==================== qtable_policy_reader_flat
===== config.mk =====
export PLATFORM = sky130hd
export DESIGN_NAME = qtable_policy_reader_flat
export DESIGN_NICKNAME = d
export VERILOG_FILES = /design/src/rtl/qtable_policy_reader_if.sv /design/src/rtl/qtable_policy_reader.sv /design/src/flat_wrapper.sv
export SDC_FILE = /design/constraint.sdc
export NUM_CORES = 1
export LEC_CHECK = 0
export CORE_UTILIZATION = 36
export CTS_CLUSTER_DIAMETER = 50
export DETAILED_ROUTE_END_ITERATION = 8
export PLACE_DENSITY = 0.63
export SYNTH_ARGS = -nofsm -noshare
export SYNTH_HDL_FRONTEND = slang
export SYNTH_SLANG_ARGS = --single-unit

===== constraint.sdc =====
create_clock -name i_clk -period 2.6 [get_ports i_clk]
set_input_delay 0.78 -clock i_clk [delete_from_list [all_inputs] [get_ports i_clk]]
set_output_delay 0.78 -clock i_clk [all_outputs]
set_load 0.02 [all_outputs]

===== src/rtl/qtable_policy_reader_if.sv =====
// Bus bundle for qtable_policy_reader: state request, Q-table read port, policy response.
// Handshakes: a transfer happens on a rising edge where valid && ready; the sender holds
// valid and payload stable until it happens, and the receiver may drive ready at any time.
interface qtable_policy_reader_if #(
    parameter int STATE_WIDTH  = 6,
    parameter int ACTION_WIDTH = 2,
    parameter int ADDR_WIDTH   = 8,
    parameter int DATA_WIDTH   = 8
);
    logic                    i_req_valid;
    logic                    o_req_ready;
    logic [STATE_WIDTH-1:0]  i_req_state;
    logic [ADDR_WIDTH-1:0]   o_q_addr;
    logic                    o_q_rd;
    logic [DATA_WIDTH-1:0]   i_q_data;
    logic                    o_rsp_valid;
    logic                    i_rsp_ready;
    logic [STATE_WIDTH-1:0]  o_rsp_state;
    logic [ACTION_WIDTH-1:0] o_rsp_action;
    logic [DATA_WIDTH-1:0]   o_rsp_qmax;
    logic [1:0]              dbg_state;

    modport slave (
        input  i_req_valid, i_req_state, i_q_data, i_rsp_ready,
        output o_req_ready, o_q_addr, o_q_rd, o_rsp_valid, o_rsp_state,
               o_rsp_action, o_rsp_qmax, dbg_state
    );

    modport master (
        output i_req_valid, i_req_state, i_q_data, i_rsp_ready,
        input  o_req_ready, o_q_addr, o_q_rd, o_rsp_valid, o_rsp_state,
               o_rsp_action, o_rsp_qmax, dbg_state
    );
endinterface


===== src/rtl/qtable_policy_reader.sv =====
// Greedy policy reader: scans all Q values of a state and returns argmax action and max Q.
// Optional epsilon-greedy exploration is enabled with the macro QPOLICY_EPSILON_GREEDY_EN.
module qtable_policy_reader #(
    parameter int STATE_WIDTH  = 6,
    parameter int ACTION_WIDTH = 2,
    parameter int ADDR_WIDTH   = 8,
    parameter int DATA_WIDTH   = 8
) (
    input  logic i_clk,
    input  logic i_rst_n,
`ifdef QPOLICY_EPSILON_GREEDY_EN
    input  logic [7:0] i_epsilon,
    output logic       o_rsp_explore,
`endif
    qtable_policy_reader_if.slave bus
);
    localparam int NUM_ACTIONS = 2 ** ACTION_WIDTH;
    localparam logic [ACTION_WIDTH-1:0] K_LAST = ACTION_WIDTH'(NUM_ACTIONS - 1);

    typedef enum logic [1:0] {IDLE = 2'd0, ISSUE = 2'd1, DRAIN = 2'd2, RESP = 2'd3} state_t;

    state_t                  fsm;
    logic [STATE_WIDTH-1:0]  st_q;
    logic [ACTION_WIDTH-1:0] k;
    logic [ACTION_WIDTH-1:0] k_inc;
    logic [ACTION_WIDTH-1:0] a_d;
    logic                    rd_d;
    logic [DATA_WIDTH-1:0]   best_q;
    logic [ACTION_WIDTH-1:0] best_a;
    logic                    take;
    logic [DATA_WIDTH-1:0]   best_q_nx;
    logic [ACTION_WIDTH-1:0] best_a_nx;

    // rd_d/a_d track the read issued last cycle, whose data is on i_q_data now.
    always_comb begin
        k_inc     = k + ACTION_WIDTH'(1);
        take      = rd_d && ((a_d == '0) || (bus.i_q_data > best_q));
        best_q_nx = take ? bus.i_q_data : best_q;
        best_a_nx = take ? a_d : best_a;
    end

    assign bus.dbg_state = fsm;

`ifdef QPOLICY_EPSILON_GREEDY_EN
    logic [15:0] lfsr;

    // Galois form of x^16+x^14+x^13+x^11+1, free-running.
    always_ff @(posedge i_clk or negedge i_rst_n) begin
        if (!i_rst_n) lfsr <= 16'hACE1;
        else          lfsr <= {1'b0, lfsr[15:1]} ^ (lfsr[0] ? 16'hB400 : 16'h0000);
    end
`endif

    always_ff @(posedge i_clk or negedge i_rst_n) begin
        if (!i_rst_n) begin
            fsm              <= IDLE;
            st_q             <= '0;
            k                <= '0;
            a_d              <= '0;
            rd_d             <= 1'b0;
            best_q           <= '0;
            best_a           <= '0;
            bus.o_req_ready  <= 1'b1;
            bus.o_q_rd       <= 1'b0;
            bus.o_q_addr     <= '0;
            bus.o_rsp_valid  <= 1'b0;
            bus.o_rsp_state  <= '0;
            bus.o_rsp_action <= '0;
            bus.o_rsp_qmax   <= '0;
`ifdef QPOLICY_EPSILON_GREEDY_EN
            o_rsp_explore    <= 1'b0;
`endif
        end else begin
            rd_d <= bus.o_q_rd;
            a_d  <= k;
            if (rd_d) begin
                best_q <= best_q_nx;
                best_a <= best_a_nx;
            end
            case (fsm)
                IDLE: begin
                    if (bus.i_req_valid) begin
                        st_q            <= bus.i_req_state;
                        k               <= '0;
                        best_q          <= '0;
                        best_a          <= '0;
                        bus.o_req_ready <= 1'b0;
                        bus.o_q_rd      <= 1'b1;
                        bus.o_q_addr    <= ADDR_WIDTH'({bus.i_req_state, {ACTION_WIDTH{1'b0}}});
                        fsm             <= ISSUE;
                    end
                end
                ISSUE: begin
                    if (k == K_LAST) begin
                        bus.o_q_rd <= 1'b0;
                        fsm        <= DRAIN;
                    end else begin
                        k            <= k_inc;
                        bus.o_q_addr <= ADDR_WIDTH'({st_q, k_inc});
                    end
                end
                DRAIN: begin
                    // Last action's data arrives now, so the response uses the bypassed best.
                    bus.o_rsp_valid  <= 1'b1;
                    bus.o_rsp_state  <= st_q;
                    bus.o_rsp_qmax   <= best_q_nx;
                    bus.o_rsp_action <= best_a_nx;
`ifdef QPOLICY_EPSILON_GREEDY_EN
                    o_rsp_explore    <= 1'b0;
                    if (lfsr[7:0] < i_epsilon) begin
                        bus.o_rsp_action <= lfsr[8 +: ACTION_WIDTH];
                        o_rsp_explore    <= 1'b1;
                    end
`endif
                    fsm <= RESP;
                end
                RESP: begin
                    if (bus.i_rsp_ready) begin
                        bus.o_rsp_valid <= 1'b0;
                        bus.o_req_ready <= 1'b1;
                        fsm             <= IDLE;
                    end
                end
                default: fsm <= IDLE;
            endcase
        end
    end
endmodule


===== src/flat_wrapper.sv =====
// flat-port wrapper written by rule: the top's interface ports become plain ports
module qtable_policy_reader_flat 
#(
    parameter int STATE_WIDTH  = 6,
    parameter int ACTION_WIDTH = 2,
    parameter int ADDR_WIDTH   = 8,
    parameter int DATA_WIDTH   = 8
)
  (i_clk, i_rst_n, bus_i_req_valid, bus_i_req_state, bus_i_q_data, bus_i_rsp_ready, bus_o_req_ready, bus_o_q_addr, bus_o_q_rd, bus_o_rsp_valid, bus_o_rsp_state, bus_o_rsp_action, bus_o_rsp_qmax, bus_dbg_state);
  qtable_policy_reader_if #(.STATE_WIDTH(STATE_WIDTH), .ACTION_WIDTH(ACTION_WIDTH), .ADDR_WIDTH(ADDR_WIDTH), .DATA_WIDTH(DATA_WIDTH)) bus_i ();
  input  logic i_clk;
  input  logic i_rst_n;
  input wire logic [$bits(bus_i.i_req_valid)-1:0] bus_i_req_valid;
  input wire logic [$bits(bus_i.i_req_state)-1:0] bus_i_req_state;
  input wire logic [$bits(bus_i.i_q_data)-1:0] bus_i_q_data;
  input wire logic [$bits(bus_i.i_rsp_ready)-1:0] bus_i_rsp_ready;
  output wire logic [$bits(bus_i.o_req_ready)-1:0] bus_o_req_ready;
  output wire logic [$bits(bus_i.o_q_addr)-1:0] bus_o_q_addr;
  output wire logic [$bits(bus_i.o_q_rd)-1:0] bus_o_q_rd;
  output wire logic [$bits(bus_i.o_rsp_valid)-1:0] bus_o_rsp_valid;
  output wire logic [$bits(bus_i.o_rsp_state)-1:0] bus_o_rsp_state;
  output wire logic [$bits(bus_i.o_rsp_action)-1:0] bus_o_rsp_action;
  output wire logic [$bits(bus_i.o_rsp_qmax)-1:0] bus_o_rsp_qmax;
  output wire logic [$bits(bus_i.dbg_state)-1:0] bus_dbg_state;
  assign bus_i.i_req_valid = bus_i_req_valid;
  assign bus_i.i_req_state = bus_i_req_state;
  assign bus_i.i_q_data = bus_i_q_data;
  assign bus_i.i_rsp_ready = bus_i_rsp_ready;
  assign bus_o_req_ready = bus_i.o_req_ready;
  assign bus_o_q_addr = bus_i.o_q_addr;
  assign bus_o_q_rd = bus_i.o_q_rd;
  assign bus_o_rsp_valid = bus_i.o_rsp_valid;
  assign bus_o_rsp_state = bus_i.o_rsp_state;
  assign bus_o_rsp_action = bus_i.o_rsp_action;
  assign bus_o_rsp_qmax = bus_i.o_rsp_qmax;
  assign bus_dbg_state = bus_i.dbg_state;
  qtable_policy_reader #(.STATE_WIDTH(STATE_WIDTH), .ACTION_WIDTH(ACTION_WIDTH), .ADDR_WIDTH(ADDR_WIDTH), .DATA_WIDTH(DATA_WIDTH)) u_core (.i_clk(i_clk), .i_rst_n(i_rst_n), .bus(bus_i));
endmodule

==> flow_results.xml <==
<?xml version="1.0" encoding="UTF-8"?>
<metrics>
  <group name="power_and_ir_drop">
    <metric name="powerSeq" unit="mW">1.34</metric>
    <metric name="power.clock.total" unit="mW">0.462</metric>
    <metric name="ir_worst_vdd" unit="V">0.0007029</metric>
    <metric name="power_frac_comb" unit="">0.541</metric>
    <metric name="fin_total_pwr" unit="mW">3.923</metric>
    <metric name="net-switching-power" unit="mW">1.561</metric>
    <metric name="pg_comb" unit="mW">2.12</metric>
    <metric name="pwr_density_cell" unit="nW/um2">1283</metric>
  </group>
  <group name="logic_synthesis">
    <metric name="ys_dominant_reg_cell" unit="">sky130_fd_sc_hd__dfrtp_1</metric>
    <metric name="yosysTopAreaCell" unit="">sky130_fd_sc_hd__dfrtp_1</metric>
    <metric name="synth_flops" unit="">48</metric>
    <metric name="synthesis.nets" unit="">238</metric>
    <metric name="yosys-top-cells-area" unit="">sky130_fd_sc_hd__dfrtp_1 53%, sky130_fd_sc_hd__mux2i_1 7.6%, sky130_fd_sc_hd__ha_1 7.3%</metric>
  </group>
  <group name="cts">
    <metric name="cts.clk_slew.worst_paths" unit="ps">90</metric>
    <metric name="clock_insertion_delay_worst_skew" unit="ps">290</metric>
  </group>
  <group name="hold_path">
    <metric name="min_path_type" unit="">primary input to asynchronous set/reset pin</metric>
  </group>
  <group name="routing">
    <metric name="dr_total_vias" unit="">1642</metric>
    <metric name="route.antenna.remaining_nets" unit="">0</metric>
    <metric name="detail_route.wl_per_cell" unit="um">13.43</metric>
    <metric name="met2RoutedLength" unit="mm">2.078</metric>
    <metric name="detail_route.first_pass.iterations" unit="">4</metric>
    <metric name="wirelength_met1" unit="mm">2.286</metric>
  </group>
  <group name="global_routing">
    <metric name="groute.layer.met2.usage" unit="">0.2378</metric>
    <metric name="pin_count_of_the_biggest_net_entering_global_routing" unit="">25</metric>
  </group>
  <group name="critical_path">
    <metric name="standard_cell_with_the_maximum_stage_delay_on_the_critical_path" unit="">sky130_fd_sc_hd__clkdlybuf4s50_1</metric>
    <metric name="startpoint" unit="">bus_i_q_data[6]</metric>
    <metric name="r2r_cells" unit="">8</metric>
    <metric name="critical_path.max_stage_delay" unit="ps">440</metric>
  </group>
  <group name="finish">
    <metric name="layout_top_registers" unit="">u_core.best_q: 8 flops, u_core.bus.o_rsp_qmax: 8 flops, u_core.bus.o_q_addr: 7 flops</metric>
    <metric name="finish.utilization" unit="">0.5132</metric>
  </group>
  <group name="place">
    <metric name="dp.cells" unit="">335</metric>
  </group>
  <group name="status">
    <metric name="outcome" unit="">finished clean</metric>
  </group>
  <group name="final_timing">
    <metric name="max_slew_margin" unit="">0.6383</metric>
    <metric name="fin_worst_skew" unit="ps">7.156</metric>
    <metric name="final_min_period" unit="ps">2550</metric>
    <metric name="clock.fmax" unit="GHz">0.3922</metric>
  </group>
  <group name="run">
    <metric name="stage_log_warnings" unit="">29</metric>
  </group>
  <group name="floorplanning">
    <metric name="die_height" unit="um">80.83</metric>
    <metric name="floorplan.core_util" unit="">0.3756</metric>
  </group>
</metrics>
==> cell type report <==
type / count / area, um2
clock buffer: 6 / 82.58
inverter: 15 / 56.30
clock inverter: 2 / 15.01
multi-input combinational: 137 / 1023
sequential: 48 / 1202
timing repair buffer: 60 / 583.1
fill: 578 / 2899
tap: 75 / 93.84
==> kinds of logic (layout without fill, tap and decap cells) <==
family                     Yosys count  after routing  synth area share
and+or+nand+nor                     61             61            0.1163
DFF                                 48             48            0.5375
adders and majority gates           13             13           0.07271
muxes                               23             23            0.1063
AOI/OAI and AO/OA                   40             40            0.1208
buffers and inverters               22             83           0.04642
==> layout by cell type (no fill, tap or decap), drive strengths merged, types with 11 or more instances in the layout <==
cell,instances
dfrtp,47
clkdlybuf4s50,41
nand2,31
nor2,22
mux2i,17
inv,15
buf,15
o21ai,14
ha,13
a21oi,11
Fig. 1: qtable_policy_reader_flat, I/O nets highlighted
Bar = 20 um.
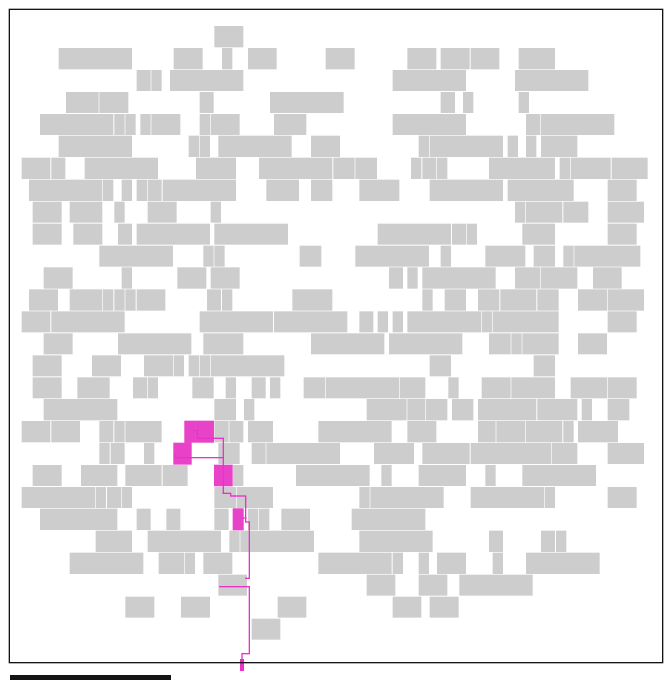
[`bus_i_req_valid`] magenta | direction: input | edge: bottom | end cells: 5 | buffers: 1 | wire: 46.1 um
Port-buffer cells: 46
Boundary Pins: 47


==================== avalon_mm_fabric_flat
Fig. 2: avalon_mm_fabric_flat, supply network
Bar = 50 um. Pins as bars on the die edge. Tap cells in gray.
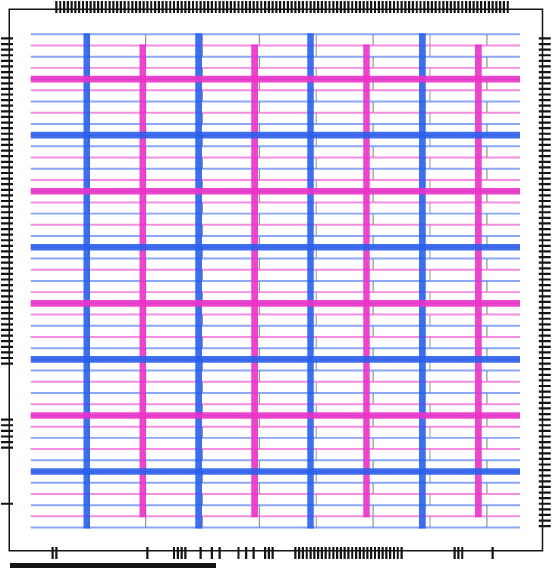
Fig. 3: avalon_mm_fabric_flat, placement view
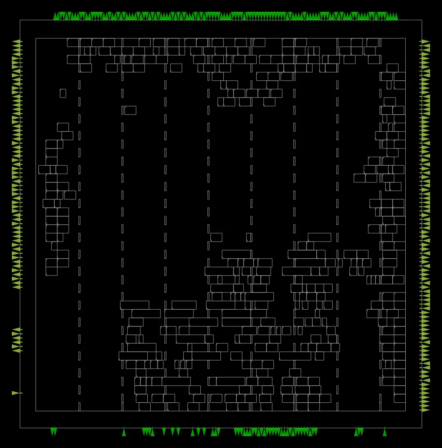
Fig. 4: avalon_mm_fabric_flat, I/O nets highlighted
Bar = 50 um.
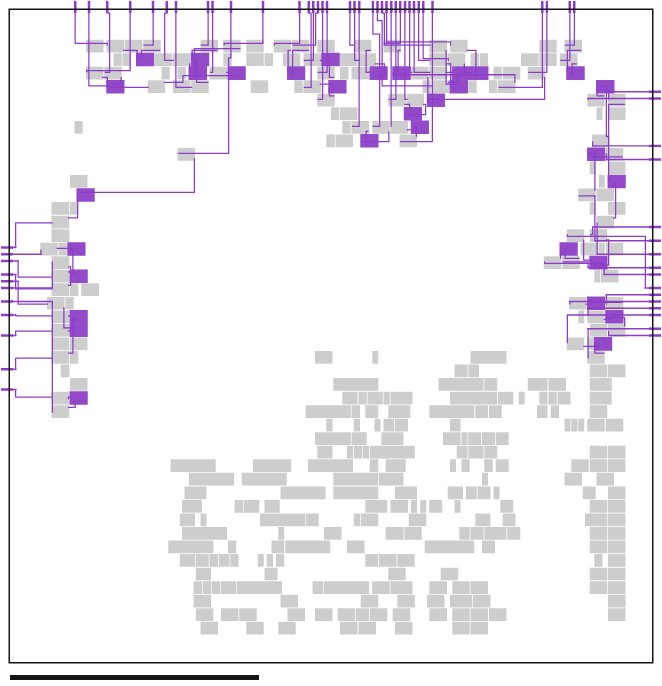
## src/rtl/avalon_mm_fabric_pkg.sv

```systemverilog
// Shared types and default address map for the Avalon-MM fabric.
// The default map has two agents: ROM at 0x0000_0000 and RAM at 0x0001_0000, 64 KiB each.
package avalon_mm_fabric_pkg;

   // Index of an agent port; the value NUM_AGENTS is the error slot.
   typedef logic [3:0] agent_idx_t;

   localparam logic [1:0][31:0] DEFAULT_BASE = {32'h0001_0000, 32'h0000_0000};
   localparam logic [1:0][31:0] DEFAULT_MASK = {32'hFFFF_0000, 32'hFFFF_0000};
   localparam logic [31:0]      ERR_DATA_DEFAULT = 32'hDEAD_BEEF;

endpackage

```

## src/rtl/avalon_mm_fabric_if.sv

```systemverilog
// Host-side and agent-side Avalon-MM signal bundle for the fabric.
// The slave modport is the fabric's view; the master modport is the view of the host and agents around it.
interface avalon_mm_fabric_if #(
   parameter int NUM_AGENTS = 2,
   parameter int ADDR_W     = 32,
   parameter int DATA_W     = 32
);
   localparam int BE_W = DATA_W / 8;

   logic [ADDR_W-1:0]                  host_address;
   logic                               host_read;
   logic                               host_write;
   logic [DATA_W-1:0]                  host_writedata;
   logic [BE_W-1:0]                    host_byteenable;
   logic                               host_waitrequest;
   logic [DATA_W-1:0]                  host_readdata;
   logic                               host_readdatavalid;

   logic [NUM_AGENTS-1:0][ADDR_W-1:0]  agent_address;
   logic [NUM_AGENTS-1:0]              agent_read;
   logic [NUM_AGENTS-1:0]              agent_write;
   logic [NUM_AGENTS-1:0][DATA_W-1:0]  agent_writedata;
   logic [NUM_AGENTS-1:0][BE_W-1:0]    agent_byteenable;
   logic [NUM_AGENTS-1:0]              agent_waitrequest;
   logic [NUM_AGENTS-1:0][DATA_W-1:0]  agent_readdata;
   logic [NUM_AGENTS-1:0]              agent_readdatavalid;

   modport slave (
      input  host_address, host_read, host_write, host_writedata, host_byteenable,
      output host_waitrequest, host_readdata, host_readdatavalid,
      output agent_address, agent_read, agent_write, agent_writedata, agent_byteenable,
      input  agent_waitrequest, agent_readdata, agent_readdatavalid
   );

   modport master (
      output host_address, host_read, host_write, host_writedata, host_byteenable,
      input  host_waitrequest, host_readdata, host_readdatavalid,
      input  agent_address, agent_read, agent_write, agent_writedata, agent_byteenable,
      output agent_waitrequest, agent_readdata, agent_readdatavalid
   );

endinterface

```

## src/rtl/avalon_mm_fabric_decoder.sv

```systemverilog
// Combinational address decoder: picks the lowest-index agent whose base/mask matches.
// When no agent matches, it returns the error slot (NUM_AGENTS).
module avalon_mm_fabric_decoder
   import avalon_mm_fabric_pkg::*;
#(
   parameter int NUM_AGENTS = 2,
   parameter int ADDR_W     = 32,
   parameter logic [NUM_AGENTS-1:0][ADDR_W-1:0] AGENT_BASE = DEFAULT_BASE,
   parameter logic [NUM_AGENTS-1:0][ADDR_W-1:0] AGENT_MASK = DEFAULT_MASK
) (
   input  logic [ADDR_W-1:0] address,
   output agent_idx_t        target,
   output logic              miss
);

   always_comb begin
      target = agent_idx_t'(NUM_AGENTS);
      miss   = 1'b1;
      // Walk downwards so the lowest matching index is the last one written.
      for (int i = NUM_AGENTS - 1; i >= 0; i--) begin
         if ((address & AGENT_MASK[i]) == AGENT_BASE[i]) begin
            target = agent_idx_t'(i);
            miss   = 1'b0;
         end
      end
   end

endmodule

```

## src/rtl/avalon_mm_fabric.sv

```systemverilog
// Avalon-MM interconnect: one host fanned out to NUM_AGENTS agents by address decode.
// Pipelined reads stay in order, and unmapped accesses are answered with ERR_DATA.
module avalon_mm_fabric
   import avalon_mm_fabric_pkg::*;
#(
   parameter int NUM_AGENTS  = 2,
   parameter int ADDR_W      = 32,
   parameter int DATA_W      = 32,
   parameter int MAX_PENDING = 4,
   parameter logic [NUM_AGENTS-1:0][ADDR_W-1:0] AGENT_BASE = DEFAULT_BASE,
   parameter logic [NUM_AGENTS-1:0][ADDR_W-1:0] AGENT_MASK = DEFAULT_MASK,
   parameter logic [DATA_W-1:0] ERR_DATA = DATA_W'(ERR_DATA_DEFAULT)
) (
   input  logic               clk,
   input  logic               rst,
   avalon_mm_fabric_if.slave  bus,
   output logic               decode_err,
   output logic [7:0]         err_count
);

   localparam int PEND_W = 4;

   agent_idx_t        target;
   agent_idx_t        active;
   logic              miss;
   logic [PEND_W-1:0] pending;
   logic              err_rsp_q;

   logic              pend_nz, stall, tgt_wait, waitreq;
   logic              act_rdv, mapped_rsp, rsp, stray;
   logic              rd_accept, wr_accept, err_evt;
   logic [DATA_W-1:0] act_rdata;

   function automatic logic [7:0] sat_inc(input logic [7:0] v);
      return (v == 8'hFF) ? v : v + 8'd1;
   endfunction

   avalon_mm_fabric_decoder #(
      .NUM_AGENTS (NUM_AGENTS),
      .ADDR_W     (ADDR_W),
      .AGENT_BASE (AGENT_BASE),
      .AGENT_MASK (AGENT_MASK)
   ) u_decoder (
      .address (bus.host_address),
      .target  (target),
      .miss    (miss)
   );

   always_comb begin
      pend_nz   = (pending != '0);
      stall     = (pend_nz && (target != active)) ||
                  (bus.host_read && (pending == PEND_W'(MAX_PENDING)));
      tgt_wait  = 1'b0;
      act_rdv   = 1'b0;
      act_rdata = '0;
      stray     = 1'b0;
      for (int i = 0; i < NUM_AGENTS; i++) begin
         if (target == agent_idx_t'(i)) tgt_wait = bus.agent_waitrequest[i];
         if (active == agent_idx_t'(i)) begin
            act_rdv   = bus.agent_readdatavalid[i];
            act_rdata = bus.agent_readdata[i];
         end
         // Only the active agent may respond, and only while reads are outstanding.
         if (bus.agent_readdatavalid[i] && !(pend_nz && (active == agent_idx_t'(i))))
            stray = 1'b1;
      end

      waitreq    = !rst || stall || tgt_wait;
      rd_accept  = bus.host_read  && !waitreq;
      wr_accept  = bus.host_write && !waitreq;
      mapped_rsp = pend_nz && act_rdv;
      rsp        = mapped_rsp || err_rsp_q;
      err_evt    = ((rd_accept || wr_accept) && miss) || stray;

      bus.host_waitrequest   = waitreq;
      bus.host_readdatavalid = rsp;
      bus.host_readdata      = mapped_rsp ? act_rdata : (err_rsp_q ? ERR_DATA : '0);

      for (int i = 0; i < NUM_AGENTS; i++) begin
         bus.agent_address[i]    = bus.host_address;
         bus.agent_writedata[i]  = bus.host_writedata;
         bus.agent_byteenable[i] = bus.host_byteenable;
         bus.agent_read[i]       = rst && bus.host_read  && (target == agent_idx_t'(i)) && !stall;
         bus.agent_write[i]      = rst && bus.host_write && (target == agent_idx_t'(i)) && !stall;
      end
   end

   always_ff @(posedge clk or negedge rst) begin
      if (!rst) begin
         pending    <= '0;
         active     <= '0;
         err_rsp_q  <= 1'b0;
         decode_err <= 1'b0;
         err_count  <= '0;
      end else begin
         // The error slot answers one cycle after it accepts, one response per read.
         err_rsp_q <= rd_accept && miss;
         if (rd_accept) active <= target;
         case ({rd_accept, rsp})
            2'b10:   pending <= pending + 1'b1;
            2'b01:   pending <= pending - 1'b1;
            default: pending <= pending;
         endcase
         if (err_evt) begin
            decode_err <= 1'b1;
            err_count  <= sat_inc(err_count);
         end
      end
   end

endmodule

```

## src/flat_wrapper.sv

```systemverilog
// flat-port wrapper written by rule: the top's interface ports become plain ports
module avalon_mm_fabric_flat import avalon_mm_fabric_pkg::*;
#(
   parameter int NUM_AGENTS  = 2,
   parameter int ADDR_W      = 32,
   parameter int DATA_W      = 32,
   parameter int MAX_PENDING = 4,
   parameter logic [NUM_AGENTS-1:0][ADDR_W-1:0] AGENT_BASE = DEFAULT_BASE,
   parameter logic [NUM_AGENTS-1:0][ADDR_W-1:0] AGENT_MASK = DEFAULT_MASK,
   parameter logic [DATA_W-1:0] ERR_DATA = DATA_W'(ERR_DATA_DEFAULT)
)
  (clk, rst, decode_err, err_count, bus_host_address, bus_host_read, bus_host_write, bus_host_writedata, bus_host_byteenable, bus_host_waitrequest, bus_host_readdata, bus_host_readdatavalid, bus_agent_address, bus_agent_read, bus_agent_write, bus_agent_writedata, bus_agent_byteenable, bus_agent_waitrequest, bus_agent_readdata, bus_agent_readdatavalid);
  avalon_mm_fabric_if #(.NUM_AGENTS(NUM_AGENTS), .ADDR_W(ADDR_W), .DATA_W(DATA_W)) bus_i ();
  input  logic clk;
  input  logic rst;
  output logic decode_err;
  output logic [7:0] err_count;
  input wire logic [$bits(bus_i.host_address)-1:0] bus_host_address;
  input wire logic [$bits(bus_i.host_read)-1:0] bus_host_read;
  input wire logic [$bits(bus_i.host_write)-1:0] bus_host_write;
  input wire logic [$bits(bus_i.host_writedata)-1:0] bus_host_writedata;
  input wire logic [$bits(bus_i.host_byteenable)-1:0] bus_host_byteenable;
  output wire logic [$bits(bus_i.host_waitrequest)-1:0] bus_host_waitrequest;
  output wire logic [$bits(bus_i.host_readdata)-1:0] bus_host_readdata;
  output wire logic [$bits(bus_i.host_readdatavalid)-1:0] bus_host_readdatavalid;
  output wire logic [$bits(bus_i.agent_address)-1:0] bus_agent_address;
  output wire logic [$bits(bus_i.agent_read)-1:0] bus_agent_read;
  output wire logic [$bits(bus_i.agent_write)-1:0] bus_agent_write;
  output wire logic [$bits(bus_i.agent_writedata)-1:0] bus_agent_writedata;
  output wire logic [$bits(bus_i.agent_byteenable)-1:0] bus_agent_byteenable;
  input wire logic [$bits(bus_i.agent_waitrequest)-1:0] bus_agent_waitrequest;
  input wire logic [$bits(bus_i.agent_readdata)-1:0] bus_agent_readdata;
  input wire logic [$bits(bus_i.agent_readdatavalid)-1:0] bus_agent_readdatavalid;
  assign bus_i.host_address = bus_host_address;
  assign bus_i.host_read = bus_host_read;
  assign bus_i.host_write = bus_host_write;
  assign bus_i.host_writedata = bus_host_writedata;
  assign bus_i.host_byteenable = bus_host_byteenable;
  assign bus_host_waitrequest = bus_i.host_waitrequest;
  assign bus_host_readdata = bus_i.host_readdata;
  assign bus_host_readdatavalid = bus_i.host_readdatavalid;
  assign bus_agent_address = bus_i.agent_address;
  assign bus_agent_read = bus_i.agent_read;
  assign bus_agent_write = bus_i.agent_write;
  assign bus_agent_writedata = bus_i.agent_writedata;
  assign bus_agent_byteenable = bus_i.agent_byteenable;
  assign bus_i.agent_waitrequest = bus_agent_waitrequest;
  assign bus_i.agent_readdata = bus_agent_readdata;
  assign bus_i.agent_readdatavalid = bus_agent_readdatavalid;
  avalon_mm_fabric #(.NUM_AGENTS(NUM_AGENTS), .ADDR_W(ADDR_W), .DATA_W(DATA_W), .MAX_PENDING(MAX_PENDING), .AGENT_BASE(AGENT_BASE), .AGENT_MASK(AGENT_MASK), .ERR_DATA(ERR_DATA)) u_core (.clk(clk), .rst(rst), .bus(bus_i), .decode_err(decode_err), .err_count(err_count));
endmodule
```

## config.mk

```make
export PLATFORM = sky130hd
export DESIGN_NAME = avalon_mm_fabric_flat
export DESIGN_NICKNAME = d
export VERILOG_FILES = /design/src/rtl/avalon_mm_fabric_pkg.sv /design/src/rtl/avalon_mm_fabric_if.sv /design/src/rtl/avalon_mm_fabric_decoder.sv /design/src/rtl/avalon_mm_fabric.sv /design/src/flat_wrapper.sv
export SDC_FILE = /design/constraint.sdc
export NUM_CORES = 1
export LEC_CHECK = 0
export CORE_AREA = 5 5 124 126
export DETAILED_ROUTE_END_ITERATION = 8
export DIE_AREA = 0 0 129 131
export PLACE_DENSITY_LB_ADDON = 0.3
export SLEW_MARGIN = 20
export SYNTH_ARGS = -nofsm -noshare
export SYNTH_HDL_FRONTEND = slang
export SYNTH_SLANG_ARGS = --single-unit
```

## constraint.sdc

```tcl
create_clock -name clk -period 3.35 [get_ports clk]
set_input_delay 0.5025 -clock clk [delete_from_list [all_inputs] [get_ports clk]]
set_output_delay 0.5025 -clock clk [all_outputs]
set_load 0.02 [all_outputs]
```

==> flow_results.xml <==
<?xml version="1.0" encoding="UTF-8"?>
<metrics>
  <group name="status">
    <metric name="outcome" unit="">finished clean</metric>
  </group>
  <group name="finish">
    <metric name="count_of_antenna_diodes_in_the_layout" unit="">0</metric>
    <metric name="drive_gt1_frac" unit="">0.1056</metric>
  </group>
  <group name="final_timing">
    <metric name="finalSetupViolCount" unit="">0</metric>
    <metric name="final_min_period" unit="ps">3108</metric>
    <metric name="finalClockPeriodUsage" unit="">0.9279</metric>
  </group>
  <group name="global_routing">
    <metric name="antenna_violations_before_repair" unit="">0</metric>
  </group>
  <group name="critical_path">
    <metric name="crit-reg2reg-capture" unit="">u_core.pending[3]$_DFFE_PN0P_</metric>
    <metric name="timing_worst_setup_path_type" unit="">primary input to primary output</metric>
  </group>
  <group name="logic_synthesis">
    <metric name="synth-area-yosys" unit="um2">2592</metric>
    <metric name="yosys.cell_count.top_type" unit="">sky130_fd_sc_hd__buf_4</metric>
    <metric name="yosysTopAreaCellShare" unit="">0.3938</metric>
  </group>
  <group name="routing">
    <metric name="drt_iter0_drc" unit="">36</metric>
    <metric name="drc" unit="">0</metric>
    <metric name="route.antenna.remaining_nets" unit="">0</metric>
  </group>
  <group name="cts">
    <metric name="cts_tree" unit="">yes</metric>
  </group>
  <group name="floorplanning">
    <metric name="floorplan.core_util" unit="">0.1825</metric>
  </group>
</metrics>
Notes on Fig. 2 above:
[VSS] blue
[VDD] magenta
met5 straps: 8
met4 straps: 8
largest vdd supply drop: 0.0002372 V
area of the core: 14,200 um2
Horiz. Die Dim: 129 um

Notes on Fig. 3 above:
# fillers: 1,550
share of the final layout cell area in sequential cells: 0.1090
final core utilization: 0.2595
post-route insts no fill: 544
number of flip-flops and latches: 16

Notes on Fig. 4 above:
[`bus_agent_readdata`] purple | direction: input | edge: 37 top, 16 right, 11 left | end cells: 32 | buffers: 64 | wire: 1,410 um

==> sequential cells by signal, summed over array words and instances, names as in the netlist <==
| name | flops |
|---|---|
| u_core.err_rsp_q | 1 |
| u_core.pending | 4 |
| u_core.active | 2 |
| u_core.decode_err | 1 |
| u_core.err_count | 8 |
==> area by class of cell <==
class                      instances  area, um2
tap                              184      230.2
multi-input combinational        148       1117
fill                            1550      10520
sequential                        16      401.6
inverter                           7      26.28
timing repair buffer             185       1822
clock buffer                       4      88.84
==> where the power goes <==
group          internal (mW)  leakage (nW)  switching (mW)
clock                  0.181        0.0442          0.0776
sequential             0.278         0.182           0.105
combinational          0.690          1.16           0.716
==> timing repair <==
item                                   in CTS  in global routing
setup endpoints to repair                   0                  2
buffers inserted                            0                  0
endpoints found under the hold margin       0                  0
gates resized                               0                  2
==> per-stage QoR <==
stage / util / instances
after global routing: 0.2595 / 544
after detailed placement: 0.2529 / 540
after global placement: 0.2529 / 540
after floorplan: - / 316
final: 0.2595 / 544
after CTS: 0.2592 / 544
==> layer usage <==
layer	GRT usage	wire, um	vias to the layer above
met5	0	0	-
met4	0.02779	166	0
met3	0.04431	1097	25
met2	0.1305	3713	137
met1	0.09821	2860	917
li1	-	-	1018

==================== booth_mul_seq_flat
Fig. 5: booth_mul_seq_flat, signal metal coverage by tile
The die is cut into 12 by 21 equal tiles; dark blue is low, red is high, scaled to the fullest tile. Values are wire area over tile area, all layers added.
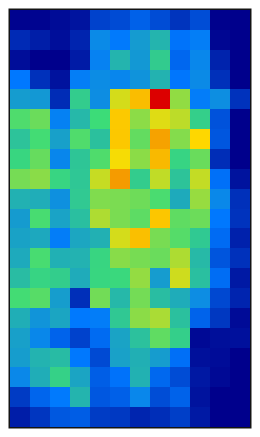
Fig. 6: booth_mul_seq_flat, supply network
Bar = 20 um. Pins as bars on the die edge. Tap cells in gray.
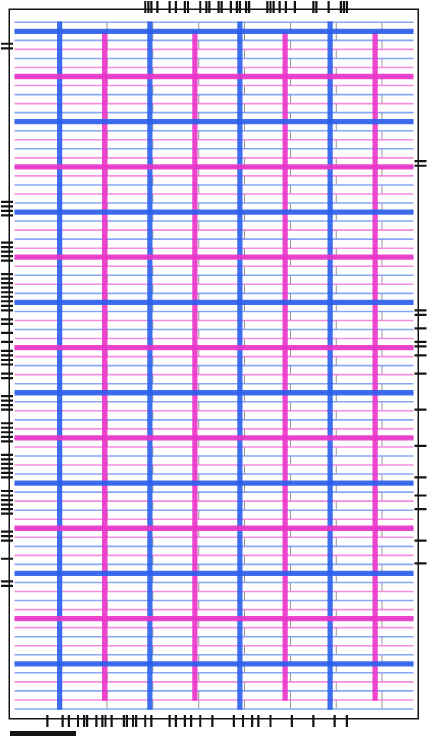
`src/rtl/mul_pkg.sv`:
```
// Shared types and helpers for the sequential radix-4 Booth multiplier:
// FSM state encoding, Booth digit encoding and the iteration-count function.
package mul_pkg;

  typedef enum logic [1:0] {
    IDLE = 2'd0,
    RUN  = 2'd1,
    DONE = 2'd2
  } state_e;

  typedef enum logic [2:0] {
    ZERO = 3'd0,
    POS1 = 3'd1,
    POS2 = 3'd2,
    NEG1 = 3'd3,
    NEG2 = 3'd4
  } booth_digit_e;

  // Operands are widened by two bits, and each step consumes two of them.
  function automatic int booth_iters(input int width);
    return (width + 32'sd2) / 32'sd2;
  endfunction

endpackage

```
`src/rtl/booth_mul_seq_if.sv`:
```
// Start/done handshake and operand/result bus of the Booth multiplier.
interface booth_mul_seq_if #(
  parameter int WIDTH = 32
);
  logic                 start;
  logic                 is_signed;
  logic [WIDTH-1:0]     multiplicand;
  logic [WIDTH-1:0]     multiplier;
  logic                 busy;
  logic                 done;
  logic [2*WIDTH-1:0]   product;

  modport master (
    output start, is_signed, multiplicand, multiplier,
    input  busy, done, product
  );

  modport slave (
    input  start, is_signed, multiplicand, multiplier,
    output busy, done, product
  );
endinterface

```
`src/rtl/booth_recode_r4.sv`:
```
// Radix-4 Booth recoder: maps the {b1, b0, cb} triple and the extended
// multiplicand Q to a sign-extended WIDTH+4-bit partial product.
module booth_recode_r4
  import mul_pkg::*;
#(
  parameter int WIDTH = 32
) (
  input  logic [2:0]       trip_i,
  input  logic [WIDTH+1:0] q_i,
  output logic [WIDTH+3:0] pp_o
);

  booth_digit_e     digit_s;
  logic [WIDTH+3:0] q1_s;
  logic [WIDTH+3:0] q2_s;

  assign q1_s = {{2{q_i[WIDTH+1]}}, q_i};
  assign q2_s = {q_i[WIDTH+1], q_i, 1'b0};

  // Triple to signed digit
  always_comb begin
    digit_s = ZERO;
    case (trip_i)
      3'b000, 3'b111: digit_s = ZERO;
      3'b001, 3'b010: digit_s = POS1;
      3'b011:         digit_s = POS2;
      3'b100:         digit_s = NEG2;
      3'b101, 3'b110: digit_s = NEG1;
      default:        digit_s = ZERO;
    endcase
  end

  // Digit to partial product
  always_comb begin
    pp_o = {(WIDTH+4){1'b0}};
    case (digit_s)
      ZERO:    pp_o = {(WIDTH+4){1'b0}};
      POS1:    pp_o = q1_s;
      POS2:    pp_o = q2_s;
      NEG1:    pp_o = {(WIDTH+4){1'b0}} - q1_s;
      NEG2:    pp_o = {(WIDTH+4){1'b0}} - q2_s;
      default: pp_o = {(WIDTH+4){1'b0}};
    endcase
  end

endmodule

```
`src/rtl/booth_mul_seq.sv`:
```
// Sequential radix-4 Booth multiplier, signed or unsigned, 2*WIDTH-bit product.
// Optional macro BOOTH_MUL_EARLY_TERM_EN enables early termination (variable latency).
module booth_mul_seq
  import mul_pkg::*;
#(
  parameter int WIDTH = 32
) (
  input  logic           clk,
  input  logic           reset_n,
  booth_mul_seq_if.slave bus
);

  localparam int N  = booth_iters(WIDTH);
  localparam int CW = $clog2(N + 1);
  localparam int EW = WIDTH + 2;
  localparam int AW = WIDTH + 4;
  localparam int PW = AW + EW;

  state_e                   state_q, state_d;
  logic [AW-1:0]            acc_q, acc_d;
  logic [EW-1:0]            mreg_q, mreg_d;
  logic [EW-1:0]            q_q, q_d;
  logic                     cb_q, cb_d;
  logic [CW-1:0]            cnt_q, cnt_d;
  logic                     busy_q, busy_d;
  logic                     done_q, done_d;
  logic [2*WIDTH-1:0]       product_q, product_d;

  logic [AW-1:0]            pp_s;
  logic [AW-1:0]            sum_s;
  logic signed [PW-1:0]     pair_s;
  logic signed [PW-1:0]     pair_step_s;

  booth_recode_r4 #(.WIDTH(WIDTH)) u_recode (
    .trip_i ({mreg_q[1:0], cb_q}),
    .q_i    (q_q),
    .pp_o   (pp_s)
  );

  assign sum_s       = acc_q + pp_s;
  assign pair_s      = {sum_s, mreg_q};
  assign pair_step_s = pair_s >>> 2'd2;

`ifdef BOOTH_MUL_EARLY_TERM_EN
  // The 2*cnt unconsumed multiplier bits plus cb all equal means every remaining digit is zero.
  logic [EW-1:0]        rem_mask_s;
  logic                 et_hit_s;
  logic signed [PW-1:0] pair_cur_s;
  logic signed [PW-1:0] pair_jump_s;

  assign rem_mask_s  = ~({EW{1'b1}} << {cnt_q, 1'b0});
  assign et_hit_s    = ((((mreg_q & rem_mask_s) == {EW{1'b0}}) && !cb_q) ||
                        (((mreg_q | ~rem_mask_s) == {EW{1'b1}}) && cb_q));
  assign pair_cur_s  = {acc_q, mreg_q};
  assign pair_jump_s = pair_cur_s >>> {cnt_q, 1'b0};
`endif

  // State register
  always_ff @(posedge clk or negedge reset_n) begin
    if (!reset_n) begin
      state_q <= IDLE;
    end else begin
      state_q <= state_d;
    end
  end

  // Next-state logic
  always_comb begin
    state_d = state_q;
    case (state_q)
      IDLE: begin
        if (bus.start) state_d = RUN;
        else           state_d = IDLE;
      end
      RUN: begin
`ifdef BOOTH_MUL_EARLY_TERM_EN
        if (et_hit_s || (cnt_q == CW'(1))) state_d = DONE;
        else                               state_d = RUN;
`else
        if (cnt_q == CW'(1)) state_d = DONE;
        else                 state_d = RUN;
`endif
      end
      DONE:    state_d = IDLE;
      default: state_d = IDLE;
    endcase
  end

  // Output logic: busy follows the next state, product is captured in DONE
  always_comb begin
    busy_d    = (state_d != IDLE);
    done_d    = (state_q == DONE);
    if (state_q == DONE) begin
      product_d = {acc_q[2*WIDTH-EW-1:0], mreg_q};
    end else begin
      product_d = product_q;
    end
  end

  // Datapath next-state: operand load in IDLE, one Booth step per RUN cycle
  always_comb begin
    acc_d  = acc_q;
    mreg_d = mreg_q;
    q_d    = q_q;
    cb_d   = cb_q;
    cnt_d  = cnt_q;
    case (state_q)
      IDLE: begin
        if (bus.start) begin
          acc_d  = {AW{1'b0}};
          mreg_d = {{2{bus.is_signed & bus.multiplier[WIDTH-1]}}, bus.multiplier};
          q_d    = {{2{bus.is_signed & bus.multiplicand[WIDTH-1]}}, bus.multiplicand};
          cb_d   = 1'b0;
          cnt_d  = CW'(N);
        end else begin
          cnt_d  = cnt_q;
        end
      end
      RUN: begin
`ifdef BOOTH_MUL_EARLY_TERM_EN
        if (et_hit_s) begin
          {acc_d, mreg_d} = pair_jump_s;
          cb_d            = cb_q;
          cnt_d           = {CW{1'b0}};
        end else begin
          {acc_d, mreg_d} = pair_step_s;
          cb_d            = mreg_q[1];
          cnt_d           = cnt_q - CW'(1);
        end
`else
        {acc_d, mreg_d} = pair_step_s;
        cb_d            = mreg_q[1];
        cnt_d           = cnt_q - CW'(1);
`endif
      end
      default: begin
        cnt_d = cnt_q;
      end
    endcase
  end

  // Datapath and output registers
  always_ff @(posedge clk or negedge reset_n) begin
    if (!reset_n) begin
      acc_q     <= {AW{1'b0}};
      mreg_q    <= {EW{1'b0}};
      q_q       <= {EW{1'b0}};
      cb_q      <= 1'b0;
      cnt_q     <= {CW{1'b0}};
      busy_q    <= 1'b0;
      done_q    <= 1'b0;
      product_q <= {(2*WIDTH){1'b0}};
    end else begin
      acc_q     <= acc_d;
      mreg_q    <= mreg_d;
      q_q       <= q_d;
      cb_q      <= cb_d;
      cnt_q     <= cnt_d;
      busy_q    <= busy_d;
      done_q    <= done_d;
      product_q <= product_d;
    end
  end

  assign bus.busy    = busy_q;
  assign bus.done    = done_q;
  assign bus.product = product_q;

endmodule
```
`src/flat_wrapper.sv`:
```
// flat-port wrapper written by rule: the top's interface ports become plain ports
module booth_mul_seq_flat import mul_pkg::*;
#(
  parameter int WIDTH = 32
)
  (clk, reset_n, bus_start, bus_is_signed, bus_multiplicand, bus_multiplier, bus_busy, bus_done, bus_product);
  booth_mul_seq_if #(.WIDTH(WIDTH)) bus_i ();
  input  logic clk;
  input  logic reset_n;
  input wire logic [$bits(bus_i.start)-1:0] bus_start;
  input wire logic [$bits(bus_i.is_signed)-1:0] bus_is_signed;
  input wire logic [$bits(bus_i.multiplicand)-1:0] bus_multiplicand;
  input wire logic [$bits(bus_i.multiplier)-1:0] bus_multiplier;
  output wire logic [$bits(bus_i.busy)-1:0] bus_busy;
  output wire logic [$bits(bus_i.done)-1:0] bus_done;
  output wire logic [$bits(bus_i.product)-1:0] bus_product;
  assign bus_i.start = bus_start;
  assign bus_i.is_signed = bus_is_signed;
  assign bus_i.multiplicand = bus_multiplicand;
  assign bus_i.multiplier = bus_multiplier;
  assign bus_busy = bus_i.busy;
  assign bus_done = bus_i.done;
  assign bus_product = bus_i.product;
  booth_mul_seq #(.WIDTH(WIDTH)) u_core (.clk(clk), .reset_n(reset_n), .bus(bus_i));
endmodule
```
`config.mk`:
```
export PLATFORM = sky130hd
export DESIGN_NAME = booth_mul_seq_flat
export DESIGN_NICKNAME = d
export VERILOG_FILES = /design/src/rtl/mul_pkg.sv /design/src/rtl/booth_mul_seq_if.sv /design/src/rtl/booth_recode_r4.sv /design/src/rtl/booth_mul_seq.sv /design/src/flat_wrapper.sv
export SDC_FILE = /design/constraint.sdc
export NUM_CORES = 1
export LEC_CHECK = 0
export CORE_ASPECT_RATIO = 1.75
export CORE_UTILIZATION = 41
export DETAILED_ROUTE_END_ITERATION = 7
export PLACE_DENSITY = 0.67
export SYNTH_ARGS = -nofsm -noshare
export SYNTH_HDL_FRONTEND = slang
export SYNTH_SLANG_ARGS = --single-unit
```
`constraint.sdc`:
```
create_clock -name clk -period 6 [get_ports clk]
set_input_delay 1.2 -clock clk [delete_from_list [all_inputs] [get_ports clk]]
set_output_delay 1.2 -clock clk [all_outputs]
set_load 0.005 [all_outputs]
```
==> flow_results.xml <==
<?xml version="1.0" encoding="UTF-8"?>
<metrics>
  <group name="critical_path">
    <metric name="critical_path_buf_inv_count" unit="">1</metric>
    <metric name="crit_required" unit="ps">6320</metric>
    <metric name="r2r_cells" unit="">19</metric>
    <metric name="setup.worst_path.end" unit="">u_core.acc_q[34]$_DFFE_PN0P_</metric>
    <metric name="critical_path.max_stage_delay" unit="ps">500</metric>
    <metric name="crit-reg2reg-capture" unit="">u_core.acc_q[34]$_DFFE_PN0P_</metric>
    <metric name="reg2reg_slack" unit="ps">530</metric>
    <metric name="timing.critical_path.arrival" unit="ps">5790</metric>
  </group>
  <group name="finish">
    <metric name="count_of_antenna_diodes_in_the_layout" unit="">0</metric>
    <metric name="top_area_cell_class" unit="">multi-input combinational cells</metric>
    <metric name="comb_area" unit="um2">5690</metric>
  </group>
  <group name="cts">
    <metric name="clkSinkCount" unit="">175</metric>
    <metric name="cts_root_buffer" unit="">sky130_fd_sc_hd__clkbuf_16</metric>
  </group>
  <group name="routing">
    <metric name="dr_total_vias" unit="">9009</metric>
    <metric name="route.antenna.remaining_nets" unit="">0</metric>
    <metric name="detail_route.first_pass.iterations" unit="">5</metric>
    <metric name="met2RoutedLength" unit="mm">14.96</metric>
  </group>
  <group name="status">
    <metric name="outcome" unit="">finished clean</metric>
  </group>
  <group name="place">
    <metric name="dp.cells" unit="">1538</metric>
    <metric name="preCtsSetupSlack" unit="ps">599.9</metric>
    <metric name="placed_cell_area" unit="um2">11970</metric>
  </group>
  <group name="logic_synthesis">
    <metric name="synthesis.nets" unit="">1271</metric>
    <metric name="topCombFamilyByArea" unit="">AND-OR/OR-AND gates</metric>
    <metric name="synth_adder_area_share" unit="">0.04983</metric>
    <metric name="postSynthAreaPerCell" unit="um2">8.989</metric>
    <metric name="yosys-top-cells-area" unit="">sky130_fd_sc_hd__dfrtp_1 42%, sky130_fd_sc_hd__mux2_2 6.7%, sky130_fd_sc_hd__nand2_1 6.4%</metric>
  </group>
  <group name="global_routing">
    <metric name="pin_count_of_the_biggest_net_entering_global_routing" unit="">97</metric>
    <metric name="total_congestion_overflow_after_global_routing" unit="">0</metric>
  </group>
  <group name="final_timing">
    <metric name="final_hold_fails" unit="">0</metric>
    <metric name="hold_ws" unit="ps">499.4</metric>
  </group>
  <group name="floorplanning">
    <metric name="chip_area" unit="um2">26140</metric>
  </group>
  <group name="power_and_ir_drop">
    <metric name="leakagePower" unit="nW">5.538</metric>
  </group>
</metrics>
About Fig. 5:
nearly empty tiles: 8.3%
fullest tile: 0.55
densest ninth of the die: center
tiles over half the peak: 24%

About Fig. 6:
[VSS] blue
[VDD] magenta
met5 straps: 15
met1 rails: 77
area of the core: 24,820 um2
largest vdd supply drop: 0.0003164 V
die outline height: 213.1 um

## state kept, by name, indices dropped and copies added, names as in the netlist
signal and count:
u_core.bus.product 64, u_core.acc_q 34, u_core.mreg_q 34, u_core.q_q 33
u_core.cnt_q 5, u_core.state_q 2, u_core.bus.busy 1, u_core.bus.done 1
u_core.cb_q 1
## Yosys cell counts (18+ instances only)
library cell	instances
sky130_fd_sc_hd__a21o_1	18
sky130_fd_sc_hd__nand2_1	177
sky130_fd_sc_hd__a22oi_1	41
sky130_fd_sc_hd__ha_1	40
sky130_fd_sc_hd__o21ai_0	132
sky130_fd_sc_hd__dfrtp_1	175
sky130_fd_sc_hd__nor2_1	38
sky130_fd_sc_hd__a21oi_1	89
sky130_fd_sc_hd__inv_1	18
sky130_fd_sc_hd__clkbuf_1	76
sky130_fd_sc_hd__nor3_1	35
sky130_fd_sc_hd__mux2_2	62
sky130_fd_sc_hd__xor2_1	21
sky130_fd_sc_hd__nor2b_1	36
## power by group through the flow
stage	sequential (mW)	combinational (mW)	clock [mW]
after floorplan	2.04	3.45	0
after global placement	2.27	4.54	0
after detailed placement	2.29	4.61	0
after CTS	2.27	4.64	1.18
after global routing	2.34	5.14	1.22
final	2.27	4.62	1.15

==================== spi_master
Fig. 7: spi_master, placement view
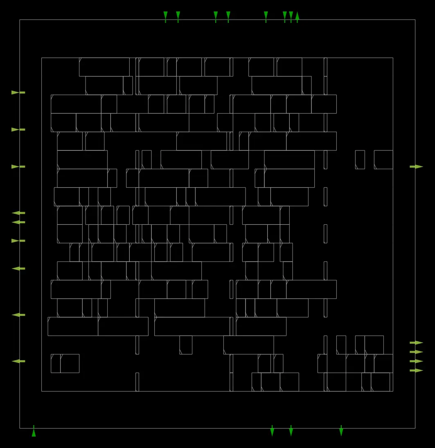
--- config.mk ---
export PLATFORM = sky130hd
export DESIGN_NAME = spi_master
export DESIGN_NICKNAME = d
export VERILOG_FILES = /design/src/rtl/spi_pkg.sv /design/src/rtl/spi_clkgen.sv /design/src/rtl/spi_master.sv
export SDC_FILE = /design/constraint.sdc
export NUM_CORES = 1
export LEC_CHECK = 0
export ABC_AREA = 0
export CORE_AREA = 3 3 55 57
export DETAILED_ROUTE_END_ITERATION = 10
export DIE_AREA = 0 0 58 60
export GPL_TIMING_DRIVEN = 0
export MAX_ROUTING_LAYER = met4
export PLACE_DENSITY = 0.68
export SKIP_LAST_GASP = 1
export SLEW_MARGIN = 20
export SYNTH_ARGS = -nofsm -noshare
export SYNTH_HDL_FRONTEND = slang
export SYNTH_HIERARCHICAL = 1
export SYNTH_SLANG_ARGS = --single-unit
--- constraint.sdc ---
create_clock -name clk -period 4.16 [get_ports clk]
set_input_delay 0.624 -clock clk [delete_from_list [all_inputs] [get_ports clk]]
set_output_delay 0.624 -clock clk [all_outputs]
set_load 0.05 [all_outputs]
--- src/rtl/spi_pkg.sv ---
// Shared definitions for the SPI master: FSM state encoding, SPI mode constants
// ({CPOL,CPHA}) and small helpers used when elaborating mode-dependent behaviour.
package spi_pkg;

  // Transfer FSM states
  typedef enum logic [2:0] {
    ST_IDL   = 3'd0,
    ST_LEAD  = 3'd1,
    ST_XFER  = 3'd2,
    ST_TRAIL = 3'd3,
    ST_DONE  = 3'd4
  } state_e;

  // SPI modes encoded as {CPOL,CPHA}
  localparam logic [1:0] SPI_MODE0 = 2'b00;
  localparam logic [1:0] SPI_MODE1 = 2'b01;
  localparam logic [1:0] SPI_MODE2 = 2'b10;
  localparam logic [1:0] SPI_MODE3 = 2'b11;

  // Pack polarity/phase into a mode number
  function automatic logic [1:0] spi_mode(input logic cpol, input logic cpha);
    return {cpol, cpha};
  endfunction

  // Modes 1 and 3 launch data on the leading SCLK edge and sample on the trailing one
  function automatic logic shift_on_lead(input logic [1:0] mode);
    case (mode)
      SPI_MODE0, SPI_MODE2: return 1'b0;
      SPI_MODE1, SPI_MODE3: return 1'b1;
      default:              return 1'b0;
    endcase
  endfunction

endpackage

--- src/rtl/spi_clkgen.sv ---
// SCLK half-period timer: emits a one-cycle tick every DIV enabled cycles.
// Ports:
//   clk_i    system clock
//   rst_i    synchronous active-high reset
//   en_i     high while the master is in LEAD/XFER/TRAIL; low clears the count
//   tick_c_o combinational tick, high in the last cycle of each half period
module spi_clkgen #(
  parameter int unsigned DIV = 2
) (
  input  logic clk_i,
  input  logic rst_i,
  input  logic en_i,
  output logic tick_c_o
);

  localparam int unsigned CW = (DIV > 1) ? $clog2(DIV) : 1;

  logic [CW-1:0] cnt_q;

  assign tick_c_o = en_i && (cnt_q == CW'(DIV - 1));

  // Count restarts on every tick so each phase lasts exactly DIV cycles
  always_ff @(posedge clk_i) begin
    if (rst_i || !en_i) begin
      cnt_q <= '0;
    end else if (tick_c_o) begin
      cnt_q <= '0;
    end else begin
      cnt_q <= cnt_q + CW'(1);
    end
  end

endmodule

--- src/rtl/spi_master.sv ---
// SPI master: one DW-bit word per req/rdy handshake with programmable SCLK
// divider, CPOL/CPHA mode, bit order and active-low chip select.
// Optional receive path enabled by defining SPI_RX_EN; otherwise sdi is ignored
// and rx_dat/rx_vld are tied low.
// Ports:
//   clk, rst      clock, synchronous active-high reset
//   req/rdy/dat   word handshake; dat sampled on the accept cycle (req && rdy)
//   sclk/sdo/sdi  serial clock, data out, data in
//   cs_n          chip select, active low
//   rx_dat/rx_vld received word and its one-cycle valid pulse
//   snt           one-cycle pulse after the word is sent and cs_n is high
module spi_master
  import spi_pkg::*;
#(
  parameter int unsigned DW   = 8,
  parameter int unsigned DIV  = 2,
  parameter bit          CPOL = 1'b0,
  parameter bit          CPHA = 1'b0,
  parameter bit          LSBF = 1'b0
) (
  input  logic          clk,
  input  logic          rst,
  input  logic          req,
  output logic          rdy,
  input  logic [DW-1:0] dat,
  output logic          sclk,
  output logic          sdo,
  input  logic          sdi,
  output logic          cs_n,
  output logic [DW-1:0] rx_dat,
  output logic          rx_vld,
  output logic          snt
);

  localparam int unsigned EW            = $clog2(2 * DW);
  localparam bit          SHIFT_ON_LEAD = shift_on_lead(spi_mode(CPOL, CPHA));

  state_e        state_q;
  logic          rdy_q;
  logic          cs_n_q;
  logic          sclk_q;
  logic          sdo_q;
  logic          snt_q;
  logic [DW-1:0] tx_q;
  logic [EW-1:0] ecnt_q;

  logic tick_c;
  logic clk_en_c;
  logic lead_edge_c;
  logic last_edge_c;

  // Bit that goes out next, honouring bit order
  function automatic logic first_bit(input logic [DW-1:0] w);
    return LSBF ? w[0] : w[DW-1];
  endfunction

  // Drop the bit just sent; zero fill, no wrap
  function automatic logic [DW-1:0] shift_word(input logic [DW-1:0] w);
    return LSBF ? {1'b0, w[DW-1:1]} : {w[DW-2:0], 1'b0};
  endfunction

  assign clk_en_c    = state_q inside {ST_LEAD, ST_XFER, ST_TRAIL};
  assign lead_edge_c = ~ecnt_q[0];
  assign last_edge_c = (ecnt_q == EW'(2 * DW - 1));

  spi_clkgen #(
    .DIV (DIV)
  ) u_clkgen (
    .clk_i    (clk),
    .rst_i    (rst),
    .en_i     (clk_en_c),
    .tick_c_o (tick_c)
  );

  // Transfer FSM with registered outputs
  always_ff @(posedge clk) begin
    if (rst) begin
      state_q <= ST_IDL;
      rdy_q   <= 1'b1;
      cs_n_q  <= 1'b1;
      sclk_q  <= CPOL;
      sdo_q   <= 1'b0;
      snt_q   <= 1'b0;
      tx_q    <= '0;
      ecnt_q  <= '0;
    end else begin
      snt_q <= 1'b0;
      case (state_q)
        ST_IDL: begin
          if (req) begin
            state_q <= ST_LEAD;
            rdy_q   <= 1'b0;
            cs_n_q  <= 1'b0;
            sclk_q  <= CPOL;
            ecnt_q  <= '0;
            // CPHA=0 presents the first bit before the first SCLK edge
            if (SHIFT_ON_LEAD) begin
              tx_q <= dat;
            end else begin
              sdo_q <= first_bit(dat);
              tx_q  <= shift_word(dat);
            end
          end
        end
        ST_LEAD: begin
          if (tick_c) begin
            state_q <= ST_XFER;
          end
        end
        ST_XFER: begin
          if (tick_c) begin
            sclk_q <= ~sclk_q;
            ecnt_q <= ecnt_q + EW'(1);
            // Launch edge; the final trailing edge never launches
            if ((lead_edge_c == SHIFT_ON_LEAD) && !last_edge_c) begin
              sdo_q <= first_bit(tx_q);
              tx_q  <= shift_word(tx_q);
            end
            if (last_edge_c) begin
              state_q <= ST_TRAIL;
            end
          end
        end
        ST_TRAIL: begin
          if (tick_c) begin
            state_q <= ST_DONE;
            cs_n_q  <= 1'b1;
            snt_q   <= 1'b1;
          end
        end
        ST_DONE: begin
          state_q <= ST_IDL;
          rdy_q   <= 1'b1;
        end
        default: begin
          state_q <= ST_IDL;
          rdy_q   <= 1'b1;
          cs_n_q  <= 1'b1;
          sclk_q  <= CPOL;
        end
      endcase
    end
  end

  assign rdy  = rdy_q;
  assign cs_n = cs_n_q;
  assign sclk = sclk_q;
  assign sdo  = sdo_q;
  assign snt  = snt_q;

`ifdef SPI_RX_EN
  logic [DW-1:0] rx_q;
  logic [DW-1:0] rx_dat_q;
  logic          rx_vld_q;

  // Receive shifter samples on the edge opposite to launch; result published with snt
  always_ff @(posedge clk) begin
    if (rst) begin
      rx_q     <= '0;
      rx_dat_q <= '0;
      rx_vld_q <= 1'b0;
    end else begin
      rx_vld_q <= 1'b0;
      if ((state_q == ST_XFER) && tick_c && (lead_edge_c != SHIFT_ON_LEAD)) begin
        rx_q <= LSBF ? {sdi, rx_q[DW-1:1]} : {rx_q[DW-2:0], sdi};
      end
      if ((state_q == ST_TRAIL) && tick_c) begin
        rx_dat_q <= rx_q;
        rx_vld_q <= 1'b1;
      end
    end
  end

  assign rx_dat = rx_dat_q;
  assign rx_vld = rx_vld_q;
`else
  logic unused_sdi;

  assign unused_sdi = sdi;
  assign rx_dat     = '0;
  assign rx_vld     = 1'b0;
`endif

endmodule

==> flow_results.xml <==
<?xml version="1.0" encoding="UTF-8"?>
<metrics>
  <group name="routing">
    <metric name="dr_wl_met3" unit="um">81</metric>
    <metric name="wirelength_met1" unit="um">919</metric>
    <metric name="detail_route.first_pass.iterations" unit="">4</metric>
    <metric name="dr_total_vias" unit="">858</metric>
    <metric name="drt-total-wl" unit="mm">1.995</metric>
    <metric name="met2RoutedLength" unit="um">953</metric>
    <metric name="detail_route.vias_per_cell" unit="">5.077</metric>
    <metric name="drc" unit="">0</metric>
  </group>
  <group name="finish">
    <metric name="combAreaFraction" unit="">0.4056</metric>
    <metric name="top_area_cell_class" unit="">multi-input combinational cells</metric>
    <metric name="count_of_antenna_diodes_in_the_layout" unit="">0</metric>
    <metric name="n_all_inverters" unit="">9</metric>
    <metric name="finish.utilization" unit="">0.5149</metric>
    <metric name="sequential_cell_total" unit="">20</metric>
  </group>
  <group name="place">
    <metric name="place.gp.congestion" unit="">0.7993</metric>
    <metric name="dpl.hpwl" unit="mm">1.525</metric>
    <metric name="placed_cell_area" unit="um2">1246</metric>
  </group>
  <group name="logic_synthesis">
    <metric name="postSynthAreaPerCell" unit="um2">9.183</metric>
    <metric name="synth_flops" unit="">20</metric>
    <metric name="post_synth_and_or_nand_nor_area_fraction" unit="">0.1800</metric>
    <metric name="post_synth_ao_oa_area_fraction" unit="">0.2275</metric>
    <metric name="async_flop_share" unit="">0</metric>
    <metric name="synth_sequential_area_ratio" unit="">0.3893</metric>
    <metric name="synth_cells" unit="">112</metric>
    <metric name="synth_adder_area_share" unit="">0.01217</metric>
  </group>
  <group name="status">
    <metric name="outcome" unit="">finished clean</metric>
  </group>
  <group name="floorplanning">
    <metric name="chip_area" unit="um2">3480</metric>
    <metric name="ioPinCount" unit="">26</metric>
  </group>
  <group name="cts">
    <metric name="htreeDepth" unit="">1</metric>
    <metric name="cts.clk_slew.worst_paths" unit="ps">130</metric>
  </group>
  <group name="hold_path">
    <metric name="timing.hold.worst_path_depth" unit="">1</metric>
    <metric name="min_path_type" unit="">flip-flop to flip-flop</metric>
  </group>
  <group name="critical_path">
    <metric name="cp-end-kind" unit="">flip-flop</metric>
    <metric name="path_delay_family" unit="">AND-OR/OR-AND gates</metric>
  </group>
  <group name="power_and_ir_drop">
    <metric name="fin_total_pwr" unit="mW">0.4617</metric>
    <metric name="part_of_the_power_in_registers" unit="">0.449</metric>
    <metric name="internal_power" unit="mW">0.3365</metric>
  </group>
  <group name="global_routing">
    <metric name="pin_count_of_the_biggest_net_entering_global_routing" unit="">13</metric>
    <metric name="grt_most_used_layer" unit="">met2</metric>
    <metric name="grt_pass1_vias" unit="">863</metric>
  </group>
  <group name="final_timing">
    <metric name="finalSetupViolCount" unit="">0</metric>
    <metric name="final_hold_fails" unit="">0</metric>
    <metric name="fin_worst_skew" unit="ps">18.57</metric>
  </group>
</metrics>
About Fig. 7:
post-route insts no fill: 169
std cell rows: 18

-- cell usage after synthesis (2+ instances only) --
library cell | n | area share
sky130_fd_sc_hd__nand2_1 | 7 | 0.026
sky130_fd_sc_hd__buf_2 | 3 | 0.015
sky130_fd_sc_hd__inv_1 | 9 | 0.033
sky130_fd_sc_hd__nand3_1 | 4 | 0.019
sky130_fd_sc_hd__a221oi_2 | 7 | 0.10
sky130_fd_sc_hd__o22ai_1 | 7 | 0.043
sky130_fd_sc_hd__dfxtp_1 | 20 | 0.39
sky130_fd_sc_hd__a21oi_1 | 5 | 0.024
sky130_fd_sc_hd__buf_4 | 9 | 0.066
sky130_fd_sc_hd__o21ai_0 | 4 | 0.019
sky130_fd_sc_hd__mux2i_1 | 2 | 0.019
sky130_fd_sc_hd__xor2_1 | 3 | 0.026
sky130_fd_sc_hd__nor3_1 | 3 | 0.015
sky130_fd_sc_hd__nor2_1 | 9 | 0.033
-- sequential cells by signal, indices dropped and copies added (netlist names) --
name / flops
u_clkgen/cnt_q: 1
state_q: 3
rdy: 1
tx_q: 7
sdo: 1
snt: 1
sclk: 1
cs_n: 1
ecnt_q: 4

==================== truth_table_sweeper
[src/rtl/truth_table_sweeper_pkg.sv]
// Shared types for the truth-table sweeper: FSM state encodings and timer width.
package truth_table_sweeper_pkg;

  typedef enum logic [1:0] {
    ST_IDLE  = 2'd0,
    ST_DRIVE = 2'd1,
    ST_DONE  = 2'd2
  } state_e;

  localparam int DWELL_W = 8;

endpackage

[src/rtl/truth_table_sweeper_dwell_timer.sv]
// Dwell counter: counts cycles while tick is high and flags the final cycle (count == DWELL-1).
module truth_table_sweeper_dwell_timer
  import truth_table_sweeper_pkg::*;
#(
  parameter int DWELL = 4
) (
  input  logic clk,
  input  logic reset,
  input  logic clear,
  input  logic tick,
  output logic last
);

  localparam logic [DWELL_W-1:0] LAST_CNT = DWELL_W'(DWELL - 1);

  logic [DWELL_W-1:0] cnt_q;
  logic [DWELL_W-1:0] cnt_d;

  assign last = (cnt_q == LAST_CNT);

  always_comb begin
    cnt_d = cnt_q;
    if (clear) begin
      cnt_d = '0;
    end else if (tick) begin
      // Wraps on its own so the next input code starts a fresh dwell.
      cnt_d = last ? '0 : cnt_q + DWELL_W'(1);
    end
  end

  always_ff @(posedge clk) begin
    if (reset) begin
      cnt_q <= '0;
    end else begin
      cnt_q <= cnt_d;
    end
  end

endmodule

[src/rtl/truth_table_sweeper.sv]
// Drives every input code of a small combinational block, captures f into a truth table
// and compares it against a golden table, reporting match and the lowest failing row.
//
//   state    | meaning
//   ST_IDLE  | waiting for start; x and results hold their last values
//   ST_DRIVE | applying code x, sampling f on the final dwell cycle
//   ST_DONE  | one-cycle done pulse; match/mismatch_idx just updated
module truth_table_sweeper
  import truth_table_sweeper_pkg::*;
#(
  parameter int                 N_IN     = 3,
  parameter int                 DWELL    = 4,
  parameter logic [2**N_IN-1:0] EXPECTED = 8'hE8
) (
  input  logic               clk,
  input  logic               reset,
  input  logic               start,
  input  logic               f,
  output logic [N_IN-1:0]    x,
  output logic               busy,
  output logic               done,
  output logic [2**N_IN-1:0] tt,
  output logic               match,
  output logic [N_IN-1:0]    mismatch_idx
);

  localparam int              TT_W   = 2**N_IN;
  localparam logic [N_IN-1:0] X_LAST = '1;

  state_e            state_q;
  logic [N_IN-1:0]   x_q;
  logic              busy_q;
  logic              done_q;
  logic [TT_W-1:0]   tt_q;
  logic              match_q;
  logic [N_IN-1:0]   idx_q;

  logic [TT_W-1:0]   tt_d;
  logic [TT_W-1:0]   diff_d;
  logic [N_IN-1:0]   idx_d;
  logic              dwell_last;

  truth_table_sweeper_dwell_timer #(
    .DWELL (DWELL)
  ) u_dwell (
    .clk   (clk),
    .reset (reset),
    .clear (state_q == ST_IDLE),
    .tick  (state_q == ST_DRIVE),
    .last  (dwell_last)
  );

  // Table including the bit sampled this cycle, so the final row is part of the compare.
  always_comb begin
    tt_d       = tt_q;
    tt_d[x_q]  = f;
  end

  always_comb begin
    diff_d = tt_d ^ EXPECTED;
    idx_d  = '0;
    for (int i = TT_W - 1; i >= 0; i--) begin
      if (diff_d[i]) idx_d = N_IN'(i);
    end
  end

  always_ff @(posedge clk) begin
    if (reset) begin
      state_q <= ST_IDLE;
      x_q     <= '0;
      busy_q  <= 1'b0;
      done_q  <= 1'b0;
      tt_q    <= '0;
      match_q <= 1'b0;
      idx_q   <= '0;
    end else begin
      done_q <= 1'b0;
      case (state_q)
        ST_IDLE: begin
          if (start) begin
            state_q <= ST_DRIVE;
            x_q     <= '0;
            busy_q  <= 1'b1;
            tt_q    <= '0;
            match_q <= 1'b0;
            idx_q   <= '0;
          end
        end
        ST_DRIVE: begin
          if (dwell_last) begin
            tt_q <= tt_d;
            if (x_q == X_LAST) begin
              state_q <= ST_DONE;
              busy_q  <= 1'b0;
              done_q  <= 1'b1;
              match_q <= (tt_d == EXPECTED);
              idx_q   <= idx_d;
            end else begin
              x_q <= x_q + N_IN'(1);
            end
          end
        end
        ST_DONE: begin
          state_q <= ST_IDLE;
        end
        default: begin
          state_q <= ST_IDLE;
        end
      endcase
    end
  end

  assign x            = x_q;
  assign busy         = busy_q;
  assign done         = done_q;
  assign tt           = tt_q;
  assign match        = match_q;
  assign mismatch_idx = idx_q;

endmodule

[config.mk]
export PLATFORM = sky130hd
export DESIGN_NAME = truth_table_sweeper
export DESIGN_NICKNAME = d
export VERILOG_FILES = /design/src/rtl/truth_table_sweeper_pkg.sv /design/src/rtl/truth_table_sweeper_dwell_timer.sv /design/src/rtl/truth_table_sweeper.sv
export SDC_FILE = /design/constraint.sdc
export NUM_CORES = 1
export LEC_CHECK = 0
export CAP_MARGIN = 0
export CELL_PAD_IN_SITES_DETAIL_PLACEMENT = 0
export CELL_PAD_IN_SITES_GLOBAL_PLACEMENT = 1
export CORE_ASPECT_RATIO = 1.25
export CORE_UTILIZATION = 40
export DETAILED_ROUTE_END_ITERATION = 16
export MAX_ROUTING_LAYER = met4
export PLACE_DENSITY = 0.85
export SLEW_MARGIN = 20
export SYNTH_ARGS = -nofsm -noshare
export SYNTH_HDL_FRONTEND = slang
export SYNTH_SLANG_ARGS = --single-unit
[constraint.sdc]
create_clock -name clk -period 1.8 [get_ports clk]
set_input_delay 0.18 -clock clk [delete_from_list [all_inputs] [get_ports clk]]
set_output_delay 0.18 -clock clk [all_outputs]
set_load 0.02 [all_outputs]
Fig. 8: truth_table_sweeper, signal metal coverage by tile
The die is cut into 11 by 14 equal tiles; dark blue is low, red is high, scaled to the fullest tile. Values are wire area over tile area, all layers added.
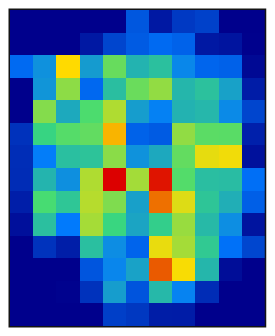
mean over tiles: 0.13
fullest tile: 0.45
densest ninth of the die: center
tiles over half the peak: 22%
emptiest ninth of the die: lower left

==> flow_results.xml <==
<?xml version="1.0" encoding="UTF-8"?>
<metrics>
  <group name="finish">
    <metric name="most-common-layout-cells" unit="">26 x sky130_fd_sc_hd__dfxtp_1, 25 x sky130_fd_sc_hd__nor2_1, 20 x sky130_fd_sc_hd__clkdlybuf4s50_1</metric>
    <metric name="comb.multi_input.count" unit="">134</metric>
    <metric name="fin_nets" unit="">214</metric>
    <metric name="seq_area_frac" unit="">0.2938</metric>
  </group>
  <group name="logic_synthesis">
    <metric name="topCombFamilyByArea" unit="">simple AND/OR/NAND/NOR gates</metric>
    <metric name="post_synth_and_or_nand_nor_area_fraction" unit="">0.3131</metric>
    <metric name="yosys-top-cells-area" unit="">sky130_fd_sc_hd__dfxtp_1 37%, sky130_fd_sc_hd__nor2_1 6.5%, sky130_fd_sc_hd__mux2i_1 6.2%</metric>
    <metric name="yosysTopAreaCell" unit="">sky130_fd_sc_hd__dfxtp_1</metric>
    <metric name="mappedNetlistArea" unit="um2">1446</metric>
    <metric name="synth-area-yosys" unit="um2">1446</metric>
    <metric name="synth_warnings" unit="">0</metric>
  </group>
  <group name="power_and_ir_drop">
    <metric name="ir_worst_vdd" unit="V">0.0005147</metric>
    <metric name="part_of_the_power_in_registers" unit="">0.593</metric>
    <metric name="power.clock.total" unit="mW">0.338</metric>
  </group>
  <group name="floorplanning">
    <metric name="core-area" unit="um2">3483</metric>
    <metric name="die_height" unit="um">69.23</metric>
    <metric name="core.rowCount" unit="">24</metric>
  </group>
  <group name="final_timing">
    <metric name="unrepaired_setup_endpoints_after_global_routing" unit="">no</metric>
    <metric name="tightest_slew" unit="ps">338.5</metric>
    <metric name="totalNegativeSetupSlack" unit="ps">0</metric>
    <metric name="hold_ws" unit="ps">454.6</metric>
    <metric name="fin_worst_skew" unit="ps">4.085</metric>
  </group>
  <group name="run">
    <metric name="maxCapViolCount" unit="">0</metric>
  </group>
  <group name="routing">
    <metric name="detail_route.vias_per_cell" unit="">5.522</metric>
  </group>
  <group name="place">
    <metric name="port_buffers" unit="">20</metric>
  </group>
  <group name="status">
    <metric name="outcome" unit="">finished clean</metric>
  </group>
  <group name="critical_path">
    <metric name="critical_path.reg2reg.startpoint" unit="">u_dwell.cnt_q[0]$_SDFFE_PP0P_</metric>
  </group>
  <group name="cts">
    <metric name="clk_path_buf_depth" unit="">2</metric>
  </group>
</metrics>
-- critical path: stages (launching register included) --
cell and delay (ps):
sky130_fd_sc_hd__dfxtp_1 370, sky130_fd_sc_hd__ha_1 220, sky130_fd_sc_hd__nor4b_4 330, sky130_fd_sc_hd__nand3_4 200, sky130_fd_sc_hd__buf_4 220, sky130_fd_sc_hd__a31oi_1 190
sky130_fd_sc_hd__nor2_1 50
-- what timing repair did --
item	4_1_cts	5_1_grt
buffers inserted	0	4
hold buffers	0	0
gates resized	1	1
setup endpoints to repair	1	3
pin swaps	0	1
-- metal layers --
layer | vias up | wire length, um | track usage
met1 | 653 | 1352 | 0.1874
met3 | 5 | 69 | 0.02425
met2 | 19 | 1809 | 0.3494
met5 | - | 0 | -
met4 | 0 | 47 | 0.06944
li1 | 676 | - | -
-- flip-flops by register name, summed over array words and instances (netlist names) --
| signal | flops |
|---|---|
| match | 1 |
| done | 1 |
| busy | 1 |
| mismatch_idx | 3 |
| u_dwell.cnt_q | 8 |
| x | 3 |
| state_q | 2 |
| tt | 8 |

==================== stall_ctrl
## src/rtl/hazard_pkg.sv

```systemverilog
// Shared encodings and default latencies for the D-stage hazard controller.
package hazard_pkg;

  // Tuse value meaning "this operand is not read by the D instruction".
  localparam logic [1:0] TUSE_NONE = 2'd3;

  // Tnew encodings: cycles until a producer's result reaches a forwarding point.
  localparam logic [1:0] TNEW_0 = 2'd0;
  localparam logic [1:0] TNEW_1 = 2'd1;
  localparam logic [1:0] TNEW_2 = 2'd2;

  // Mult/div occupancy of HI/LO after the start cycle.
  localparam int MULT_LAT_DEF = 5;
  localparam int DIV_LAT_DEF  = 10;
  localparam int CNT_W_DEF    = 4;

  typedef enum logic {
    MD_MULT = 1'b0,
    MD_DIV  = 1'b1
  } md_op_e;

endpackage

```

## src/rtl/md_busy_timer.sv

```systemverilog
// Mult/div occupancy timer: loads the operation latency on a start and counts
// down to zero. md_busy covers the start cycle plus LAT following cycles.
module md_busy_timer
  import hazard_pkg::*;
#(
  parameter int MULT_LAT = MULT_LAT_DEF,
  parameter int DIV_LAT  = DIV_LAT_DEF,
  parameter int CNT_W    = CNT_W_DEF
) (
  input  logic clk,
  input  logic reset,
  input  logic start,
  input  logic is_div,
  output logic md_busy
);

  localparam logic [CNT_W-1:0] MULT_LD = CNT_W'(MULT_LAT);
  localparam logic [CNT_W-1:0] DIV_LD  = CNT_W'(DIV_LAT);

  logic [CNT_W-1:0] timer_q;

  // ---- registered state: reload on start (a restart simply reloads), else count down
  always_ff @(posedge clk) begin
    if (reset) begin
      timer_q <= '0;
    end else if (start) begin
      timer_q <= (md_op_e'(is_div) == MD_DIV) ? DIV_LD : MULT_LD;
    end else if (timer_q != '0) begin
      timer_q <= timer_q - 1'b1;
    end
  end

  // ---- combinational output: busy already in the start cycle itself
  assign md_busy = start | (timer_q != '0);

endmodule

```

## src/rtl/stall_ctrl.sv

```systemverilog
// D-stage hazard controller for the 5-stage MIPS core. Stalls the D instruction
// on Tuse/Tnew data hazards or when it needs HI/LO while mult/div is busy, and
// keeps a saturating count of stalled cycles.
module stall_ctrl
  import hazard_pkg::*;
#(
  parameter int MULT_LAT = MULT_LAT_DEF,
  parameter int DIV_LAT  = DIV_LAT_DEF,
  parameter int CNT_W    = CNT_W_DEF
) (
  input  logic        clk,
  input  logic        reset,
  input  logic [4:0]  D_rs,
  input  logic [4:0]  D_rt,
  input  logic [1:0]  D_Tuse_rs,
  input  logic [1:0]  D_Tuse_rt,
  input  logic        D_is_md,
  input  logic [4:0]  E_wa,
  input  logic [1:0]  E_Tnew,
  input  logic [4:0]  M_wa,
  input  logic [1:0]  M_Tnew,
  input  logic        E_md_start,
  input  logic        E_md_div,
  output logic        freeze,
  output logic        D_en,
  output logic        E_flush,
  output logic        md_busy,
  output logic [31:0] stall_cycles
);

  logic        stall_rs;
  logic        stall_rt;
  logic        stall_md;
  logic        stall;
  logic [31:0] stall_cnt_q;

  // Operand needed sooner than the producer can supply it. Unsigned compare:
  // Tnew=0 never stalls and Tuse=TUSE_NONE (3) can never be below a Tnew.
  function automatic logic hazard(input logic [4:0] src, input logic [1:0] tuse,
                                  input logic [4:0] wa,  input logic [1:0] tnew);
    return (src == wa) && (tuse < tnew);
  endfunction

  // Saturating increment: sticks at all-ones instead of wrapping.
  function automatic logic [31:0] sat_inc(input logic [31:0] v);
    return (v == 32'hFFFF_FFFF) ? v : v + 32'd1;
  endfunction

  md_busy_timer #(
    .MULT_LAT (MULT_LAT),
    .DIV_LAT  (DIV_LAT),
    .CNT_W    (CNT_W)
  ) u_md_busy_timer (
    .clk     (clk),
    .reset   (reset),
    .start   (E_md_start),
    .is_div  (E_md_div),
    .md_busy (md_busy)
  );

  // ---- combinational decision: same-cycle effect on IFU, F/D and D/E
  always_comb begin
    stall_rs = (D_rs != 5'd0) &&
               (hazard(D_rs, D_Tuse_rs, E_wa, E_Tnew) || hazard(D_rs, D_Tuse_rs, M_wa, M_Tnew));
    stall_rt = (D_rt != 5'd0) &&
               (hazard(D_rt, D_Tuse_rt, E_wa, E_Tnew) || hazard(D_rt, D_Tuse_rt, M_wa, M_Tnew));
    stall_md = D_is_md & md_busy;
    stall    = stall_rs | stall_rt | stall_md;
  end

  assign freeze  = stall;
  assign D_en    = ~stall;
  assign E_flush = stall;

  // ---- registered state: stalled-cycle performance counter
  always_ff @(posedge clk) begin
    if (reset) begin
      stall_cnt_q <= 32'd0;
    end else if (stall) begin
      stall_cnt_q <= sat_inc(stall_cnt_q);
    end
  end

  assign stall_cycles = stall_cnt_q;

endmodule

```

## config.mk

```make
export PLATFORM = sky130hd
export DESIGN_NAME = stall_ctrl
export DESIGN_NICKNAME = d
export VERILOG_FILES = /design/src/rtl/hazard_pkg.sv /design/src/rtl/md_busy_timer.sv /design/src/rtl/stall_ctrl.sv
export SDC_FILE = /design/constraint.sdc
export NUM_CORES = 1
export LEC_CHECK = 0
export CAP_MARGIN = 10
export CORE_MARGIN = 10
export CORE_UTILIZATION = 47
export DETAILED_ROUTE_END_ITERATION = 6
export PLACE_DENSITY_LB_ADDON = 0.3
export SYNTH_ARGS = -nofsm -noshare
export SYNTH_HDL_FRONTEND = slang
export SYNTH_SLANG_ARGS = --single-unit
export TNS_END_PERCENT = 10
```

## constraint.sdc

```tcl
create_clock -name clk -period 3.2 [get_ports clk]
set_input_delay 0.8 -clock clk [delete_from_list [all_inputs] [get_ports clk]]
set_output_delay 0.8 -clock clk [all_outputs]
set_load 0.1 [all_outputs]
```

Fig. 9: stall_ctrl, placement view
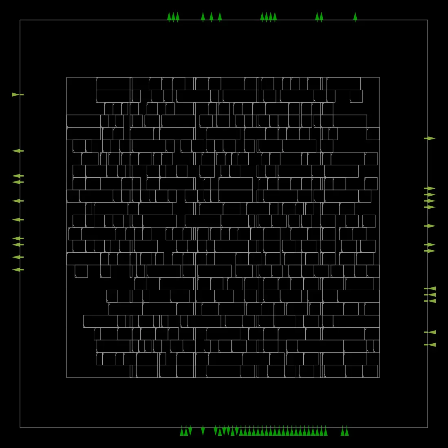
number of flip-flops and latches: 36
area of the core: 4444 um2
share of the final layout cell area in sequential cells: 0.2189

Fig. 10: stall_ctrl, placed cells, one color a class
Fill, decap, tap and diode cells in gray.
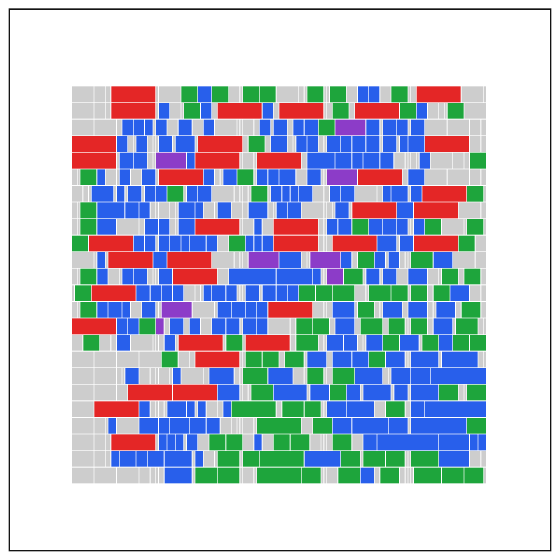
[remaining logic cells] blue | cells: 222 | share of their area: 48%
[registers] red | cells: 36 | share of their area: 22%
[clock drivers and dummy loads] purple | cells: 8 | share of their area: 2.9%
[remaining buffers and delay cells] green | cells: 98 | share of their area: 27%
std cell rows: 24
final instance area: 3292 um2

-- cell families after synthesis --
family,after synthesis,synth area share
AOI/OAI and AO/OA,72,0.1887
xor gates and xnor gates,24,0.09491
buffers and inverters,24,0.04802
and+or+nand+nor,108,0.2938
DFF,36,0.3254
muxes,2,0.009604
adders and majority gates,7,0.03955
-- sequential cells by signal, summed over array words and instances, names as in the netlist --
register and flops:
stall_cycles 32, u_md_busy_timer.timer_q 4
-- critical path, stage by stage --
cell and delay (ps):
sky130_fd_sc_hd__clkdlybuf4s50_1 460, sky130_fd_sc_hd__xor2_1 170, sky130_fd_sc_hd__nor4_1 300, sky130_fd_sc_hd__a22oi_1 140
sky130_fd_sc_hd__o2bb2ai_2 210, sky130_fd_sc_hd__nor2_4 60, sky130_fd_sc_hd__inv_2 100, sky130_fd_sc_hd__buf_12 180
-- area by class of cell --
class	count	area, um2
Clock buffer	7	86.33
Clock inverter	1	7.507
Fill cell	324	1152
Inverter	9	33.78
Multi-Input combinational cell	213	1523
Sequential cell	36	720.7
Tap cell	52	65.06
Timing Repair Buffer	98	855.8
==> flow_results.xml <==
<?xml version="1.0" encoding="UTF-8"?>
<metrics>
  <group name="logic_synthesis">
    <metric name="mappedNetlistArea" unit="um2">2215</metric>
    <metric name="yosysTopAreaCell" unit="">sky130_fd_sc_hd__dfxtp_1</metric>
    <metric name="synth_flops" unit="">36</metric>
    <metric name="ys_dominant_reg_cell" unit="">sky130_fd_sc_hd__dfxtp_1</metric>
    <metric name="post_synth_most_frequent_cells" unit="">36 x sky130_fd_sc_hd__dfxtp_1, 32 x sky130_fd_sc_hd__a21oi_1, 23 x sky130_fd_sc_hd__o21ai_0</metric>
  </group>
  <group name="final_timing">
    <metric name="clock.fmax" unit="GHz">0.3114</metric>
    <metric name="finalSetupViolCount" unit="">3</metric>
    <metric name="postLayoutSetupSlackWorst" unit="ps">-11.70</metric>
  </group>
  <group name="routing">
    <metric name="drt-total-wl" unit="mm">6.622</metric>
  </group>
  <group name="power_and_ir_drop">
    <metric name="pg_comb" unit="mW">0.355</metric>
  </group>
  <group name="finish">
    <metric name="drive_gt1_frac" unit="">0.2720</metric>
  </group>
  <group name="critical_path">
    <metric name="cp-end-kind" unit="">primary output</metric>
  </group>
  <group name="status">
    <metric name="outcome" unit="">complete, but fails checks</metric>
    <metric name="failing_checks" unit="">setup timing</metric>
  </group>
  <group name="place">
    <metric name="dp.cells" unit="">404</metric>
  </group>
</metrics>

==================== somador_seq_ctrl_flat
Fig. 11: somador_seq_ctrl_flat, supply network
Bar = 20 um. Pins as bars on the die edge. Tap cells in gray.
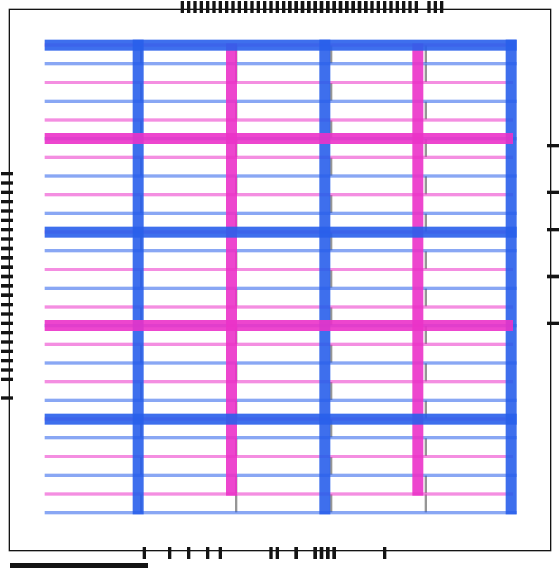
Fig. 12: somador_seq_ctrl_flat, signal metal coverage by tile
The die is cut into 16 by 16 equal tiles; dark blue is low, red is high, scaled to the fullest tile. Values are wire area over tile area, all layers added.
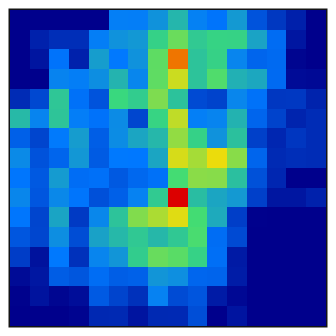
Fig. 13: somador_seq_ctrl_flat, placement view
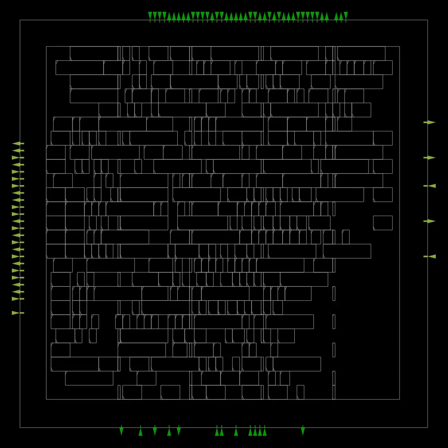
**config.mk**
```make
export PLATFORM = sky130hd
export DESIGN_NAME = somador_seq_ctrl_flat
export DESIGN_NICKNAME = d
export VERILOG_FILES = /design/src/rtl/somador_pkg.sv /design/src/rtl/somador_seq_ctrl_if.sv /design/src/rtl/somador_ovf_track.sv /design/src/rtl/somador_seq_ctrl.sv /design/src/flat_wrapper.sv
export SDC_FILE = /design/constraint.sdc
export NUM_CORES = 1
export LEC_CHECK = 0
export ABC_AREA = 1
export CAP_MARGIN = 20
export CORE_MARGIN = 5
export CORE_UTILIZATION = 47
export DETAILED_ROUTE_END_ITERATION = 7
export PLACE_DENSITY = 0.92
export REMOVE_ABC_BUFFERS = 1
export SLEW_MARGIN = 10
export SYNTH_ARGS = -nofsm -noshare
export SYNTH_HDL_FRONTEND = slang
export SYNTH_SLANG_ARGS = --single-unit
```
**constraint.sdc**
```tcl
create_clock -name clk -period 3.2 [get_ports clk]
set_input_delay 0.8 -clock clk [delete_from_list [all_inputs] [get_ports clk]]
set_output_delay 0.8 -clock clk [all_outputs]
set_load 0.05 [all_outputs]
```
**src/rtl/somador_pkg.sv**
```systemverilog
// somador_pkg: shared widths and FSM state encoding for the Somador
// accumulator sequencing controller.
package somador_pkg;

  // Default operand/sum width (matches accumulator in/out) and count width.
  localparam int SOMA_W  = 16;
  localparam int SOMA_CW = 8;

  // Explicit state encodings so the FSM encoding is visible on a waveform.
  localparam logic [2:0] ST_IDLE  = 3'd0;
  localparam logic [2:0] ST_CLR   = 3'd1;
  localparam logic [2:0] ST_RUN   = 3'd2;
  localparam logic [2:0] ST_FLUSH = 3'd3;
  localparam logic [2:0] ST_XFER  = 3'd4;
  localparam logic [2:0] ST_CAPT  = 3'd5;

  typedef enum logic [2:0] {
    S_IDLE  = ST_IDLE,
    S_CLR   = ST_CLR,
    S_RUN   = ST_RUN,
    S_FLUSH = ST_FLUSH,
    S_XFER  = ST_XFER,
    S_CAPT  = ST_CAPT
  } seq_state_t;

endpackage

```
**src/rtl/somador_seq_ctrl_if.sv**
```systemverilog
// somador_seq_ctrl_if: operand valid/ready handshake plus the strobe/data
// bus toward the 16-bit accumulator.
//   slave  : the sequencing controller
//   master : the operand source together with the accumulator
interface somador_seq_ctrl_if
  import somador_pkg::*;
#(
  parameter int W = SOMA_W
);

  logic         op_valid;
  logic [W-1:0] op_data;
  logic         op_ready;
  logic         acc_clear;
  logic         acc_load;
  logic         acc_transf;
  logic [W-1:0] acc_in;
  logic [W-1:0] acc_out;

  modport master (
    output op_valid, op_data, acc_out,
    input  op_ready, acc_clear, acc_load, acc_transf, acc_in
  );

  modport slave (
    input  op_valid, op_data, acc_out,
    output op_ready, acc_clear, acc_load, acc_transf, acc_in
  );

endinterface

```
**src/rtl/somador_ovf_track.sv**
```systemverilog
// somador_ovf_track: shadow adder that mirrors the accumulator's additions
// and keeps a sticky carry-out flag for the current run. Only instantiated
// when SOMADOR_SEQ_OVF_EN is defined.
module somador_ovf_track
  import somador_pkg::*;
#(
  parameter int W = SOMA_W
) (
  input  logic         clk,
  input  logic         clear,
  input  logic         i_clr,
  input  logic         i_add,
  input  logic [W-1:0] i_data,
  output logic         o_ovf
);

  logic [W-1:0] r_sum;
  logic         r_ovf;
  logic [W:0]   w_next;

  // Bit W of this (W+1)-bit add is the carry-out of the accepted operand.
  assign w_next = {1'b0, r_sum} + {1'b0, i_data};

  // Shadow sum restarts with each run; the flag stays set once any add carries.
  always_ff @(posedge clk or negedge clear) begin
    if (!clear) begin
      r_sum <= '0;
      r_ovf <= 1'b0;
    end else if (i_clr) begin
      r_sum <= '0;
      r_ovf <= 1'b0;
    end else if (i_add) begin
      r_sum <= w_next[W-1:0];
      r_ovf <= r_ovf | w_next[W];
    end
  end

  assign o_ovf = r_ovf;

endmodule

```
**src/rtl/somador_seq_ctrl.sv**
```systemverilog
// somador_seq_ctrl: sequencing controller for the Somador accumulator.
// Accepts a programmed number of operands, strobes the accumulator's
// clear/load/transfer inputs and captures the final result.
// Optional feature macro: SOMADOR_SEQ_OVF_EN (sticky overflow flag).
//
// state | meaning
// ------+-------------------------------------------------------------
// IDLE  | waiting for start; done pulses here after a capture
// CLR   | accumulator clear strobe; first operand may already be taken
// RUN   | accepting operands over op_valid/op_ready
// FLUSH | last acc_load is on the bus; no more operands taken
// XFER  | acc_transf strobe copies the internal sum to acc_out
// CAPT  | acc_out is sampled into sum at the closing edge
//
// The operand window opens in CLR (op_ready is raised together with the
// clear strobe when count is nonzero). The accumulator clears at the end
// of CLR and the first registered acc_load lands in the following cycle,
// which keeps the run at count+4 cycles from start to done.
module somador_seq_ctrl
  import somador_pkg::*;
#(
  parameter int W  = SOMA_W,
  parameter int CW = SOMA_CW
) (
  input  logic              clk,
  input  logic              clear,
  input  logic              start,
  input  logic [CW-1:0]     count,
  somador_seq_ctrl_if.slave bus,
  output logic              busy,
  output logic              done,
  output logic [W-1:0]      sum,
  output logic              overflow
);

  seq_state_t    r_state;
  logic [CW-1:0] r_rem;
  logic          r_op_ready;
  logic          r_acc_clear;
  logic          r_acc_load;
  logic          r_acc_transf;
  logic [W-1:0]  r_acc_in;
  logic          r_busy;
  logic          r_done;
  logic [W-1:0]  r_sum;

  logic w_start_acc;
  logic w_accept;
  logic w_last;

  assign w_start_acc = (r_state == S_IDLE) && start;
  assign w_accept    = bus.op_valid && r_op_ready;
  assign w_last      = w_accept && (r_rem == CW'(1));

  // Single FSM block: state, remaining counter and every registered output.
  always_ff @(posedge clk or negedge clear) begin
    if (!clear) begin
      r_state      <= S_IDLE;
      r_rem        <= '0;
      r_op_ready   <= 1'b0;
      r_acc_clear  <= 1'b1;
      r_acc_load   <= 1'b0;
      r_acc_transf <= 1'b0;
      r_acc_in     <= '0;
      r_busy       <= 1'b0;
      r_done       <= 1'b0;
      r_sum        <= '0;
    end else begin
      // Strobes default inactive; one load per accepted operand, one cycle later.
      r_acc_clear  <= 1'b1;
      r_acc_transf <= 1'b0;
      r_done       <= 1'b0;
      r_acc_load   <= w_accept;
      if (w_accept) begin
        r_acc_in <= bus.op_data;
        r_rem    <= r_rem - CW'(1);
      end

      case (r_state)
        S_IDLE: begin
          if (start) begin
            r_state     <= S_CLR;
            r_acc_clear <= 1'b0;
            r_rem       <= count;
            r_op_ready  <= (count != '0);
            r_busy      <= 1'b1;
          end
        end

        S_CLR: begin
          if (r_rem == '0) begin
            r_state      <= S_XFER;
            r_acc_transf <= 1'b1;
          end else if (w_last) begin
            r_state    <= S_FLUSH;
            r_op_ready <= 1'b0;
          end else begin
            r_state <= S_RUN;
          end
        end

        S_RUN: begin
          if (w_last) begin
            r_state    <= S_FLUSH;
            r_op_ready <= 1'b0;
          end
        end

        S_FLUSH: begin
          r_state      <= S_XFER;
          r_acc_transf <= 1'b1;
        end

        S_XFER: begin
          r_state <= S_CAPT;
        end

        S_CAPT: begin
          r_state <= S_IDLE;
          r_sum   <= bus.acc_out;
          r_done  <= 1'b1;
          r_busy  <= 1'b0;
        end

        default: begin
          r_state    <= S_IDLE;
          r_op_ready <= 1'b0;
          r_busy     <= 1'b0;
        end
      endcase
    end
  end

  assign bus.op_ready   = r_op_ready;
  assign bus.acc_clear  = r_acc_clear;
  assign bus.acc_load   = r_acc_load;
  assign bus.acc_transf = r_acc_transf;
  assign bus.acc_in     = r_acc_in;

  assign busy = r_busy;
  assign done = r_done;
  assign sum  = r_sum;

`ifdef SOMADOR_SEQ_OVF_EN
  logic w_ovf;

  somador_ovf_track #(
    .W (W)
  ) u_ovf_track (
    .clk    (clk),
    .clear  (clear),
    .i_clr  (w_start_acc),
    .i_add  (w_accept),
    .i_data (bus.op_data),
    .o_ovf  (w_ovf)
  );

  assign overflow = w_ovf;
`else
  assign overflow = 1'b0;
`endif

endmodule

```
**src/flat_wrapper.sv**
```systemverilog
// flat-port wrapper written by rule: the top's interface ports become plain ports
module somador_seq_ctrl_flat import somador_pkg::*;
#(
  parameter int W  = SOMA_W,
  parameter int CW = SOMA_CW
)
  (clk, clear, start, count, busy, done, sum, overflow, bus_op_valid, bus_op_data, bus_acc_out, bus_op_ready, bus_acc_clear, bus_acc_load, bus_acc_transf, bus_acc_in);
  somador_seq_ctrl_if #(.W(W)) bus_i ();
  input  logic clk;
  input  logic clear;
  input  logic start;
  input  logic [CW-1:0] count;
  output logic busy;
  output logic done;
  output logic [W-1:0] sum;
  output logic overflow;
  input wire logic [$bits(bus_i.op_valid)-1:0] bus_op_valid;
  input wire logic [$bits(bus_i.op_data)-1:0] bus_op_data;
  input wire logic [$bits(bus_i.acc_out)-1:0] bus_acc_out;
  output wire logic [$bits(bus_i.op_ready)-1:0] bus_op_ready;
  output wire logic [$bits(bus_i.acc_clear)-1:0] bus_acc_clear;
  output wire logic [$bits(bus_i.acc_load)-1:0] bus_acc_load;
  output wire logic [$bits(bus_i.acc_transf)-1:0] bus_acc_transf;
  output wire logic [$bits(bus_i.acc_in)-1:0] bus_acc_in;
  assign bus_i.op_valid = bus_op_valid;
  assign bus_i.op_data = bus_op_data;
  assign bus_i.acc_out = bus_acc_out;
  assign bus_op_ready = bus_i.op_ready;
  assign bus_acc_clear = bus_i.acc_clear;
  assign bus_acc_load = bus_i.acc_load;
  assign bus_acc_transf = bus_i.acc_transf;
  assign bus_acc_in = bus_i.acc_in;
  somador_seq_ctrl #(.W(W), .CW(CW)) u_core (.clk(clk), .clear(clear), .start(start), .count(count), .bus(bus_i), .busy(busy), .done(done), .sum(sum), .overflow(overflow));
endmodule
```
==> flow_results.xml <==
<?xml version="1.0" encoding="UTF-8"?>
<metrics>
  <group name="final_timing">
    <metric name="fin_worst_skew" unit="ps">5.106</metric>
    <metric name="unrepaired_setup_endpoints_after_global_routing" unit="">no</metric>
    <metric name="finalClockPeriodUsage" unit="">0.7647</metric>
    <metric name="final_min_period" unit="ps">2447</metric>
    <metric name="tightest_slew" unit="ps">554.3</metric>
    <metric name="final_hold_fails" unit="">0</metric>
    <metric name="postLayoutSetupSlackWorst" unit="ps">752.9</metric>
  </group>
  <group name="global_routing">
    <metric name="grt_pass1_wl" unit="mm">9.183</metric>
    <metric name="grt_pass1_vias" unit="">1986</metric>
    <metric name="grt_most_used_layer" unit="">met2</metric>
    <metric name="pin_count_of_the_biggest_net_entering_global_routing" unit="">34</metric>
  </group>
  <group name="routing">
    <metric name="route.antenna.remaining_nets" unit="">0</metric>
    <metric name="dr_wl_met3" unit="um">283</metric>
    <metric name="drt_iter0_drc" unit="">195</metric>
    <metric name="detail_route.wl_per_cell" unit="um">13.77</metric>
    <metric name="detail_route.vias_per_cell" unit="">4.903</metric>
    <metric name="wirelength_met1" unit="mm">2.242</metric>
  </group>
  <group name="floorplanning">
    <metric name="chip_area" unit="um2">6169</metric>
    <metric name="floorplan.core_util" unit="">0.4770</metric>
  </group>
  <group name="hold_path">
    <metric name="min_path_type" unit="">primary input to asynchronous set/reset pin</metric>
  </group>
  <group name="critical_path">
    <metric name="crit-reg2reg-capture" unit="">u_core.r_rem[7]$_DFF_PN0_</metric>
    <metric name="timing_worst_setup_path_type" unit="">flip-flop to primary output</metric>
    <metric name="cp-end-kind" unit="">primary output</metric>
    <metric name="critical_path_buf_inv_count" unit="">1</metric>
  </group>
  <group name="finish">
    <metric name="fin_nets" unit="">393</metric>
    <metric name="drive_gt1_frac" unit="">0.06897</metric>
    <metric name="area_growth_syn_to_layout" unit="%">41.59</metric>
  </group>
  <group name="logic_synthesis">
    <metric name="post_synth_and_or_nand_nor_area_fraction" unit="">0.3252</metric>
    <metric name="mappedNetlistArea" unit="um2">2208</metric>
    <metric name="ys_cells" unit="">266</metric>
    <metric name="yosysTopAreaCellShare" unit="">0.5439</metric>
    <metric name="xor_share" unit="">0.003966</metric>
  </group>
  <group name="power_and_ir_drop">
    <metric name="pwr_density_cell" unit="nW/um2">1108</metric>
    <metric name="clock_power_share" unit="">0.116</metric>
    <metric name="pg_comb" unit="mW">1.95</metric>
    <metric name="internal_power" unit="mW">1.741</metric>
    <metric name="fin_total_pwr" unit="mW">3.465</metric>
  </group>
  <group name="place">
    <metric name="placed_cell_area" unit="um2">3022</metric>
  </group>
  <group name="run">
    <metric name="maxCapViolCount" unit="">0</metric>
  </group>
  <group name="cts">
    <metric name="post_cts_buffers" unit="">0</metric>
    <metric name="clock_insertion_delay_worst_skew" unit="ps">300</metric>
  </group>
  <group name="status">
    <metric name="outcome" unit="">finished clean</metric>
  </group>
</metrics>
Notes on Fig. 11 above:
[VDD] magenta
[VSS] blue
tap cells: 54
met4 straps: 5
largest vdd supply drop: 0.0006494 V
Horiz. Die Dim: 78.55 um
die outline height: 78.55 um
area of the core: 4629 um2

Notes on Fig. 12 above:
emptiest ninth of the die: lower right
mean over tiles: 0.15
nearly empty tiles: 19%
number of vias after detailed routing: 1,971
final WL: 5.535 mm
overall global routing resource usage: 0.1907

Notes on Fig. 13 above:
number of flip-flops and latches: 49
final core utilization: 0.6754
number of well-tap cells placed: 54

[final cells by class]
type | instances | area [um2]
fillers | 378 | 1503
flip-flops and latches | 49 | 1227
multi-input cells | 189 | 835.8
repair buffers | 82 | 813.3
clock buffers | 7 | 96.34
inverters | 20 | 77.57
well taps | 54 | 67.56
clock inverters | 1 | 8.758
[cells in the mapped netlist (2+ instances only)]
cell type                   n
sky130_fd_sc_hd__nor2_2     3
sky130_fd_sc_hd__nand2_2    2
sky130_fd_sc_hd__a31oi_1    2
sky130_fd_sc_hd__nand4_1    3
sky130_fd_sc_hd__dfrtp_1   48
sky130_fd_sc_hd__buf_2      3
sky130_fd_sc_hd__nor2_1    25
sky130_fd_sc_hd__a21oi_1    6
sky130_fd_sc_hd__buf_6      4
sky130_fd_sc_hd__inv_1     16
sky130_fd_sc_hd__inv_2      3
sky130_fd_sc_hd__nand3_1   10
sky130_fd_sc_hd__o21ai_0    3
sky130_fd_sc_hd__ha_1       2
sky130_fd_sc_hd__nand2_1  124
[sequential cells by signal (all words and copies together), names as in the netlist, 3 cells and up]
signal	cells
u_core.bus.acc_in	16
u_core.r_state	3
u_core.sum	16
u_core.r_rem	8

==================== rocc_mem_arbiter_flat
`src/rtl/rocc_mem_arbiter_if.sv`:
```
// Bundle between the RoCC requesters, the arbiter and the shared L1 data-cache port.
// Requester i occupies slice i of each flat per-requester vector.
interface rocc_mem_arbiter_if #(
  parameter int NUM_REQ = 2,
  parameter int ID_W    = 1,
  parameter int TAG_W   = 10
);
  localparam int LT = TAG_W - ID_W;

  logic [NUM_REQ-1:0]      req_valid;
  logic [NUM_REQ-1:0]      req_ready;
  logic [NUM_REQ*40-1:0]   req_addr;
  logic [NUM_REQ*LT-1:0]   req_tag;
  logic [NUM_REQ*5-1:0]    req_cmd;
  logic [NUM_REQ*3-1:0]    req_typ;
  logic [NUM_REQ*64-1:0]   req_data;

  logic                    io_mem_req_valid;
  logic                    io_mem_req_ready;
  logic [39:0]             io_mem_req_bits_addr;
  logic [TAG_W-1:0]        io_mem_req_bits_tag;
  logic [4:0]              io_mem_req_bits_cmd;
  logic [2:0]              io_mem_req_bits_typ;
  logic                    io_mem_req_bits_phys;
  logic [63:0]             io_mem_req_bits_data;
  logic                    io_mem_resp_valid;
  logic [TAG_W-1:0]        io_mem_resp_bits_tag;
  logic [63:0]             io_mem_resp_bits_data;
  logic                    io_mem_resp_bits_nack;

  logic [NUM_REQ-1:0]      resp_valid;
  logic [LT-1:0]           resp_tag;
  logic [63:0]             resp_data;
  logic                    resp_nack;
  logic [NUM_REQ-1:0]      busy;
  logic                    err;

  modport slave (
    input  req_valid, req_addr, req_tag, req_cmd, req_typ, req_data,
           io_mem_req_ready, io_mem_resp_valid, io_mem_resp_bits_tag,
           io_mem_resp_bits_data, io_mem_resp_bits_nack,
    output req_ready, io_mem_req_valid, io_mem_req_bits_addr, io_mem_req_bits_tag,
           io_mem_req_bits_cmd, io_mem_req_bits_typ, io_mem_req_bits_phys,
           io_mem_req_bits_data, resp_valid, resp_tag, resp_data, resp_nack, busy, err
  );

  modport master (
    output req_valid, req_addr, req_tag, req_cmd, req_typ, req_data,
           io_mem_req_ready, io_mem_resp_valid, io_mem_resp_bits_tag,
           io_mem_resp_bits_data, io_mem_resp_bits_nack,
    input  req_ready, io_mem_req_valid, io_mem_req_bits_addr, io_mem_req_bits_tag,
           io_mem_req_bits_cmd, io_mem_req_bits_typ, io_mem_req_bits_phys,
           io_mem_req_bits_data, resp_valid, resp_tag, resp_data, resp_nack, busy, err
  );
endinterface

```
`src/rtl/rocc_mem_arbiter.sv`:
```
// Round-robin sharing of one L1 data-cache port among NUM_REQ RoCC accelerators,
// with ID-prefixed tags for response routing and per-requester in-flight tracking.
module rocc_mem_arbiter_cnt #(
  parameter int MAX_OUT = 4,
  parameter int CNT_W   = 3
) (
  input  logic clk,
  input  logic reset,
  input  logic i_inc,
  input  logic i_dec,
  output logic o_below,
  output logic o_busy,
  output logic o_uflow
);
  logic [CNT_W-1:0] r_cnt;

  assign o_below = r_cnt < CNT_W'(MAX_OUT);
  assign o_busy  = r_cnt != '0;
  // A response with nothing in flight is stale: the count holds at zero.
  assign o_uflow = i_dec && !i_inc && (r_cnt == '0);

  always_ff @(posedge clk) begin
    if (reset)                                r_cnt <= '0;
    else if (i_inc && !i_dec)                 r_cnt <= r_cnt + 1'b1;
    else if (i_dec && !i_inc && r_cnt != '0)  r_cnt <= r_cnt - 1'b1;
  end
endmodule

module rocc_mem_arbiter #(
  parameter int NUM_REQ = 2,
  parameter int ID_W    = 1,
  parameter int TAG_W   = 10,
  parameter int MAX_OUT = 4
) (
  input logic              clk,
  input logic              reset,
  rocc_mem_arbiter_if.slave bus
);
  localparam int LT    = TAG_W - ID_W;
  localparam int CNT_W = $clog2(MAX_OUT + 1);
  localparam logic [0:0] S_IDLE = 1'b0;
  localparam logic [0:0] S_HOLD = 1'b1;

  logic [0:0]         r_state;
  logic [ID_W-1:0]    r_rr_ptr, r_hold_id;
  logic               r_err;
  logic [NUM_REQ-1:0] w_below, w_elig, w_inc, w_dec, w_uflow, w_busy, w_rsp;
  logic [ID_W-1:0]    w_srch, w_gnt, w_rid;
  logic               w_mvalid, w_fire, w_drop, w_bad_rid;

  assign w_elig = bus.req_valid & w_below;

  // Walk from the highest offset down so the lowest offset after rr_ptr wins.
  always_comb begin
    w_srch = r_rr_ptr;
    for (int k = NUM_REQ - 1; k >= 0; k--)
      if (w_elig[(int'(r_rr_ptr) + k) % NUM_REQ])
        w_srch = ID_W'((int'(r_rr_ptr) + k) % NUM_REQ);
  end

  assign w_gnt    = (r_state == S_HOLD) ? r_hold_id : w_srch;
  assign w_mvalid = !reset && ((r_state == S_HOLD) ? bus.req_valid[r_hold_id] : |w_elig);
  assign w_fire   = w_mvalid && bus.io_mem_req_ready;
  assign w_drop   = (r_state == S_HOLD) && !bus.req_valid[r_hold_id];

  assign w_rid     = bus.io_mem_resp_bits_tag[TAG_W-1 -: ID_W];
  assign w_bad_rid = bus.io_mem_resp_valid && (int'(w_rid) >= NUM_REQ);

  always_comb begin
    w_rsp = '0;
    w_inc = '0;
    for (int i = 0; i < NUM_REQ; i++) begin
      w_rsp[i] = !reset && bus.io_mem_resp_valid && (w_rid == ID_W'(i));
      w_inc[i] = w_fire && (w_gnt == ID_W'(i));
    end
  end
  assign w_dec = w_rsp;

  genvar g;
  generate
    for (g = 0; g < NUM_REQ; g++) begin : g_lane
      rocc_mem_arbiter_cnt #(.MAX_OUT(MAX_OUT), .CNT_W(CNT_W)) u_cnt (
        .clk     (clk),
        .reset   (reset),
        .i_inc   (w_inc[g]),
        .i_dec   (w_dec[g]),
        .o_below (w_below[g]),
        .o_busy  (w_busy[g]),
        .o_uflow (w_uflow[g])
      );
    end
  endgenerate

  assign bus.req_ready             = w_inc;
  assign bus.io_mem_req_valid      = w_mvalid;
  assign bus.io_mem_req_bits_addr  = bus.req_addr[w_gnt*40 +: 40];
  assign bus.io_mem_req_bits_tag   = {w_gnt, bus.req_tag[w_gnt*LT +: LT]};
  assign bus.io_mem_req_bits_cmd   = bus.req_cmd[w_gnt*5 +: 5];
  assign bus.io_mem_req_bits_typ   = bus.req_typ[w_gnt*3 +: 3];
  assign bus.io_mem_req_bits_phys  = 1'b1;
  assign bus.io_mem_req_bits_data  = bus.req_data[w_gnt*64 +: 64];
  assign bus.resp_valid            = w_rsp;
  assign bus.resp_tag              = bus.io_mem_resp_bits_tag[LT-1:0];
  assign bus.resp_data             = bus.io_mem_resp_bits_data;
  assign bus.resp_nack             = bus.io_mem_resp_bits_nack;
  assign bus.busy                  = w_busy;
  assign bus.err                   = r_err;

  always_ff @(posedge clk) begin
    if (reset) begin
      r_state   <= S_IDLE;
      r_rr_ptr  <= '0;
      r_hold_id <= '0;
      r_err     <= 1'b0;
    end else begin
      if (w_fire) r_rr_ptr <= ID_W'((int'(w_gnt) + 1) % NUM_REQ);
      case (r_state)
        S_IDLE: if (|w_elig && !bus.io_mem_req_ready) begin
          r_state   <= S_HOLD;
          r_hold_id <= w_gnt;
        end
        default: if (w_fire || w_drop) r_state <= S_IDLE;
      endcase
      if (w_drop || w_bad_rid || |w_uflow) r_err <= 1'b1;
    end
  end
endmodule

```
`src/flat_wrapper.sv`:
```
// flat-port wrapper written by rule: the top's interface ports become plain ports
module rocc_mem_arbiter_flat 
#(
  parameter int NUM_REQ = 2,
  parameter int ID_W    = 1,
  parameter int TAG_W   = 10,
  parameter int MAX_OUT = 4
)
  (clk, reset, bus_req_valid, bus_req_addr, bus_req_tag, bus_req_cmd, bus_req_typ, bus_req_data, bus_io_mem_req_ready, bus_io_mem_resp_valid, bus_io_mem_resp_bits_tag, bus_io_mem_resp_bits_data, bus_io_mem_resp_bits_nack, bus_req_ready, bus_io_mem_req_valid, bus_io_mem_req_bits_addr, bus_io_mem_req_bits_tag, bus_io_mem_req_bits_cmd, bus_io_mem_req_bits_typ, bus_io_mem_req_bits_phys, bus_io_mem_req_bits_data, bus_resp_valid, bus_resp_tag, bus_resp_data, bus_resp_nack, bus_busy, bus_err);
  rocc_mem_arbiter_if #(.NUM_REQ(NUM_REQ), .ID_W(ID_W), .TAG_W(TAG_W)) bus_i ();
  input logic clk;
  input logic reset;
  input wire logic [$bits(bus_i.req_valid)-1:0] bus_req_valid;
  input wire logic [$bits(bus_i.req_addr)-1:0] bus_req_addr;
  input wire logic [$bits(bus_i.req_tag)-1:0] bus_req_tag;
  input wire logic [$bits(bus_i.req_cmd)-1:0] bus_req_cmd;
  input wire logic [$bits(bus_i.req_typ)-1:0] bus_req_typ;
  input wire logic [$bits(bus_i.req_data)-1:0] bus_req_data;
  input wire logic [$bits(bus_i.io_mem_req_ready)-1:0] bus_io_mem_req_ready;
  input wire logic [$bits(bus_i.io_mem_resp_valid)-1:0] bus_io_mem_resp_valid;
  input wire logic [$bits(bus_i.io_mem_resp_bits_tag)-1:0] bus_io_mem_resp_bits_tag;
  input wire logic [$bits(bus_i.io_mem_resp_bits_data)-1:0] bus_io_mem_resp_bits_data;
  input wire logic [$bits(bus_i.io_mem_resp_bits_nack)-1:0] bus_io_mem_resp_bits_nack;
  output wire logic [$bits(bus_i.req_ready)-1:0] bus_req_ready;
  output wire logic [$bits(bus_i.io_mem_req_valid)-1:0] bus_io_mem_req_valid;
  output wire logic [$bits(bus_i.io_mem_req_bits_addr)-1:0] bus_io_mem_req_bits_addr;
  output wire logic [$bits(bus_i.io_mem_req_bits_tag)-1:0] bus_io_mem_req_bits_tag;
  output wire logic [$bits(bus_i.io_mem_req_bits_cmd)-1:0] bus_io_mem_req_bits_cmd;
  output wire logic [$bits(bus_i.io_mem_req_bits_typ)-1:0] bus_io_mem_req_bits_typ;
  output wire logic [$bits(bus_i.io_mem_req_bits_phys)-1:0] bus_io_mem_req_bits_phys;
  output wire logic [$bits(bus_i.io_mem_req_bits_data)-1:0] bus_io_mem_req_bits_data;
  output wire logic [$bits(bus_i.resp_valid)-1:0] bus_resp_valid;
  output wire logic [$bits(bus_i.resp_tag)-1:0] bus_resp_tag;
  output wire logic [$bits(bus_i.resp_data)-1:0] bus_resp_data;
  output wire logic [$bits(bus_i.resp_nack)-1:0] bus_resp_nack;
  output wire logic [$bits(bus_i.busy)-1:0] bus_busy;
  output wire logic [$bits(bus_i.err)-1:0] bus_err;
  assign bus_i.req_valid = bus_req_valid;
  assign bus_i.req_addr = bus_req_addr;
  assign bus_i.req_tag = bus_req_tag;
  assign bus_i.req_cmd = bus_req_cmd;
  assign bus_i.req_typ = bus_req_typ;
  assign bus_i.req_data = bus_req_data;
  assign bus_i.io_mem_req_ready = bus_io_mem_req_ready;
  assign bus_i.io_mem_resp_valid = bus_io_mem_resp_valid;
  assign bus_i.io_mem_resp_bits_tag = bus_io_mem_resp_bits_tag;
  assign bus_i.io_mem_resp_bits_data = bus_io_mem_resp_bits_data;
  assign bus_i.io_mem_resp_bits_nack = bus_io_mem_resp_bits_nack;
  assign bus_req_ready = bus_i.req_ready;
  assign bus_io_mem_req_valid = bus_i.io_mem_req_valid;
  assign bus_io_mem_req_bits_addr = bus_i.io_mem_req_bits_addr;
  assign bus_io_mem_req_bits_tag = bus_i.io_mem_req_bits_tag;
  assign bus_io_mem_req_bits_cmd = bus_i.io_mem_req_bits_cmd;
  assign bus_io_mem_req_bits_typ = bus_i.io_mem_req_bits_typ;
  assign bus_io_mem_req_bits_phys = bus_i.io_mem_req_bits_phys;
  assign bus_io_mem_req_bits_data = bus_i.io_mem_req_bits_data;
  assign bus_resp_valid = bus_i.resp_valid;
  assign bus_resp_tag = bus_i.resp_tag;
  assign bus_resp_data = bus_i.resp_data;
  assign bus_resp_nack = bus_i.resp_nack;
  assign bus_busy = bus_i.busy;
  assign bus_err = bus_i.err;
  rocc_mem_arbiter #(.NUM_REQ(NUM_REQ), .ID_W(ID_W), .TAG_W(TAG_W), .MAX_OUT(MAX_OUT)) u_core (.clk(clk), .reset(reset), .bus(bus_i));
endmodule
```
`config.mk`:
```
export PLATFORM = sky130hd
export DESIGN_NAME = rocc_mem_arbiter_flat
export DESIGN_NICKNAME = d
export VERILOG_FILES = /design/src/rtl/rocc_mem_arbiter_if.sv /design/src/rtl/rocc_mem_arbiter.sv /design/src/flat_wrapper.sv
export SDC_FILE = /design/constraint.sdc
export NUM_CORES = 1
export LEC_CHECK = 0
export ABC_CLOCK_PERIOD_IN_PS = 3400
export CAP_MARGIN = 10
export CORE_AREA = 4 4 205 207
export CTS_CLUSTER_DIAMETER = 60
export DETAILED_ROUTE_END_ITERATION = 12
export DIE_AREA = 0 0 209 211
export PLACE_DENSITY = 0.36
export SLEW_MARGIN = 40
export SYNTH_ARGS = -nofsm -noshare
export SYNTH_HDL_FRONTEND = slang
export SYNTH_SLANG_ARGS = --single-unit
```
`constraint.sdc`:
```
create_clock -name clk -period 3.4 [get_ports clk]
set_input_delay 1.02 -clock clk [delete_from_list [all_inputs] [get_ports clk]]
set_output_delay 1.02 -clock clk [all_outputs]
set_load 0.03 [all_outputs]
```
==> flow_results.xml <==
<?xml version="1.0" encoding="UTF-8"?>
<metrics>
  <group name="place">
    <metric name="port_buffers" unit="">378</metric>
    <metric name="preCtsSetupSlack" unit="ps">-690.4</metric>
  </group>
  <group name="routing">
    <metric name="wirelength_met1" unit="mm">7.423</metric>
    <metric name="detail_route.wl_per_cell" unit="um">15.65</metric>
  </group>
  <group name="final_timing">
    <metric name="finalClockPeriodUsage" unit="">1.057</metric>
    <metric name="finalSetupViolCount" unit="">120</metric>
    <metric name="postLayoutSetupSlackWorst" unit="ps">-195.3</metric>
  </group>
  <group name="run">
    <metric name="stage_log_warnings" unit="">28</metric>
    <metric name="maxCapViolCount" unit="">0</metric>
  </group>
  <group name="floorplanning">
    <metric name="floorplan.core_util" unit="">0.06816</metric>
    <metric name="chip_area" unit="um2">44100</metric>
    <metric name="tap-cell-count" unit="">532</metric>
  </group>
  <group name="logic_synthesis">
    <metric name="synth_cells" unit="">546</metric>
    <metric name="ys_dominant_reg_cell" unit="">sky130_fd_sc_hd__dfxtp_1</metric>
    <metric name="post_synth_num_cell_types" unit="">36</metric>
    <metric name="synth_warnings" unit="">0</metric>
  </group>
  <group name="status">
    <metric name="outcome" unit="">complete, but fails checks</metric>
    <metric name="failing_checks" unit="">setup timing</metric>
  </group>
  <group name="cts">
    <metric name="clk_path_buf_depth" unit="">2</metric>
    <metric name="post_cts_buffers" unit="">15</metric>
    <metric name="cts.clk_slew.worst_paths" unit="ps">40</metric>
  </group>
  <group name="finish">
    <metric name="clk_share" unit="">0.01089</metric>
    <metric name="most_used_logic_cell_in_the_final_layout" unit="">sky130_fd_sc_hd__nand2_1</metric>
    <metric name="finish.utilization" unit="">0.2020</metric>
  </group>
  <group name="global_routing">
    <metric name="grt_pass1_wl" unit="mm">29.48</metric>
  </group>
  <group name="critical_path">
    <metric name="path_delay_family" unit="">buffers and inverters</metric>
  </group>
</metrics>
-- power breakdown --
part           internal (mW)  switching, mW  total, mW
logic                   1.07           1.08       2.15
clock network          0.177         0.0547      0.231
registers              0.131         0.0161      0.147
-- through the flow --
step,cells,hold slack (ps)
2_1_floorplan,546,474.8
3_3_place_gp,1378,513.0
3_5_place_dp,1378,510.5
4_1_cts,1413,516.3
5_1_grt,1416,563.5
6_report,1416,510.6
-- worst max-delay path by stage --
stage / end / startpoint / cells after the start
global placement: bus_io_mem_req_bits_addr[16] / bus_req_valid[0] / 8
global route: bus_io_mem_req_bits_data[8] / bus_req_valid[1] / 11
finish: bus_io_mem_req_bits_data[8] / bus_req_valid[1] / 11
floorplan: bus_io_mem_req_bits_addr[23] / bus_req_valid[1] / 8
CTS: bus_io_mem_req_bits_tag[7] / bus_req_valid[1] / 11
detailed placement: bus_io_mem_req_bits_addr[16] / bus_req_valid[0] / 8
-- tightest hold or removal path, stage by stage (launching register included) --
cell	delay, ps
sky130_fd_sc_hd__dfxtp_1	340
sky130_fd_sc_hd__nand2_1	70
sky130_fd_sc_hd__mux2i_1	50
Fig. 14: rocc_mem_arbiter_flat, I/O nets highlighted
Bar = 50 um.
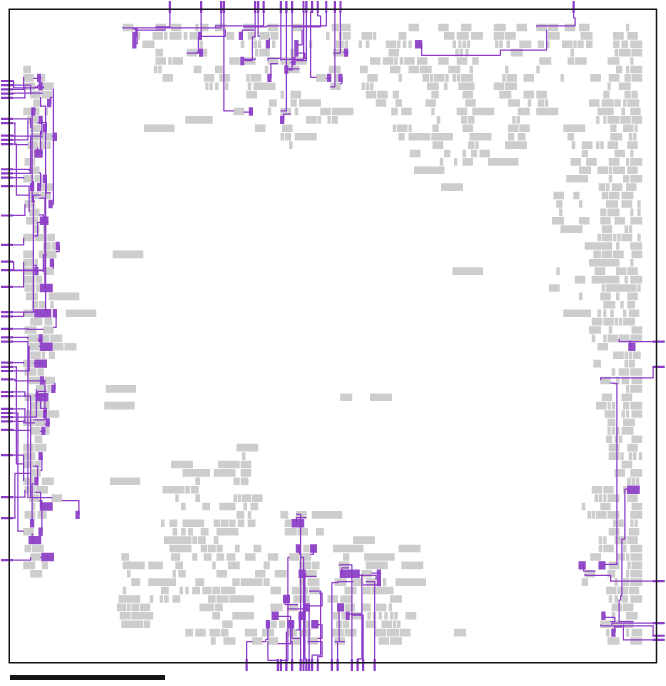
[`bus_req_addr`] purple | direction: input | edge: 39 left, 18 top, 17 bottom, 6 right | end cells: 80 | buffers: 80 | wire: 2,220 um

Fig. 15: rocc_mem_arbiter_flat, supply network
Bar = 50 um. Pins as bars on the die edge. Tap cells in gray.
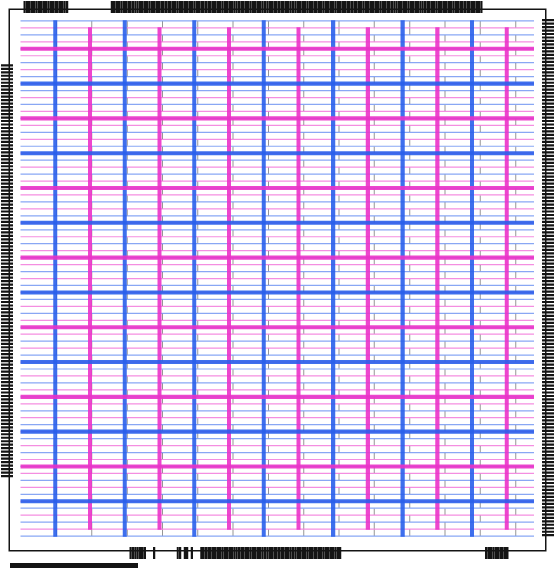
[VDD] magenta
[VSS] blue
signal pins: 528
met1 rails: 75
met5 straps: 14
rows: 74
die outline height: 211 um
Horiz. Die Dim: 209 um
largest vdd supply drop: 0.0001118 V
area of the core: 40,370 um2


==================== lifting_dwt_stream
==> src/rtl/lifting_dwt_stream.sv <==
// lifting_dwt_stream
// Single-clock integer lifting wavelet stage. A valid-qualified stream of
// signed samples is split into an approximation stream (out_s) and a detail
// stream (out_d) at half the input rate. The half rate is carried by the
// single-cycle out_valid strobe, so there is no divided clock.
// The mode is latched while rst is high: LeGall 5/3 lifting (mode_53 = 1) or
// Haar lifting (mode_53 = 0).
//
// Ports:
//   clk        sole clock, rising edge
//   rst        synchronous active-high reset; also latches mode_53
//   mode_53    1 = 5/3 lifting, 0 = Haar lifting (only sampled during rst)
//   in_valid   in_data is consumed this cycle (no backpressure)
//   in_data    signed sample x[k], DATA_W bits
//   out_valid  one-cycle strobe marking an (s, d) pair
//   out_s      signed approximation coefficient, OUT_W bits
//   out_d      signed detail coefficient, OUT_W bits
//   out_first  high with out_valid on the first pair after reset
module lifting_dwt_stream #(
   parameter  int DATA_W = 32,
   localparam int OUT_W  = DATA_W + 2
) (
   input  logic                     clk,
   input  logic                     rst,
   input  logic                     mode_53,
   input  logic                     in_valid,
   input  logic signed [DATA_W-1:0] in_data,
   output logic                     out_valid,
   output logic signed [OUT_W-1:0]  out_s,
   output logic signed [OUT_W-1:0]  out_d,
   output logic                     out_first
);

   localparam int SUM_W = DATA_W + 4;
   localparam logic signed [SUM_W-1:0] ROUND_53 = 2;

   typedef enum logic [1:0] {
      FIRST,
      ODD,
      EVEN,
      HAAR_EVEN
   } state_t;

   state_t state, state_n;

   logic                     mode_q;
   logic                     first_flag;
   logic signed [DATA_W-1:0] x_even;
   logic signed [DATA_W-1:0] x_odd;
   logic signed [OUT_W-1:0]  d_prev;

   logic load_even;
   logic load_odd;
   logic emit;

   // Widened operands so no intermediate sum can wrap.
   logic signed [SUM_W-1:0] xe, xo, xn, dp;
   logic signed [SUM_W-1:0] d_53, d_left, s_53;
   logic signed [SUM_W-1:0] d_haar, s_haar;
   logic signed [OUT_W-1:0] s_next, d_next;

   assign xe = {{4{x_even[DATA_W-1]}}, x_even};
   assign xo = {{4{x_odd[DATA_W-1]}}, x_odd};
   assign xn = {{4{in_data[DATA_W-1]}}, in_data};
   assign dp = {{2{d_prev[OUT_W-1]}}, d_prev};

   // >>> on signed operands is floor division, never truncation toward zero.
   assign d_53   = xo - ((xe + xn) >>> 1);
   // Symmetric left extension: the first pair uses d[0] as its own d[-1].
   assign d_left = first_flag ? d_53 : dp;
   assign s_53   = xe + ((d_left + d_53 + ROUND_53) >>> 2);

   // In Haar mode the completing sample is x_odd, still on in_data.
   assign d_haar = xn - xe;
   assign s_haar = xe + (d_haar >>> 1);

   assign s_next = OUT_W'(mode_q ? s_53 : s_haar);
   assign d_next = OUT_W'(mode_q ? d_53 : d_haar);

   // State register.
   always_ff @(posedge clk) begin
      // NOTE: sequential state uses non-blocking assignments so every register
      // samples the pre-edge values regardless of process ordering.
      if (rst) state <= FIRST;
      else     state <= state_n;
   end

   // Next state and datapath strobes; only an accepted sample moves the FSM.
   always_comb begin
      // NOTE: every output of this block gets a default first, otherwise the
      // paths that do not assign it would infer a latch.
      state_n   = state;
      load_even = 1'b0;
      load_odd  = 1'b0;
      emit      = 1'b0;
      if (in_valid) begin
         unique case (state)
            FIRST, HAAR_EVEN: begin
               load_even = 1'b1;
               state_n   = ODD;
            end
            ODD: begin
               load_odd = 1'b1;
               if (mode_q) begin
                  state_n = EVEN;
               end else begin
                  emit    = 1'b1;
                  state_n = HAAR_EVEN;
               end
            end
            EVEN: begin
               // x[2n+2] closes pair n and becomes the next x_even.
               load_even = 1'b1;
               emit      = 1'b1;
               state_n   = ODD;
            end
            default: state_n = FIRST;
         endcase
      end
   end

   // Sample registers, d_prev, mode latch and registered outputs.
   always_ff @(posedge clk) begin
      if (rst) begin
         // NOTE: the sample and d_prev registers are cleared on reset so a
         // dropped partial pair can never leak into the next stream.
         mode_q     <= mode_53;
         first_flag <= 1'b1;
         x_even     <= '0;
         x_odd      <= '0;
         d_prev     <= '0;
         out_valid  <= 1'b0;
         out_s      <= '0;
         out_d      <= '0;
         out_first  <= 1'b0;
      end else begin
         out_valid <= emit;
         out_first <= emit & first_flag;
         if (emit) begin
            out_s      <= s_next;
            out_d      <= d_next;
            first_flag <= 1'b0;
            if (mode_q) d_prev <= OUT_W'(d_53);
         end
         if (load_even) x_even <= in_data;
         if (load_odd)  x_odd  <= in_data;
      end
   end

endmodule

==> config.mk <==
export PLATFORM = sky130hd
export DESIGN_NAME = lifting_dwt_stream
export DESIGN_NICKNAME = d
export VERILOG_FILES = /design/src/rtl/lifting_dwt_stream.sv
export SDC_FILE = /design/constraint.sdc
export NUM_CORES = 1
export LEC_CHECK = 0
export CAP_MARGIN = 20
export CORE_MARGIN = 4
export CORE_UTILIZATION = 50
export DETAILED_ROUTE_END_ITERATION = 16
export GPL_ROUTABILITY_DRIVEN = 0
export PLACE_DENSITY = 0.76
export SLEW_MARGIN = 25
export SYNTH_ARGS = -nofsm -noshare
export SYNTH_HDL_FRONTEND = slang
export SYNTH_SLANG_ARGS = --single-unit
==> constraint.sdc <==
create_clock -name clk -period 11.9 [get_ports clk]
set_clock_uncertainty 0.05 [all_clocks]
set_input_delay 2.38 -clock clk [delete_from_list [all_inputs] [get_ports clk]]
set_output_delay 2.38 -clock clk [all_outputs]
set_load 0.005 [all_outputs]
==> flow_results.xml <==
<?xml version="1.0" encoding="UTF-8"?>
<metrics>
  <group name="status">
    <metric name="outcome" unit="">finished clean</metric>
  </group>
  <group name="critical_path">
    <metric name="critical_path_buf_inv_count" unit="">2</metric>
  </group>
  <group name="finish">
    <metric name="layout_top_registers" unit="">out_s: 34 flops, d_prev: 33 flops, out_d: 33 flops</metric>
    <metric name="n_all_inverters" unit="">109</metric>
    <metric name="area_growth_syn_to_layout" unit="%">11.15</metric>
  </group>
  <group name="logic_synthesis">
    <metric name="yosysTopAreaCell" unit="">sky130_fd_sc_hd__dfxtp_1</metric>
    <metric name="ys_dominant_reg_cell" unit="">sky130_fd_sc_hd__dfxtp_1</metric>
    <metric name="synth_sequential_area_ratio" unit="">0.2010</metric>
    <metric name="synth_warnings" unit="">0</metric>
    <metric name="yosys.cell_count.top_type" unit="">sky130_fd_sc_hd__nand2_1</metric>
  </group>
  <group name="cts">
    <metric name="cts_tree" unit="">yes</metric>
    <metric name="number_of_buffers_created_by_cts" unit="">17</metric>
  </group>
  <group name="hold_path">
    <metric name="min_path_type" unit="">flip-flop to flip-flop</metric>
  </group>
  <group name="final_timing">
    <metric name="final_min_period" unit="ps">11160</metric>
    <metric name="max_slew_margin" unit="">0.3409</metric>
  </group>
  <group name="place">
    <metric name="placed_cell_area" unit="um2">18250</metric>
    <metric name="port_buffers" unit="">105</metric>
  </group>
  <group name="power_and_ir_drop">
    <metric name="part_of_the_power_in_registers" unit="">0.172</metric>
    <metric name="internal_power" unit="mW">1.909</metric>
    <metric name="maxPowerGroup" unit="">combinational cells</metric>
  </group>
  <group name="floorplanning">
    <metric name="floorplan.core_util" unit="">0.5064</metric>
  </group>
  <group name="global_routing">
    <metric name="pin_count_of_the_biggest_net_entering_global_routing" unit="">65</metric>
    <metric name="grt_pass1_vias" unit="">15510</metric>
  </group>
  <group name="routing">
    <metric name="drt-total-wl" unit="mm">52.12</metric>
  </group>
</metrics>
stage by stage:
stage | util | hold WS (ps) | power, mW | cells | setup WS (ps)
floorplan | - | 383.8 | 2.453 | 2238 | 1779
global placement | 0.5444 | 389.3 | 2.908 | 2703 | 692.9
detailed placement | 0.5444 | 395.0 | 2.962 | 2703 | 346.6
CTS | 0.5625 | 404.1 | 3.565 | 2735 | 776.1
global route | 0.5629 | 419.6 | 3.890 | 2735 | 43.83
finish | 0.5629 | 401.7 | 3.617 | 2735 | 741.2
worst max path at each step:
| stage | depth (start not counted) | startpoint | end | slack, ps |
|---|---|---|---|---|
| final | 43 | in_data[0] | out_s[33]$_SDFFE_PP0P_ | 740 |
| after global routing | 43 | in_data[0] | out_s[33]$_SDFFE_PP0P_ | 40 |
| after CTS | 43 | in_data[0] | out_s[33]$_SDFFE_PP0P_ | 780 |
| after detailed placement | 42 | in_data[1] | out_s[33]$_SDFFE_PP0P_ | 350 |
| after global placement | 40 | in_data[0] | out_s[30]$_SDFFE_PP0P_ | 690 |
| after floorplan | 38 | in_data[6] | out_s[30]$_SDFFE_PP0P_ | 1780 |
Fig. 16: lifting_dwt_stream, supply network
Bar = 50 um. Pins as bars on the die edge. Tap cells in gray.
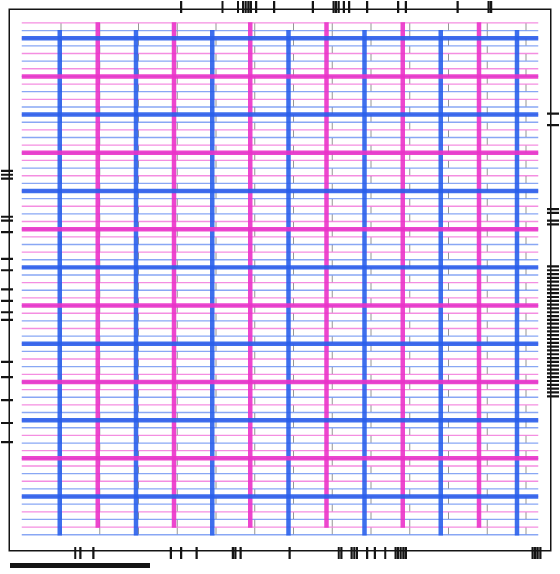
[VSS] blue
[VDD] magenta
signal pins: 106
rows: 67
met4 straps: 13
met1 rails: 68


==================== tlb_issue
### config.mk
export PLATFORM = sky130hd
export DESIGN_NAME = tlb_issue
export DESIGN_NICKNAME = d
export VERILOG_FILES = /design/src/rtl/tlb_issue.sv
export SDC_FILE = /design/constraint.sdc
export NUM_CORES = 1
export LEC_CHECK = 0
export CELL_PAD_IN_SITES_DETAIL_PLACEMENT = 1
export CELL_PAD_IN_SITES_GLOBAL_PLACEMENT = 2
export CORE_MARGIN = 1
export CORE_UTILIZATION = 25
export DETAILED_ROUTE_END_ITERATION = 8
export GPL_ROUTABILITY_DRIVEN = 0
export PLACE_DENSITY_LB_ADDON = 0.15
export SYNTH_ARGS = -nofsm -noshare
export SYNTH_HDL_FRONTEND = slang
export SYNTH_SLANG_ARGS = --single-unit
### constraint.sdc
create_clock -name clk -period 3.6 [get_ports clk]
set_input_delay 0.54 -clock clk [delete_from_list [all_inputs] [get_ports clk]]
set_output_delay 0.54 -clock clk [all_outputs]
set_load 0.01 [all_outputs]
### src/rtl/tlb_issue.sv
// tlb_issue -- sequencer for MIPS-style TLB instructions (TLBP/TLBR/TLBWI/TLBWR).
//
// An accepted instruction's operands are latched. The instruction is then
// presented to the TLB until the TLB reports completion. The results are
// returned to CP0 in a single writeback cycle. The block also maintains the
// CP0 Random register, which TLBWR uses as its target entry.
//
// Ports:
//   clk, resetn                 clock, asynchronous active-low reset
//   op_valid/op_code/op_ready   instruction handshake (0=TLBP 1=TLBR 2=TLBWI 3=TLBWR)
//   cp0_index, cp0_entryhi,
//   cp0_entrylo0/1              CP0 operands sampled at acceptance
//   cp0_wired, cp0_wired_we     Wired register value and its write strobe
//   tlb_req, tlb_index,
//   tlb_entryhi/lo0/lo1         request to the TLB (0=none, 1..4 = op+1)
//   tlb_ok, res_*               TLB completion and its results
//   wb_valid, wb_index_we,
//   wb_entry_we, wb_*           one-cycle writeback to CP0
//   random                      CP0 Random
//   busy                        an instruction is in flight
module tlb_issue #(
  parameter int TLBEntries = 32,
  localparam int IW = $clog2(TLBEntries)
) (
  input  logic          clk,
  input  logic          resetn,
  input  logic          op_valid,
  input  logic [1:0]    op_code,
  output logic          op_ready,
  input  logic [IW-1:0] cp0_index,
  input  logic [31:0]   cp0_entryhi,
  input  logic [31:0]   cp0_entrylo0,
  input  logic [31:0]   cp0_entrylo1,
  input  logic [IW-1:0] cp0_wired,
  input  logic          cp0_wired_we,
  output logic [2:0]    tlb_req,
  output logic [IW-1:0] tlb_index,
  output logic [31:0]   tlb_entryhi,
  output logic [31:0]   tlb_entrylo0,
  output logic [31:0]   tlb_entrylo1,
  input  logic          tlb_ok,
  input  logic [31:0]   res_index,
  input  logic [31:0]   res_entryhi,
  input  logic [31:0]   res_entrylo0,
  input  logic [31:0]   res_entrylo1,
  output logic          wb_valid,
  output logic          wb_index_we,
  output logic          wb_entry_we,
  output logic [31:0]   wb_index,
  output logic [31:0]   wb_entryhi,
  output logic [31:0]   wb_entrylo0,
  output logic [31:0]   wb_entrylo1,
  output logic [IW-1:0] random,
  output logic          busy
);

  typedef enum logic [1:0] {
    IDLE = 2'd0,
    REQ  = 2'd1,
    WB   = 2'd2
  } state_t;

  localparam logic [1:0]    OpTlbp  = 2'd0;
  localparam logic [1:0]    OpTlbr  = 2'd1;
  localparam logic [1:0]    OpTlbwr = 2'd3;
  localparam logic [IW-1:0] LastIdx = IW'(TLBEntries - 1);

  state_t        state, state_next;
  logic [1:0]    op_q;
  logic [IW-1:0] idx_q;
  logic [31:0]   hi_q, lo0_q, lo1_q;
  logic [31:0]   res_index_q, res_hi_q, res_lo0_q, res_lo1_q;
  logic [IW-1:0] random_q, random_next;
  logic          unused_res_bits;

  // Result bits that the CP0 field masks throw away; folded together so
  // their non-use is deliberate.
  assign unused_res_bits = ^{res_index[30:IW], res_entryhi[12:8],
                             res_entrylo0[31:26], res_entrylo1[31:26]};

  // State register.
  always_ff @(posedge clk or negedge resetn) begin
    if (!resetn) state <= IDLE;
    else         state <= state_next;
  end

  // Next state and all handshake/writeback outputs. Writeback data is
  // zero except in the WB cycle of the op that produces it.
  always_comb begin
    state_next  = state;
    op_ready    = 1'b0;
    tlb_req     = 3'd0;
    wb_valid    = 1'b0;
    wb_index_we = 1'b0;
    wb_entry_we = 1'b0;
    wb_index    = 32'd0;
    wb_entryhi  = 32'd0;
    wb_entrylo0 = 32'd0;
    wb_entrylo1 = 32'd0;
    unique case (state)
      IDLE: begin
        op_ready = resetn;
        if (op_valid) state_next = REQ;
      end
      REQ: begin
        tlb_req = {1'b0, op_q} + 3'd1;
        if (tlb_ok) state_next = WB;
      end
      WB: begin
        wb_valid   = 1'b1;
        state_next = IDLE;
        if (op_q == OpTlbp) begin
          wb_index_we = 1'b1;
          wb_index    = res_index_q;
        end
        if (op_q == OpTlbr) begin
          wb_entry_we = 1'b1;
          wb_entryhi  = res_hi_q;
          wb_entrylo0 = res_lo0_q;
          wb_entrylo1 = res_lo1_q;
        end
      end
      default: state_next = IDLE;
    endcase
  end

  // Random counts down and wraps to the top entry once it reaches the
  // wired boundary. A Wired write restarts it from the top. If the wired
  // region covers everything, the wrap condition holds every cycle, so the
  // counter pins at the top.
  always_comb begin
    random_next = random_q - IW'(1);
    if (cp0_wired_we || (random_q <= cp0_wired)) random_next = LastIdx;
  end

  always_ff @(posedge clk or negedge resetn) begin
    if (!resetn) random_q <= LastIdx;
    else         random_q <= random_next;
  end

  // Operand capture on acceptance. The result is captured already masked
  // into CP0 field layout. A probe miss keeps only the P bit.
  always_ff @(posedge clk or negedge resetn) begin
    if (!resetn) begin
      op_q        <= 2'd0;
      idx_q       <= '0;
      hi_q        <= 32'd0;
      lo0_q       <= 32'd0;
      lo1_q       <= 32'd0;
      res_index_q <= 32'd0;
      res_hi_q    <= 32'd0;
      res_lo0_q   <= 32'd0;
      res_lo1_q   <= 32'd0;
    end else begin
      if ((state == IDLE) && op_valid) begin
        op_q  <= op_code;
        idx_q <= (op_code == OpTlbwr) ? random_q : cp0_index;
        hi_q  <= cp0_entryhi;
        lo0_q <= cp0_entrylo0;
        lo1_q <= cp0_entrylo1;
      end
      if ((state == REQ) && tlb_ok) begin
        res_index_q <= {res_index[31], {(31-IW){1'b0}},
                        res_index[31] ? {IW{1'b0}} : res_index[IW-1:0]};
        res_hi_q    <= {res_entryhi[31:13], 5'd0, res_entryhi[7:0]};
        res_lo0_q   <= {6'd0, res_entrylo0[25:0]};
        res_lo1_q   <= {6'd0, res_entrylo1[25:0]};
      end
    end
  end

  assign tlb_index    = idx_q;
  assign tlb_entryhi  = hi_q;
  assign tlb_entrylo0 = lo0_q;
  assign tlb_entrylo1 = lo1_q;
  assign random       = random_q;
  assign busy         = (state != IDLE);

endmodule
Fig. 17: tlb_issue, supply network
Bar = 50 um. Pins as bars on the die edge. Tap cells in gray.
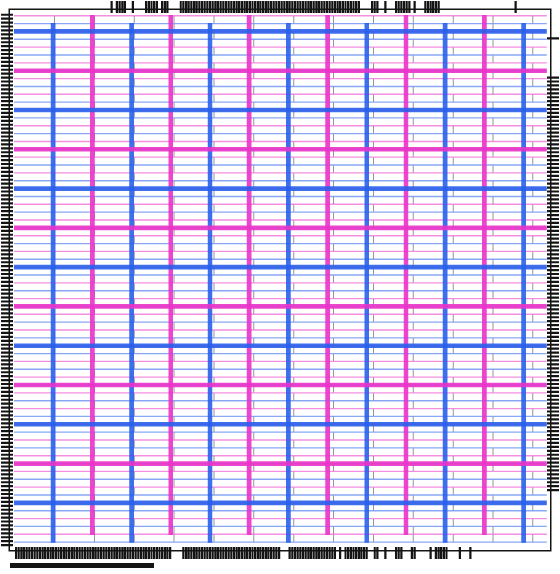
[VSS] blue
[VDD] magenta
met4 straps: 13
met5 straps: 13
rows: 67
tap cells: 448
signal pins: 483
area of the core: 33,620 um2
largest vdd supply drop: 0.0002924 V

==> flow_results.xml <==
<?xml version="1.0" encoding="UTF-8"?>
<metrics>
  <group name="status">
    <metric name="outcome" unit="">finished clean</metric>
  </group>
  <group name="critical_path">
    <metric name="crit-reg2reg-capture" unit="">tlb_entryhi[12]$_DFFE_PN0P_</metric>
    <metric name="critPathMaxFanout" unit="">32</metric>
  </group>
  <group name="logic_synthesis">
    <metric name="synth_sequential_area_ratio" unit="">0.5714</metric>
    <metric name="yosys-top-cells-area" unit="">sky130_fd_sc_hd__dfrtp_1 56%, sky130_fd_sc_hd__mux2_1 22%, sky130_fd_sc_hd__and3_1 6.2%</metric>
    <metric name="synth_cells" unit="">624</metric>
    <metric name="enable_flop_cells" unit="">0</metric>
    <metric name="yosysTopAreaCell" unit="">sky130_fd_sc_hd__dfrtp_1</metric>
  </group>
  <group name="power_and_ir_drop">
    <metric name="powerSeq" unit="mW">3.15</metric>
  </group>
  <group name="floorplanning">
    <metric name="floorplan.core_util" unit="">0.2544</metric>
  </group>
  <group name="place">
    <metric name="port_buffers" unit="">396</metric>
    <metric name="dpl.hpwl" unit="mm">19.20</metric>
    <metric name="preCtsSetupSlack" unit="ps">913.3</metric>
  </group>
  <group name="cts">
    <metric name="cts.clk_slew.worst_paths" unit="ps">70</metric>
    <metric name="post_cts_buffers" unit="">0</metric>
    <metric name="clock_insertion_delay_worst_skew" unit="ps">440</metric>
    <metric name="clkSinkCount" unit="">195</metric>
  </group>
  <group name="global_routing">
    <metric name="grt_pass1_wl" unit="mm">42.14</metric>
    <metric name="groute.usage.overall" unit="">0.1579</metric>
  </group>
  <group name="hold_path">
    <metric name="hp-start" unit="">res_index_q[3]$_DFFE_PN0P_</metric>
    <metric name="min_path_type" unit="">flip-flop to flip-flop</metric>
  </group>
  <group name="routing">
    <metric name="drt-total-wl" unit="mm">27.02</metric>
    <metric name="drt_iter0_drc" unit="">222</metric>
    <metric name="drc" unit="">0</metric>
  </group>
  <group name="final_timing">
    <metric name="max_slew_margin" unit="">0.4297</metric>
    <metric name="final_min_period" unit="ps">3129</metric>
    <metric name="finalClockPeriodUsage" unit="">0.8691</metric>
  </group>
  <group name="run">
    <metric name="stage_log_warnings" unit="">77</metric>
  </group>
</metrics>
Fig. 18: tlb_issue, placement view
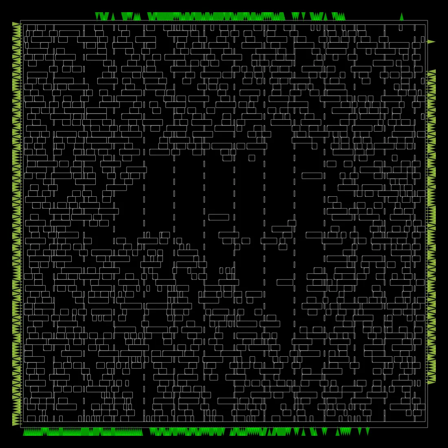
share of the final layout cell area in sequential cells: 0.3658
std cell rows: 67
number of flip-flops and latches: 195
final core utilization: 0.3974
# fillers: 3,592

## cell type report
class                           instances  area share
Tap cell                              448     0.04196
Sequential cell                       195      0.3658
Multi-Input combinational cell        378      0.2383
Clock buffer                           19     0.03391
Antenna cell                            1   0.0001873
Timing Repair Buffer                  405      0.3079
Clock inverter                         13    0.008898
Inverter                               11    0.003091
## cells by family after synthesis
group / after synthesis / share of synthesized area
flip-flops: 195 / 0.5714
multiplexers: 182 / 0.2388
AND/OR/NAND/NOR: 125 / 0.08736
buffers and inverters: 93 / 0.07594
AND-OR/OR-AND: 16 / 0.009804
adder cells (fa/ha/maj): 9 / 0.01317
XOR/XNOR: 3 / 0.003073
other: 1 / 0.0004386
## worst max-delay path, cell delays in order, from the launching register on
cell                              delay [ps]
sky130_fd_sc_hd__dfrtp_1                 460
sky130_fd_sc_hd__and2b_2                 640
sky130_fd_sc_hd__buf_12                  260
sky130_fd_sc_hd__and3_1                  170
sky130_fd_sc_hd__clkdlybuf4s50_1         600
## repair_timing
item                                    in CTS  in global routing
hold endpoints to repair                    27                  0
gates resized                                0                  0
hold buffers                                 1                  0
endpoints found under the setup margin       0                  0

==================== image_stream_gen
Fig. 19: image_stream_gen, placement view
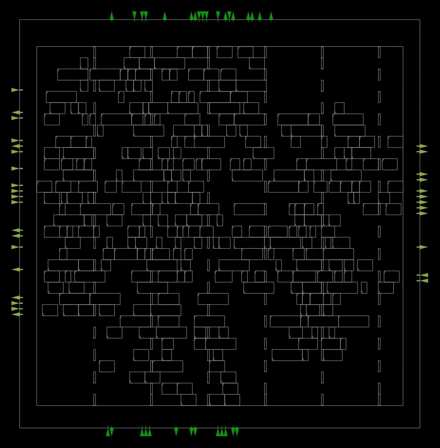
$ cat src/rtl/image_pkg.sv
// image_pkg: shared state encoding, alignment record and grayscale weights
package image_pkg;
  typedef enum logic [2:0] {S_IDLE, S_VBLANK, S_ACTIVE, S_HBL, S_DONE} state_e;
  typedef struct packed {
    logic vs;
    logic act;
    logic dn;
  } align_t;
  // gray = (ch0 + 2*ch1 + ch2) >> 2, weights expressed as left shifts
  localparam int GRAY_C0_SH = 0;
  localparam int GRAY_C1_SH = 1;
  localparam int GRAY_C2_SH = 0;
  localparam int GRAY_SHIFT = 2;
endpackage

$ cat src/rtl/pix_gray.sv
// pix_gray: combinational grayscale conversion, pass-through when mode is 0 or CH<3
module pix_gray
  import image_pkg::*;
#(
  parameter int CH = 3,
  parameter int DW = 8
) (
  input  logic             mode_i,
  input  logic [CH*DW-1:0] pix_i,
  output logic [CH*DW-1:0] pix_o
);
  if (CH >= 3) begin : g_gray
    logic [DW+1:0] sum;
    logic [DW-1:0] gray;
    always_comb begin
      sum   = ({2'b0, pix_i[0 +: DW]} << GRAY_C0_SH)
            + ({2'b0, pix_i[DW +: DW]} << GRAY_C1_SH)
            + ({2'b0, pix_i[2*DW +: DW]} << GRAY_C2_SH);
      gray  = sum[GRAY_SHIFT +: DW];
      pix_o = mode_i ? {CH{gray}} : pix_i;
    end
  end else begin : g_pass
    assign pix_o = pix_i;
  end
endmodule

$ cat src/rtl/image_stream_gen.sv
// image_stream_gen: frame timing FSM that fetches pixels from memory and streams
// them with VSYNC/HSYNC, all flags delayed two cycles to line up with the data.
module image_stream_gen
  import image_pkg::*;
#(
  parameter int IMG_W  = 4,
  parameter int IMG_H  = 2,
  parameter int CH     = 3,
  parameter int DW     = 8,
  parameter int HBLANK = 2,
  parameter int VBLANK = 3,
  parameter int ADDR_W = (IMG_W * IMG_H > 1) ? $clog2(IMG_W * IMG_H) : 1
) (
  input  logic              HCLK,
  input  logic              HRESETn,
  input  logic              start,
  input  logic              continuous,
  input  logic              mode,
  output logic              mem_rd_en,
  output logic [ADDR_W-1:0] mem_addr,
  input  logic [CH*DW-1:0]  mem_rdata,
  output logic              VSYNC,
  output logic              HSYNC,
  output logic              pix_valid,
  output logic [CH*DW-1:0]  data,
  output logic              ctrl_done,
  output logic              busy
);
  localparam int CW = $clog2(VBLANK + IMG_W + HBLANK + 1);
  localparam int RW = $clog2(IMG_H + 1);
  state_e             state_q, state_d;
  logic [CW-1:0]      cnt_q, cnt_d;
  logic [RW-1:0]      row_q, row_d;
  logic [ADDR_W-1:0]  addr_q, addr_d;
  align_t             s1_q, s1_d, s2_q;
  logic [CH*DW-1:0]   data_q, pix;
  pix_gray #(.CH(CH), .DW(DW)) u_gray (
    .mode_i(mode),
    .pix_i (mem_rdata),
    .pix_o (pix)
  );
  always_comb begin
    state_d = state_q;
    cnt_d   = cnt_q + 1'b1;
    row_d   = row_q;
    addr_d  = addr_q;
    case (state_q)
      S_IDLE: begin
        cnt_d = '0;
        if (start) state_d = S_VBLANK;
      end
      S_VBLANK: if (cnt_q == CW'(VBLANK - 1)) begin
        state_d = S_ACTIVE;
        cnt_d   = '0;
        row_d   = '0;
        addr_d  = '0;
      end
      S_ACTIVE: begin
        addr_d = addr_q + 1'b1;
        if (cnt_q == CW'(IMG_W - 1)) begin
          state_d = S_HBL;
          cnt_d   = '0;
        end
      end
      S_HBL: if (cnt_q == CW'(HBLANK - 1)) begin
        state_d = (row_q == RW'(IMG_H - 1)) ? S_DONE : S_ACTIVE;
        cnt_d   = '0;
        row_d   = row_q + 1'b1;
      end
      S_DONE: begin
        state_d = continuous ? S_VBLANK : S_IDLE;
        cnt_d   = '0;
        addr_d  = '0;
      end
      default: begin
        state_d = S_IDLE;
        cnt_d   = '0;
      end
    endcase
    s1_d = '{vs: state_q == S_VBLANK, act: state_q == S_ACTIVE, dn: state_q == S_DONE};
  end
  always_ff @(posedge HCLK) begin
    if (!HRESETn) begin
      state_q <= S_IDLE;
      cnt_q   <= '0;
      row_q   <= '0;
      addr_q  <= '0;
      s1_q    <= '0;
      s2_q    <= '0;
      data_q  <= '0;
    end else begin
      state_q <= state_d;
      cnt_q   <= cnt_d;
      row_q   <= row_d;
      addr_q  <= addr_d;
      s1_q    <= s1_d;
      s2_q    <= s1_q;
      // s1_q.act marks the cycle the memory word for an ACTIVE read is present
      data_q  <= s1_q.act ? pix : data_q;
    end
  end
  assign mem_rd_en = state_q == S_ACTIVE;
  assign mem_addr  = addr_q;
  assign VSYNC     = s2_q.vs;
  assign HSYNC     = s2_q.act;
  assign pix_valid = s2_q.act;
  assign ctrl_done = s2_q.dn;
  assign data      = data_q;
  assign busy      = (state_q != S_IDLE) || (|s1_q) || (|s2_q);
endmodule

$ cat config.mk
export PLATFORM = sky130hd
export DESIGN_NAME = image_stream_gen
export DESIGN_NICKNAME = d
export VERILOG_FILES = /design/src/rtl/image_pkg.sv /design/src/rtl/pix_gray.sv /design/src/rtl/image_stream_gen.sv
export SDC_FILE = /design/constraint.sdc
export NUM_CORES = 1
export LEC_CHECK = 0
export CAP_MARGIN = 20
export CORE_AREA = 4 4 93 95
export DETAILED_ROUTE_END_ITERATION = 6
export DIE_AREA = 0 0 97 99
export PLACE_DENSITY = 0.52
export SYNTH_ARGS = -nofsm -noshare
export SYNTH_HDL_FRONTEND = slang
export SYNTH_SLANG_ARGS = --single-unit
$ cat constraint.sdc
create_clock -name HCLK -period 3.8 [get_ports HCLK]
set_clock_uncertainty 0.15 [all_clocks]
set_input_delay 0.76 -clock HCLK [delete_from_list [all_inputs] [get_ports HCLK]]
set_output_delay 0.76 -clock HCLK [all_outputs]
set_load 0.1 [all_outputs]
==> flow_results.xml <==
<?xml version="1.0" encoding="UTF-8"?>
<metrics>
  <group name="critical_path">
    <metric name="crit_required" unit="ps">3890</metric>
    <metric name="critPathMaxFanout" unit="">3</metric>
    <metric name="worstPathCellList" unit="">clkdlybuf4s50_1 -&gt; inv_1 -&gt; fa_1 -&gt; nand3b_1 -&gt; fa_1 -&gt; and2b_1 -&gt; o21ai_1 -&gt; a21o_1 -&gt; a311oi_2 -&gt; o221a_2</metric>
    <metric name="standard_cell_with_the_maximum_stage_delay_on_the_critical_path" unit="">sky130_fd_sc_hd__clkdlybuf4s50_1</metric>
    <metric name="crit-reg2reg-capture" unit="">state_q[1]$_SDFFE_PN0P_</metric>
    <metric name="timing.critical_path.arrival" unit="ps">3400</metric>
    <metric name="timing_worst_setup_path_type" unit="">primary input to flip-flop</metric>
    <metric name="critPathMostFrequentCell" unit="">sky130_fd_sc_hd__fa_1</metric>
    <metric name="critical_path.reg2reg.startpoint" unit="">cnt_q[1]$_SDFF_PN0_</metric>
  </group>
  <group name="place">
    <metric name="placed_cell_area" unit="um2">2992</metric>
    <metric name="place.gp.congestion" unit="">0.8527</metric>
  </group>
  <group name="logic_synthesis">
    <metric name="synth-area-yosys" unit="um2">2286</metric>
    <metric name="yosys-top-cells-area" unit="">sky130_fd_sc_hd__dfxtp_1 37%, sky130_fd_sc_hd__fa_1 7.0%, sky130_fd_sc_hd__ha_1 6.6%</metric>
    <metric name="synth_flops" unit="">42</metric>
    <metric name="synth_cells" unit="">249</metric>
  </group>
  <group name="global_routing">
    <metric name="grt_most_used_layer" unit="">met2</metric>
    <metric name="groute.layer.met2.usage" unit="">0.2219</metric>
  </group>
  <group name="final_timing">
    <metric name="finalSetupViolCount" unit="">0</metric>
    <metric name="postLayoutSetupSlackWorst" unit="ps">485.0</metric>
    <metric name="hold_ws" unit="ps">306.5</metric>
  </group>
  <group name="floorplanning">
    <metric name="die_width" unit="um">97</metric>
    <metric name="ioPinCount" unit="">62</metric>
    <metric name="floorplan.core_util" unit="">0.2958</metric>
  </group>
  <group name="cts">
    <metric name="cts-resized-gates" unit="">0</metric>
    <metric name="post_cts_buffers" unit="">0</metric>
  </group>
  <group name="routing">
    <metric name="dr_total_vias" unit="">2038</metric>
    <metric name="met2RoutedLength" unit="mm">2.919</metric>
    <metric name="drt_iter0_drc" unit="">55</metric>
  </group>
  <group name="hold_path">
    <metric name="timing.hold.worst_endpoint" unit="">data[15]$_SDFFE_PN0P_</metric>
  </group>
  <group name="finish">
    <metric name="top_area_cell_class" unit="">multi-input combinational cells</metric>
    <metric name="fin_nets" unit="">359</metric>
    <metric name="sequential_cell_total" unit="">42</metric>
    <metric name="clock_buffers" unit="">7</metric>
  </group>
  <group name="power_and_ir_drop">
    <metric name="power.clock.total" unit="mW">0.296</metric>
  </group>
  <group name="status">
    <metric name="outcome" unit="">finished clean</metric>
  </group>
</metrics>
About Fig. 19:
std cell rows: 32
post-route insts no fill: 413
area of the core: 7727 um2
number of well-tap cells placed: 102
share of the final layout cell area in sequential cells: 0.2727

## logic make-up (layout without fill, tap and decap cells)
group | after synthesis | in the layout | share of synthesized area
AOI/OAI and AO/OA | 76 | 76 | 0.2315
DFF | 42 | 42 | 0.3678
and+or+nand+nor | 80 | 80 | 0.1932
buffers and inverters | 25 | 87 | 0.04707
muxes | 3 | 3 | 0.01314
adders and majority gates | 20 | 20 | 0.1357
xor gates and xnor gates | 3 | 3 | 0.01150
## sequential cells by signal (all words and copies together), names as in the netlist
name and cells:
s1_q 3, row_q 2, VSYNC 1, cnt_q 4
HSYNC 1, ctrl_done 1, mem_addr 3, state_q 3
data 24
## Yosys cell counts, drive strengths merged (2+ instances only)
library cell  number
nor2b              7
ha                12
xor2               2
a21boi             2
nor3b              5
a221o              3
nand3              6
a211oi             4
nor4b              2
mux2i              3
nand2b             3
dfxtp             42
nand2             15
a21oi             17
nand3b             3
inv               14
and2               4
nor4               2
nor2              23
o221a              7
or3                3
o22ai              3
clkbuf             7
o21ai             23
a22oi              2
nand4b             2
a31oi              4
buf                4
o211a              2
fa                 8

==================== sync_fifo_fwft
Fig. 20: sync_fifo_fwft, I/O nets highlighted
Bar = 20 um.
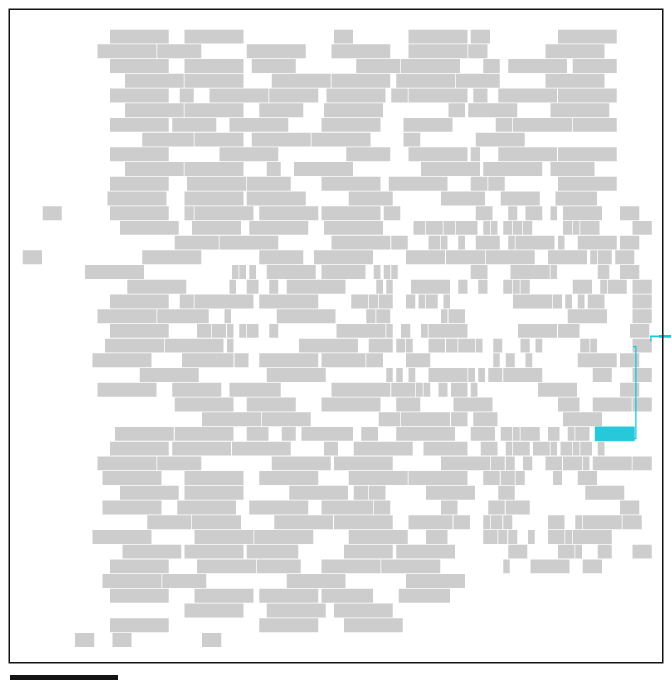
Fig. 21: sync_fifo_fwft, supply network
Bar = 20 um. Pins as bars on the die edge. Tap cells in gray.
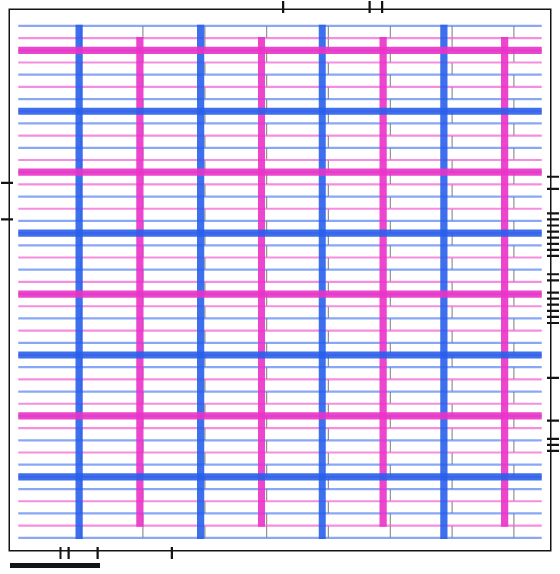
**src/rtl/sync_fifo_fwft_pkg.sv**
```systemverilog
// Shared constants and types for the single-clock FIFO family.
// Mode encodings select registered (standard) or fall-through read data.
package sync_fifo_fwft_pkg;

    localparam int FIFO_DEF_DATA_WIDTH = 8;
    localparam int FIFO_DEF_DEPTH      = 16;
    localparam bit FIFO_MODE_STD       = 1'b0;
    localparam bit FIFO_MODE_FWFT      = 1'b1;

    // Encoded as {rd_ok, wr_ok} so the accepted operation can drive a case directly.
    typedef enum logic [1:0] {
        OP_IDLE  = 2'b00,
        OP_WRITE = 2'b01,
        OP_READ  = 2'b10,
        OP_BOTH  = 2'b11
    } fifo_op_e;

    function automatic logic err_next(
        input logic i_err_now,
        input logic i_err_sticky,
        input logic i_clr
    );
        return i_err_now | (i_err_sticky & ~i_clr);
    endfunction

endpackage

```
**src/rtl/sync_fifo_fwft_ram.sv**
```systemverilog
// Simple dual-port storage: synchronous write, asynchronous read.
// The read port is combinational so the top can use it for fall-through data.
module fifo_ram
#(
    parameter  int DATA_WIDTH = 8,
    parameter  int DEPTH      = 16,
    localparam int ADDR_W     = $clog2(DEPTH)
)(
    input  logic                  i_clk,
    input  logic                  i_we,
    input  logic [ADDR_W-1:0]     i_waddr,
    input  logic [DATA_WIDTH-1:0] i_wdata,
    input  logic [ADDR_W-1:0]     i_raddr,
    output logic [DATA_WIDTH-1:0] o_rdata
);

    logic [DATA_WIDTH-1:0] r_mem [DEPTH];

    // Write port; contents are never cleared by reset.
    always_ff @(posedge i_clk) begin
        if (i_we) begin
            r_mem[i_waddr] <= i_wdata;
        end
    end

    assign o_rdata = r_mem[i_raddr];

endmodule

```
**src/rtl/sync_fifo_fwft.sv**
```systemverilog
// Single-clock FIFO with standard or first-word-fall-through read data,
// occupancy count, almost-full/empty flags and sticky overflow/underflow.
module sync_fifo_fwft
    import sync_fifo_fwft_pkg::*;
#(
    parameter  int DATA_WIDTH = FIFO_DEF_DATA_WIDTH,
    parameter  int DEPTH      = FIFO_DEF_DEPTH,
    parameter  bit FWFT       = FIFO_MODE_STD,
    parameter  int AF_LEVEL   = 12,
    parameter  int AE_LEVEL   = 4,
    localparam int ADDR_W     = $clog2(DEPTH)
)(
    input  logic                  i_clk,
    input  logic                  i_rst,
    input  logic                  i_wr_en,
    input  logic [DATA_WIDTH-1:0] i_din,
    input  logic                  i_rd_en,
    input  logic                  i_clr_err,
    output logic [DATA_WIDTH-1:0] o_dout,
    output logic                  o_full,
    output logic                  o_empty,
    output logic                  o_almost_full,
    output logic                  o_almost_empty,
    output logic [ADDR_W:0]       o_count,
    output logic                  o_overflow,
    output logic                  o_underflow
);

    typedef logic [ADDR_W:0]   cnt_t;
    typedef logic [ADDR_W-1:0] ptr_t;

    localparam cnt_t CNT_ONE  = cnt_t'(1);
    localparam cnt_t CNT_ZERO = cnt_t'(0);
    localparam cnt_t CNT_FULL = cnt_t'(DEPTH);
    localparam cnt_t CNT_AF   = cnt_t'(AF_LEVEL);
    localparam cnt_t CNT_AE   = cnt_t'(AE_LEVEL);
    localparam ptr_t PTR_ONE  = ptr_t'(1);
    localparam ptr_t PTR_ZERO = ptr_t'(0);

    ptr_t                  r_wr_ptr;
    ptr_t                  r_rd_ptr;
    cnt_t                  r_count;
    logic                  r_full;
    logic                  r_empty;
    logic                  r_almost_full;
    logic                  r_almost_empty;
    logic                  r_overflow;
    logic                  r_underflow;

    logic                  w_rd_ok;
    logic                  w_wr_ok;
    logic                  w_ram_we;
    fifo_op_e              w_op;
    cnt_t                  w_count_nxt;
    logic [DATA_WIDTH-1:0] w_ram_rdata;

    // Acceptance uses the registered flags, so a read on an empty FIFO is
    // rejected even when a write lands in the same cycle.
    assign w_rd_ok  = i_rd_en & ~r_empty;
    assign w_wr_ok  = i_wr_en & (~r_full | w_rd_ok);
    assign w_op     = fifo_op_e'({w_rd_ok, w_wr_ok});
    assign w_ram_we = w_wr_ok & ~i_rst;

    // Next occupancy from the accepted operation pair.
    always_comb begin
        w_count_nxt = r_count;
        case (w_op)
            OP_WRITE: w_count_nxt = r_count + CNT_ONE;
            OP_READ:  w_count_nxt = r_count - CNT_ONE;
            OP_BOTH:  w_count_nxt = r_count;
            OP_IDLE:  w_count_nxt = r_count;
            default:  w_count_nxt = r_count;
        endcase
    end

    // Pointers, count and flags; flags derive from the next count so they
    // move on the same edge as the count itself.
    always_ff @(posedge i_clk) begin
        if (i_rst) begin
            r_wr_ptr       <= PTR_ZERO;
            r_rd_ptr       <= PTR_ZERO;
            r_count        <= CNT_ZERO;
            r_full         <= 1'b0;
            r_empty        <= 1'b1;
            r_almost_full  <= 1'b0;
            r_almost_empty <= 1'b1;
            r_overflow     <= 1'b0;
            r_underflow    <= 1'b0;
        end else begin
            if (w_wr_ok) begin
                r_wr_ptr <= r_wr_ptr + PTR_ONE;
            end
            if (w_rd_ok) begin
                r_rd_ptr <= r_rd_ptr + PTR_ONE;
            end
            r_count        <= w_count_nxt;
            r_full         <= (w_count_nxt == CNT_FULL);
            r_empty        <= (w_count_nxt == CNT_ZERO);
            r_almost_full  <= (w_count_nxt >= CNT_AF);
            r_almost_empty <= (w_count_nxt <= CNT_AE);
            r_overflow     <= err_next(i_wr_en & ~w_wr_ok, r_overflow, i_clr_err);
            r_underflow    <= err_next(i_rd_en & ~w_rd_ok, r_underflow, i_clr_err);
        end
    end

    fifo_ram #(
        .DATA_WIDTH (DATA_WIDTH),
        .DEPTH      (DEPTH)
    ) u_ram (
        .i_clk   (i_clk),
        .i_we    (w_ram_we),
        .i_waddr (r_wr_ptr),
        .i_wdata (i_din),
        .i_raddr (r_rd_ptr),
        .o_rdata (w_ram_rdata)
    );

    generate
        if (FWFT == FIFO_MODE_FWFT) begin : g_fwft
            // Head word is visible directly; meaningless while empty.
            assign o_dout = w_ram_rdata;
        end else begin : g_std
            logic [DATA_WIDTH-1:0] r_dout;

            // Registered read data, held between accepted reads.
            always_ff @(posedge i_clk) begin
                if (i_rst) begin
                    r_dout <= {DATA_WIDTH{1'b0}};
                end else if (w_rd_ok) begin
                    r_dout <= w_ram_rdata;
                end
            end

            assign o_dout = r_dout;
        end
    endgenerate

    assign o_full         = r_full;
    assign o_empty        = r_empty;
    assign o_almost_full  = r_almost_full;
    assign o_almost_empty = r_almost_empty;
    assign o_count        = r_count;
    assign o_overflow     = r_overflow;
    assign o_underflow    = r_underflow;

endmodule
```
**config.mk**
```make
export PLATFORM = sky130hd
export DESIGN_NAME = sync_fifo_fwft
export DESIGN_NICKNAME = d
export VERILOG_FILES = /design/src/rtl/sync_fifo_fwft_pkg.sv /design/src/rtl/sync_fifo_fwft_ram.sv /design/src/rtl/sync_fifo_fwft.sv
export SDC_FILE = /design/constraint.sdc
export NUM_CORES = 1
export LEC_CHECK = 0
export CAP_MARGIN = 15
export CORE_MARGIN = 1.5
export CORE_UTILIZATION = 45
export CTS_BUF_LIST = sky130_fd_sc_hd__clkbuf_16
export CTS_CLUSTER_DIAMETER = 100
export DETAILED_ROUTE_END_ITERATION = 10
export MAX_ROUTING_LAYER = met4
export REMOVE_ABC_BUFFERS = 1
export SYNTH_ARGS = -nofsm -noshare
export SYNTH_HDL_FRONTEND = slang
export SYNTH_SLANG_ARGS = --single-unit
```
**constraint.sdc**
```tcl
create_clock -name i_clk -period 4.6 [get_ports i_clk]
set_input_delay 0.92 -clock i_clk [delete_from_list [all_inputs] [get_ports i_clk]]
set_output_delay 0.92 -clock i_clk [all_outputs]
set_load 0.05 [all_outputs]
```
==> flow_results.xml <==
<?xml version="1.0" encoding="UTF-8"?>
<metrics>
  <group name="logic_synthesis">
    <metric name="synth_flops" unit="">155</metric>
    <metric name="ys_cells" unit="">362</metric>
    <metric name="post_synth_and_or_nand_nor_area_fraction" unit="">0.05094</metric>
    <metric name="enable_flop_cells" unit="">128</metric>
    <metric name="ys_dominant_reg_cell" unit="">sky130_fd_sc_hd__edfxtp_1</metric>
    <metric name="synth-area-yosys" unit="um2">6215</metric>
    <metric name="postSynthAreaPerCell" unit="um2">17.17</metric>
  </group>
  <group name="finish">
    <metric name="area_growth_syn_to_layout" unit="%">17.62</metric>
    <metric name="comb.multi_input.count" unit="">177</metric>
    <metric name="count_of_antenna_diodes_in_the_layout" unit="">0</metric>
    <metric name="area_share_nonclk_buffers" unit="">0.05478</metric>
    <metric name="top_area_cell_class" unit="">registers</metric>
  </group>
  <group name="final_timing">
    <metric name="max_slew_margin" unit="">0.4096</metric>
    <metric name="finalClockPeriodUsage" unit="">0.7980</metric>
  </group>
  <group name="cts">
    <metric name="clock_insertion_delay_worst_skew" unit="ps">420</metric>
    <metric name="hold_bufs_inserted_after_cts" unit="">0</metric>
  </group>
  <group name="power_and_ir_drop">
    <metric name="internal_power" unit="mW">2.667</metric>
    <metric name="power_frac_comb" unit="">0.151</metric>
  </group>
  <group name="routing">
    <metric name="detail_route.vias_per_cell" unit="">5.432</metric>
  </group>
  <group name="status">
    <metric name="outcome" unit="">finished clean</metric>
  </group>
  <group name="run">
    <metric name="maxCapViolCount" unit="">0</metric>
  </group>
  <group name="global_routing">
    <metric name="grt_pass1_wl" unit="mm">18.68</metric>
  </group>
  <group name="critical_path">
    <metric name="setup.worst_path.end" unit="">o_almost_empty$_SDFF_PP1_</metric>
    <metric name="critical_path_buf_inv_count" unit="">2</metric>
  </group>
  <group name="hold_path">
    <metric name="timing.hold.worst_path_depth" unit="">2</metric>
    <metric name="hp-start" unit="">o_dout[3]$_SDFFE_PP0P_</metric>
  </group>
</metrics>
About Fig. 20:
[`o_almost_full`] cyan | direction: output | edge: right | end cells: 1 | buffers: 1 | wire: 20.4 um
Port-buffer cells: 31
Boundary Pins: 32

About Fig. 21:
[VDD] magenta
[VSS] blue
met5 straps: 8
rows: 42
met4 straps: 8

[power by group through the flow]
stage | sequential [mW] | clock (mW) | combinational, mW
2_1_floorplan | 1.78 | 0 | 0.243
3_3_place_gp | 1.66 | 0 | 0.544
3_5_place_dp | 1.66 | 0 | 0.548
4_1_cts | 1.63 | 1.47 | 0.550
5_1_grt | 1.64 | 1.52 | 0.587
6_report | 1.63 | 1.44 | 0.546
[through the flow]
step / setup slack [ps] / utilization / std cells
2_1_floorplan: 1339 / - / 340
3_3_place_gp: 676.6 / 0.5018 / 559
3_5_place_dp: 526.2 / 0.5018 / 559
4_1_cts: 940.4 / 0.5476 / 590
5_1_grt: 694.2 / 0.5476 / 590
6_report: 929.2 / 0.5476 / 590
[state kept, by name, indices dropped and copies added, names as in the netlist, 4 cells and up]
register / flops
r_rd_ptr: 4
o_count: 5
o_dout: 8
u_ram.r_mem: 128
r_wr_ptr: 4
[layer usage]
layer / share of wire / routed length, um / GRT usage / vias to the layer above
met4: 0.017 / 204 / 0.07721 / 0
met5: 0 / 0 / - / -
met3: 0.048 / 578 / 0.03821 / 13
met1: 0.46 / 5555 / 0.2488 / 1615
li1: - / - / - / 1493
met2: 0.47 / 5678 / 0.2798 / 84

==================== gf_mult_seq_flat
Fig. 22: gf_mult_seq_flat, I/O nets highlighted
Bar = 20 um.
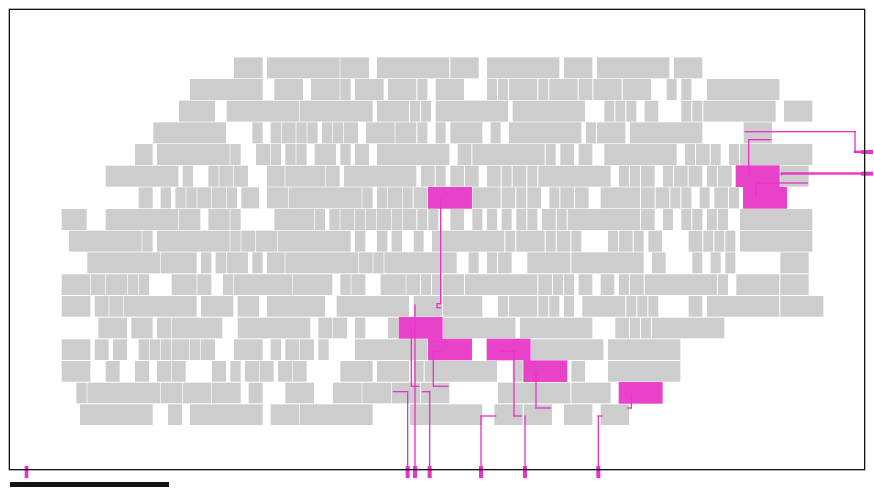
Fig. 23: gf_mult_seq_flat, placed cells, one color a class
Fill, decap, tap and diode cells in gray.
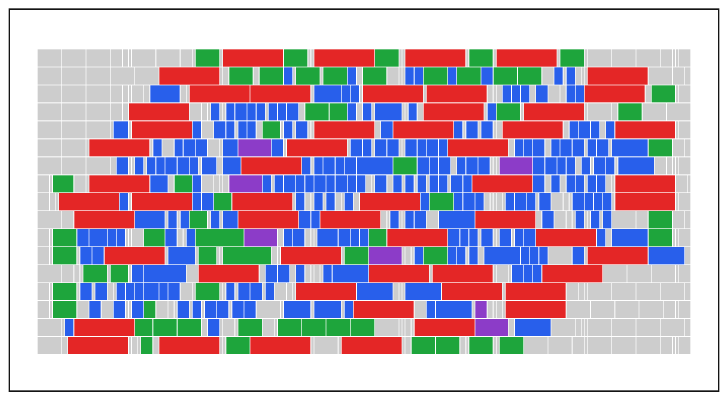
`src/rtl/gf_mult_seq_if.sv`:
```
// Operand/result handshake bundle for the sequential GF(2^N) multiply-add unit.
// The master drives the operands and out_ready; the slave returns the result and status.
interface gf_mult_seq_if #(
    parameter int N = 8
);
    logic         in_valid;
    logic         in_ready;
    logic [N-1:0] a;
    logic [N-1:0] b;
    logic [N-1:0] c;
    logic [N:0]   prim;
    logic         out_valid;
    logic         out_ready;
    logic [N-1:0] out;
    logic         busy;

    modport master (
        output in_valid, a, b, c, prim, out_ready,
        input  in_ready, out_valid, out, busy
    );

    modport slave (
        input  in_valid, a, b, c, prim, out_ready,
        output in_ready, out_valid, out, busy
    );
endinterface

```
`src/rtl/gf_mult_seq.sv`:
```
// Sequential GF(2^N) multiply-add: out = (a*b mod prim) ^ c.
// Each BUSY cycle consumes D bits of b, MSB first, in a Horner-style shift/reduce/add loop.
module gf_mult_seq #(
    parameter int N = 8,
    parameter int D = 1
) (
    input logic          clk,
    input logic          rst_n,
    gf_mult_seq_if.slave bus
);
    localparam int STEPS = N / D;
    localparam int CW    = $clog2(STEPS + 1);

    typedef enum logic [1:0] {IDLE, BUSY, DONE} state_t;

    state_t         state_q, state_d;
    logic           en_q;
    logic [N-1:0]   a_q, a_d;
    logic [N-1:0]   b_q, b_d;
    logic [N-1:0]   c_q, c_d;
    logic [N-1:0]   p_q, p_d;
    logic [N-1:0]   acc_q, acc_d;
    logic [N-1:0]   out_q, out_d;
    logic [CW-1:0]  cnt_q, cnt_d;
    logic [N-1:0]   acc_nxt;
    logic           accept;
    logic           prim_msb_unused;

    // The leading coefficient of prim is implicit; only prim[N-1:0] enters the reduction.
    assign prim_msb_unused = bus.prim[N];

    function automatic logic [N-1:0] gf_steps(
        input logic [N-1:0] acc,
        input logic [N-1:0] mcand,
        input logic [N-1:0] poly,
        input logic [D-1:0] bits
    );
        logic [N-1:0] r;
        logic         msb;
        r = acc;
        for (int i = D - 1; i >= 0; i--) begin
            msb = r[N-1];
            r   = r << 1;
            if (msb)     r = r ^ poly;
            if (bits[i]) r = r ^ mcand;
        end
        return r;
    endfunction

    assign acc_nxt = gf_steps(acc_q, a_q, p_q, b_q[N-1 -: D]);
    assign accept  = bus.in_valid && (state_q == IDLE) && en_q;

    always_comb begin
        state_d = state_q;
        a_d     = a_q;
        b_d     = b_q;
        c_d     = c_q;
        p_d     = p_q;
        acc_d   = acc_q;
        out_d   = out_q;
        cnt_d   = cnt_q;
        case (state_q)
            IDLE: begin
                if (accept) begin
                    a_d     = bus.a;
                    b_d     = bus.b;
                    c_d     = bus.c;
                    p_d     = bus.prim[N-1:0];
                    acc_d   = '0;
                    cnt_d   = CW'(STEPS);
                    state_d = BUSY;
                end
            end
            BUSY: begin
                acc_d = acc_nxt;
                b_d   = b_q << D;
                cnt_d = cnt_q - 1'b1;
                if (cnt_q == CW'(1)) begin
                    out_d   = acc_nxt ^ c_q;
                    state_d = DONE;
                end
            end
            DONE: begin
                if (bus.out_ready) state_d = IDLE;
            end
            default: state_d = IDLE;
        endcase
    end

    // en_q keeps in_ready low until the first clock edge after reset release.
    always_ff @(posedge clk or negedge rst_n) begin
        if (!rst_n) begin
            state_q <= IDLE;
            en_q    <= 1'b0;
            a_q     <= '0;
            b_q     <= '0;
            c_q     <= '0;
            p_q     <= '0;
            acc_q   <= '0;
            out_q   <= '0;
            cnt_q   <= '0;
        end else begin
            state_q <= state_d;
            en_q    <= 1'b1;
            a_q     <= a_d;
            b_q     <= b_d;
            c_q     <= c_d;
            p_q     <= p_d;
            acc_q   <= acc_d;
            out_q   <= out_d;
            cnt_q   <= cnt_d;
        end
    end

    assign bus.in_ready  = (state_q == IDLE) && en_q;
    assign bus.out_valid = (state_q == DONE);
    assign bus.busy      = (state_q != IDLE);
    assign bus.out       = out_q;
endmodule

```
`src/flat_wrapper.sv`:
```
// flat-port wrapper written by rule: the top's interface ports become plain ports
module gf_mult_seq_flat 
#(
    parameter int N = 8,
    parameter int D = 1
)
  (clk, rst_n, bus_in_valid, bus_a, bus_b, bus_c, bus_prim, bus_out_ready, bus_in_ready, bus_out_valid, bus_out, bus_busy);
  gf_mult_seq_if #(.N(N)) bus_i ();
  input logic clk;
  input logic rst_n;
  input wire logic [$bits(bus_i.in_valid)-1:0] bus_in_valid;
  input wire logic [$bits(bus_i.a)-1:0] bus_a;
  input wire logic [$bits(bus_i.b)-1:0] bus_b;
  input wire logic [$bits(bus_i.c)-1:0] bus_c;
  input wire logic [$bits(bus_i.prim)-1:0] bus_prim;
  input wire logic [$bits(bus_i.out_ready)-1:0] bus_out_ready;
  output wire logic [$bits(bus_i.in_ready)-1:0] bus_in_ready;
  output wire logic [$bits(bus_i.out_valid)-1:0] bus_out_valid;
  output wire logic [$bits(bus_i.out)-1:0] bus_out;
  output wire logic [$bits(bus_i.busy)-1:0] bus_busy;
  assign bus_i.in_valid = bus_in_valid;
  assign bus_i.a = bus_a;
  assign bus_i.b = bus_b;
  assign bus_i.c = bus_c;
  assign bus_i.prim = bus_prim;
  assign bus_i.out_ready = bus_out_ready;
  assign bus_in_ready = bus_i.in_ready;
  assign bus_out_valid = bus_i.out_valid;
  assign bus_out = bus_i.out;
  assign bus_busy = bus_i.busy;
  gf_mult_seq #(.N(N), .D(D)) u_core (.clk(clk), .rst_n(rst_n), .bus(bus_i));
endmodule
```
`config.mk`:
```
export PLATFORM = sky130hd
export DESIGN_NAME = gf_mult_seq_flat
export DESIGN_NICKNAME = d
export VERILOG_FILES = /design/src/rtl/gf_mult_seq_if.sv /design/src/rtl/gf_mult_seq.sv /design/src/flat_wrapper.sv
export SDC_FILE = /design/constraint.sdc
export NUM_CORES = 1
export LEC_CHECK = 0
export ABC_AREA = 1
export CORE_ASPECT_RATIO = 0.5
export CORE_MARGIN = 4
export CORE_UTILIZATION = 54
export CTS_BUF_LIST = sky130_fd_sc_hd__clkbuf_8
export DETAILED_ROUTE_END_ITERATION = 10
export PLACE_DENSITY = 0.88
export SYNTH_ARGS = -nofsm -noshare
export SYNTH_HDL_FRONTEND = slang
export SYNTH_SLANG_ARGS = --single-unit
```
`constraint.sdc`:
```
create_clock -name clk -period 1.81 [get_ports clk]
set_clock_uncertainty 0.05 [all_clocks]
set_input_delay 0.362 -clock clk [delete_from_list [all_inputs] [get_ports clk]]
set_output_delay 0.362 -clock clk [all_outputs]
set_load 0.02 [all_outputs]
```
==> flow_results.xml <==
<?xml version="1.0" encoding="UTF-8"?>
<metrics>
  <group name="logic_synthesis">
    <metric name="yosys.cell_count.top_type" unit="">sky130_fd_sc_hd__nand2_1</metric>
    <metric name="enable_flop_cells" unit="">0</metric>
    <metric name="synth_flops" unit="">55</metric>
    <metric name="synth-area-yosys" unit="um2">2655</metric>
  </group>
  <group name="critical_path">
    <metric name="path_delay_family" unit="">buffers and inverters</metric>
    <metric name="crit-reg2reg-capture" unit="">u_core.bus.out[0]$_DFFE_PN0P_</metric>
    <metric name="critical_path_buf_inv_count" unit="">1</metric>
    <metric name="timing_worst_setup_path_type" unit="">flip-flop to primary output</metric>
  </group>
  <group name="hold_path">
    <metric name="timing.hold.worst_endpoint" unit="">u_core.bus.out[1]$_DFFE_PN0P_</metric>
    <metric name="timing.hold.worst_path_depth" unit="">2</metric>
    <metric name="hp-start" unit="">u_core.bus.out[1]$_DFFE_PN0P_</metric>
  </group>
  <group name="routing">
    <metric name="detail_route.first_pass.iterations" unit="">5</metric>
    <metric name="drc" unit="">0</metric>
    <metric name="drt_iter0_drc" unit="">109</metric>
    <metric name="dr_total_vias" unit="">2253</metric>
    <metric name="drt-total-wl" unit="mm">5.937</metric>
  </group>
  <group name="final_timing">
    <metric name="max_slew_margin" unit="">0.6319</metric>
    <metric name="totalNegativeSetupSlack" unit="ps">0</metric>
  </group>
  <group name="finish">
    <metric name="finish.utilization" unit="">0.7259</metric>
    <metric name="layout.cells.non_filler" unit="">420</metric>
    <metric name="drive_gt1_frac" unit="">0.1243</metric>
    <metric name="finish.instance_area" unit="um2">3319</metric>
  </group>
  <group name="power_and_ir_drop">
    <metric name="part_of_the_power_in_registers" unit="">0.417</metric>
    <metric name="pwr_density_cell" unit="nW/um2">1603</metric>
  </group>
  <group name="cts">
    <metric name="hold_bufs_inserted_after_cts" unit="">1</metric>
    <metric name="cts_root_buffer" unit="">sky130_fd_sc_hd__clkbuf_8</metric>
    <metric name="clkSinkCount" unit="">55</metric>
  </group>
  <group name="status">
    <metric name="outcome" unit="">finished clean</metric>
  </group>
  <group name="global_routing">
    <metric name="antenna_violations_before_repair" unit="">0</metric>
    <metric name="grt_util_met1" unit="">0.2464</metric>
  </group>
  <group name="floorplanning">
    <metric name="core.rowCount" unit="">17</metric>
  </group>
  <group name="place">
    <metric name="dp.cells" unit="">412</metric>
  </group>
</metrics>
## Picture notes: Fig. 22
[`bus_prim`] magenta | direction: input | edge: 7 bottom, 2 right | end cells: 8 | buffers: 8 | wire: 155 um
Boundary Pins: 48
Port-buffer cells: 46

## Picture notes: Fig. 23
[remaining buffers and delay cells] green | cells: 58 | share of their area: 17%
[registers] red | cells: 55 | share of their area: 43%
[clock drivers and dummy loads] purple | cells: 7 | share of their area: 2.7%
[remaining logic cells] blue | cells: 234 | share of their area: 37%

[power groups by stage]
stage               registers, mW  clock network (mW)  logic, mW
global placement             2.18                   0       2.29
CTS                          2.20               0.697       2.43
detailed placement           2.22                   0       2.42
floorplan                    2.15                   0       1.70
global route                 2.29               0.758       2.71
finish                       2.22               0.682       2.42
[tightest hold or removal path, stage by stage (launching register included)]
cell and delay [ps]:
sky130_fd_sc_hd__dfrtp_1 350, sky130_fd_sc_hd__nand2_1 60, sky130_fd_sc_hd__nand2_1 60
[final cells by class]
cell class	count	area, um2
multi-input cells	202	1087
repair buffers	58	565.5
flip-flops and latches	55	1376
clock buffers	6	82.58
fillers	324	1254
clock inverters	1	5.005
well taps	66	82.58
inverters	32	120.1
[sequential cells by signal, indices dropped and copies added (netlist names)]
name	flops
u_core.a_q	8
u_core.b_q	8
u_core.acc_q	8
u_core.en_q	1
u_core.p_q	8
u_core.state_q	2
u_core.c_q	8
u_core.bus.out	8
u_core.cnt_q	4
[metal layers]
| layer | vias to the layer above | share of wire |
|---|---|---|
| met4 | 0 | 0.015 |
| met3 | 14 | 0.068 |
| li1 | 1073 | - |
| met2 | 73 | 0.52 |
| met1 | 1093 | 0.39 |
| met5 | - | 0 |

==================== phase_cmd_scheduler
File: src/rtl/phase_cmd_pkg.sv
// phase_cmd_pkg
//   Shared definitions for the phase command scheduler: command opcodes,
//   FSM state encoding, status/error reply field positions and a helper
//   that packs the status reply word.
package phase_cmd_pkg;

  // Command opcodes, carried in bits [23:20] of a host command word.
  localparam logic [3:0] OP_NOP        = 4'h0;
  localparam logic [3:0] OP_SET_ADDR   = 4'h1;
  localparam logic [3:0] OP_WRITE      = 4'h2;
  localparam logic [3:0] OP_COMMIT     = 4'h3;
  localparam logic [3:0] OP_SET_ENABLE = 4'h4;
  localparam logic [3:0] OP_STATUS     = 4'h5;

  // Reply tags, placed in bits [23:20] of a reply word.
  localparam logic [3:0] STATUS_TAG    = 4'h5;
  localparam logic [3:0] ERR_TAG       = 4'hE;

  // Status reply field positions.
  localparam int STS_EN_BIT     = 19;
  localparam int STS_PEND_BIT   = 18;
  localparam int STS_DROP_BIT   = 17;
  localparam int STS_OVF_BIT    = 16;
  localparam int STS_ERR_LSB    = 8;
  localparam int STS_PTR_LSB    = 0;

  typedef enum logic [1:0] {
    ST_IDLE       = 2'd0,
    ST_EXEC       = 2'd1,
    ST_WAIT_FRAME = 2'd2,
    ST_REPLY      = 2'd3
  } state_e;

  // Packs the status reply word from its individual fields.
  function automatic logic [23:0] pack_status(input logic       en,
                                              input logic       pend,
                                              input logic       drop,
                                              input logic       ovf,
                                              input logic [7:0] err,
                                              input logic [7:0] ptr8);
    logic [23:0] w;
    w                             = 24'h000000;
    w[23:20]                      = STATUS_TAG;
    w[STS_EN_BIT]                 = en;
    w[STS_PEND_BIT]               = pend;
    w[STS_DROP_BIT]               = drop;
    w[STS_OVF_BIT]                = ovf;
    w[STS_ERR_LSB+7:STS_ERR_LSB]  = err;
    w[STS_PTR_LSB+7:STS_PTR_LSB]  = ptr8;
    return w;
  endfunction

endpackage

File: src/rtl/cmd_fifo.sv
// cmd_fifo
//   Synchronous FIFO holding host command words. The head entry is
//   presented combinationally on dout_o. A push while full is accepted
//   only when a pop happens in the same cycle; otherwise it is ignored
//   (the caller decides what a dropped push means).
// Ports:
//   clk_i, rst_i   clock, synchronous active-high reset
//   push_i, din_i  write strobe and data
//   pop_i          remove head entry (ignored when empty)
//   full_o         DEPTH entries stored
//   empty_o        no entries stored
//   dout_o         head entry
module cmd_fifo #(
  parameter int WIDTH = 24,
  parameter int DEPTH = 8
) (
  input  logic             clk_i,
  input  logic             rst_i,
  input  logic             push_i,
  input  logic [WIDTH-1:0] din_i,
  input  logic             pop_i,
  output logic             full_o,
  output logic             empty_o,
  output logic [WIDTH-1:0] dout_o
);

  localparam int PTR_W = $clog2(DEPTH);

  logic [WIDTH-1:0] mem_q [DEPTH];
  logic [PTR_W-1:0] rd_ptr_q, rd_ptr_d;
  logic [PTR_W-1:0] wr_ptr_q, wr_ptr_d;
  logic [PTR_W:0]   count_q, count_d;
  logic             do_push_s;
  logic             do_pop_s;

  assign full_o    = (count_q == (PTR_W+1)'(DEPTH));
  assign empty_o   = (count_q == (PTR_W+1)'(0));
  assign dout_o    = mem_q[rd_ptr_q];
  assign do_pop_s  = pop_i && !empty_o;
  // When full, the pop in the same cycle frees the slot being written.
  assign do_push_s = push_i && (!full_o || do_pop_s);

  // Next-state for pointers and occupancy count.
  always_comb begin
    rd_ptr_d = do_pop_s  ? rd_ptr_q + PTR_W'(1) : rd_ptr_q;
    wr_ptr_d = do_push_s ? wr_ptr_q + PTR_W'(1) : wr_ptr_q;
    case ({do_push_s, do_pop_s})
      2'b10:   count_d = count_q + (PTR_W+1)'(1);
      2'b01:   count_d = count_q - (PTR_W+1)'(1);
      default: count_d = count_q;
    endcase
  end

  // Pointer and count registers.
  always_ff @(posedge clk_i) begin
    if (rst_i) begin
      rd_ptr_q <= PTR_W'(0);
      wr_ptr_q <= PTR_W'(0);
      count_q  <= (PTR_W+1)'(0);
    end else begin
      rd_ptr_q <= rd_ptr_d;
      wr_ptr_q <= wr_ptr_d;
      count_q  <= count_d;
    end
  end

  // Storage array; contents are qualified by count, so no reset is needed.
  always_ff @(posedge clk_i) begin
    if (do_push_s) begin
      mem_q[wr_ptr_q] <= din_i;
    end
  end

endmodule

File: src/rtl/phase_cmd_scheduler.sv
// phase_cmd_scheduler
//   Buffers 24-bit host commands and decodes them into shadow phase-table
//   writes, output-enable control, frame-synchronous bank commit requests
//   and status/error replies. All outputs are registered and reset to 0.
// Ports:
//   i_clk, i_rst                  clock, synchronous active-high reset
//   i_command, i_command_data     command strobe and word ([23:20] opcode)
//   i_overflow                    decoder overflow, latched into a sticky
//   i_frame_start                 frame boundary pulse from the generator
//   o_reply, o_reply_data         reply strobe and word
//   o_wr_en, o_wr_addr, o_wr_data shadow phase-table write port
//   o_commit_req                  bank swap request (level)
//   o_enable                      channel output enable
module phase_cmd_scheduler
  import phase_cmd_pkg::*;
#(
  parameter int ADDR_W     = 8,
  parameter int PHASE_W    = 8,
  parameter int FIFO_DEPTH = 8
) (
  input  logic               i_clk,
  input  logic               i_rst,
  input  logic               i_command,
  input  logic [23:0]        i_command_data,
  input  logic               i_overflow,
  input  logic               i_frame_start,
  output logic               o_reply,
  output logic [23:0]        o_reply_data,
  output logic               o_wr_en,
  output logic [ADDR_W-1:0]  o_wr_addr,
  output logic [PHASE_W-1:0] o_wr_data,
  output logic               o_commit_req,
  output logic               o_enable
);

  state_e             state_q, state_d;
  logic [23:0]        cmd_q, cmd_d;
  logic [ADDR_W-1:0]  ptr_q, ptr_d;
  logic               enable_q, enable_d;
  logic               drop_q, drop_d;
  logic               ovf_q, ovf_d;
  logic [7:0]         err_q, err_d;
  logic [23:0]        reply_word_q, reply_word_d;
  logic               reply_q, reply_d;
  logic [23:0]        reply_data_q, reply_data_d;
  logic               wr_en_q, wr_en_d;
  logic [ADDR_W-1:0]  wr_addr_q, wr_addr_d;
  logic [PHASE_W-1:0] wr_data_q, wr_data_d;
  logic               commit_q, commit_d;

  logic               fifo_full_s;
  logic               fifo_empty_s;
  logic               fifo_pop_s;
  logic [23:0]        fifo_head_s;
  logic               drop_set_s;
  logic               sticky_clr_s;
  logic [3:0]         opcode_s;
  logic [7:0]         ptr8_s;
  logic               unused_payload_s;

  cmd_fifo #(
    .WIDTH (24),
    .DEPTH (FIFO_DEPTH)
  ) u_fifo (
    .clk_i   (i_clk),
    .rst_i   (i_rst),
    .push_i  (i_command),
    .din_i   (i_command_data),
    .pop_i   (fifo_pop_s),
    .full_o  (fifo_full_s),
    .empty_o (fifo_empty_s),
    .dout_o  (fifo_head_s)
  );

  assign fifo_pop_s       = (state_q == ST_IDLE) && !fifo_empty_s;
  // A push into a full FIFO survives only if the head leaves this cycle.
  assign drop_set_s       = i_command && fifo_full_s && !fifo_pop_s;
  assign opcode_s         = cmd_q[23:20];
  assign unused_payload_s = ^cmd_q[19:0];

  // The status reply always carries exactly 8 pointer bits.
  if (ADDR_W >= 8) begin : g_ptr_trunc
    assign ptr8_s = ptr_q[7:0];
  end else begin : g_ptr_ext
    assign ptr8_s = {{(8-ADDR_W){1'b0}}, ptr_q};
  end

  // Command FSM next-state and datapath next values.
  always_comb begin
    state_d      = state_q;
    cmd_d        = cmd_q;
    ptr_d        = ptr_q;
    enable_d     = enable_q;
    err_d        = err_q;
    reply_word_d = reply_word_q;
    wr_en_d      = 1'b0;
    wr_addr_d    = wr_addr_q;
    wr_data_d    = wr_data_q;
    sticky_clr_s = 1'b0;

    case (state_q)
      ST_IDLE: begin
        if (!fifo_empty_s) begin
          cmd_d   = fifo_head_s;
          state_d = ST_EXEC;
        end else begin
          state_d = ST_IDLE;
        end
      end
      ST_EXEC: begin
        state_d = ST_IDLE;
        case (opcode_s)
          OP_NOP: begin
            state_d = ST_IDLE;
          end
          OP_SET_ADDR: begin
            ptr_d = cmd_q[ADDR_W-1:0];
          end
          OP_WRITE: begin
            wr_en_d   = 1'b1;
            wr_addr_d = ptr_q;
            wr_data_d = cmd_q[PHASE_W-1:0];
            ptr_d     = ptr_q + ADDR_W'(1);
          end
          OP_COMMIT: begin
            state_d = ST_WAIT_FRAME;
          end
          OP_SET_ENABLE: begin
            enable_d = cmd_q[0];
          end
          OP_STATUS: begin
            // Snapshot before the stickies clear; a same-cycle set
            // still lands in the sticky for the next read.
            reply_word_d = pack_status(enable_q, commit_q, drop_q, ovf_q,
                                       err_q, ptr8_s);
            sticky_clr_s = 1'b1;
            state_d      = ST_REPLY;
          end
          default: begin
            err_d        = (err_q == 8'hFF) ? err_q : err_q + 8'd1;
            reply_word_d = {ERR_TAG, opcode_s, 16'h0000};
            state_d      = ST_REPLY;
          end
        endcase
      end
      ST_WAIT_FRAME: begin
        if (i_frame_start) begin
          state_d = ST_IDLE;
        end else begin
          state_d = ST_WAIT_FRAME;
        end
      end
      ST_REPLY: begin
        state_d = ST_IDLE;
      end
      default: begin
        state_d = ST_IDLE;
      end
    endcase

    // Set has priority over the STATUS clear.
    drop_d       = drop_set_s | (drop_q & ~sticky_clr_s);
    ovf_d        = i_overflow | (ovf_q & ~sticky_clr_s);
    commit_d     = (state_d == ST_WAIT_FRAME);
    reply_d      = (state_q == ST_REPLY);
    reply_data_d = (state_q == ST_REPLY) ? reply_word_q : reply_data_q;
  end

  // State, datapath and output registers.
  always_ff @(posedge i_clk) begin
    if (i_rst) begin
      state_q      <= ST_IDLE;
      cmd_q        <= 24'h000000;
      ptr_q        <= ADDR_W'(0);
      enable_q     <= 1'b0;
      drop_q       <= 1'b0;
      ovf_q        <= 1'b0;
      err_q        <= 8'h00;
      reply_word_q <= 24'h000000;
      reply_q      <= 1'b0;
      reply_data_q <= 24'h000000;
      wr_en_q      <= 1'b0;
      wr_addr_q    <= ADDR_W'(0);
      wr_data_q    <= PHASE_W'(0);
      commit_q     <= 1'b0;
    end else begin
      state_q      <= state_d;
      cmd_q        <= cmd_d;
      ptr_q        <= ptr_d;
      enable_q     <= enable_d;
      drop_q       <= drop_d;
      ovf_q        <= ovf_d;
      err_q        <= err_d;
      reply_word_q <= reply_word_d;
      reply_q      <= reply_d;
      reply_data_q <= reply_data_d;
      wr_en_q      <= wr_en_d;
      wr_addr_q    <= wr_addr_d;
      wr_data_q    <= wr_data_d;
      commit_q     <= commit_d;
    end
  end

  assign o_reply      = reply_q;
  assign o_reply_data = reply_data_q;
  assign o_wr_en      = wr_en_q;
  assign o_wr_addr    = wr_addr_q;
  assign o_wr_data    = wr_data_q;
  assign o_commit_req = commit_q;
  assign o_enable     = enable_q;

endmodule

File: config.mk
export PLATFORM = sky130hd
export DESIGN_NAME = phase_cmd_scheduler
export DESIGN_NICKNAME = d
export VERILOG_FILES = /design/src/rtl/phase_cmd_pkg.sv /design/src/rtl/cmd_fifo.sv /design/src/rtl/phase_cmd_scheduler.sv
export SDC_FILE = /design/constraint.sdc
export NUM_CORES = 1
export LEC_CHECK = 0
export ABC_AREA = 1
export CAP_MARGIN = 20
export CORE_ASPECT_RATIO = 1.4
export CORE_UTILIZATION = 55
export CTS_CLUSTER_DIAMETER = 80
export DETAILED_ROUTE_END_ITERATION = 6
export GPL_TIMING_DRIVEN = 0
export PLACE_DENSITY = 0.77
export SLEW_MARGIN = 20
export SYNTH_ARGS = -nofsm -noshare
export SYNTH_HDL_FRONTEND = slang
export SYNTH_SLANG_ARGS = --single-unit
File: constraint.sdc
create_clock -name i_clk -period 2.6 [get_ports i_clk]
set_input_delay 0.52 -clock i_clk [delete_from_list [all_inputs] [get_ports i_clk]]
set_output_delay 0.52 -clock i_clk [all_outputs]
set_load 0.02 [all_outputs]
Fig. 24: phase_cmd_scheduler, I/O nets highlighted
Bar = 20 um.
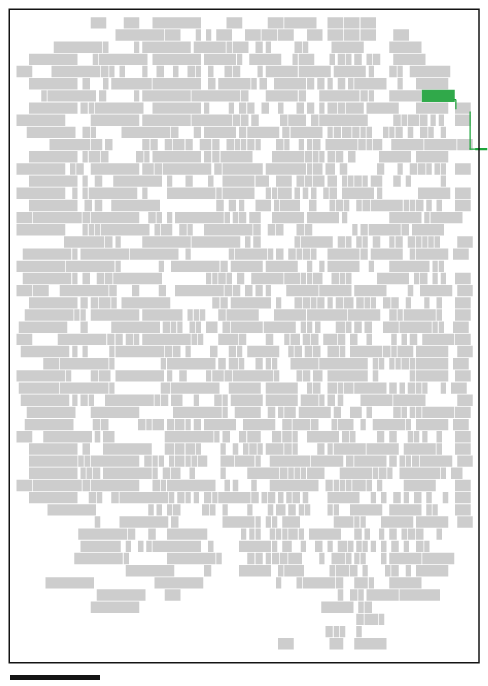
[`o_wr_en`] green | direction: output | edge: right | end cells: 1 | buffers: 1 | wire: 12.4 um
Boundary Pins: 73
Port-buffer cells: 60

Fig. 25: phase_cmd_scheduler, signal metal coverage by tile
The die is cut into 21 by 29 equal tiles; dark blue is low, red is high, scaled to the fullest tile. Values are wire area over tile area, all layers added.
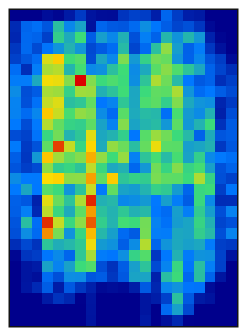
tiles over half the peak: 19%
fullest tile: 0.65
densest ninth of the die: center
mean over tiles: 0.20

==> flow_results.xml <==
<?xml version="1.0" encoding="UTF-8"?>
<metrics>
  <group name="floorplanning">
    <metric name="core-area" unit="um2">14440</metric>
    <metric name="die_height" unit="um">145.7</metric>
    <metric name="floorplan.core_util" unit="">0.5614</metric>
  </group>
  <group name="power_and_ir_drop">
    <metric name="maxPowerGroup" unit="">registers</metric>
    <metric name="part_of_the_power_in_registers" unit="">0.424</metric>
    <metric name="internal_power" unit="mW">6.149</metric>
    <metric name="pwr_density_cell" unit="nW/um2">940.0</metric>
    <metric name="ir_worst_vdd" unit="V">0.0006863</metric>
    <metric name="net-switching-power" unit="mW">2.917</metric>
  </group>
  <group name="hold_path">
    <metric name="hp-start" unit="">reply_word_q[14]$_SDFFE_PP0P_</metric>
    <metric name="timing.hold.worst_path_depth" unit="">2</metric>
  </group>
  <group name="status">
    <metric name="outcome" unit="">finished clean</metric>
  </group>
  <group name="finish">
    <metric name="fin_nets" unit="">973</metric>
    <metric name="max_flop_register" unit="">u_fifo.mem_q</metric>
    <metric name="finish.instance_area" unit="um2">9644</metric>
    <metric name="drive_gt1_frac" unit="">0.08395</metric>
  </group>
  <group name="global_routing">
    <metric name="antenna_violations_before_repair" unit="">0</metric>
    <metric name="pin_count_of_the_biggest_net_entering_global_routing" unit="">16</metric>
    <metric name="grt_pass1_vias" unit="">6027</metric>
    <metric name="total_congestion_overflow_after_global_routing" unit="">0</metric>
  </group>
  <group name="place">
    <metric name="dpl.hpwl" unit="mm">12.72</metric>
    <metric name="dp.cells" unit="">1106</metric>
    <metric name="place.gp.congestion" unit="">0.8502</metric>
    <metric name="preCtsSetupSlack" unit="ps">-152.5</metric>
  </group>
  <group name="cts">
    <metric name="post_cts_buffers" unit="">0</metric>
    <metric name="cts_root_buffer" unit="">sky130_fd_sc_hd__clkbuf_16</metric>
    <metric name="cts_tree" unit="">yes</metric>
    <metric name="clk_path_buf_depth" unit="">3</metric>
  </group>
  <group name="logic_synthesis">
    <metric name="xor_share" unit="">0.01080</metric>
    <metric name="synthesis.nets" unit="">891</metric>
    <metric name="post_synth_num_cell_types" unit="">38</metric>
    <metric name="post_synth_most_frequent_cells" unit="">165 x sky130_fd_sc_hd__nor2_1, 125 x sky130_fd_sc_hd__nand2_1, 108 x sky130_fd_sc_hd__dfxtp_1</metric>
  </group>
  <group name="critical_path">
    <metric name="cp-end-kind" unit="">flip-flop</metric>
    <metric name="critical_path.reg2reg.startpoint" unit="">state_q[1]$_SDFF_PP0_</metric>
  </group>
  <group name="final_timing">
    <metric name="tightest_slew" unit="ps">888.7</metric>
    <metric name="fin_worst_skew" unit="ps">17.36</metric>
    <metric name="hold_ws" unit="ps">460.9</metric>
    <metric name="final_min_period" unit="ps">2354</metric>
    <metric name="final_hold_fails" unit="">0</metric>
    <metric name="finalClockPeriodUsage" unit="">0.9053</metric>
  </group>
  <group name="routing">
    <metric name="drc" unit="">0</metric>
  </group>
</metrics>
Fig. 26: phase_cmd_scheduler, placement view
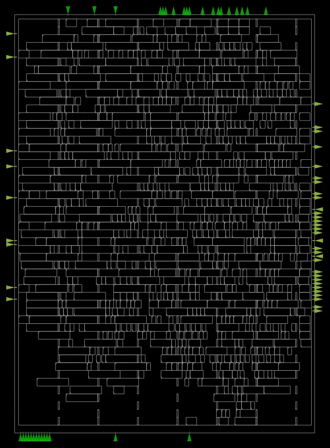
number of well-tap cells placed: 189
final core utilization: 0.6677
share of the final layout cell area in sequential cells: 0.5231
std cell rows: 52
# fillers: 1,165

critical path: stages (launching register included):
cell                      delay [ps]
sky130_fd_sc_hd__dfxtp_1         340
sky130_fd_sc_hd__nor2_2          290
sky130_fd_sc_hd__nand2_4         100
sky130_fd_sc_hd__inv_4            90
sky130_fd_sc_hd__nor2_2           50
sky130_fd_sc_hd__nor2_4          130
sky130_fd_sc_hd__inv_2            60
sky130_fd_sc_hd__or2_4           260
sky130_fd_sc_hd__nor2_2          650
area by class of cell:
class                   instances  area (um2)
plain buffers                  43       205.2
clock buffers                  22       508.0
inverters                      35       136.4
well taps                     189       236.5
clock inverters                14       180.2
fillers                      1165        4800
multi-input cells             575        2733
repair buffers                 60       600.6
flip-flops and latches        204        5045
metal layers:
layer / up-vias / GRT usage
li1: 3076 / -
met1: 2862 / 0.2767
met2: 217 / 0.4762
met3: 45 / 0.03314
met4: 0 / 0.09859
met5: - / 0

==================== mod_counter
===== config.mk =====
export PLATFORM = sky130hd
export DESIGN_NAME = mod_counter
export DESIGN_NICKNAME = d
export VERILOG_FILES = /design/src/rtl/mod_counter.sv
export SDC_FILE = /design/constraint.sdc
export NUM_CORES = 1
export LEC_CHECK = 0
export CELL_PAD_IN_SITES_DETAIL_PLACEMENT = 0
export CELL_PAD_IN_SITES_GLOBAL_PLACEMENT = 2
export CORE_MARGIN = 3
export CORE_UTILIZATION = 23
export DETAILED_ROUTE_END_ITERATION = 16
export MAX_ROUTING_LAYER = met4
export PLACE_DENSITY_LB_ADDON = 0.1
export RECOVER_POWER = 25
export SETUP_SLACK_MARGIN = 0.2
export SLEW_MARGIN = 0
export SYNTH_ARGS = -nofsm -noshare
export SYNTH_HDL_FRONTEND = slang
export SYNTH_SLANG_ARGS = --single-unit

===== constraint.sdc =====
create_clock -name i_clk -period 1.76 [get_ports i_clk]
set_input_delay 0.264 -clock i_clk [delete_from_list [all_inputs] [get_ports i_clk]]
set_output_delay 0.264 -clock i_clk [all_outputs]
set_load 0.03 [all_outputs]

===== src/rtl/mod_counter.sv =====
// Parametrised up/down modulo counter with wrap/saturate modes, clamped synchronous load and enable prescaler.
// One-cycle registered update; o_tc is combinational from q and up.
module mod_counter #(
  parameter int WIDTH    = 4,
  parameter int MAX_VAL  = 7,
  parameter int LOAD_VAL = 4,
  parameter int PRESCALE = 1
) (
  input  logic             i_clk,
  input  logic             i_reset,
  input  logic             i_en,
  input  logic             i_up,
  input  logic             i_sat,
  input  logic             i_load,
  input  logic             i_load_sel,
  input  logic [WIDTH-1:0] i_d,
  output logic [WIDTH-1:0] o_q,
  output logic             o_tc,
  output logic             o_wrap,
  output logic             o_sat_hit
);

  localparam int PW = (PRESCALE > 1) ? $clog2(PRESCALE) : 1;
  localparam logic [WIDTH-1:0] L_MAX  = WIDTH'(MAX_VAL);
  localparam logic [WIDTH-1:0] L_LOAD = WIDTH'(LOAD_VAL);
  localparam logic [PW-1:0]    L_PEND = PW'(PRESCALE - 1);

  logic [WIDTH-1:0] r_q;
  logic [PW-1:0]    r_pre;
  logic             r_wrap;
  logic             r_sat_hit;

  logic [WIDTH-1:0] w_q_nxt;
  logic [PW-1:0]    w_pre_nxt;
  logic             w_wrap_nxt;
  logic             w_sat_nxt;
  logic             w_tick;
  logic [WIDTH-1:0] w_ld_raw;
  logic [WIDTH-1:0] w_ld_val;
  logic             w_at_top;
  logic             w_at_bot;

  assign w_tick   = i_en && (r_pre == L_PEND);
  assign w_ld_raw = i_load_sel ? i_d : L_LOAD;
  // External load values above the terminal value are clamped so q stays in range.
  assign w_ld_val = (w_ld_raw > L_MAX) ? L_MAX : w_ld_raw;
  assign w_at_top = (r_q == L_MAX);
  assign w_at_bot = (r_q == '0);

  always_comb begin
    w_q_nxt    = r_q;
    w_pre_nxt  = r_pre;
    w_wrap_nxt = 1'b0;
    w_sat_nxt  = r_sat_hit;
    if (i_load) begin
      w_q_nxt   = w_ld_val;
      w_pre_nxt = '0;
      w_sat_nxt = 1'b0;
    end else if (i_en) begin
      if (w_tick) begin
        w_pre_nxt = '0;
        if (i_up) begin
          if (!w_at_top) begin
            w_q_nxt   = r_q + WIDTH'(1);
            w_sat_nxt = 1'b0;
          end else if (!i_sat) begin
            w_q_nxt    = '0;
            w_wrap_nxt = 1'b1;
            w_sat_nxt  = 1'b0;
          end else begin
            w_sat_nxt = 1'b1;
          end
        end else begin
          if (!w_at_bot) begin
            w_q_nxt   = r_q - WIDTH'(1);
            w_sat_nxt = 1'b0;
          end else if (!i_sat) begin
            w_q_nxt    = L_MAX;
            w_wrap_nxt = 1'b1;
            w_sat_nxt  = 1'b0;
          end else begin
            w_sat_nxt = 1'b1;
          end
        end
      end else begin
        w_pre_nxt = r_pre + PW'(1);
      end
    end
  end

  always_ff @(posedge i_clk) begin
    if (i_reset) begin
      r_q       <= '0;
      r_pre     <= '0;
      r_wrap    <= 1'b0;
      r_sat_hit <= 1'b0;
    end else begin
      r_q       <= w_q_nxt;
      r_pre     <= w_pre_nxt;
      r_wrap    <= w_wrap_nxt;
      r_sat_hit <= w_sat_nxt;
    end
  end

  assign o_q       = r_q;
  assign o_wrap    = r_wrap;
  assign o_sat_hit = r_sat_hit;
  assign o_tc      = i_up ? w_at_top : w_at_bot;

endmodule


Fig. 27: mod_counter, placement view
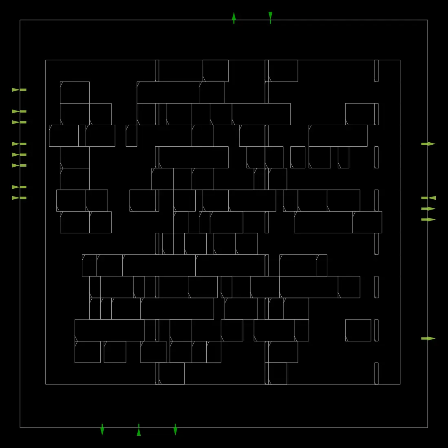
share of the final layout cell area in sequential cells: 0.1781
post-route insts no fill: 110
area of the core: 1821 um2

Fig. 28: mod_counter, I/O nets highlighted
Bar = 20 um.
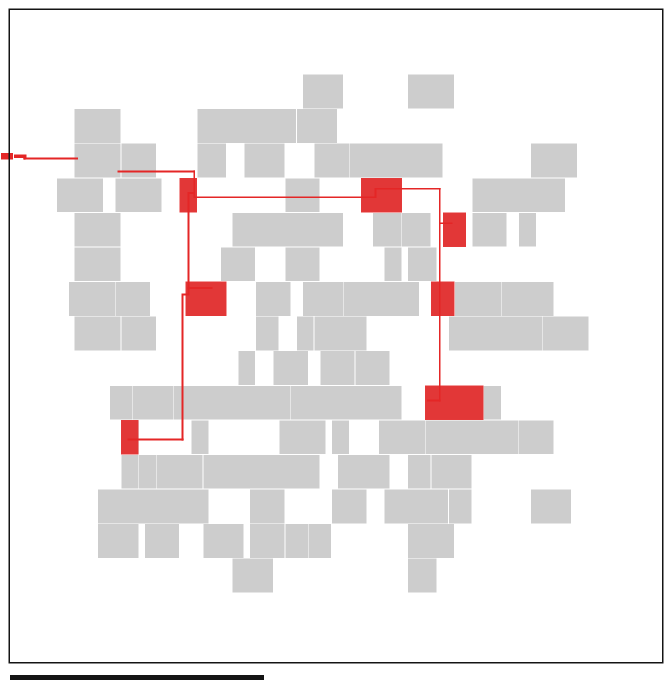
[`i_reset`] red | direction: input | edge: left | end cells: 7 | buffers: 1 | wire: 77.9 um
Port-buffer cells: 17
Boundary Pins: 18

==> flow_results.xml <==
<?xml version="1.0" encoding="UTF-8"?>
<metrics>
  <group name="critical_path">
    <metric name="startpoint_type" unit="">flip-flop</metric>
    <metric name="worstPathCellList" unit="">ha_4 -&gt; and4b_1 -&gt; or2_4 -&gt; buf_6</metric>
    <metric name="startpoint" unit="">o_q[1]$_SDFFE_PP0P_</metric>
    <metric name="critical_path.max_stage_delay" unit="ps">360</metric>
    <metric name="path_delay_family" unit="">simple AND/OR/NAND/NOR gates</metric>
    <metric name="standard_cell_with_the_maximum_stage_delay_on_the_critical_path" unit="">sky130_fd_sc_hd__dfxtp_4</metric>
    <metric name="setup.worst_path.end" unit="">o_tc</metric>
  </group>
  <group name="logic_synthesis">
    <metric name="synth_adder_area_share" unit="">0.05305</metric>
    <metric name="xor_share" unit="">0.01857</metric>
    <metric name="topCombFamilyByArea" unit="">simple AND/OR/NAND/NOR gates</metric>
    <metric name="enable_flop_cells" unit="">0</metric>
    <metric name="post_synth_ao_oa_area_fraction" unit="">0.1936</metric>
  </group>
  <group name="status">
    <metric name="outcome" unit="">finished clean</metric>
  </group>
  <group name="finish">
    <metric name="fin_nets" unit="">99</metric>
    <metric name="drive_gt1_frac" unit="">0.3176</metric>
    <metric name="comb_area" unit="um2">362.8</metric>
    <metric name="count_of_antenna_diodes_in_the_layout" unit="">0</metric>
  </group>
  <group name="hold_path">
    <metric name="timing.hold.worst_path_depth" unit="">1</metric>
    <metric name="timing.hold.worst_endpoint" unit="">r_pre$_SDFFE_PP0P_</metric>
  </group>
  <group name="cts">
    <metric name="cts-resized-gates" unit="">17</metric>
    <metric name="htreeDepth" unit="">1</metric>
    <metric name="clkSinkCount" unit="">7</metric>
    <metric name="cts.clk_slew.worst_paths" unit="ps">60</metric>
    <metric name="clk_path_buf_depth" unit="">2</metric>
    <metric name="cts_root_buffer" unit="">sky130_fd_sc_hd__clkbuf_4</metric>
    <metric name="hold_bufs_inserted_after_cts" unit="">0</metric>
  </group>
  <group name="routing">
    <metric name="detail_route.first_pass.iterations" unit="">4</metric>
    <metric name="detail_route.vias_per_cell" unit="">4.627</metric>
    <metric name="detail_route.wl_per_cell" unit="um">11.05</metric>
    <metric name="route.antenna.remaining_nets" unit="">0</metric>
    <metric name="dr_total_vias" unit="">509</metric>
    <metric name="drt-total-wl" unit="mm">1.216</metric>
  </group>
  <group name="power_and_ir_drop">
    <metric name="power_frac_comb" unit="">0.354</metric>
    <metric name="power.clock.total" unit="mW">0.152</metric>
    <metric name="powerSeq" unit="mW">0.181</metric>
    <metric name="part_of_the_power_in_registers" unit="">0.351</metric>
  </group>
  <group name="global_routing">
    <metric name="grt_pass1_wl" unit="mm">1.952</metric>
    <metric name="grt_pass1_vias" unit="">473</metric>
  </group>
  <group name="place">
    <metric name="dp.cells" unit="">106</metric>
  </group>
  <group name="run">
    <metric name="maxCapViolCount" unit="">0</metric>
  </group>
  <group name="floorplanning">
    <metric name="chip_area" unit="um2">2630</metric>
    <metric name="die_width" unit="um">51.29</metric>
  </group>
  <group name="final_timing">
    <metric name="unrepaired_setup_endpoints_after_global_routing" unit="">yes</metric>
  </group>
</metrics>
Fig. 29: mod_counter, placed cells, one color a class
Fill, decap, tap and diode cells in gray.
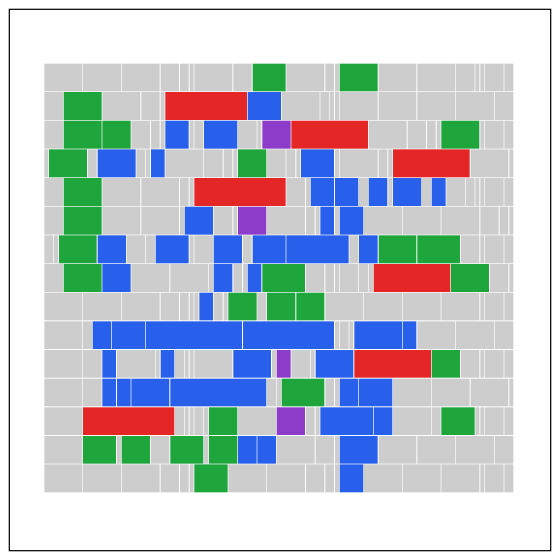
[remaining logic cells] blue | cells: 46 | share of their area: 47%
[registers] red | cells: 7 | share of their area: 19%
[clock drivers and dummy loads] purple | cells: 4 | share of their area: 3.3%
[remaining buffers and delay cells] green | cells: 28 | share of their area: 32%
std cell rows: 15
final instance area: 835.8 um2
final core utilization: 0.4591

[synth_stat cells (all sizes together), types with 2 or more instances]
master  n  area [um2]
ha      2       25.02
nor2b   2       12.51
dfxtp   7       140.1
nor2    3       11.26
o21ai   3       15.01
nand3   2       10.01
nor4b   2       23.77
nand2   4       15.01
a211oi  2       20.02
and3    2       12.51
o211ai  2       15.01
mux2i   3       30.03
inv     3       11.26
nor3    4       20.02
[area by class of cell]
cell class / count / area share
Clock buffer: 4 / 0.03144
Multi-Input combinational cell: 43 / 0.4341
Inverter: 3 / 0.01347
Tap cell: 25 / 0.03743
Timing Repair Buffer: 28 / 0.3054
Sequential cell: 7 / 0.1781
[per-layer routing]
layer  share of wire  GRT usage
met3           0.062    0.02915
met4           0.022    0.07860
met2            0.45     0.1695
met5               0          -
met1            0.47     0.1105
[layout by cell type, fill, tap and decap left out, drive strengths merged, types with 3 or more instances in the layout]
cell	count
buf	12
clkbuf	4
clkdlybuf4s50	10
dfxtp	7
dlygate4sd2	5
inv	3
mux2i	3
nand2	4
nor2	3
nor3	4
o21ai	3
[sequential cells by signal (all words and copies together), names as in the netlist]
register	count
o_q	4
o_wrap	1
o_sat_hit	1
r_pre	1

==================== vga_fb_arbiter
`src/rtl/vga_fb_arbiter.sv`:
```
// vga_fb_arbiter: shares one single-port framebuffer between the VGA scan-out
// and an image writer. Display reads own every fourth active cycle (the read
// slot); all other cycles are offered to the writer while an image loads.
//
// Writer handshake: a pixel moves when wr_valid and wr_ready are both high
// on a rising clk_in edge; wr_valid may be held with stable data for any
// number of cycles, and wr_ready never depends on wr_valid.
module vga_fb_arbiter #(
    parameter int IMG_W       = 160,
    parameter int IMG_H       = 120,
    parameter int SCALE_SHIFT = 2
) (
    input  logic        clk_in,
    input  logic        reset,
    input  logic [9:0]  h_count,
    input  logic [9:0]  v_count,
    input  logic        display_en,
    input  logic        wr_start,
    input  logic        wr_valid,
    input  logic [7:0]  wr_data,
    output logic        wr_ready,
    output logic        frame_done,
    output logic        busy,
    output logic [14:0] mem_addr,
    output logic        mem_we,
    output logic [7:0]  mem_wdata,
    input  logic [7:0]  mem_rdata,
    output logic [7:0]  pix_data,
    output logic        pix_valid
);

    localparam logic [14:0] LAST_ADDR = 15'(IMG_W * IMG_H - 1);
    localparam logic [9:0]  V_BLANK   = 10'd480;

    typedef enum logic [1:0] {
        S_IDLE = 2'd0,
        S_ARM  = 2'd1,
        S_LOAD = 2'd2
    } state_t;

    state_t      state;
    state_t      state_next;
    logic [14:0] wr_addr;
    logic        rd_slot;
    logic [14:0] rd_x;
    logic [14:0] rd_y;
    logic [14:0] rd_addr;
    logic        transfer;
    logic        last_xfer;
    logic        load_entry;

    // Scan-out pipeline: read issued at t, data returns at t+1, shown from t+2.
    logic        rd_d1;
    logic        en_d1;
    logic        en_d2;
    logic [7:0]  pix_hold;

    // Read slot and read address; the *160 is built from two shifts.
    always_comb begin
        rd_slot = display_en && (h_count[1:0] == 2'b00);
        rd_x    = 15'(h_count >> SCALE_SHIFT);
        rd_y    = 15'(v_count >> SCALE_SHIFT);
        rd_addr = (rd_y << 7) + (rd_y << 5) + rd_x;
    end

    // Next-state logic: ARM waits for vertical blanking before loading starts.
    always_comb begin
        state_next = state;
        case (state)
            S_IDLE: if (wr_start) state_next = S_ARM;
            S_ARM:  if (v_count >= V_BLANK) state_next = S_LOAD;
            S_LOAD: if (last_xfer) state_next = S_IDLE;
            default: state_next = S_IDLE;
        endcase
    end

    // Handshake and memory port muxing; reads win the read slot outright.
    always_comb begin
        wr_ready   = 1'b0;
        transfer   = 1'b0;
        last_xfer  = 1'b0;
        load_entry = 1'b0;
        mem_we     = 1'b0;
        mem_wdata  = wr_data;
        mem_addr   = wr_addr;
        busy       = (state != S_IDLE);
        if (!reset && (state == S_LOAD) && !rd_slot) begin
            wr_ready = 1'b1;
        end
        transfer   = wr_valid && wr_ready;
        last_xfer  = transfer && (wr_addr == LAST_ADDR);
        load_entry = (state == S_ARM) && (state_next == S_LOAD);
        mem_we     = transfer;
        if (rd_slot) begin
            mem_addr = rd_addr;
        end
    end

    // State register.
    always_ff @(posedge clk_in) begin
        if (reset) begin
            state <= S_IDLE;
        end else begin
            state <= state_next;
        end
    end

    // Write address counter; restarts at each load and after the last pixel.
    always_ff @(posedge clk_in) begin
        if (reset) begin
            wr_addr <= 15'd0;
        end else if (load_entry || last_xfer) begin
            wr_addr <= 15'd0;
        end else if (transfer) begin
            wr_addr <= wr_addr + 15'd1;
        end
    end

    // One-cycle completion pulse following the final accepted pixel.
    always_ff @(posedge clk_in) begin
        if (reset) begin
            frame_done <= 1'b0;
        end else begin
            frame_done <= last_xfer;
        end
    end

    // Scan-out pipeline: capture read data one cycle after the read slot.
    always_ff @(posedge clk_in) begin
        if (reset) begin
            rd_d1    <= 1'b0;
            en_d1    <= 1'b0;
            en_d2    <= 1'b0;
            pix_hold <= 8'd0;
        end else begin
            rd_d1 <= rd_slot;
            en_d1 <= display_en;
            en_d2 <= en_d1;
            if (rd_d1) begin
                pix_hold <= mem_rdata;
            end
        end
    end

    // Blank the pixel output outside the delayed active area.
    always_comb begin
        pix_valid = en_d2;
        pix_data  = en_d2 ? pix_hold : 8'd0;
    end

endmodule

```
`config.mk`:
```
export PLATFORM = sky130hd
export DESIGN_NAME = vga_fb_arbiter
export DESIGN_NICKNAME = d
export VERILOG_FILES = /design/src/rtl/vga_fb_arbiter.sv
export SDC_FILE = /design/constraint.sdc
export NUM_CORES = 1
export LEC_CHECK = 0
export CORE_MARGIN = 2
export CORE_UTILIZATION = 45
export CTS_BUF_LIST = sky130_fd_sc_hd__clkbuf_2 sky130_fd_sc_hd__clkbuf_4 sky130_fd_sc_hd__clkbuf_8
export CTS_CLUSTER_SIZE = 24
export DETAILED_ROUTE_END_ITERATION = 7
export PLACE_DENSITY_LB_ADDON = 0.05
export SYNTH_ARGS = -nofsm -noshare
export SYNTH_HDL_FRONTEND = slang
export SYNTH_SLANG_ARGS = --single-unit
```
`constraint.sdc`:
```
create_clock -name clk_in -period 3.79 [get_ports clk_in]
set_input_delay 0.5685 -clock clk_in [delete_from_list [all_inputs] [get_ports clk_in]]
set_output_delay 0.5685 -clock clk_in [all_outputs]
set_load 0.02 [all_outputs]
```
Fig. 30: vga_fb_arbiter, signal metal coverage by tile
The die is cut into 14 by 14 equal tiles; dark blue is low, red is high, scaled to the fullest tile. Values are wire area over tile area, all layers added.
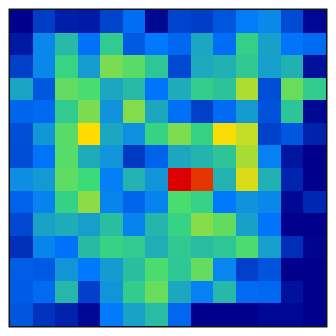
densest ninth of the die: center
emptiest ninth of the die: lower right
nearly empty tiles: 10%
tiles over half the peak: 14%
final WL: 4.421 mm
routed len/inst: 12.31 um
overall global routing resource usage: 0.1899

==> flow_results.xml <==
<?xml version="1.0" encoding="UTF-8"?>
<metrics>
  <group name="status">
    <metric name="outcome" unit="">finished clean</metric>
  </group>
  <group name="logic_synthesis">
    <metric name="postSynthAreaPerCell" unit="um2">8.035</metric>
    <metric name="synth-area-yosys" unit="um2">1961</metric>
    <metric name="yosys.cell_count.top_type" unit="">sky130_fd_sc_hd__nand2_1</metric>
    <metric name="ys_dominant_reg_cell" unit="">sky130_fd_sc_hd__dfxtp_1</metric>
    <metric name="post_synth_most_frequent_cells" unit="">39 x sky130_fd_sc_hd__nand2_1, 29 x sky130_fd_sc_hd__dfxtp_1, 26 x sky130_fd_sc_hd__nor2_1</metric>
    <metric name="yosysTopAreaCell" unit="">sky130_fd_sc_hd__dfxtp_1</metric>
    <metric name="async_flop_share" unit="">0</metric>
    <metric name="enable_flop_cells" unit="">0</metric>
    <metric name="synth_adder_area_share" unit="">0.1225</metric>
    <metric name="mappedNetlistArea" unit="um2">1961</metric>
  </group>
  <group name="final_timing">
    <metric name="fin_worst_skew" unit="ps">1.906</metric>
    <metric name="tightest_slew" unit="ps">832.0</metric>
    <metric name="max_slew_margin" unit="">0.4402</metric>
    <metric name="totalNegativeSetupSlack" unit="ps">0</metric>
  </group>
  <group name="floorplanning">
    <metric name="tap-cell-count" unit="">52</metric>
    <metric name="die_height" unit="um">70.01</metric>
  </group>
  <group name="power_and_ir_drop">
    <metric name="clock_power_share" unit="">0.324</metric>
    <metric name="internal_power" unit="mW">0.5447</metric>
    <metric name="fin_total_pwr" unit="mW">0.7484</metric>
  </group>
  <group name="hold_path">
    <metric name="min_path_type" unit="">flip-flop to flip-flop</metric>
  </group>
  <group name="routing">
    <metric name="detail_route.vias_per_cell" unit="">5.111</metric>
    <metric name="highest_layer" unit="">met4</metric>
  </group>
  <group name="finish">
    <metric name="n_all_inverters" unit="">9</metric>
    <metric name="area_share_nonclk_buffers" unit="">0.2444</metric>
    <metric name="combAreaFraction" unit="">0.4717</metric>
  </group>
  <group name="critical_path">
    <metric name="timing_worst_setup_path_type" unit="">primary input to primary output</metric>
    <metric name="critPathMostFrequentCell" unit="">sky130_fd_sc_hd__inv_1</metric>
    <metric name="r2r_cells" unit="">5</metric>
    <metric name="critical_path_buf_inv_count" unit="">5</metric>
    <metric name="crit_required" unit="ps">3220</metric>
    <metric name="standard_cell_with_the_maximum_stage_delay_on_the_critical_path" unit="">sky130_fd_sc_hd__fa_1</metric>
  </group>
</metrics>
Fig. 31: vga_fb_arbiter, I/O nets highlighted
Bar = 20 um.
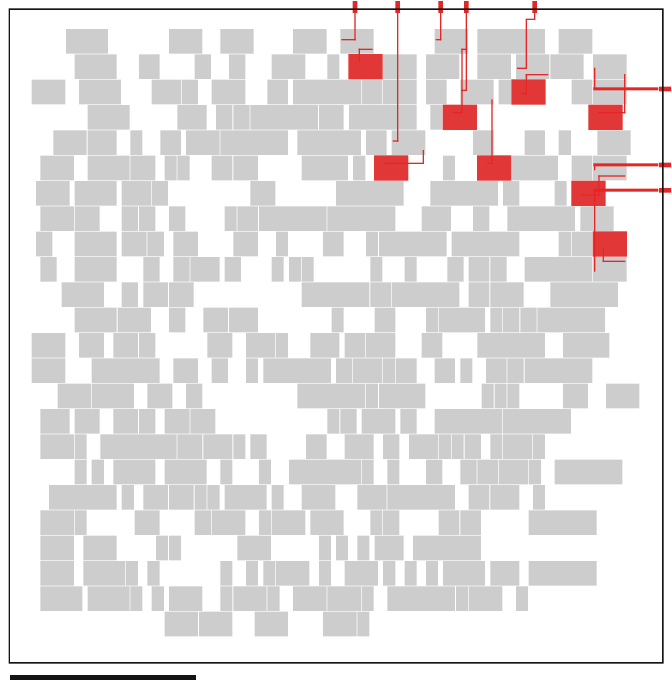
[`mem_rdata`] red | direction: input | edge: 5 top, 3 right | end cells: 8 | buffers: 8 | wire: 116 um

state kept, by name, summed over array words and instances (netlist names):
| signal | count |
|---|---|
| state | 2 |
| frame_done | 1 |
| pix_valid | 1 |
| en_d1 | 1 |
| pix_hold | 8 |
| rd_d1 | 1 |
| wr_addr | 15 |
final timing paths:
kind / startpoint / endpoint / slack [ps]
setup reg to reg: wr_addr[9]$_SDFFE_PP0P_ / wr_addr[1]$_SDFFE_PP0P_ / 1450
setup / recovery: h_count[9] / mem_addr[10] / 160
hold reg to reg: en_d1$_SDFF_PP0_ / pix_valid$_SDFF_PP0_ / 430
hold / removal: en_d1$_SDFF_PP0_ / pix_valid$_SDFF_PP0_ / 430
worst register-to-register path, cell delays in order (launching register included):
cell	delay (ps)
sky130_fd_sc_hd__dfxtp_1	410
sky130_fd_sc_hd__or3b_2	460
sky130_fd_sc_hd__nor4_1	650
sky130_fd_sc_hd__nand3_1	250
sky130_fd_sc_hd__nand2b_1	360
sky130_fd_sc_hd__nor2_1	90
per-layer routing:
layer,track usage,vias up
met5,0,-
li1,-,951
met4,0.04487,0
met2,0.3196,39
met1,0.2509,841
met3,0.03752,4

==================== uart_tx_arbiter
$ cat config.mk
export PLATFORM = sky130hd
export DESIGN_NAME = uart_tx_arbiter
export DESIGN_NICKNAME = d
export VERILOG_FILES = /design/src/rtl/uart_tx_arbiter.sv
export SDC_FILE = /design/constraint.sdc
export NUM_CORES = 1
export LEC_CHECK = 0
export ABC_AREA = 0
export CELL_PAD_IN_SITES_DETAIL_PLACEMENT = 1
export CELL_PAD_IN_SITES_GLOBAL_PLACEMENT = 2
export CORE_UTILIZATION = 29
export DETAILED_ROUTE_END_ITERATION = 8
export HOLD_SLACK_MARGIN = 0.06
export PLACE_DENSITY = 0.95
export SLEW_MARGIN = 5
export SYNTH_ARGS = -nofsm -noshare
export SYNTH_HDL_FRONTEND = slang
export SYNTH_SLANG_ARGS = --single-unit
$ cat constraint.sdc
create_clock -name clk -period 4.54 [get_ports clk]
set_input_delay 1.362 -clock clk [delete_from_list [all_inputs] [get_ports clk]]
set_output_delay 1.362 -clock clk [all_outputs]
set_load 0.005 [all_outputs]
$ cat src/rtl/uart_tx_arbiter.sv
// Round-robin arbiter sharing one byte stream sink (uart_tx) between N requesters.
// A grant is line-locked until TERM, MAX_BURST bytes, or TIMEOUT silent cycles.
module uart_tx_arbiter #(
  parameter int unsigned N         = 2,
  parameter logic [7:0]  TERM      = 8'h0A,
  parameter int unsigned MAX_BURST = 64,
  parameter int unsigned TIMEOUT   = 1024
) (
  input  logic                 clk,
  input  logic                 rst,
  input  logic [N-1:0]         in_valid,
  input  logic [8*N-1:0]       in_data,
  output logic [N-1:0]         in_ready,
  output logic                 out_valid,
  output logic [7:0]           out_data,
  input  logic                 out_ready,
  output logic                 grant_valid,
  output logic [$clog2(N)-1:0] grant_idx
);

  localparam int unsigned GW = $clog2(N);
  localparam int unsigned CW = $clog2(MAX_BURST + 1);
  localparam int unsigned IW = $clog2(TIMEOUT + 1);
  localparam logic [CW-1:0] BURST_LAST = CW'(MAX_BURST - 1);
  localparam logic [IW-1:0] IDLE_LAST  = IW'(TIMEOUT - 1);

  typedef enum logic {
    S_IDLE,
    S_LOCKED
  } state_e;

  state_e        state_q, state_d;
  logic [GW-1:0] grant_q, grant_d;
  logic [GW-1:0] last_q, last_d;
  logic [CW-1:0] cnt_q, cnt_d;
  logic [IW-1:0] idle_q, idle_d;

  logic [GW-1:0] pick;
  logic [GW-1:0] cand;
  logic          pick_found;
  logic          g_valid;
  logic [7:0]    g_data;
  logic [7:0]    data_arr [N];

  for (genvar i = 0; i < N; i++) begin : g_unpack
    assign data_arr[i] = in_data[8*i +: 8];
  end

  assign g_valid   = in_valid[grant_q];
  assign g_data    = data_arr[grant_q];
  assign grant_idx = grant_q;

  // Scan starts one past the last holder, so the previous owner ranks lowest.
  always_comb begin
    // NOTE: every always_comb output gets a default first so no path can infer a latch.
    pick       = last_q;
    cand       = last_q;
    pick_found = 1'b0;
    for (int unsigned k = 1; k <= N; k++) begin
      cand = GW'((32'(last_q) + k) % N);
      if (!pick_found && in_valid[cand]) begin
        pick_found = 1'b1;
        pick       = cand;
      end
    end
  end

  always_comb begin
    out_valid   = 1'b0;
    out_data    = 8'h00;
    in_ready    = '0;
    grant_valid = 1'b0;
    if (state_q == S_LOCKED) begin
      grant_valid       = 1'b1;
      out_valid         = g_valid;
      out_data          = g_data;
      in_ready[grant_q] = out_ready;
    end
  end

  always_comb begin
    state_d = state_q;
    grant_d = grant_q;
    last_d  = last_q;
    cnt_d   = cnt_q;
    idle_d  = idle_q;
    case (state_q)
      S_IDLE: begin
        if (pick_found) begin
          state_d = S_LOCKED;
          grant_d = pick;
          cnt_d   = '0;
          idle_d  = '0;
        end
      end
      S_LOCKED: begin
        if (g_valid) begin
          // Backpressure with data pending is not silence: the idle count clears.
          idle_d = '0;
          if (out_ready) begin
            cnt_d = cnt_q + 1'b1;
            if (g_data == TERM || cnt_q == BURST_LAST) begin
              state_d = S_IDLE;
              last_d  = grant_q;
            end
          end
        end else if (idle_q == IDLE_LAST) begin
          state_d = S_IDLE;
          last_d  = grant_q;
        end else begin
          idle_d = idle_q + 1'b1;
        end
      end
      default: state_d = S_IDLE;
    endcase
  end

  always_ff @(posedge clk) begin
    // NOTE: state registers use non-blocking assignments so all flops update from pre-edge values.
    if (rst) begin
      state_q <= S_IDLE;
      grant_q <= '0;
      last_q  <= GW'(N - 1);
      cnt_q   <= '0;
      idle_q  <= '0;
    end else begin
      state_q <= state_d;
      grant_q <= grant_d;
      last_q  <= last_d;
      cnt_q   <= cnt_d;
      idle_q  <= idle_d;
    end
  end

endmodule

Fig. 32: uart_tx_arbiter, supply network
Bar = 20 um. Pins as bars on the die edge. Tap cells in gray.
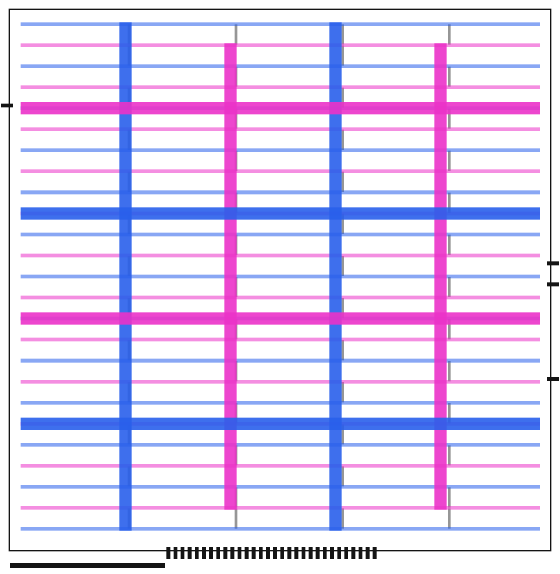
[VDD] magenta
[VSS] blue
met5 straps: 4
met4 straps: 4
rows: 24
die outline height: 69.82 um
area of the core: 4384 um2
Horiz. Die Dim: 69.82 um
largest vdd supply drop: 0.0001411 V

Fig. 33: uart_tx_arbiter, placed cells, one color a class
Fill, decap, tap and diode cells in gray.
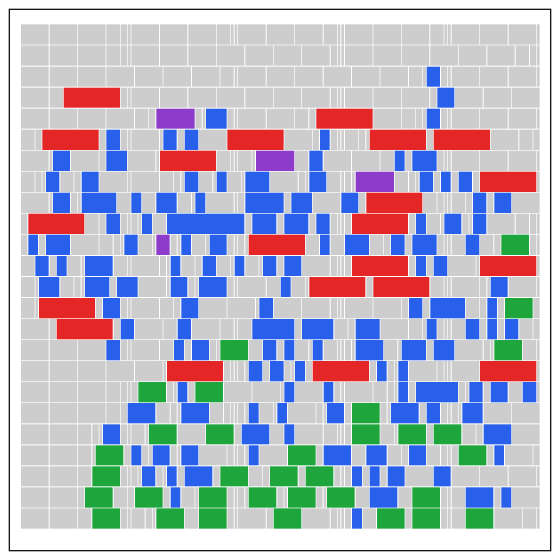
[remaining buffers and delay cells] green | cells: 33 | share of their area: 20%
[remaining logic cells] blue | cells: 137 | share of their area: 52%
[registers] red | cells: 21 | share of their area: 25%
[clock drivers and dummy loads] purple | cells: 4 | share of their area: 2.8%
std cell rows: 24
final core utilization: 0.3918
share of the final layout cell area in sequential cells: 0.2447
final instance area: 1718 um2

Fig. 34: uart_tx_arbiter, I/O nets highlighted
Bar = 20 um.
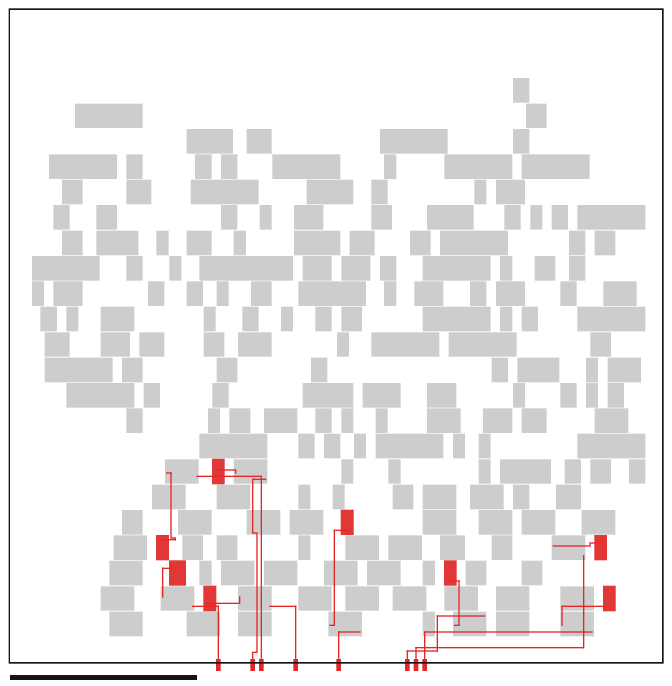
[`out_data`] red | direction: output | edge: bottom | end cells: 8 | buffers: 8 | wire: 183 um
Boundary Pins: 34
Port-buffer cells: 33

==> placed cells by master, fill, tap and decap left out, types with 2 or more instances in the layout <==
master	count
sky130_fd_sc_hd__a311oi_1	3
sky130_fd_sc_hd__ha_1	2
sky130_fd_sc_hd__mux2i_1	9
sky130_fd_sc_hd__a31oi_1	4
sky130_fd_sc_hd__or3_1	7
sky130_fd_sc_hd__a211oi_1	2
sky130_fd_sc_hd__and3_1	2
sky130_fd_sc_hd__o21a_1	2
sky130_fd_sc_hd__nor4_1	3
sky130_fd_sc_hd__o21ai_0	8
sky130_fd_sc_hd__nand3_1	11
sky130_fd_sc_hd__clkbuf_8	3
sky130_fd_sc_hd__nand2_1	19
sky130_fd_sc_hd__a41oi_1	2
sky130_fd_sc_hd__nor3_1	3
sky130_fd_sc_hd__nor2_1	20
sky130_fd_sc_hd__dfxtp_1	21
sky130_fd_sc_hd__a21oi_1	13
sky130_fd_sc_hd__clkdlybuf4s50_1	33
sky130_fd_sc_hd__nand2b_1	3
==> flip-flops by register name (all words and copies together), names as in the netlist <==
signal / cells
cnt_q: 7
grant_idx: 1
idle_q: 11
last_q: 1
state_q: 1
==> flow_results.xml <==
<?xml version="1.0" encoding="UTF-8"?>
<metrics>
  <group name="critical_path">
    <metric name="critPathMostFrequentCell" unit="">sky130_fd_sc_hd__clkdlybuf4s50_1</metric>
    <metric name="critical_path.reg2reg.startpoint" unit="">grant_idx$_SDFFE_PP0P_</metric>
    <metric name="critPathMaxFanout" unit="">6</metric>
  </group>
  <group name="cts">
    <metric name="cts_root_buffer" unit="">sky130_fd_sc_hd__clkbuf_8</metric>
    <metric name="clkSinkCount" unit="">21</metric>
    <metric name="cts_tree" unit="">yes</metric>
  </group>
  <group name="global_routing">
    <metric name="grt_most_used_layer" unit="">met2</metric>
    <metric name="total_congestion_overflow_after_global_routing" unit="">0</metric>
  </group>
  <group name="logic_synthesis">
    <metric name="postSynthAreaPerCell" unit="um2">7.987</metric>
    <metric name="synth_cells" unit="">167</metric>
    <metric name="yosys.cell_count.top_type" unit="">sky130_fd_sc_hd__dfxtp_1</metric>
  </group>
  <group name="finish">
    <metric name="ff_latch_area" unit="um2">420.4</metric>
    <metric name="combAreaFraction" unit="">0.4938</metric>
    <metric name="fin_nets" unit="">219</metric>
    <metric name="layout.cells.non_filler" unit="">247</metric>
  </group>
  <group name="place">
    <metric name="dp.cells" unit="">243</metric>
    <metric name="dpl.hpwl" unit="mm">2.961</metric>
  </group>
  <group name="routing">
    <metric name="route.antenna.remaining_nets" unit="">0</metric>
    <metric name="drt-total-wl" unit="mm">3.810</metric>
  </group>
  <group name="floorplanning">
    <metric name="floorplan.core_util" unit="">0.3042</metric>
  </group>
  <group name="final_timing">
    <metric name="final_min_period" unit="ps">4079</metric>
    <metric name="unrepaired_setup_endpoints_after_global_routing" unit="">no</metric>
  </group>
  <group name="status">
    <metric name="outcome" unit="">finished clean</metric>
  </group>
  <group name="power_and_ir_drop">
    <metric name="maxPowerGroup" unit="">registers</metric>
    <metric name="part_of_the_power_in_registers" unit="">0.488</metric>
  </group>
  <group name="hold_path">
    <metric name="timing.hold.worst_path_depth" unit="">2</metric>
  </group>
</metrics>

==================== mant_mul_seq
Fig. 35: mant_mul_seq, I/O nets highlighted
Bar = 20 um.
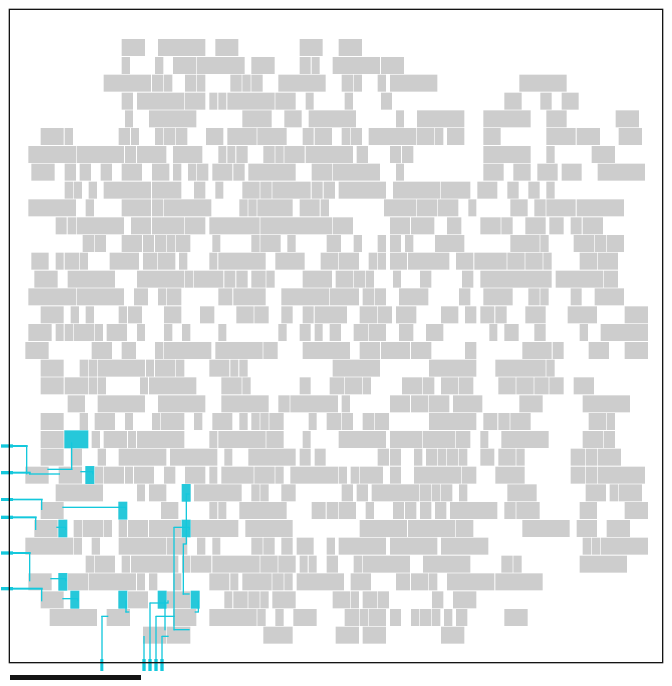
[src/rtl/mant_mul_seq.sv]
// Sequential radix-2 shift-add mantissa multiplier with valid/ready on both sides.
// One multiplier bit is retired per cycle, so latency does not depend on the data.
//
//  state   | meaning
//  --------+--------------------------------------------------------
//  S_IDLE  | ready_o=1, waiting for an operand handshake
//  S_BUSY  | retiring one multiplier bit per cycle, DWIDTH cycles
//  S_DONE  | valid_o=1, product held until the consumer takes it
module mant_mul_seq #(
   parameter  int DWIDTH = 11,
   localparam int CNT_W  = $clog2(DWIDTH + 1)
) (
   input  logic                  clk,
   input  logic                  rst,
   input  logic                  valid_i,
   output logic                  ready_o,
   input  logic [DWIDTH-1:0]     a_i,
   input  logic [DWIDTH-1:0]     b_i,
   output logic                  valid_o,
   input  logic                  ready_i,
   output logic [2*DWIDTH-1:0]   product_o,
   output logic                  norm_o
);

   typedef enum logic [1:0] {
      S_IDLE = 2'd0,
      S_BUSY = 2'd1,
      S_DONE = 2'd2
   } state_t;

   state_t                state_q;
   logic [2*DWIDTH-1:0]   mcand_q;
   logic [DWIDTH-1:0]     mplier_q;
   logic [2*DWIDTH-1:0]   acc_q;
   logic [2*DWIDTH-1:0]   acc_d;
   logic [CNT_W-1:0]      cnt_q;
   logic                  ready_q;
   logic                  valid_q;
   logic [2*DWIDTH-1:0]   product_q;
   logic                  norm_q;

   // The multiplicand is kept pre-shifted, so no barrel shifter is needed.
   always_comb begin
      acc_d = acc_q + (mplier_q[0] ? mcand_q : '0);
   end

   always_ff @(posedge clk) begin
      if (rst) begin
         state_q   <= S_IDLE;
         mcand_q   <= '0;
         mplier_q  <= '0;
         acc_q     <= '0;
         cnt_q     <= '0;
         ready_q   <= 1'b1;
         valid_q   <= 1'b0;
         product_q <= '0;
         norm_q    <= 1'b0;
      end else begin
         case (state_q)
            S_IDLE: begin
               if (valid_i && ready_q) begin
                  mcand_q  <= {{DWIDTH{1'b0}}, a_i};
                  mplier_q <= b_i;
                  acc_q    <= '0;
                  cnt_q    <= '0;
                  ready_q  <= 1'b0;
                  state_q  <= S_BUSY;
               end
            end
            S_BUSY: begin
               acc_q    <= acc_d;
               mplier_q <= mplier_q >> 1;
               mcand_q  <= mcand_q << 1;
               cnt_q    <= cnt_q + CNT_W'(1);
               // Product register is only loaded here, so partial sums never reach product_o.
               if (cnt_q == CNT_W'(DWIDTH - 1)) begin
                  product_q <= acc_d;
                  norm_q    <= acc_d[2*DWIDTH-1];
                  valid_q   <= 1'b1;
                  state_q   <= S_DONE;
               end
            end
            S_DONE: begin
               if (ready_i) begin
                  valid_q <= 1'b0;
                  ready_q <= 1'b1;
                  state_q <= S_IDLE;
               end
            end
            default: begin
               state_q <= S_IDLE;
               ready_q <= 1'b1;
               valid_q <= 1'b0;
            end
         endcase
      end
   end

   assign ready_o   = ready_q;
   assign valid_o   = valid_q;
   assign product_o = product_q;
   assign norm_o    = norm_q;

endmodule

[config.mk]
export PLATFORM = sky130hd
export DESIGN_NAME = mant_mul_seq
export DESIGN_NICKNAME = d
export VERILOG_FILES = /design/src/rtl/mant_mul_seq.sv
export SDC_FILE = /design/constraint.sdc
export NUM_CORES = 1
export LEC_CHECK = 0
export CAP_MARGIN = 20
export CORE_MARGIN = 2
export CORE_UTILIZATION = 50
export CTS_CLUSTER_SIZE = 24
export DETAILED_ROUTE_END_ITERATION = 10
export PLACE_DENSITY = 0.75
export SLEW_MARGIN = 20
export SYNTH_ARGS = -nofsm -noshare
export SYNTH_HDL_FRONTEND = slang
export SYNTH_SLANG_ARGS = --single-unit
[constraint.sdc]
create_clock -name clk -period 3.29 [get_ports clk]
set_clock_uncertainty 0.05 [all_clocks]
set_input_delay 0.658 -clock clk [delete_from_list [all_inputs] [get_ports clk]]
set_output_delay 0.658 -clock clk [all_outputs]
set_load 0.02 [all_outputs]
==> flow_results.xml <==
<?xml version="1.0" encoding="UTF-8"?>
<metrics>
  <group name="logic_synthesis">
    <metric name="topCombFamilyByArea" unit="">simple AND/OR/NAND/NOR gates</metric>
    <metric name="yosys-mux-area-fraction" unit="">0.004382</metric>
    <metric name="post_synth_most_frequent_cells" unit="">96 x sky130_fd_sc_hd__nand2_1, 85 x sky130_fd_sc_hd__dfxtp_1, 56 x sky130_fd_sc_hd__nor2_1</metric>
  </group>
  <group name="final_timing">
    <metric name="unrepaired_setup_endpoints_after_global_routing" unit="">no</metric>
    <metric name="clock.fmax" unit="GHz">0.3412</metric>
    <metric name="totalNegativeSetupSlack" unit="ps">0</metric>
    <metric name="final_hold_fails" unit="">0</metric>
  </group>
  <group name="cts">
    <metric name="htreeDepth" unit="">3</metric>
    <metric name="clock_insertion_delay_worst_skew" unit="ps">360</metric>
  </group>
  <group name="status">
    <metric name="outcome" unit="">finished clean</metric>
  </group>
  <group name="finish">
    <metric name="finish.instance_area" unit="um2">5276</metric>
  </group>
  <group name="floorplanning">
    <metric name="die_width" unit="um">99.59</metric>
    <metric name="chip_area" unit="um2">9917</metric>
  </group>
  <group name="power_and_ir_drop">
    <metric name="ir_worst_vdd" unit="V">0.0002188</metric>
    <metric name="pwr_density_cell" unit="nW/um2">399.9</metric>
  </group>
  <group name="critical_path">
    <metric name="crit_required" unit="ps">3540</metric>
    <metric name="cp-end-kind" unit="">flip-flop</metric>
  </group>
  <group name="global_routing">
    <metric name="pin_count_of_the_biggest_net_entering_global_routing" unit="">49</metric>
  </group>
  <group name="routing">
    <metric name="detail_route.wl_per_cell" unit="um">15.99</metric>
    <metric name="detail_route.vias_per_cell" unit="">5.746</metric>
  </group>
  <group name="run">
    <metric name="stage_log_warnings" unit="">27</metric>
  </group>
</metrics>
About Fig. 35:
[`b_i`] cyan | direction: input | edge: 6 left, 5 bottom | end cells: 11 | buffers: 11 | wire: 148 um

[flip-flops by register name, indices dropped and copies added (netlist names)]
name and flops:
norm_o 1, mplier_q 11, valid_o 1, acc_q 22, ready_o 1, product_o 21
state_q 2, cnt_q 4, mcand_q 22
[path summary, 6_finish.rpt]
path                                end  slack (ps)  cells after the start
max          product_o[20]$_SDFFE_PP0P_         360                     11
min           product_o[9]$_SDFFE_PP0P_         410                      2
max reg2reg  product_o[20]$_SDFFE_PP0P_         360                     11
min reg2reg   product_o[9]$_SDFFE_PP0P_         410                      2
[stage by stage]
stage / worst slack, ps / hold slack, ps / power, mW
detailed placement: 403.0 / 398.5 / 1.331
global placement: 522.3 / 393.9 / 1.324
CTS: 368.8 / 410.7 / 2.120
global route: 107.6 / 434.2 / 2.189
finish: 359.3 / 408.3 / 2.110
floorplan: 464.8 / 381.8 / 1.253
[layer usage]
metal,vias up,GRT usage
li1,2039,-
met1,1919,0.2873
met2,69,0.4059
met3,18,0.03935
met4,0,0.07692
met5,-,0
[power by group]
group	switching (mW)	total [mW]	internal [mW]
sequential	0.0251	1.09	1.06
clock	0.377	0.802	0.425
combinational	0.137	0.221	0.0834

==================== collision_detector
Fig. 36: collision_detector, I/O nets highlighted
Bar = 20 um.
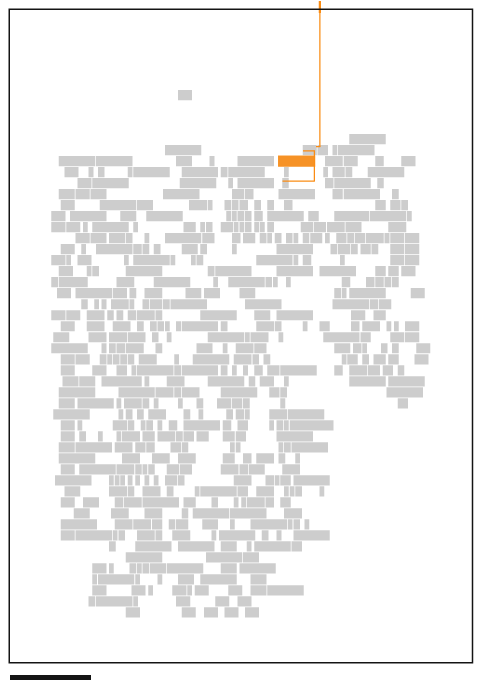
Fig. 37: collision_detector, placement view
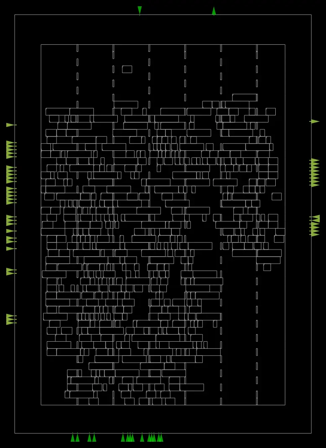
Fig. 38: collision_detector, placed cells, one color a class
Fill, decap, tap and diode cells in gray.
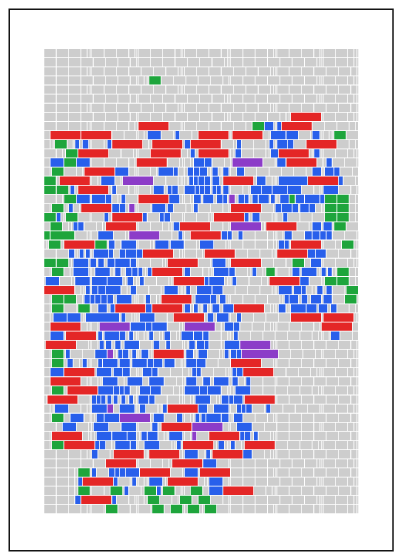
File: config.mk
export PLATFORM = sky130hd
export DESIGN_NAME = collision_detector
export DESIGN_NICKNAME = d
export VERILOG_FILES = /design/src/rtl/game_pkg.sv /design/src/rtl/bcd_score_counter.sv /design/src/rtl/collision_detector.sv
export SDC_FILE = /design/constraint.sdc
export NUM_CORES = 1
export LEC_CHECK = 0
export ABC_CLOCK_PERIOD_IN_PS = 6010
export CAP_MARGIN = 40
export CORE_ASPECT_RATIO = 1.5
export CORE_MARGIN = 10
export CORE_UTILIZATION = 35
export CTS_CLUSTER_SIZE = 28
export DETAILED_ROUTE_END_ITERATION = 8
export PLACE_DENSITY = 0.64
export SKIP_CTS_REPAIR_TIMING = 1
export SYNTH_ARGS = -nofsm -noshare
export SYNTH_HDL_FRONTEND = slang
export SYNTH_HIERARCHICAL = 1
export SYNTH_SLANG_ARGS = --single-unit
export TNS_END_PERCENT = 10
File: constraint.sdc
create_clock -name clk -period 6.01 [get_ports clk]
set_input_delay 0.601 -clock clk [delete_from_list [all_inputs] [get_ports clk]]
set_output_delay 0.601 -clock clk [all_outputs]
set_load 0.03 [all_outputs]
File: src/rtl/game_pkg.sv
// Shared game constants, state encodings and the per-frame position payload.
package game_pkg;

  localparam int unsigned POS_W          = 10;
  localparam int unsigned EXT_W          = 11;
  localparam int unsigned SCORE_W        = 12;
  localparam int unsigned CNT_W          = 3;

  localparam int unsigned BIRD_X         = 100;
  localparam int unsigned BIRD_W         = 16;
  localparam int unsigned BIRD_H         = 16;
  localparam int unsigned PIPE_W         = 40;
  localparam int unsigned SCREEN_W       = 640;
  localparam int unsigned SCREEN_H       = 480;
  localparam int unsigned DEF_HIT_FRAMES = 2;

  typedef enum logic [1:0] {
    STATE_IDLE      = 2'b00,
    STATE_PLAY      = 2'b01,
    STATE_GAME_OVER = 2'b10
  } game_state_e;

  typedef enum logic [1:0] {
    DET_DISARMED = 2'b00,
    DET_ARMED    = 2'b01,
    DET_HIT      = 2'b10
  } det_state_e;

  typedef struct packed {
    logic [1:0]       game_state;
    logic [POS_W-1:0] bird_y;
    logic [POS_W-1:0] pipe_x;
    logic [POS_W-1:0] pipe_y_top;
    logic [POS_W-1:0] pipe_y_bot;
  } frame_t;

endpackage

File: src/rtl/bcd_score_counter.sv
// Three-digit BCD score register; saturates at 999 and acknowledges each real increment.
module bcd_score_counter
  import game_pkg::*;
(
  input  logic               clk,
  input  logic               reset,
  input  logic               inc_i,
  input  logic               clear_i,
  output logic [SCORE_W-1:0] score_o,
  output logic               inc_ack_o
);

  logic [SCORE_W-1:0] score_q, score_d;
  logic               ack_q, ack_d;

  always_comb begin
    score_d = score_q;
    ack_d   = 1'b0;
    if (clear_i) begin
      score_d = '0;
    end else if (inc_i && (score_q != 12'h999)) begin
      ack_d = 1'b1;
      if (score_q[3:0] != 4'd9) begin
        score_d[3:0] = score_q[3:0] + 4'd1;
      end else begin
        score_d[3:0] = 4'd0;
        if (score_q[7:4] != 4'd9) begin
          score_d[7:4] = score_q[7:4] + 4'd1;
        end else begin
          score_d[7:4]  = 4'd0;
          score_d[11:8] = score_q[11:8] + 4'd1;
        end
      end
    end
  end

  always_ff @(posedge clk or posedge reset) begin
    if (reset) begin
      score_q <= '0;
      ack_q   <= 1'b0;
    end else begin
      score_q <= score_d;
      ack_q   <= ack_d;
    end
  end

  assign score_o   = score_q;
  assign inc_ack_o = ack_q;

endmodule

File: src/rtl/collision_detector.sv
// Three-stage frame pipeline: sample positions, compare overlap/pass, then arm/hit FSM and scoring.
module collision_detector
  import game_pkg::*;
#(
  parameter int unsigned HIT_FRAMES = DEF_HIT_FRAMES
) (
  input  logic               clk,
  input  logic               reset,
  input  logic               enable,
  input  logic [1:0]         game_state,
  input  logic [POS_W-1:0]   bird_y,
  input  logic [POS_W-1:0]   pipe_x,
  input  logic [POS_W-1:0]   pipe_y_top,
  input  logic [POS_W-1:0]   pipe_y_bot,
  output logic               collided,
  output logic [SCORE_W-1:0] score,
  output logic               score_pulse
);

  frame_t           s1_q;
  logic             s1_valid_q;
  logic             s2_valid_q, s2_hit_q, s2_pass_q, s2_respawn_q;
  logic [1:0]       s2_state_q;
  logic [POS_W-1:0] prev_x_q;

  det_state_e       state_q, state_d;
  logic [CNT_W-1:0] cnt_q, cnt_d, cnt_inc_c;
  logic             collided_q, collided_d;
  logic             scored_q, scored_d;
  logic             active_c, inc_c, clear_c;

  logic [EXT_W-1:0] by_e, px_e, top_e, bot_e, top_c;
  logic             x_ov_c, y_ov_c, bound_c, hit_c, pass_c, respawn_c;

  always_ff @(posedge clk or posedge reset) begin
    if (reset) begin
      s1_q       <= '0;
      s1_valid_q <= 1'b0;
    end else begin
      s1_valid_q <= enable;
      if (enable) s1_q <= {game_state, bird_y, pipe_x, pipe_y_top, pipe_y_bot};
    end
  end

  // Widened to 11 bits so bird/pipe extents never wrap past 1023.
  assign by_e      = EXT_W'(s1_q.bird_y);
  assign px_e      = EXT_W'(s1_q.pipe_x);
  assign top_e     = EXT_W'(s1_q.pipe_y_top);
  assign bot_e     = EXT_W'(s1_q.pipe_y_bot);
  assign top_c     = (top_e > bot_e) ? '0 : top_e;
  assign x_ov_c    = (px_e < EXT_W'(SCREEN_W)) && (px_e < EXT_W'(BIRD_X + BIRD_W))
                   && ((px_e + EXT_W'(PIPE_W)) > EXT_W'(BIRD_X));
  assign y_ov_c    = (by_e < top_c) || ((by_e + EXT_W'(BIRD_H)) > bot_e);
  assign bound_c   = ((by_e + EXT_W'(BIRD_H)) >= EXT_W'(SCREEN_H)) || (by_e >= EXT_W'(SCREEN_H));
  assign hit_c     = (x_ov_c && y_ov_c) || bound_c;
  assign pass_c    = (px_e + EXT_W'(PIPE_W)) < EXT_W'(BIRD_X);
  assign respawn_c = (s1_q.pipe_x > prev_x_q) || (px_e >= EXT_W'(SCREEN_W));

  always_ff @(posedge clk or posedge reset) begin
    if (reset) begin
      s2_valid_q   <= 1'b0;
      s2_hit_q     <= 1'b0;
      s2_pass_q    <= 1'b0;
      s2_respawn_q <= 1'b0;
      s2_state_q   <= STATE_IDLE;
      prev_x_q     <= '0;
    end else begin
      s2_valid_q <= s1_valid_q;
      if (s1_valid_q) begin
        s2_hit_q     <= hit_c;
        s2_pass_q    <= pass_c;
        s2_respawn_q <= respawn_c;
        s2_state_q   <= s1_q.game_state;
        prev_x_q     <= s1_q.pipe_x;
      end
    end
  end

  // The PLAY frame that arms the detector is already evaluated for hits and scoring.
  always_comb begin
    state_d    = state_q;
    cnt_d      = cnt_q;
    collided_d = collided_q;
    scored_d   = scored_q;
    inc_c      = 1'b0;
    clear_c    = 1'b0;
    cnt_inc_c  = '0;
    active_c   = (state_q == DET_ARMED) ||
                 ((state_q == DET_DISARMED) && (s2_state_q == STATE_PLAY));
    if (s2_valid_q) begin
      if (s2_respawn_q) scored_d = 1'b0;
      if ((state_q == DET_HIT) || active_c) begin
        if (s2_state_q == STATE_IDLE) begin
          state_d    = DET_DISARMED;
          cnt_d      = '0;
          collided_d = 1'b0;
          scored_d   = 1'b0;
          clear_c    = 1'b1;
        end else if (state_q != DET_HIT) begin
          if (s2_state_q == STATE_GAME_OVER) begin
            state_d    = DET_HIT;
            collided_d = 1'b1;
          end else begin
            cnt_inc_c = s2_hit_q ? (cnt_q + CNT_W'(1)) : '0;
            cnt_d     = cnt_inc_c;
            state_d   = DET_ARMED;
            if (32'(cnt_inc_c) >= HIT_FRAMES) begin
              state_d    = DET_HIT;
              collided_d = 1'b1;
            end
            if (s2_pass_q && !scored_d) begin
              inc_c    = 1'b1;
              scored_d = 1'b1;
            end
          end
        end
      end else begin
        cnt_d = '0;
      end
    end
  end

  always_ff @(posedge clk or posedge reset) begin
    if (reset) begin
      state_q    <= DET_DISARMED;
      cnt_q      <= '0;
      collided_q <= 1'b0;
      scored_q   <= 1'b0;
    end else begin
      state_q    <= state_d;
      cnt_q      <= cnt_d;
      collided_q <= collided_d;
      scored_q   <= scored_d;
    end
  end

  bcd_score_counter u_score (
    .clk       (clk),
    .reset     (reset),
    .inc_i     (inc_c),
    .clear_i   (clear_c),
    .score_o   (score),
    .inc_ack_o (score_pulse)
  );

  assign collided = collided_q;

endmodule

==> flow_results.xml <==
<?xml version="1.0" encoding="UTF-8"?>
<metrics>
  <group name="global_routing">
    <metric name="pin_count_of_the_biggest_net_entering_global_routing" unit="">67</metric>
    <metric name="groute.layer.met2.usage" unit="">0.2116</metric>
    <metric name="groute.usage.overall" unit="">0.1211</metric>
  </group>
  <group name="final_timing">
    <metric name="finalClockPeriodUsage" unit="">0.5349</metric>
  </group>
  <group name="finish">
    <metric name="most-common-layout-cells" unit="">79 x sky130_fd_sc_hd__dfrtp_1, 57 x sky130_fd_sc_hd__clkdlybuf4s50_1, 51 x sky130_fd_sc_hd__nand2_1, 51 x sky130_fd_sc_hd__ha_1, 43 x sky130_fd_sc_hd__o21ai_0</metric>
    <metric name="count_of_antenna_diodes_in_the_layout" unit="">0</metric>
    <metric name="most_used_logic_cell_in_the_final_layout" unit="">sky130_fd_sc_hd__dfrtp_1</metric>
    <metric name="final.signal_buffer_count" unit="">61</metric>
    <metric name="clk_share" unit="">0.04953</metric>
  </group>
  <group name="routing">
    <metric name="wirelength_met1" unit="mm">4.256</metric>
  </group>
  <group name="logic_synthesis">
    <metric name="synth_cells" unit="">464</metric>
    <metric name="async_flop_share" unit="">1.000</metric>
    <metric name="synth-area-yosys" unit="um2">4646</metric>
    <metric name="synth_sequential_area_ratio" unit="">0.4255</metric>
  </group>
  <group name="place">
    <metric name="place.gp.congestion" unit="">0.8600</metric>
  </group>
  <group name="floorplanning">
    <metric name="floorplan.core_util" unit="">0.3569</metric>
    <metric name="core-area" unit="um2">13020</metric>
  </group>
  <group name="power_and_ir_drop">
    <metric name="powerSeq" unit="mW">0.661</metric>
  </group>
  <group name="critical_path">
    <metric name="critical_path_depth" unit="">12</metric>
    <metric name="critPathMaxFanout" unit="">10</metric>
    <metric name="crit_required" unit="ps">6250</metric>
  </group>
  <group name="status">
    <metric name="outcome" unit="">finished clean</metric>
  </group>
</metrics>
Notes on Fig. 36 above:
[`collided`] orange | direction: output | edge: top | end cells: 1 | buffers: 1 | wire: 52.5 um
Boundary Pins: 59
Port-buffer cells: 58

Notes on Fig. 37 above:
# fillers: 1,277
number of well-tap cells placed: 159

Notes on Fig. 38 above:
[registers] red | cells: 79 | share of their area: 36%
[remaining buffers and delay cells] green | cells: 61 | share of their area: 11%
[clock drivers and dummy loads] purple | cells: 15 | share of their area: 5.1%
[remaining logic cells] blue | cells: 369 | share of their area: 47%
final instance area: 5633 um2
std cell rows: 51
final core utilization: 0.4327

-- stage by stage --
step	utilization	hold slack [ps]	instance area, um2	total power [mW]	std cells
detailed placement	0.4113	475.5	5354	1.040	668
CTS	0.4327	486.7	5633	1.570	683
global placement	0.4094	463.7	5329	1.020	666
finish	0.4327	483.4	5633	1.553	683
global route	0.4327	536.4	5633	1.657	683
floorplan	-	372.7	4646	0.9144	464
-- registers in the layout, summed over array words and instances, names as in the netlist, 2 cells and up --
name,cells
state_q,2
cnt_q,3
px_e,10
by_e,10
s2_state_q,2
s1_q,12
u_score/score_o,12
prev_x_q,10
bot_e,10
-- path summary, 6_finish.rpt --
path / start / end
setup / recovery: s1_q[17]$_DFFE_PP0P_ / s2_hit_q$_DFFE_PP0P_
hold / removal: s1_q[40]$_DFFE_PP0P_ / s2_state_q[0]$_DFFE_PP0P_
setup reg to reg: s1_q[17]$_DFFE_PP0P_ / s2_hit_q$_DFFE_PP0P_
hold reg to reg: s1_q[40]$_DFFE_PP0P_ / s2_state_q[0]$_DFFE_PP0P_
max in group asynchronous: reset / prev_x_q[3]$_DFFE_PP0P_
min in group asynchronous: reset / u_score/score_o[5]$_DFFE_PP0P_

==================== stream_mux2to1
==> src/rtl/stream_mux2to1.sv <==
// stream_mux2to1: registered 2-to-1 valid/ready stream merge with arbitration.
// Ports:
//   clk, rst_n      clock (rising edge), asynchronous active-low reset
//   D0, V0, R0      channel 0 data / valid / ready
//   D1, V1, R1      channel 1 data / valid / ready
//   Y, YV, S        registered merged data / valid / source channel
//   YR              downstream ready
module stream_mux2to1 #(
    parameter int W          = 8,
    parameter bit FIXED_PRIO = 1'b0
) (
    input  logic         clk,
    input  logic         rst_n,
    input  logic [W-1:0] D0,
    input  logic         V0,
    output logic         R0,
    input  logic [W-1:0] D1,
    input  logic         V1,
    output logic         R1,
    output logic [W-1:0] Y,
    output logic         YV,
    output logic         S,
    input  logic         YR
);
    logic [W-1:0] r_y;
    logic         r_yv;
    logic         r_s;
    logic         r_last;
    logic         w_space;
    logic         w_g0;
    logic         w_g1;
    logic         w_acc0;
    logic         w_acc1;

    // Under contention channel 0 wins when priority is fixed or channel 1 went last.
    always_comb begin
        w_space = ~r_yv | YR;
        w_g0    = V0 & (~V1 | FIXED_PRIO | r_last);
        w_g1    = V1 & ~w_g0;
        // rst_n gating keeps both readies low for the whole reset window.
        R0      = rst_n & w_space & w_g0;
        R1      = rst_n & w_space & w_g1;
        w_acc0  = R0 & V0;
        w_acc1  = R1 & V1;
    end

    always_ff @(posedge clk or negedge rst_n) begin
        if (!rst_n) begin
            r_y    <= '0;
            r_s    <= 1'b0;
            r_yv   <= 1'b0;
            r_last <= 1'b1;
        end else if (w_acc0 | w_acc1) begin
            r_y    <= w_acc1 ? D1 : D0;
            r_s    <= w_acc1;
            r_yv   <= 1'b1;
            r_last <= w_acc1;
        end else if (YR) begin
            r_yv   <= 1'b0;
        end
    end

    assign Y  = r_y;
    assign YV = r_yv;
    assign S  = r_s;
endmodule

==> config.mk <==
export PLATFORM = sky130hd
export DESIGN_NAME = stream_mux2to1
export DESIGN_NICKNAME = d
export VERILOG_FILES = /design/src/rtl/stream_mux2to1.sv
export SDC_FILE = /design/constraint.sdc
export NUM_CORES = 1
export LEC_CHECK = 0
export CAP_MARGIN = 20
export CORE_MARGIN = 3
export CORE_UTILIZATION = 35
export CTS_CLUSTER_SIZE = 14
export DETAILED_ROUTE_END_ITERATION = 10
export HOLD_SLACK_MARGIN = 0.15
export PLACE_DENSITY = 0.82
export SETUP_SLACK_MARGIN = 0.15
export SYNTH_ARGS = -nofsm -noshare
export SYNTH_HDL_FRONTEND = slang
export SYNTH_SLANG_ARGS = --single-unit
==> constraint.sdc <==
create_clock -name clk -period 1.6 [get_ports clk]
set_clock_uncertainty 0.15 [all_clocks]
set_input_delay 0.24 -clock clk [delete_from_list [all_inputs] [get_ports clk]]
set_output_delay 0.24 -clock clk [all_outputs]
set_load 0.02 [all_outputs]
Fig. 39: stream_mux2to1, placement view
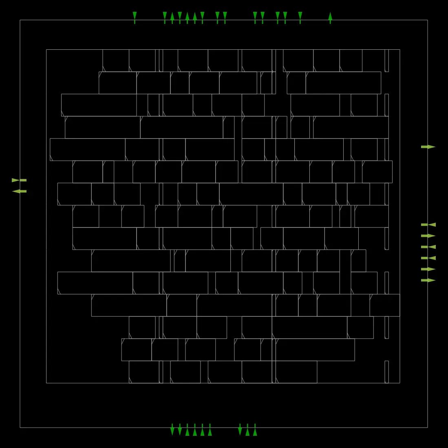
post-route insts no fill: 144
area of the core: 1764 um2
number of flip-flops and latches: 11

==> flow_results.xml <==
<?xml version="1.0" encoding="UTF-8"?>
<metrics>
  <group name="finish">
    <metric name="count_of_antenna_diodes_in_the_layout" unit="">0</metric>
    <metric name="fin_nets" unit="">141</metric>
  </group>
  <group name="status">
    <metric name="outcome" unit="">complete, but fails checks</metric>
    <metric name="failing_checks" unit="">setup timing</metric>
  </group>
  <group name="power_and_ir_drop">
    <metric name="part_of_the_power_in_registers" unit="">0.330</metric>
    <metric name="swShare" unit="">0.3670</metric>
  </group>
  <group name="logic_synthesis">
    <metric name="synth_warnings" unit="">0</metric>
    <metric name="ys_dominant_reg_cell" unit="">sky130_fd_sc_hd__dfrtp_1</metric>
    <metric name="synthesis.nets" unit="">86</metric>
    <metric name="synth-area-yosys" unit="um2">673.1</metric>
    <metric name="synth_flops" unit="">11</metric>
    <metric name="enable_flop_cells" unit="">0</metric>
  </group>
  <group name="routing">
    <metric name="dr_wl_met3" unit="um">122</metric>
    <metric name="drt_iter0_drc" unit="">15</metric>
  </group>
  <group name="global_routing">
    <metric name="antenna_violations_before_repair" unit="">0</metric>
    <metric name="groute.layer.met2.usage" unit="">0.3722</metric>
  </group>
  <group name="final_timing">
    <metric name="postLayoutSetupSlackWorst" unit="ps">-176.6</metric>
    <metric name="finalSetupViolCount" unit="">7</metric>
    <metric name="final_hold_fails" unit="">0</metric>
  </group>
  <group name="cts">
    <metric name="htreeDepth" unit="">1</metric>
    <metric name="number_of_buffers_created_by_cts" unit="">3</metric>
  </group>
  <group name="critical_path">
    <metric name="startpoint_type" unit="">flip-flop</metric>
  </group>
</metrics>
Fig. 40: stream_mux2to1, supply network
Bar = 10 um. Pins as bars on the die edge. Tap cells in gray.
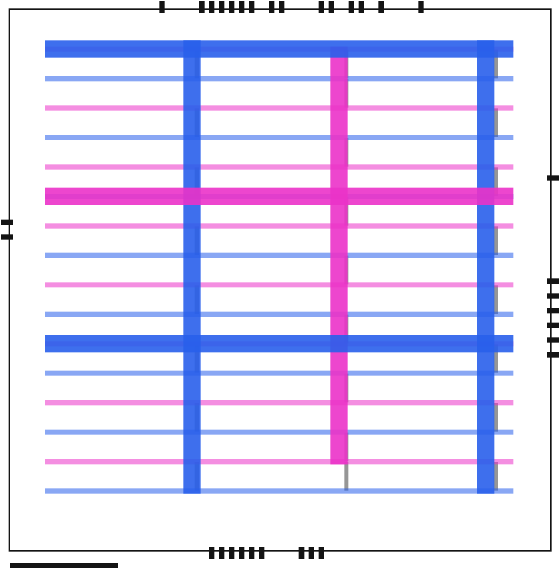
[VSS] blue
[VDD] magenta
met4 straps: 3
met5 straps: 3
tap cells: 25
signal pins: 33
rows: 15
die outline height: 49.86 um
largest vdd supply drop: 0.0005705 V

[cells in the mapped netlist (2+ instances only)]
master	count
sky130_fd_sc_hd__inv_1	2
sky130_fd_sc_hd__buf_2	2
sky130_fd_sc_hd__inv_2	2
sky130_fd_sc_hd__a221o_1	3
sky130_fd_sc_hd__buf_6	5
sky130_fd_sc_hd__nand2_1	7
sky130_fd_sc_hd__nor4_1	5
sky130_fd_sc_hd__nor4b_1	3
sky130_fd_sc_hd__a31oi_1	6
sky130_fd_sc_hd__dfrtp_1	10
sky130_fd_sc_hd__o41ai_1	5
sky130_fd_sc_hd__or4_1	5
[stage by stage]
stage | hold slack (ps) | util | cell area, um2 | cells
6_report | 361.7 | 0.7447 | 1314 | 144
5_1_grt | 372.6 | 0.7447 | 1314 | 144
3_3_place_gp | 329.2 | 0.6362 | 1122 | 130
4_1_cts | 350.9 | 0.6915 | 1220 | 137
2_1_floorplan | -205.6 | - | 730.7 | 65
3_5_place_dp | 345.4 | 0.6362 | 1122 | 130
[timing repair]
action / CTS / global route
setup endpoints to repair: 22 / 13
hold endpoints to repair: 10 / 0
gates cloned: 0 / 1
hold buffers: 2 / 0
pin swaps: 8 / 4
gates resized: 38 / 12
setup buffers: 1 / 6


==> notes/layouts.md <==
Pictures saved along the way, in no particular order.

I/O nets highlighted.
picture 1
Bar = 20 um.
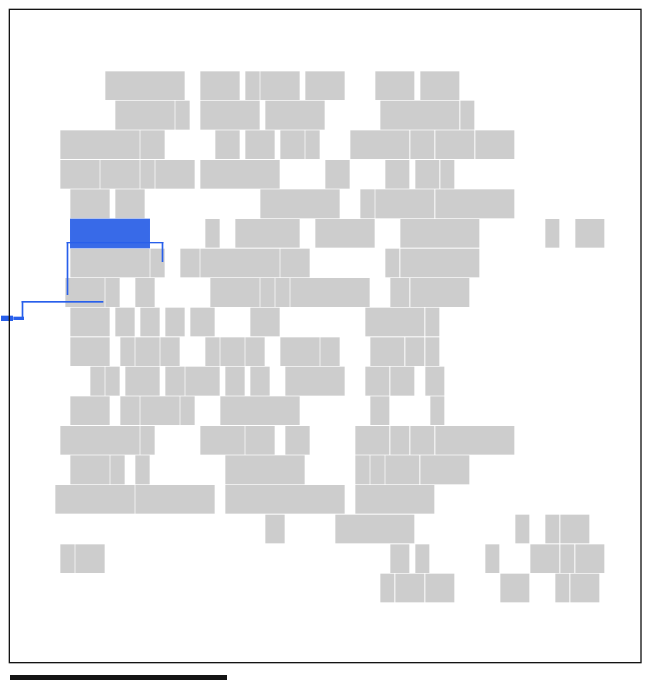
picture 2
Bar = 50 um.
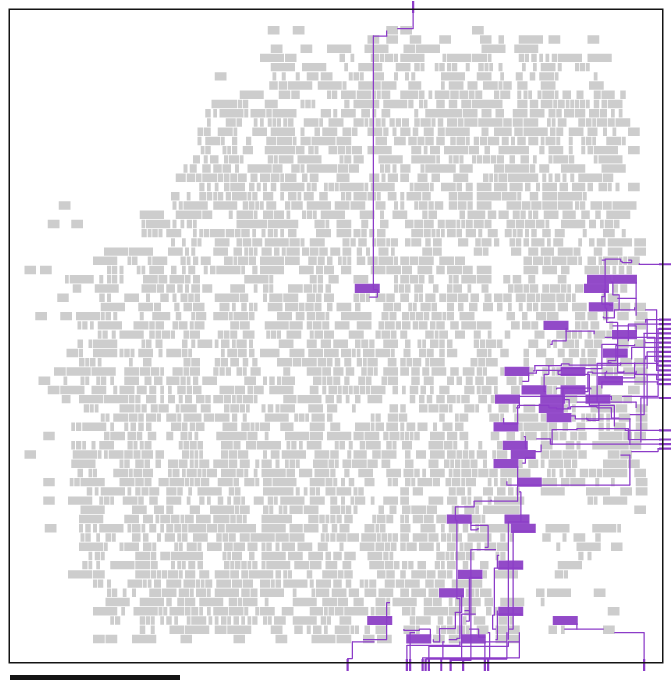
picture 3
Bar = 50 um.
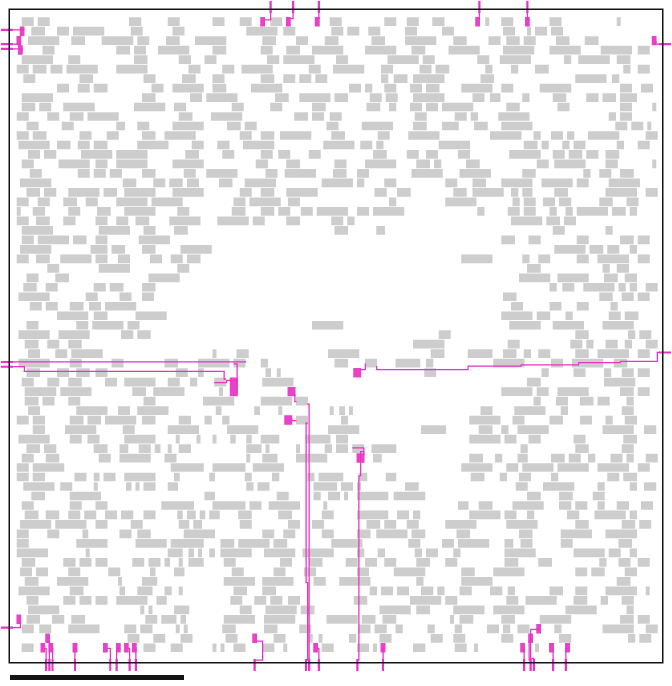
picture 4
Bar = 10 um.
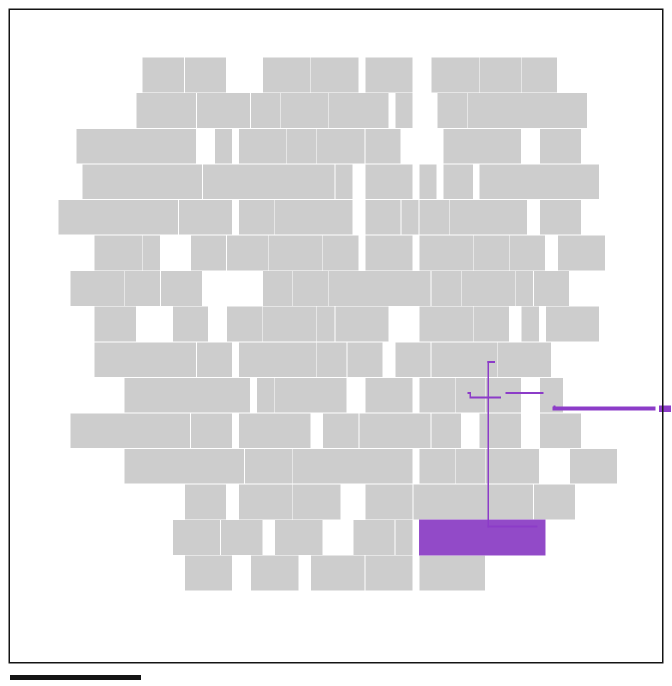
picture 5
Bar = 20 um.
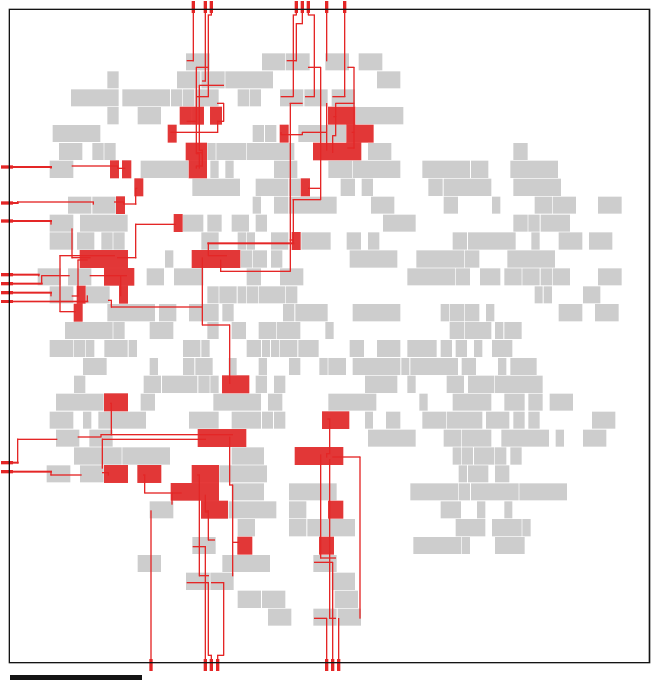
picture 6
Bar = 20 um.
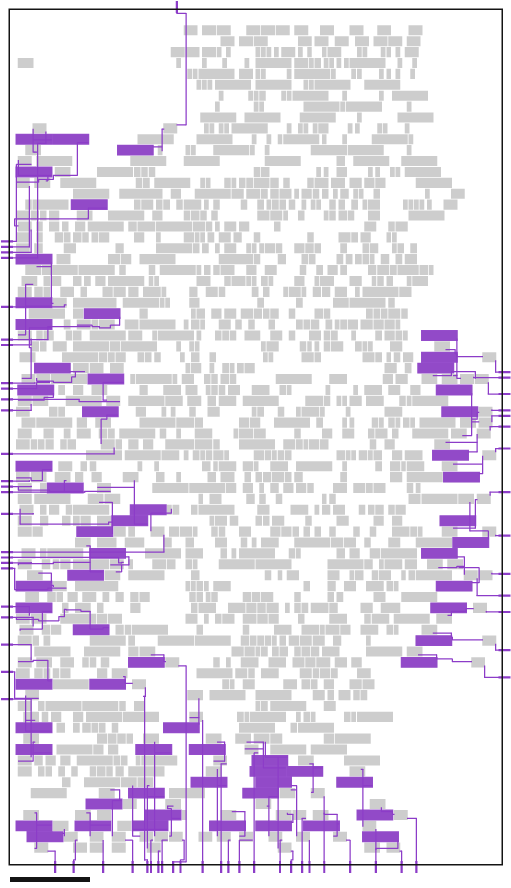
- picture 6 = booth_mul_seq_flat
- picture 3 = tlb_issue
- picture 2 = lifting_dwt_stream
- picture 1 = spi_master
- picture 4 = stream_mux2to1
- picture 5 = image_stream_gen

No activity file was given, so power comes from the tool's default toggle rates.
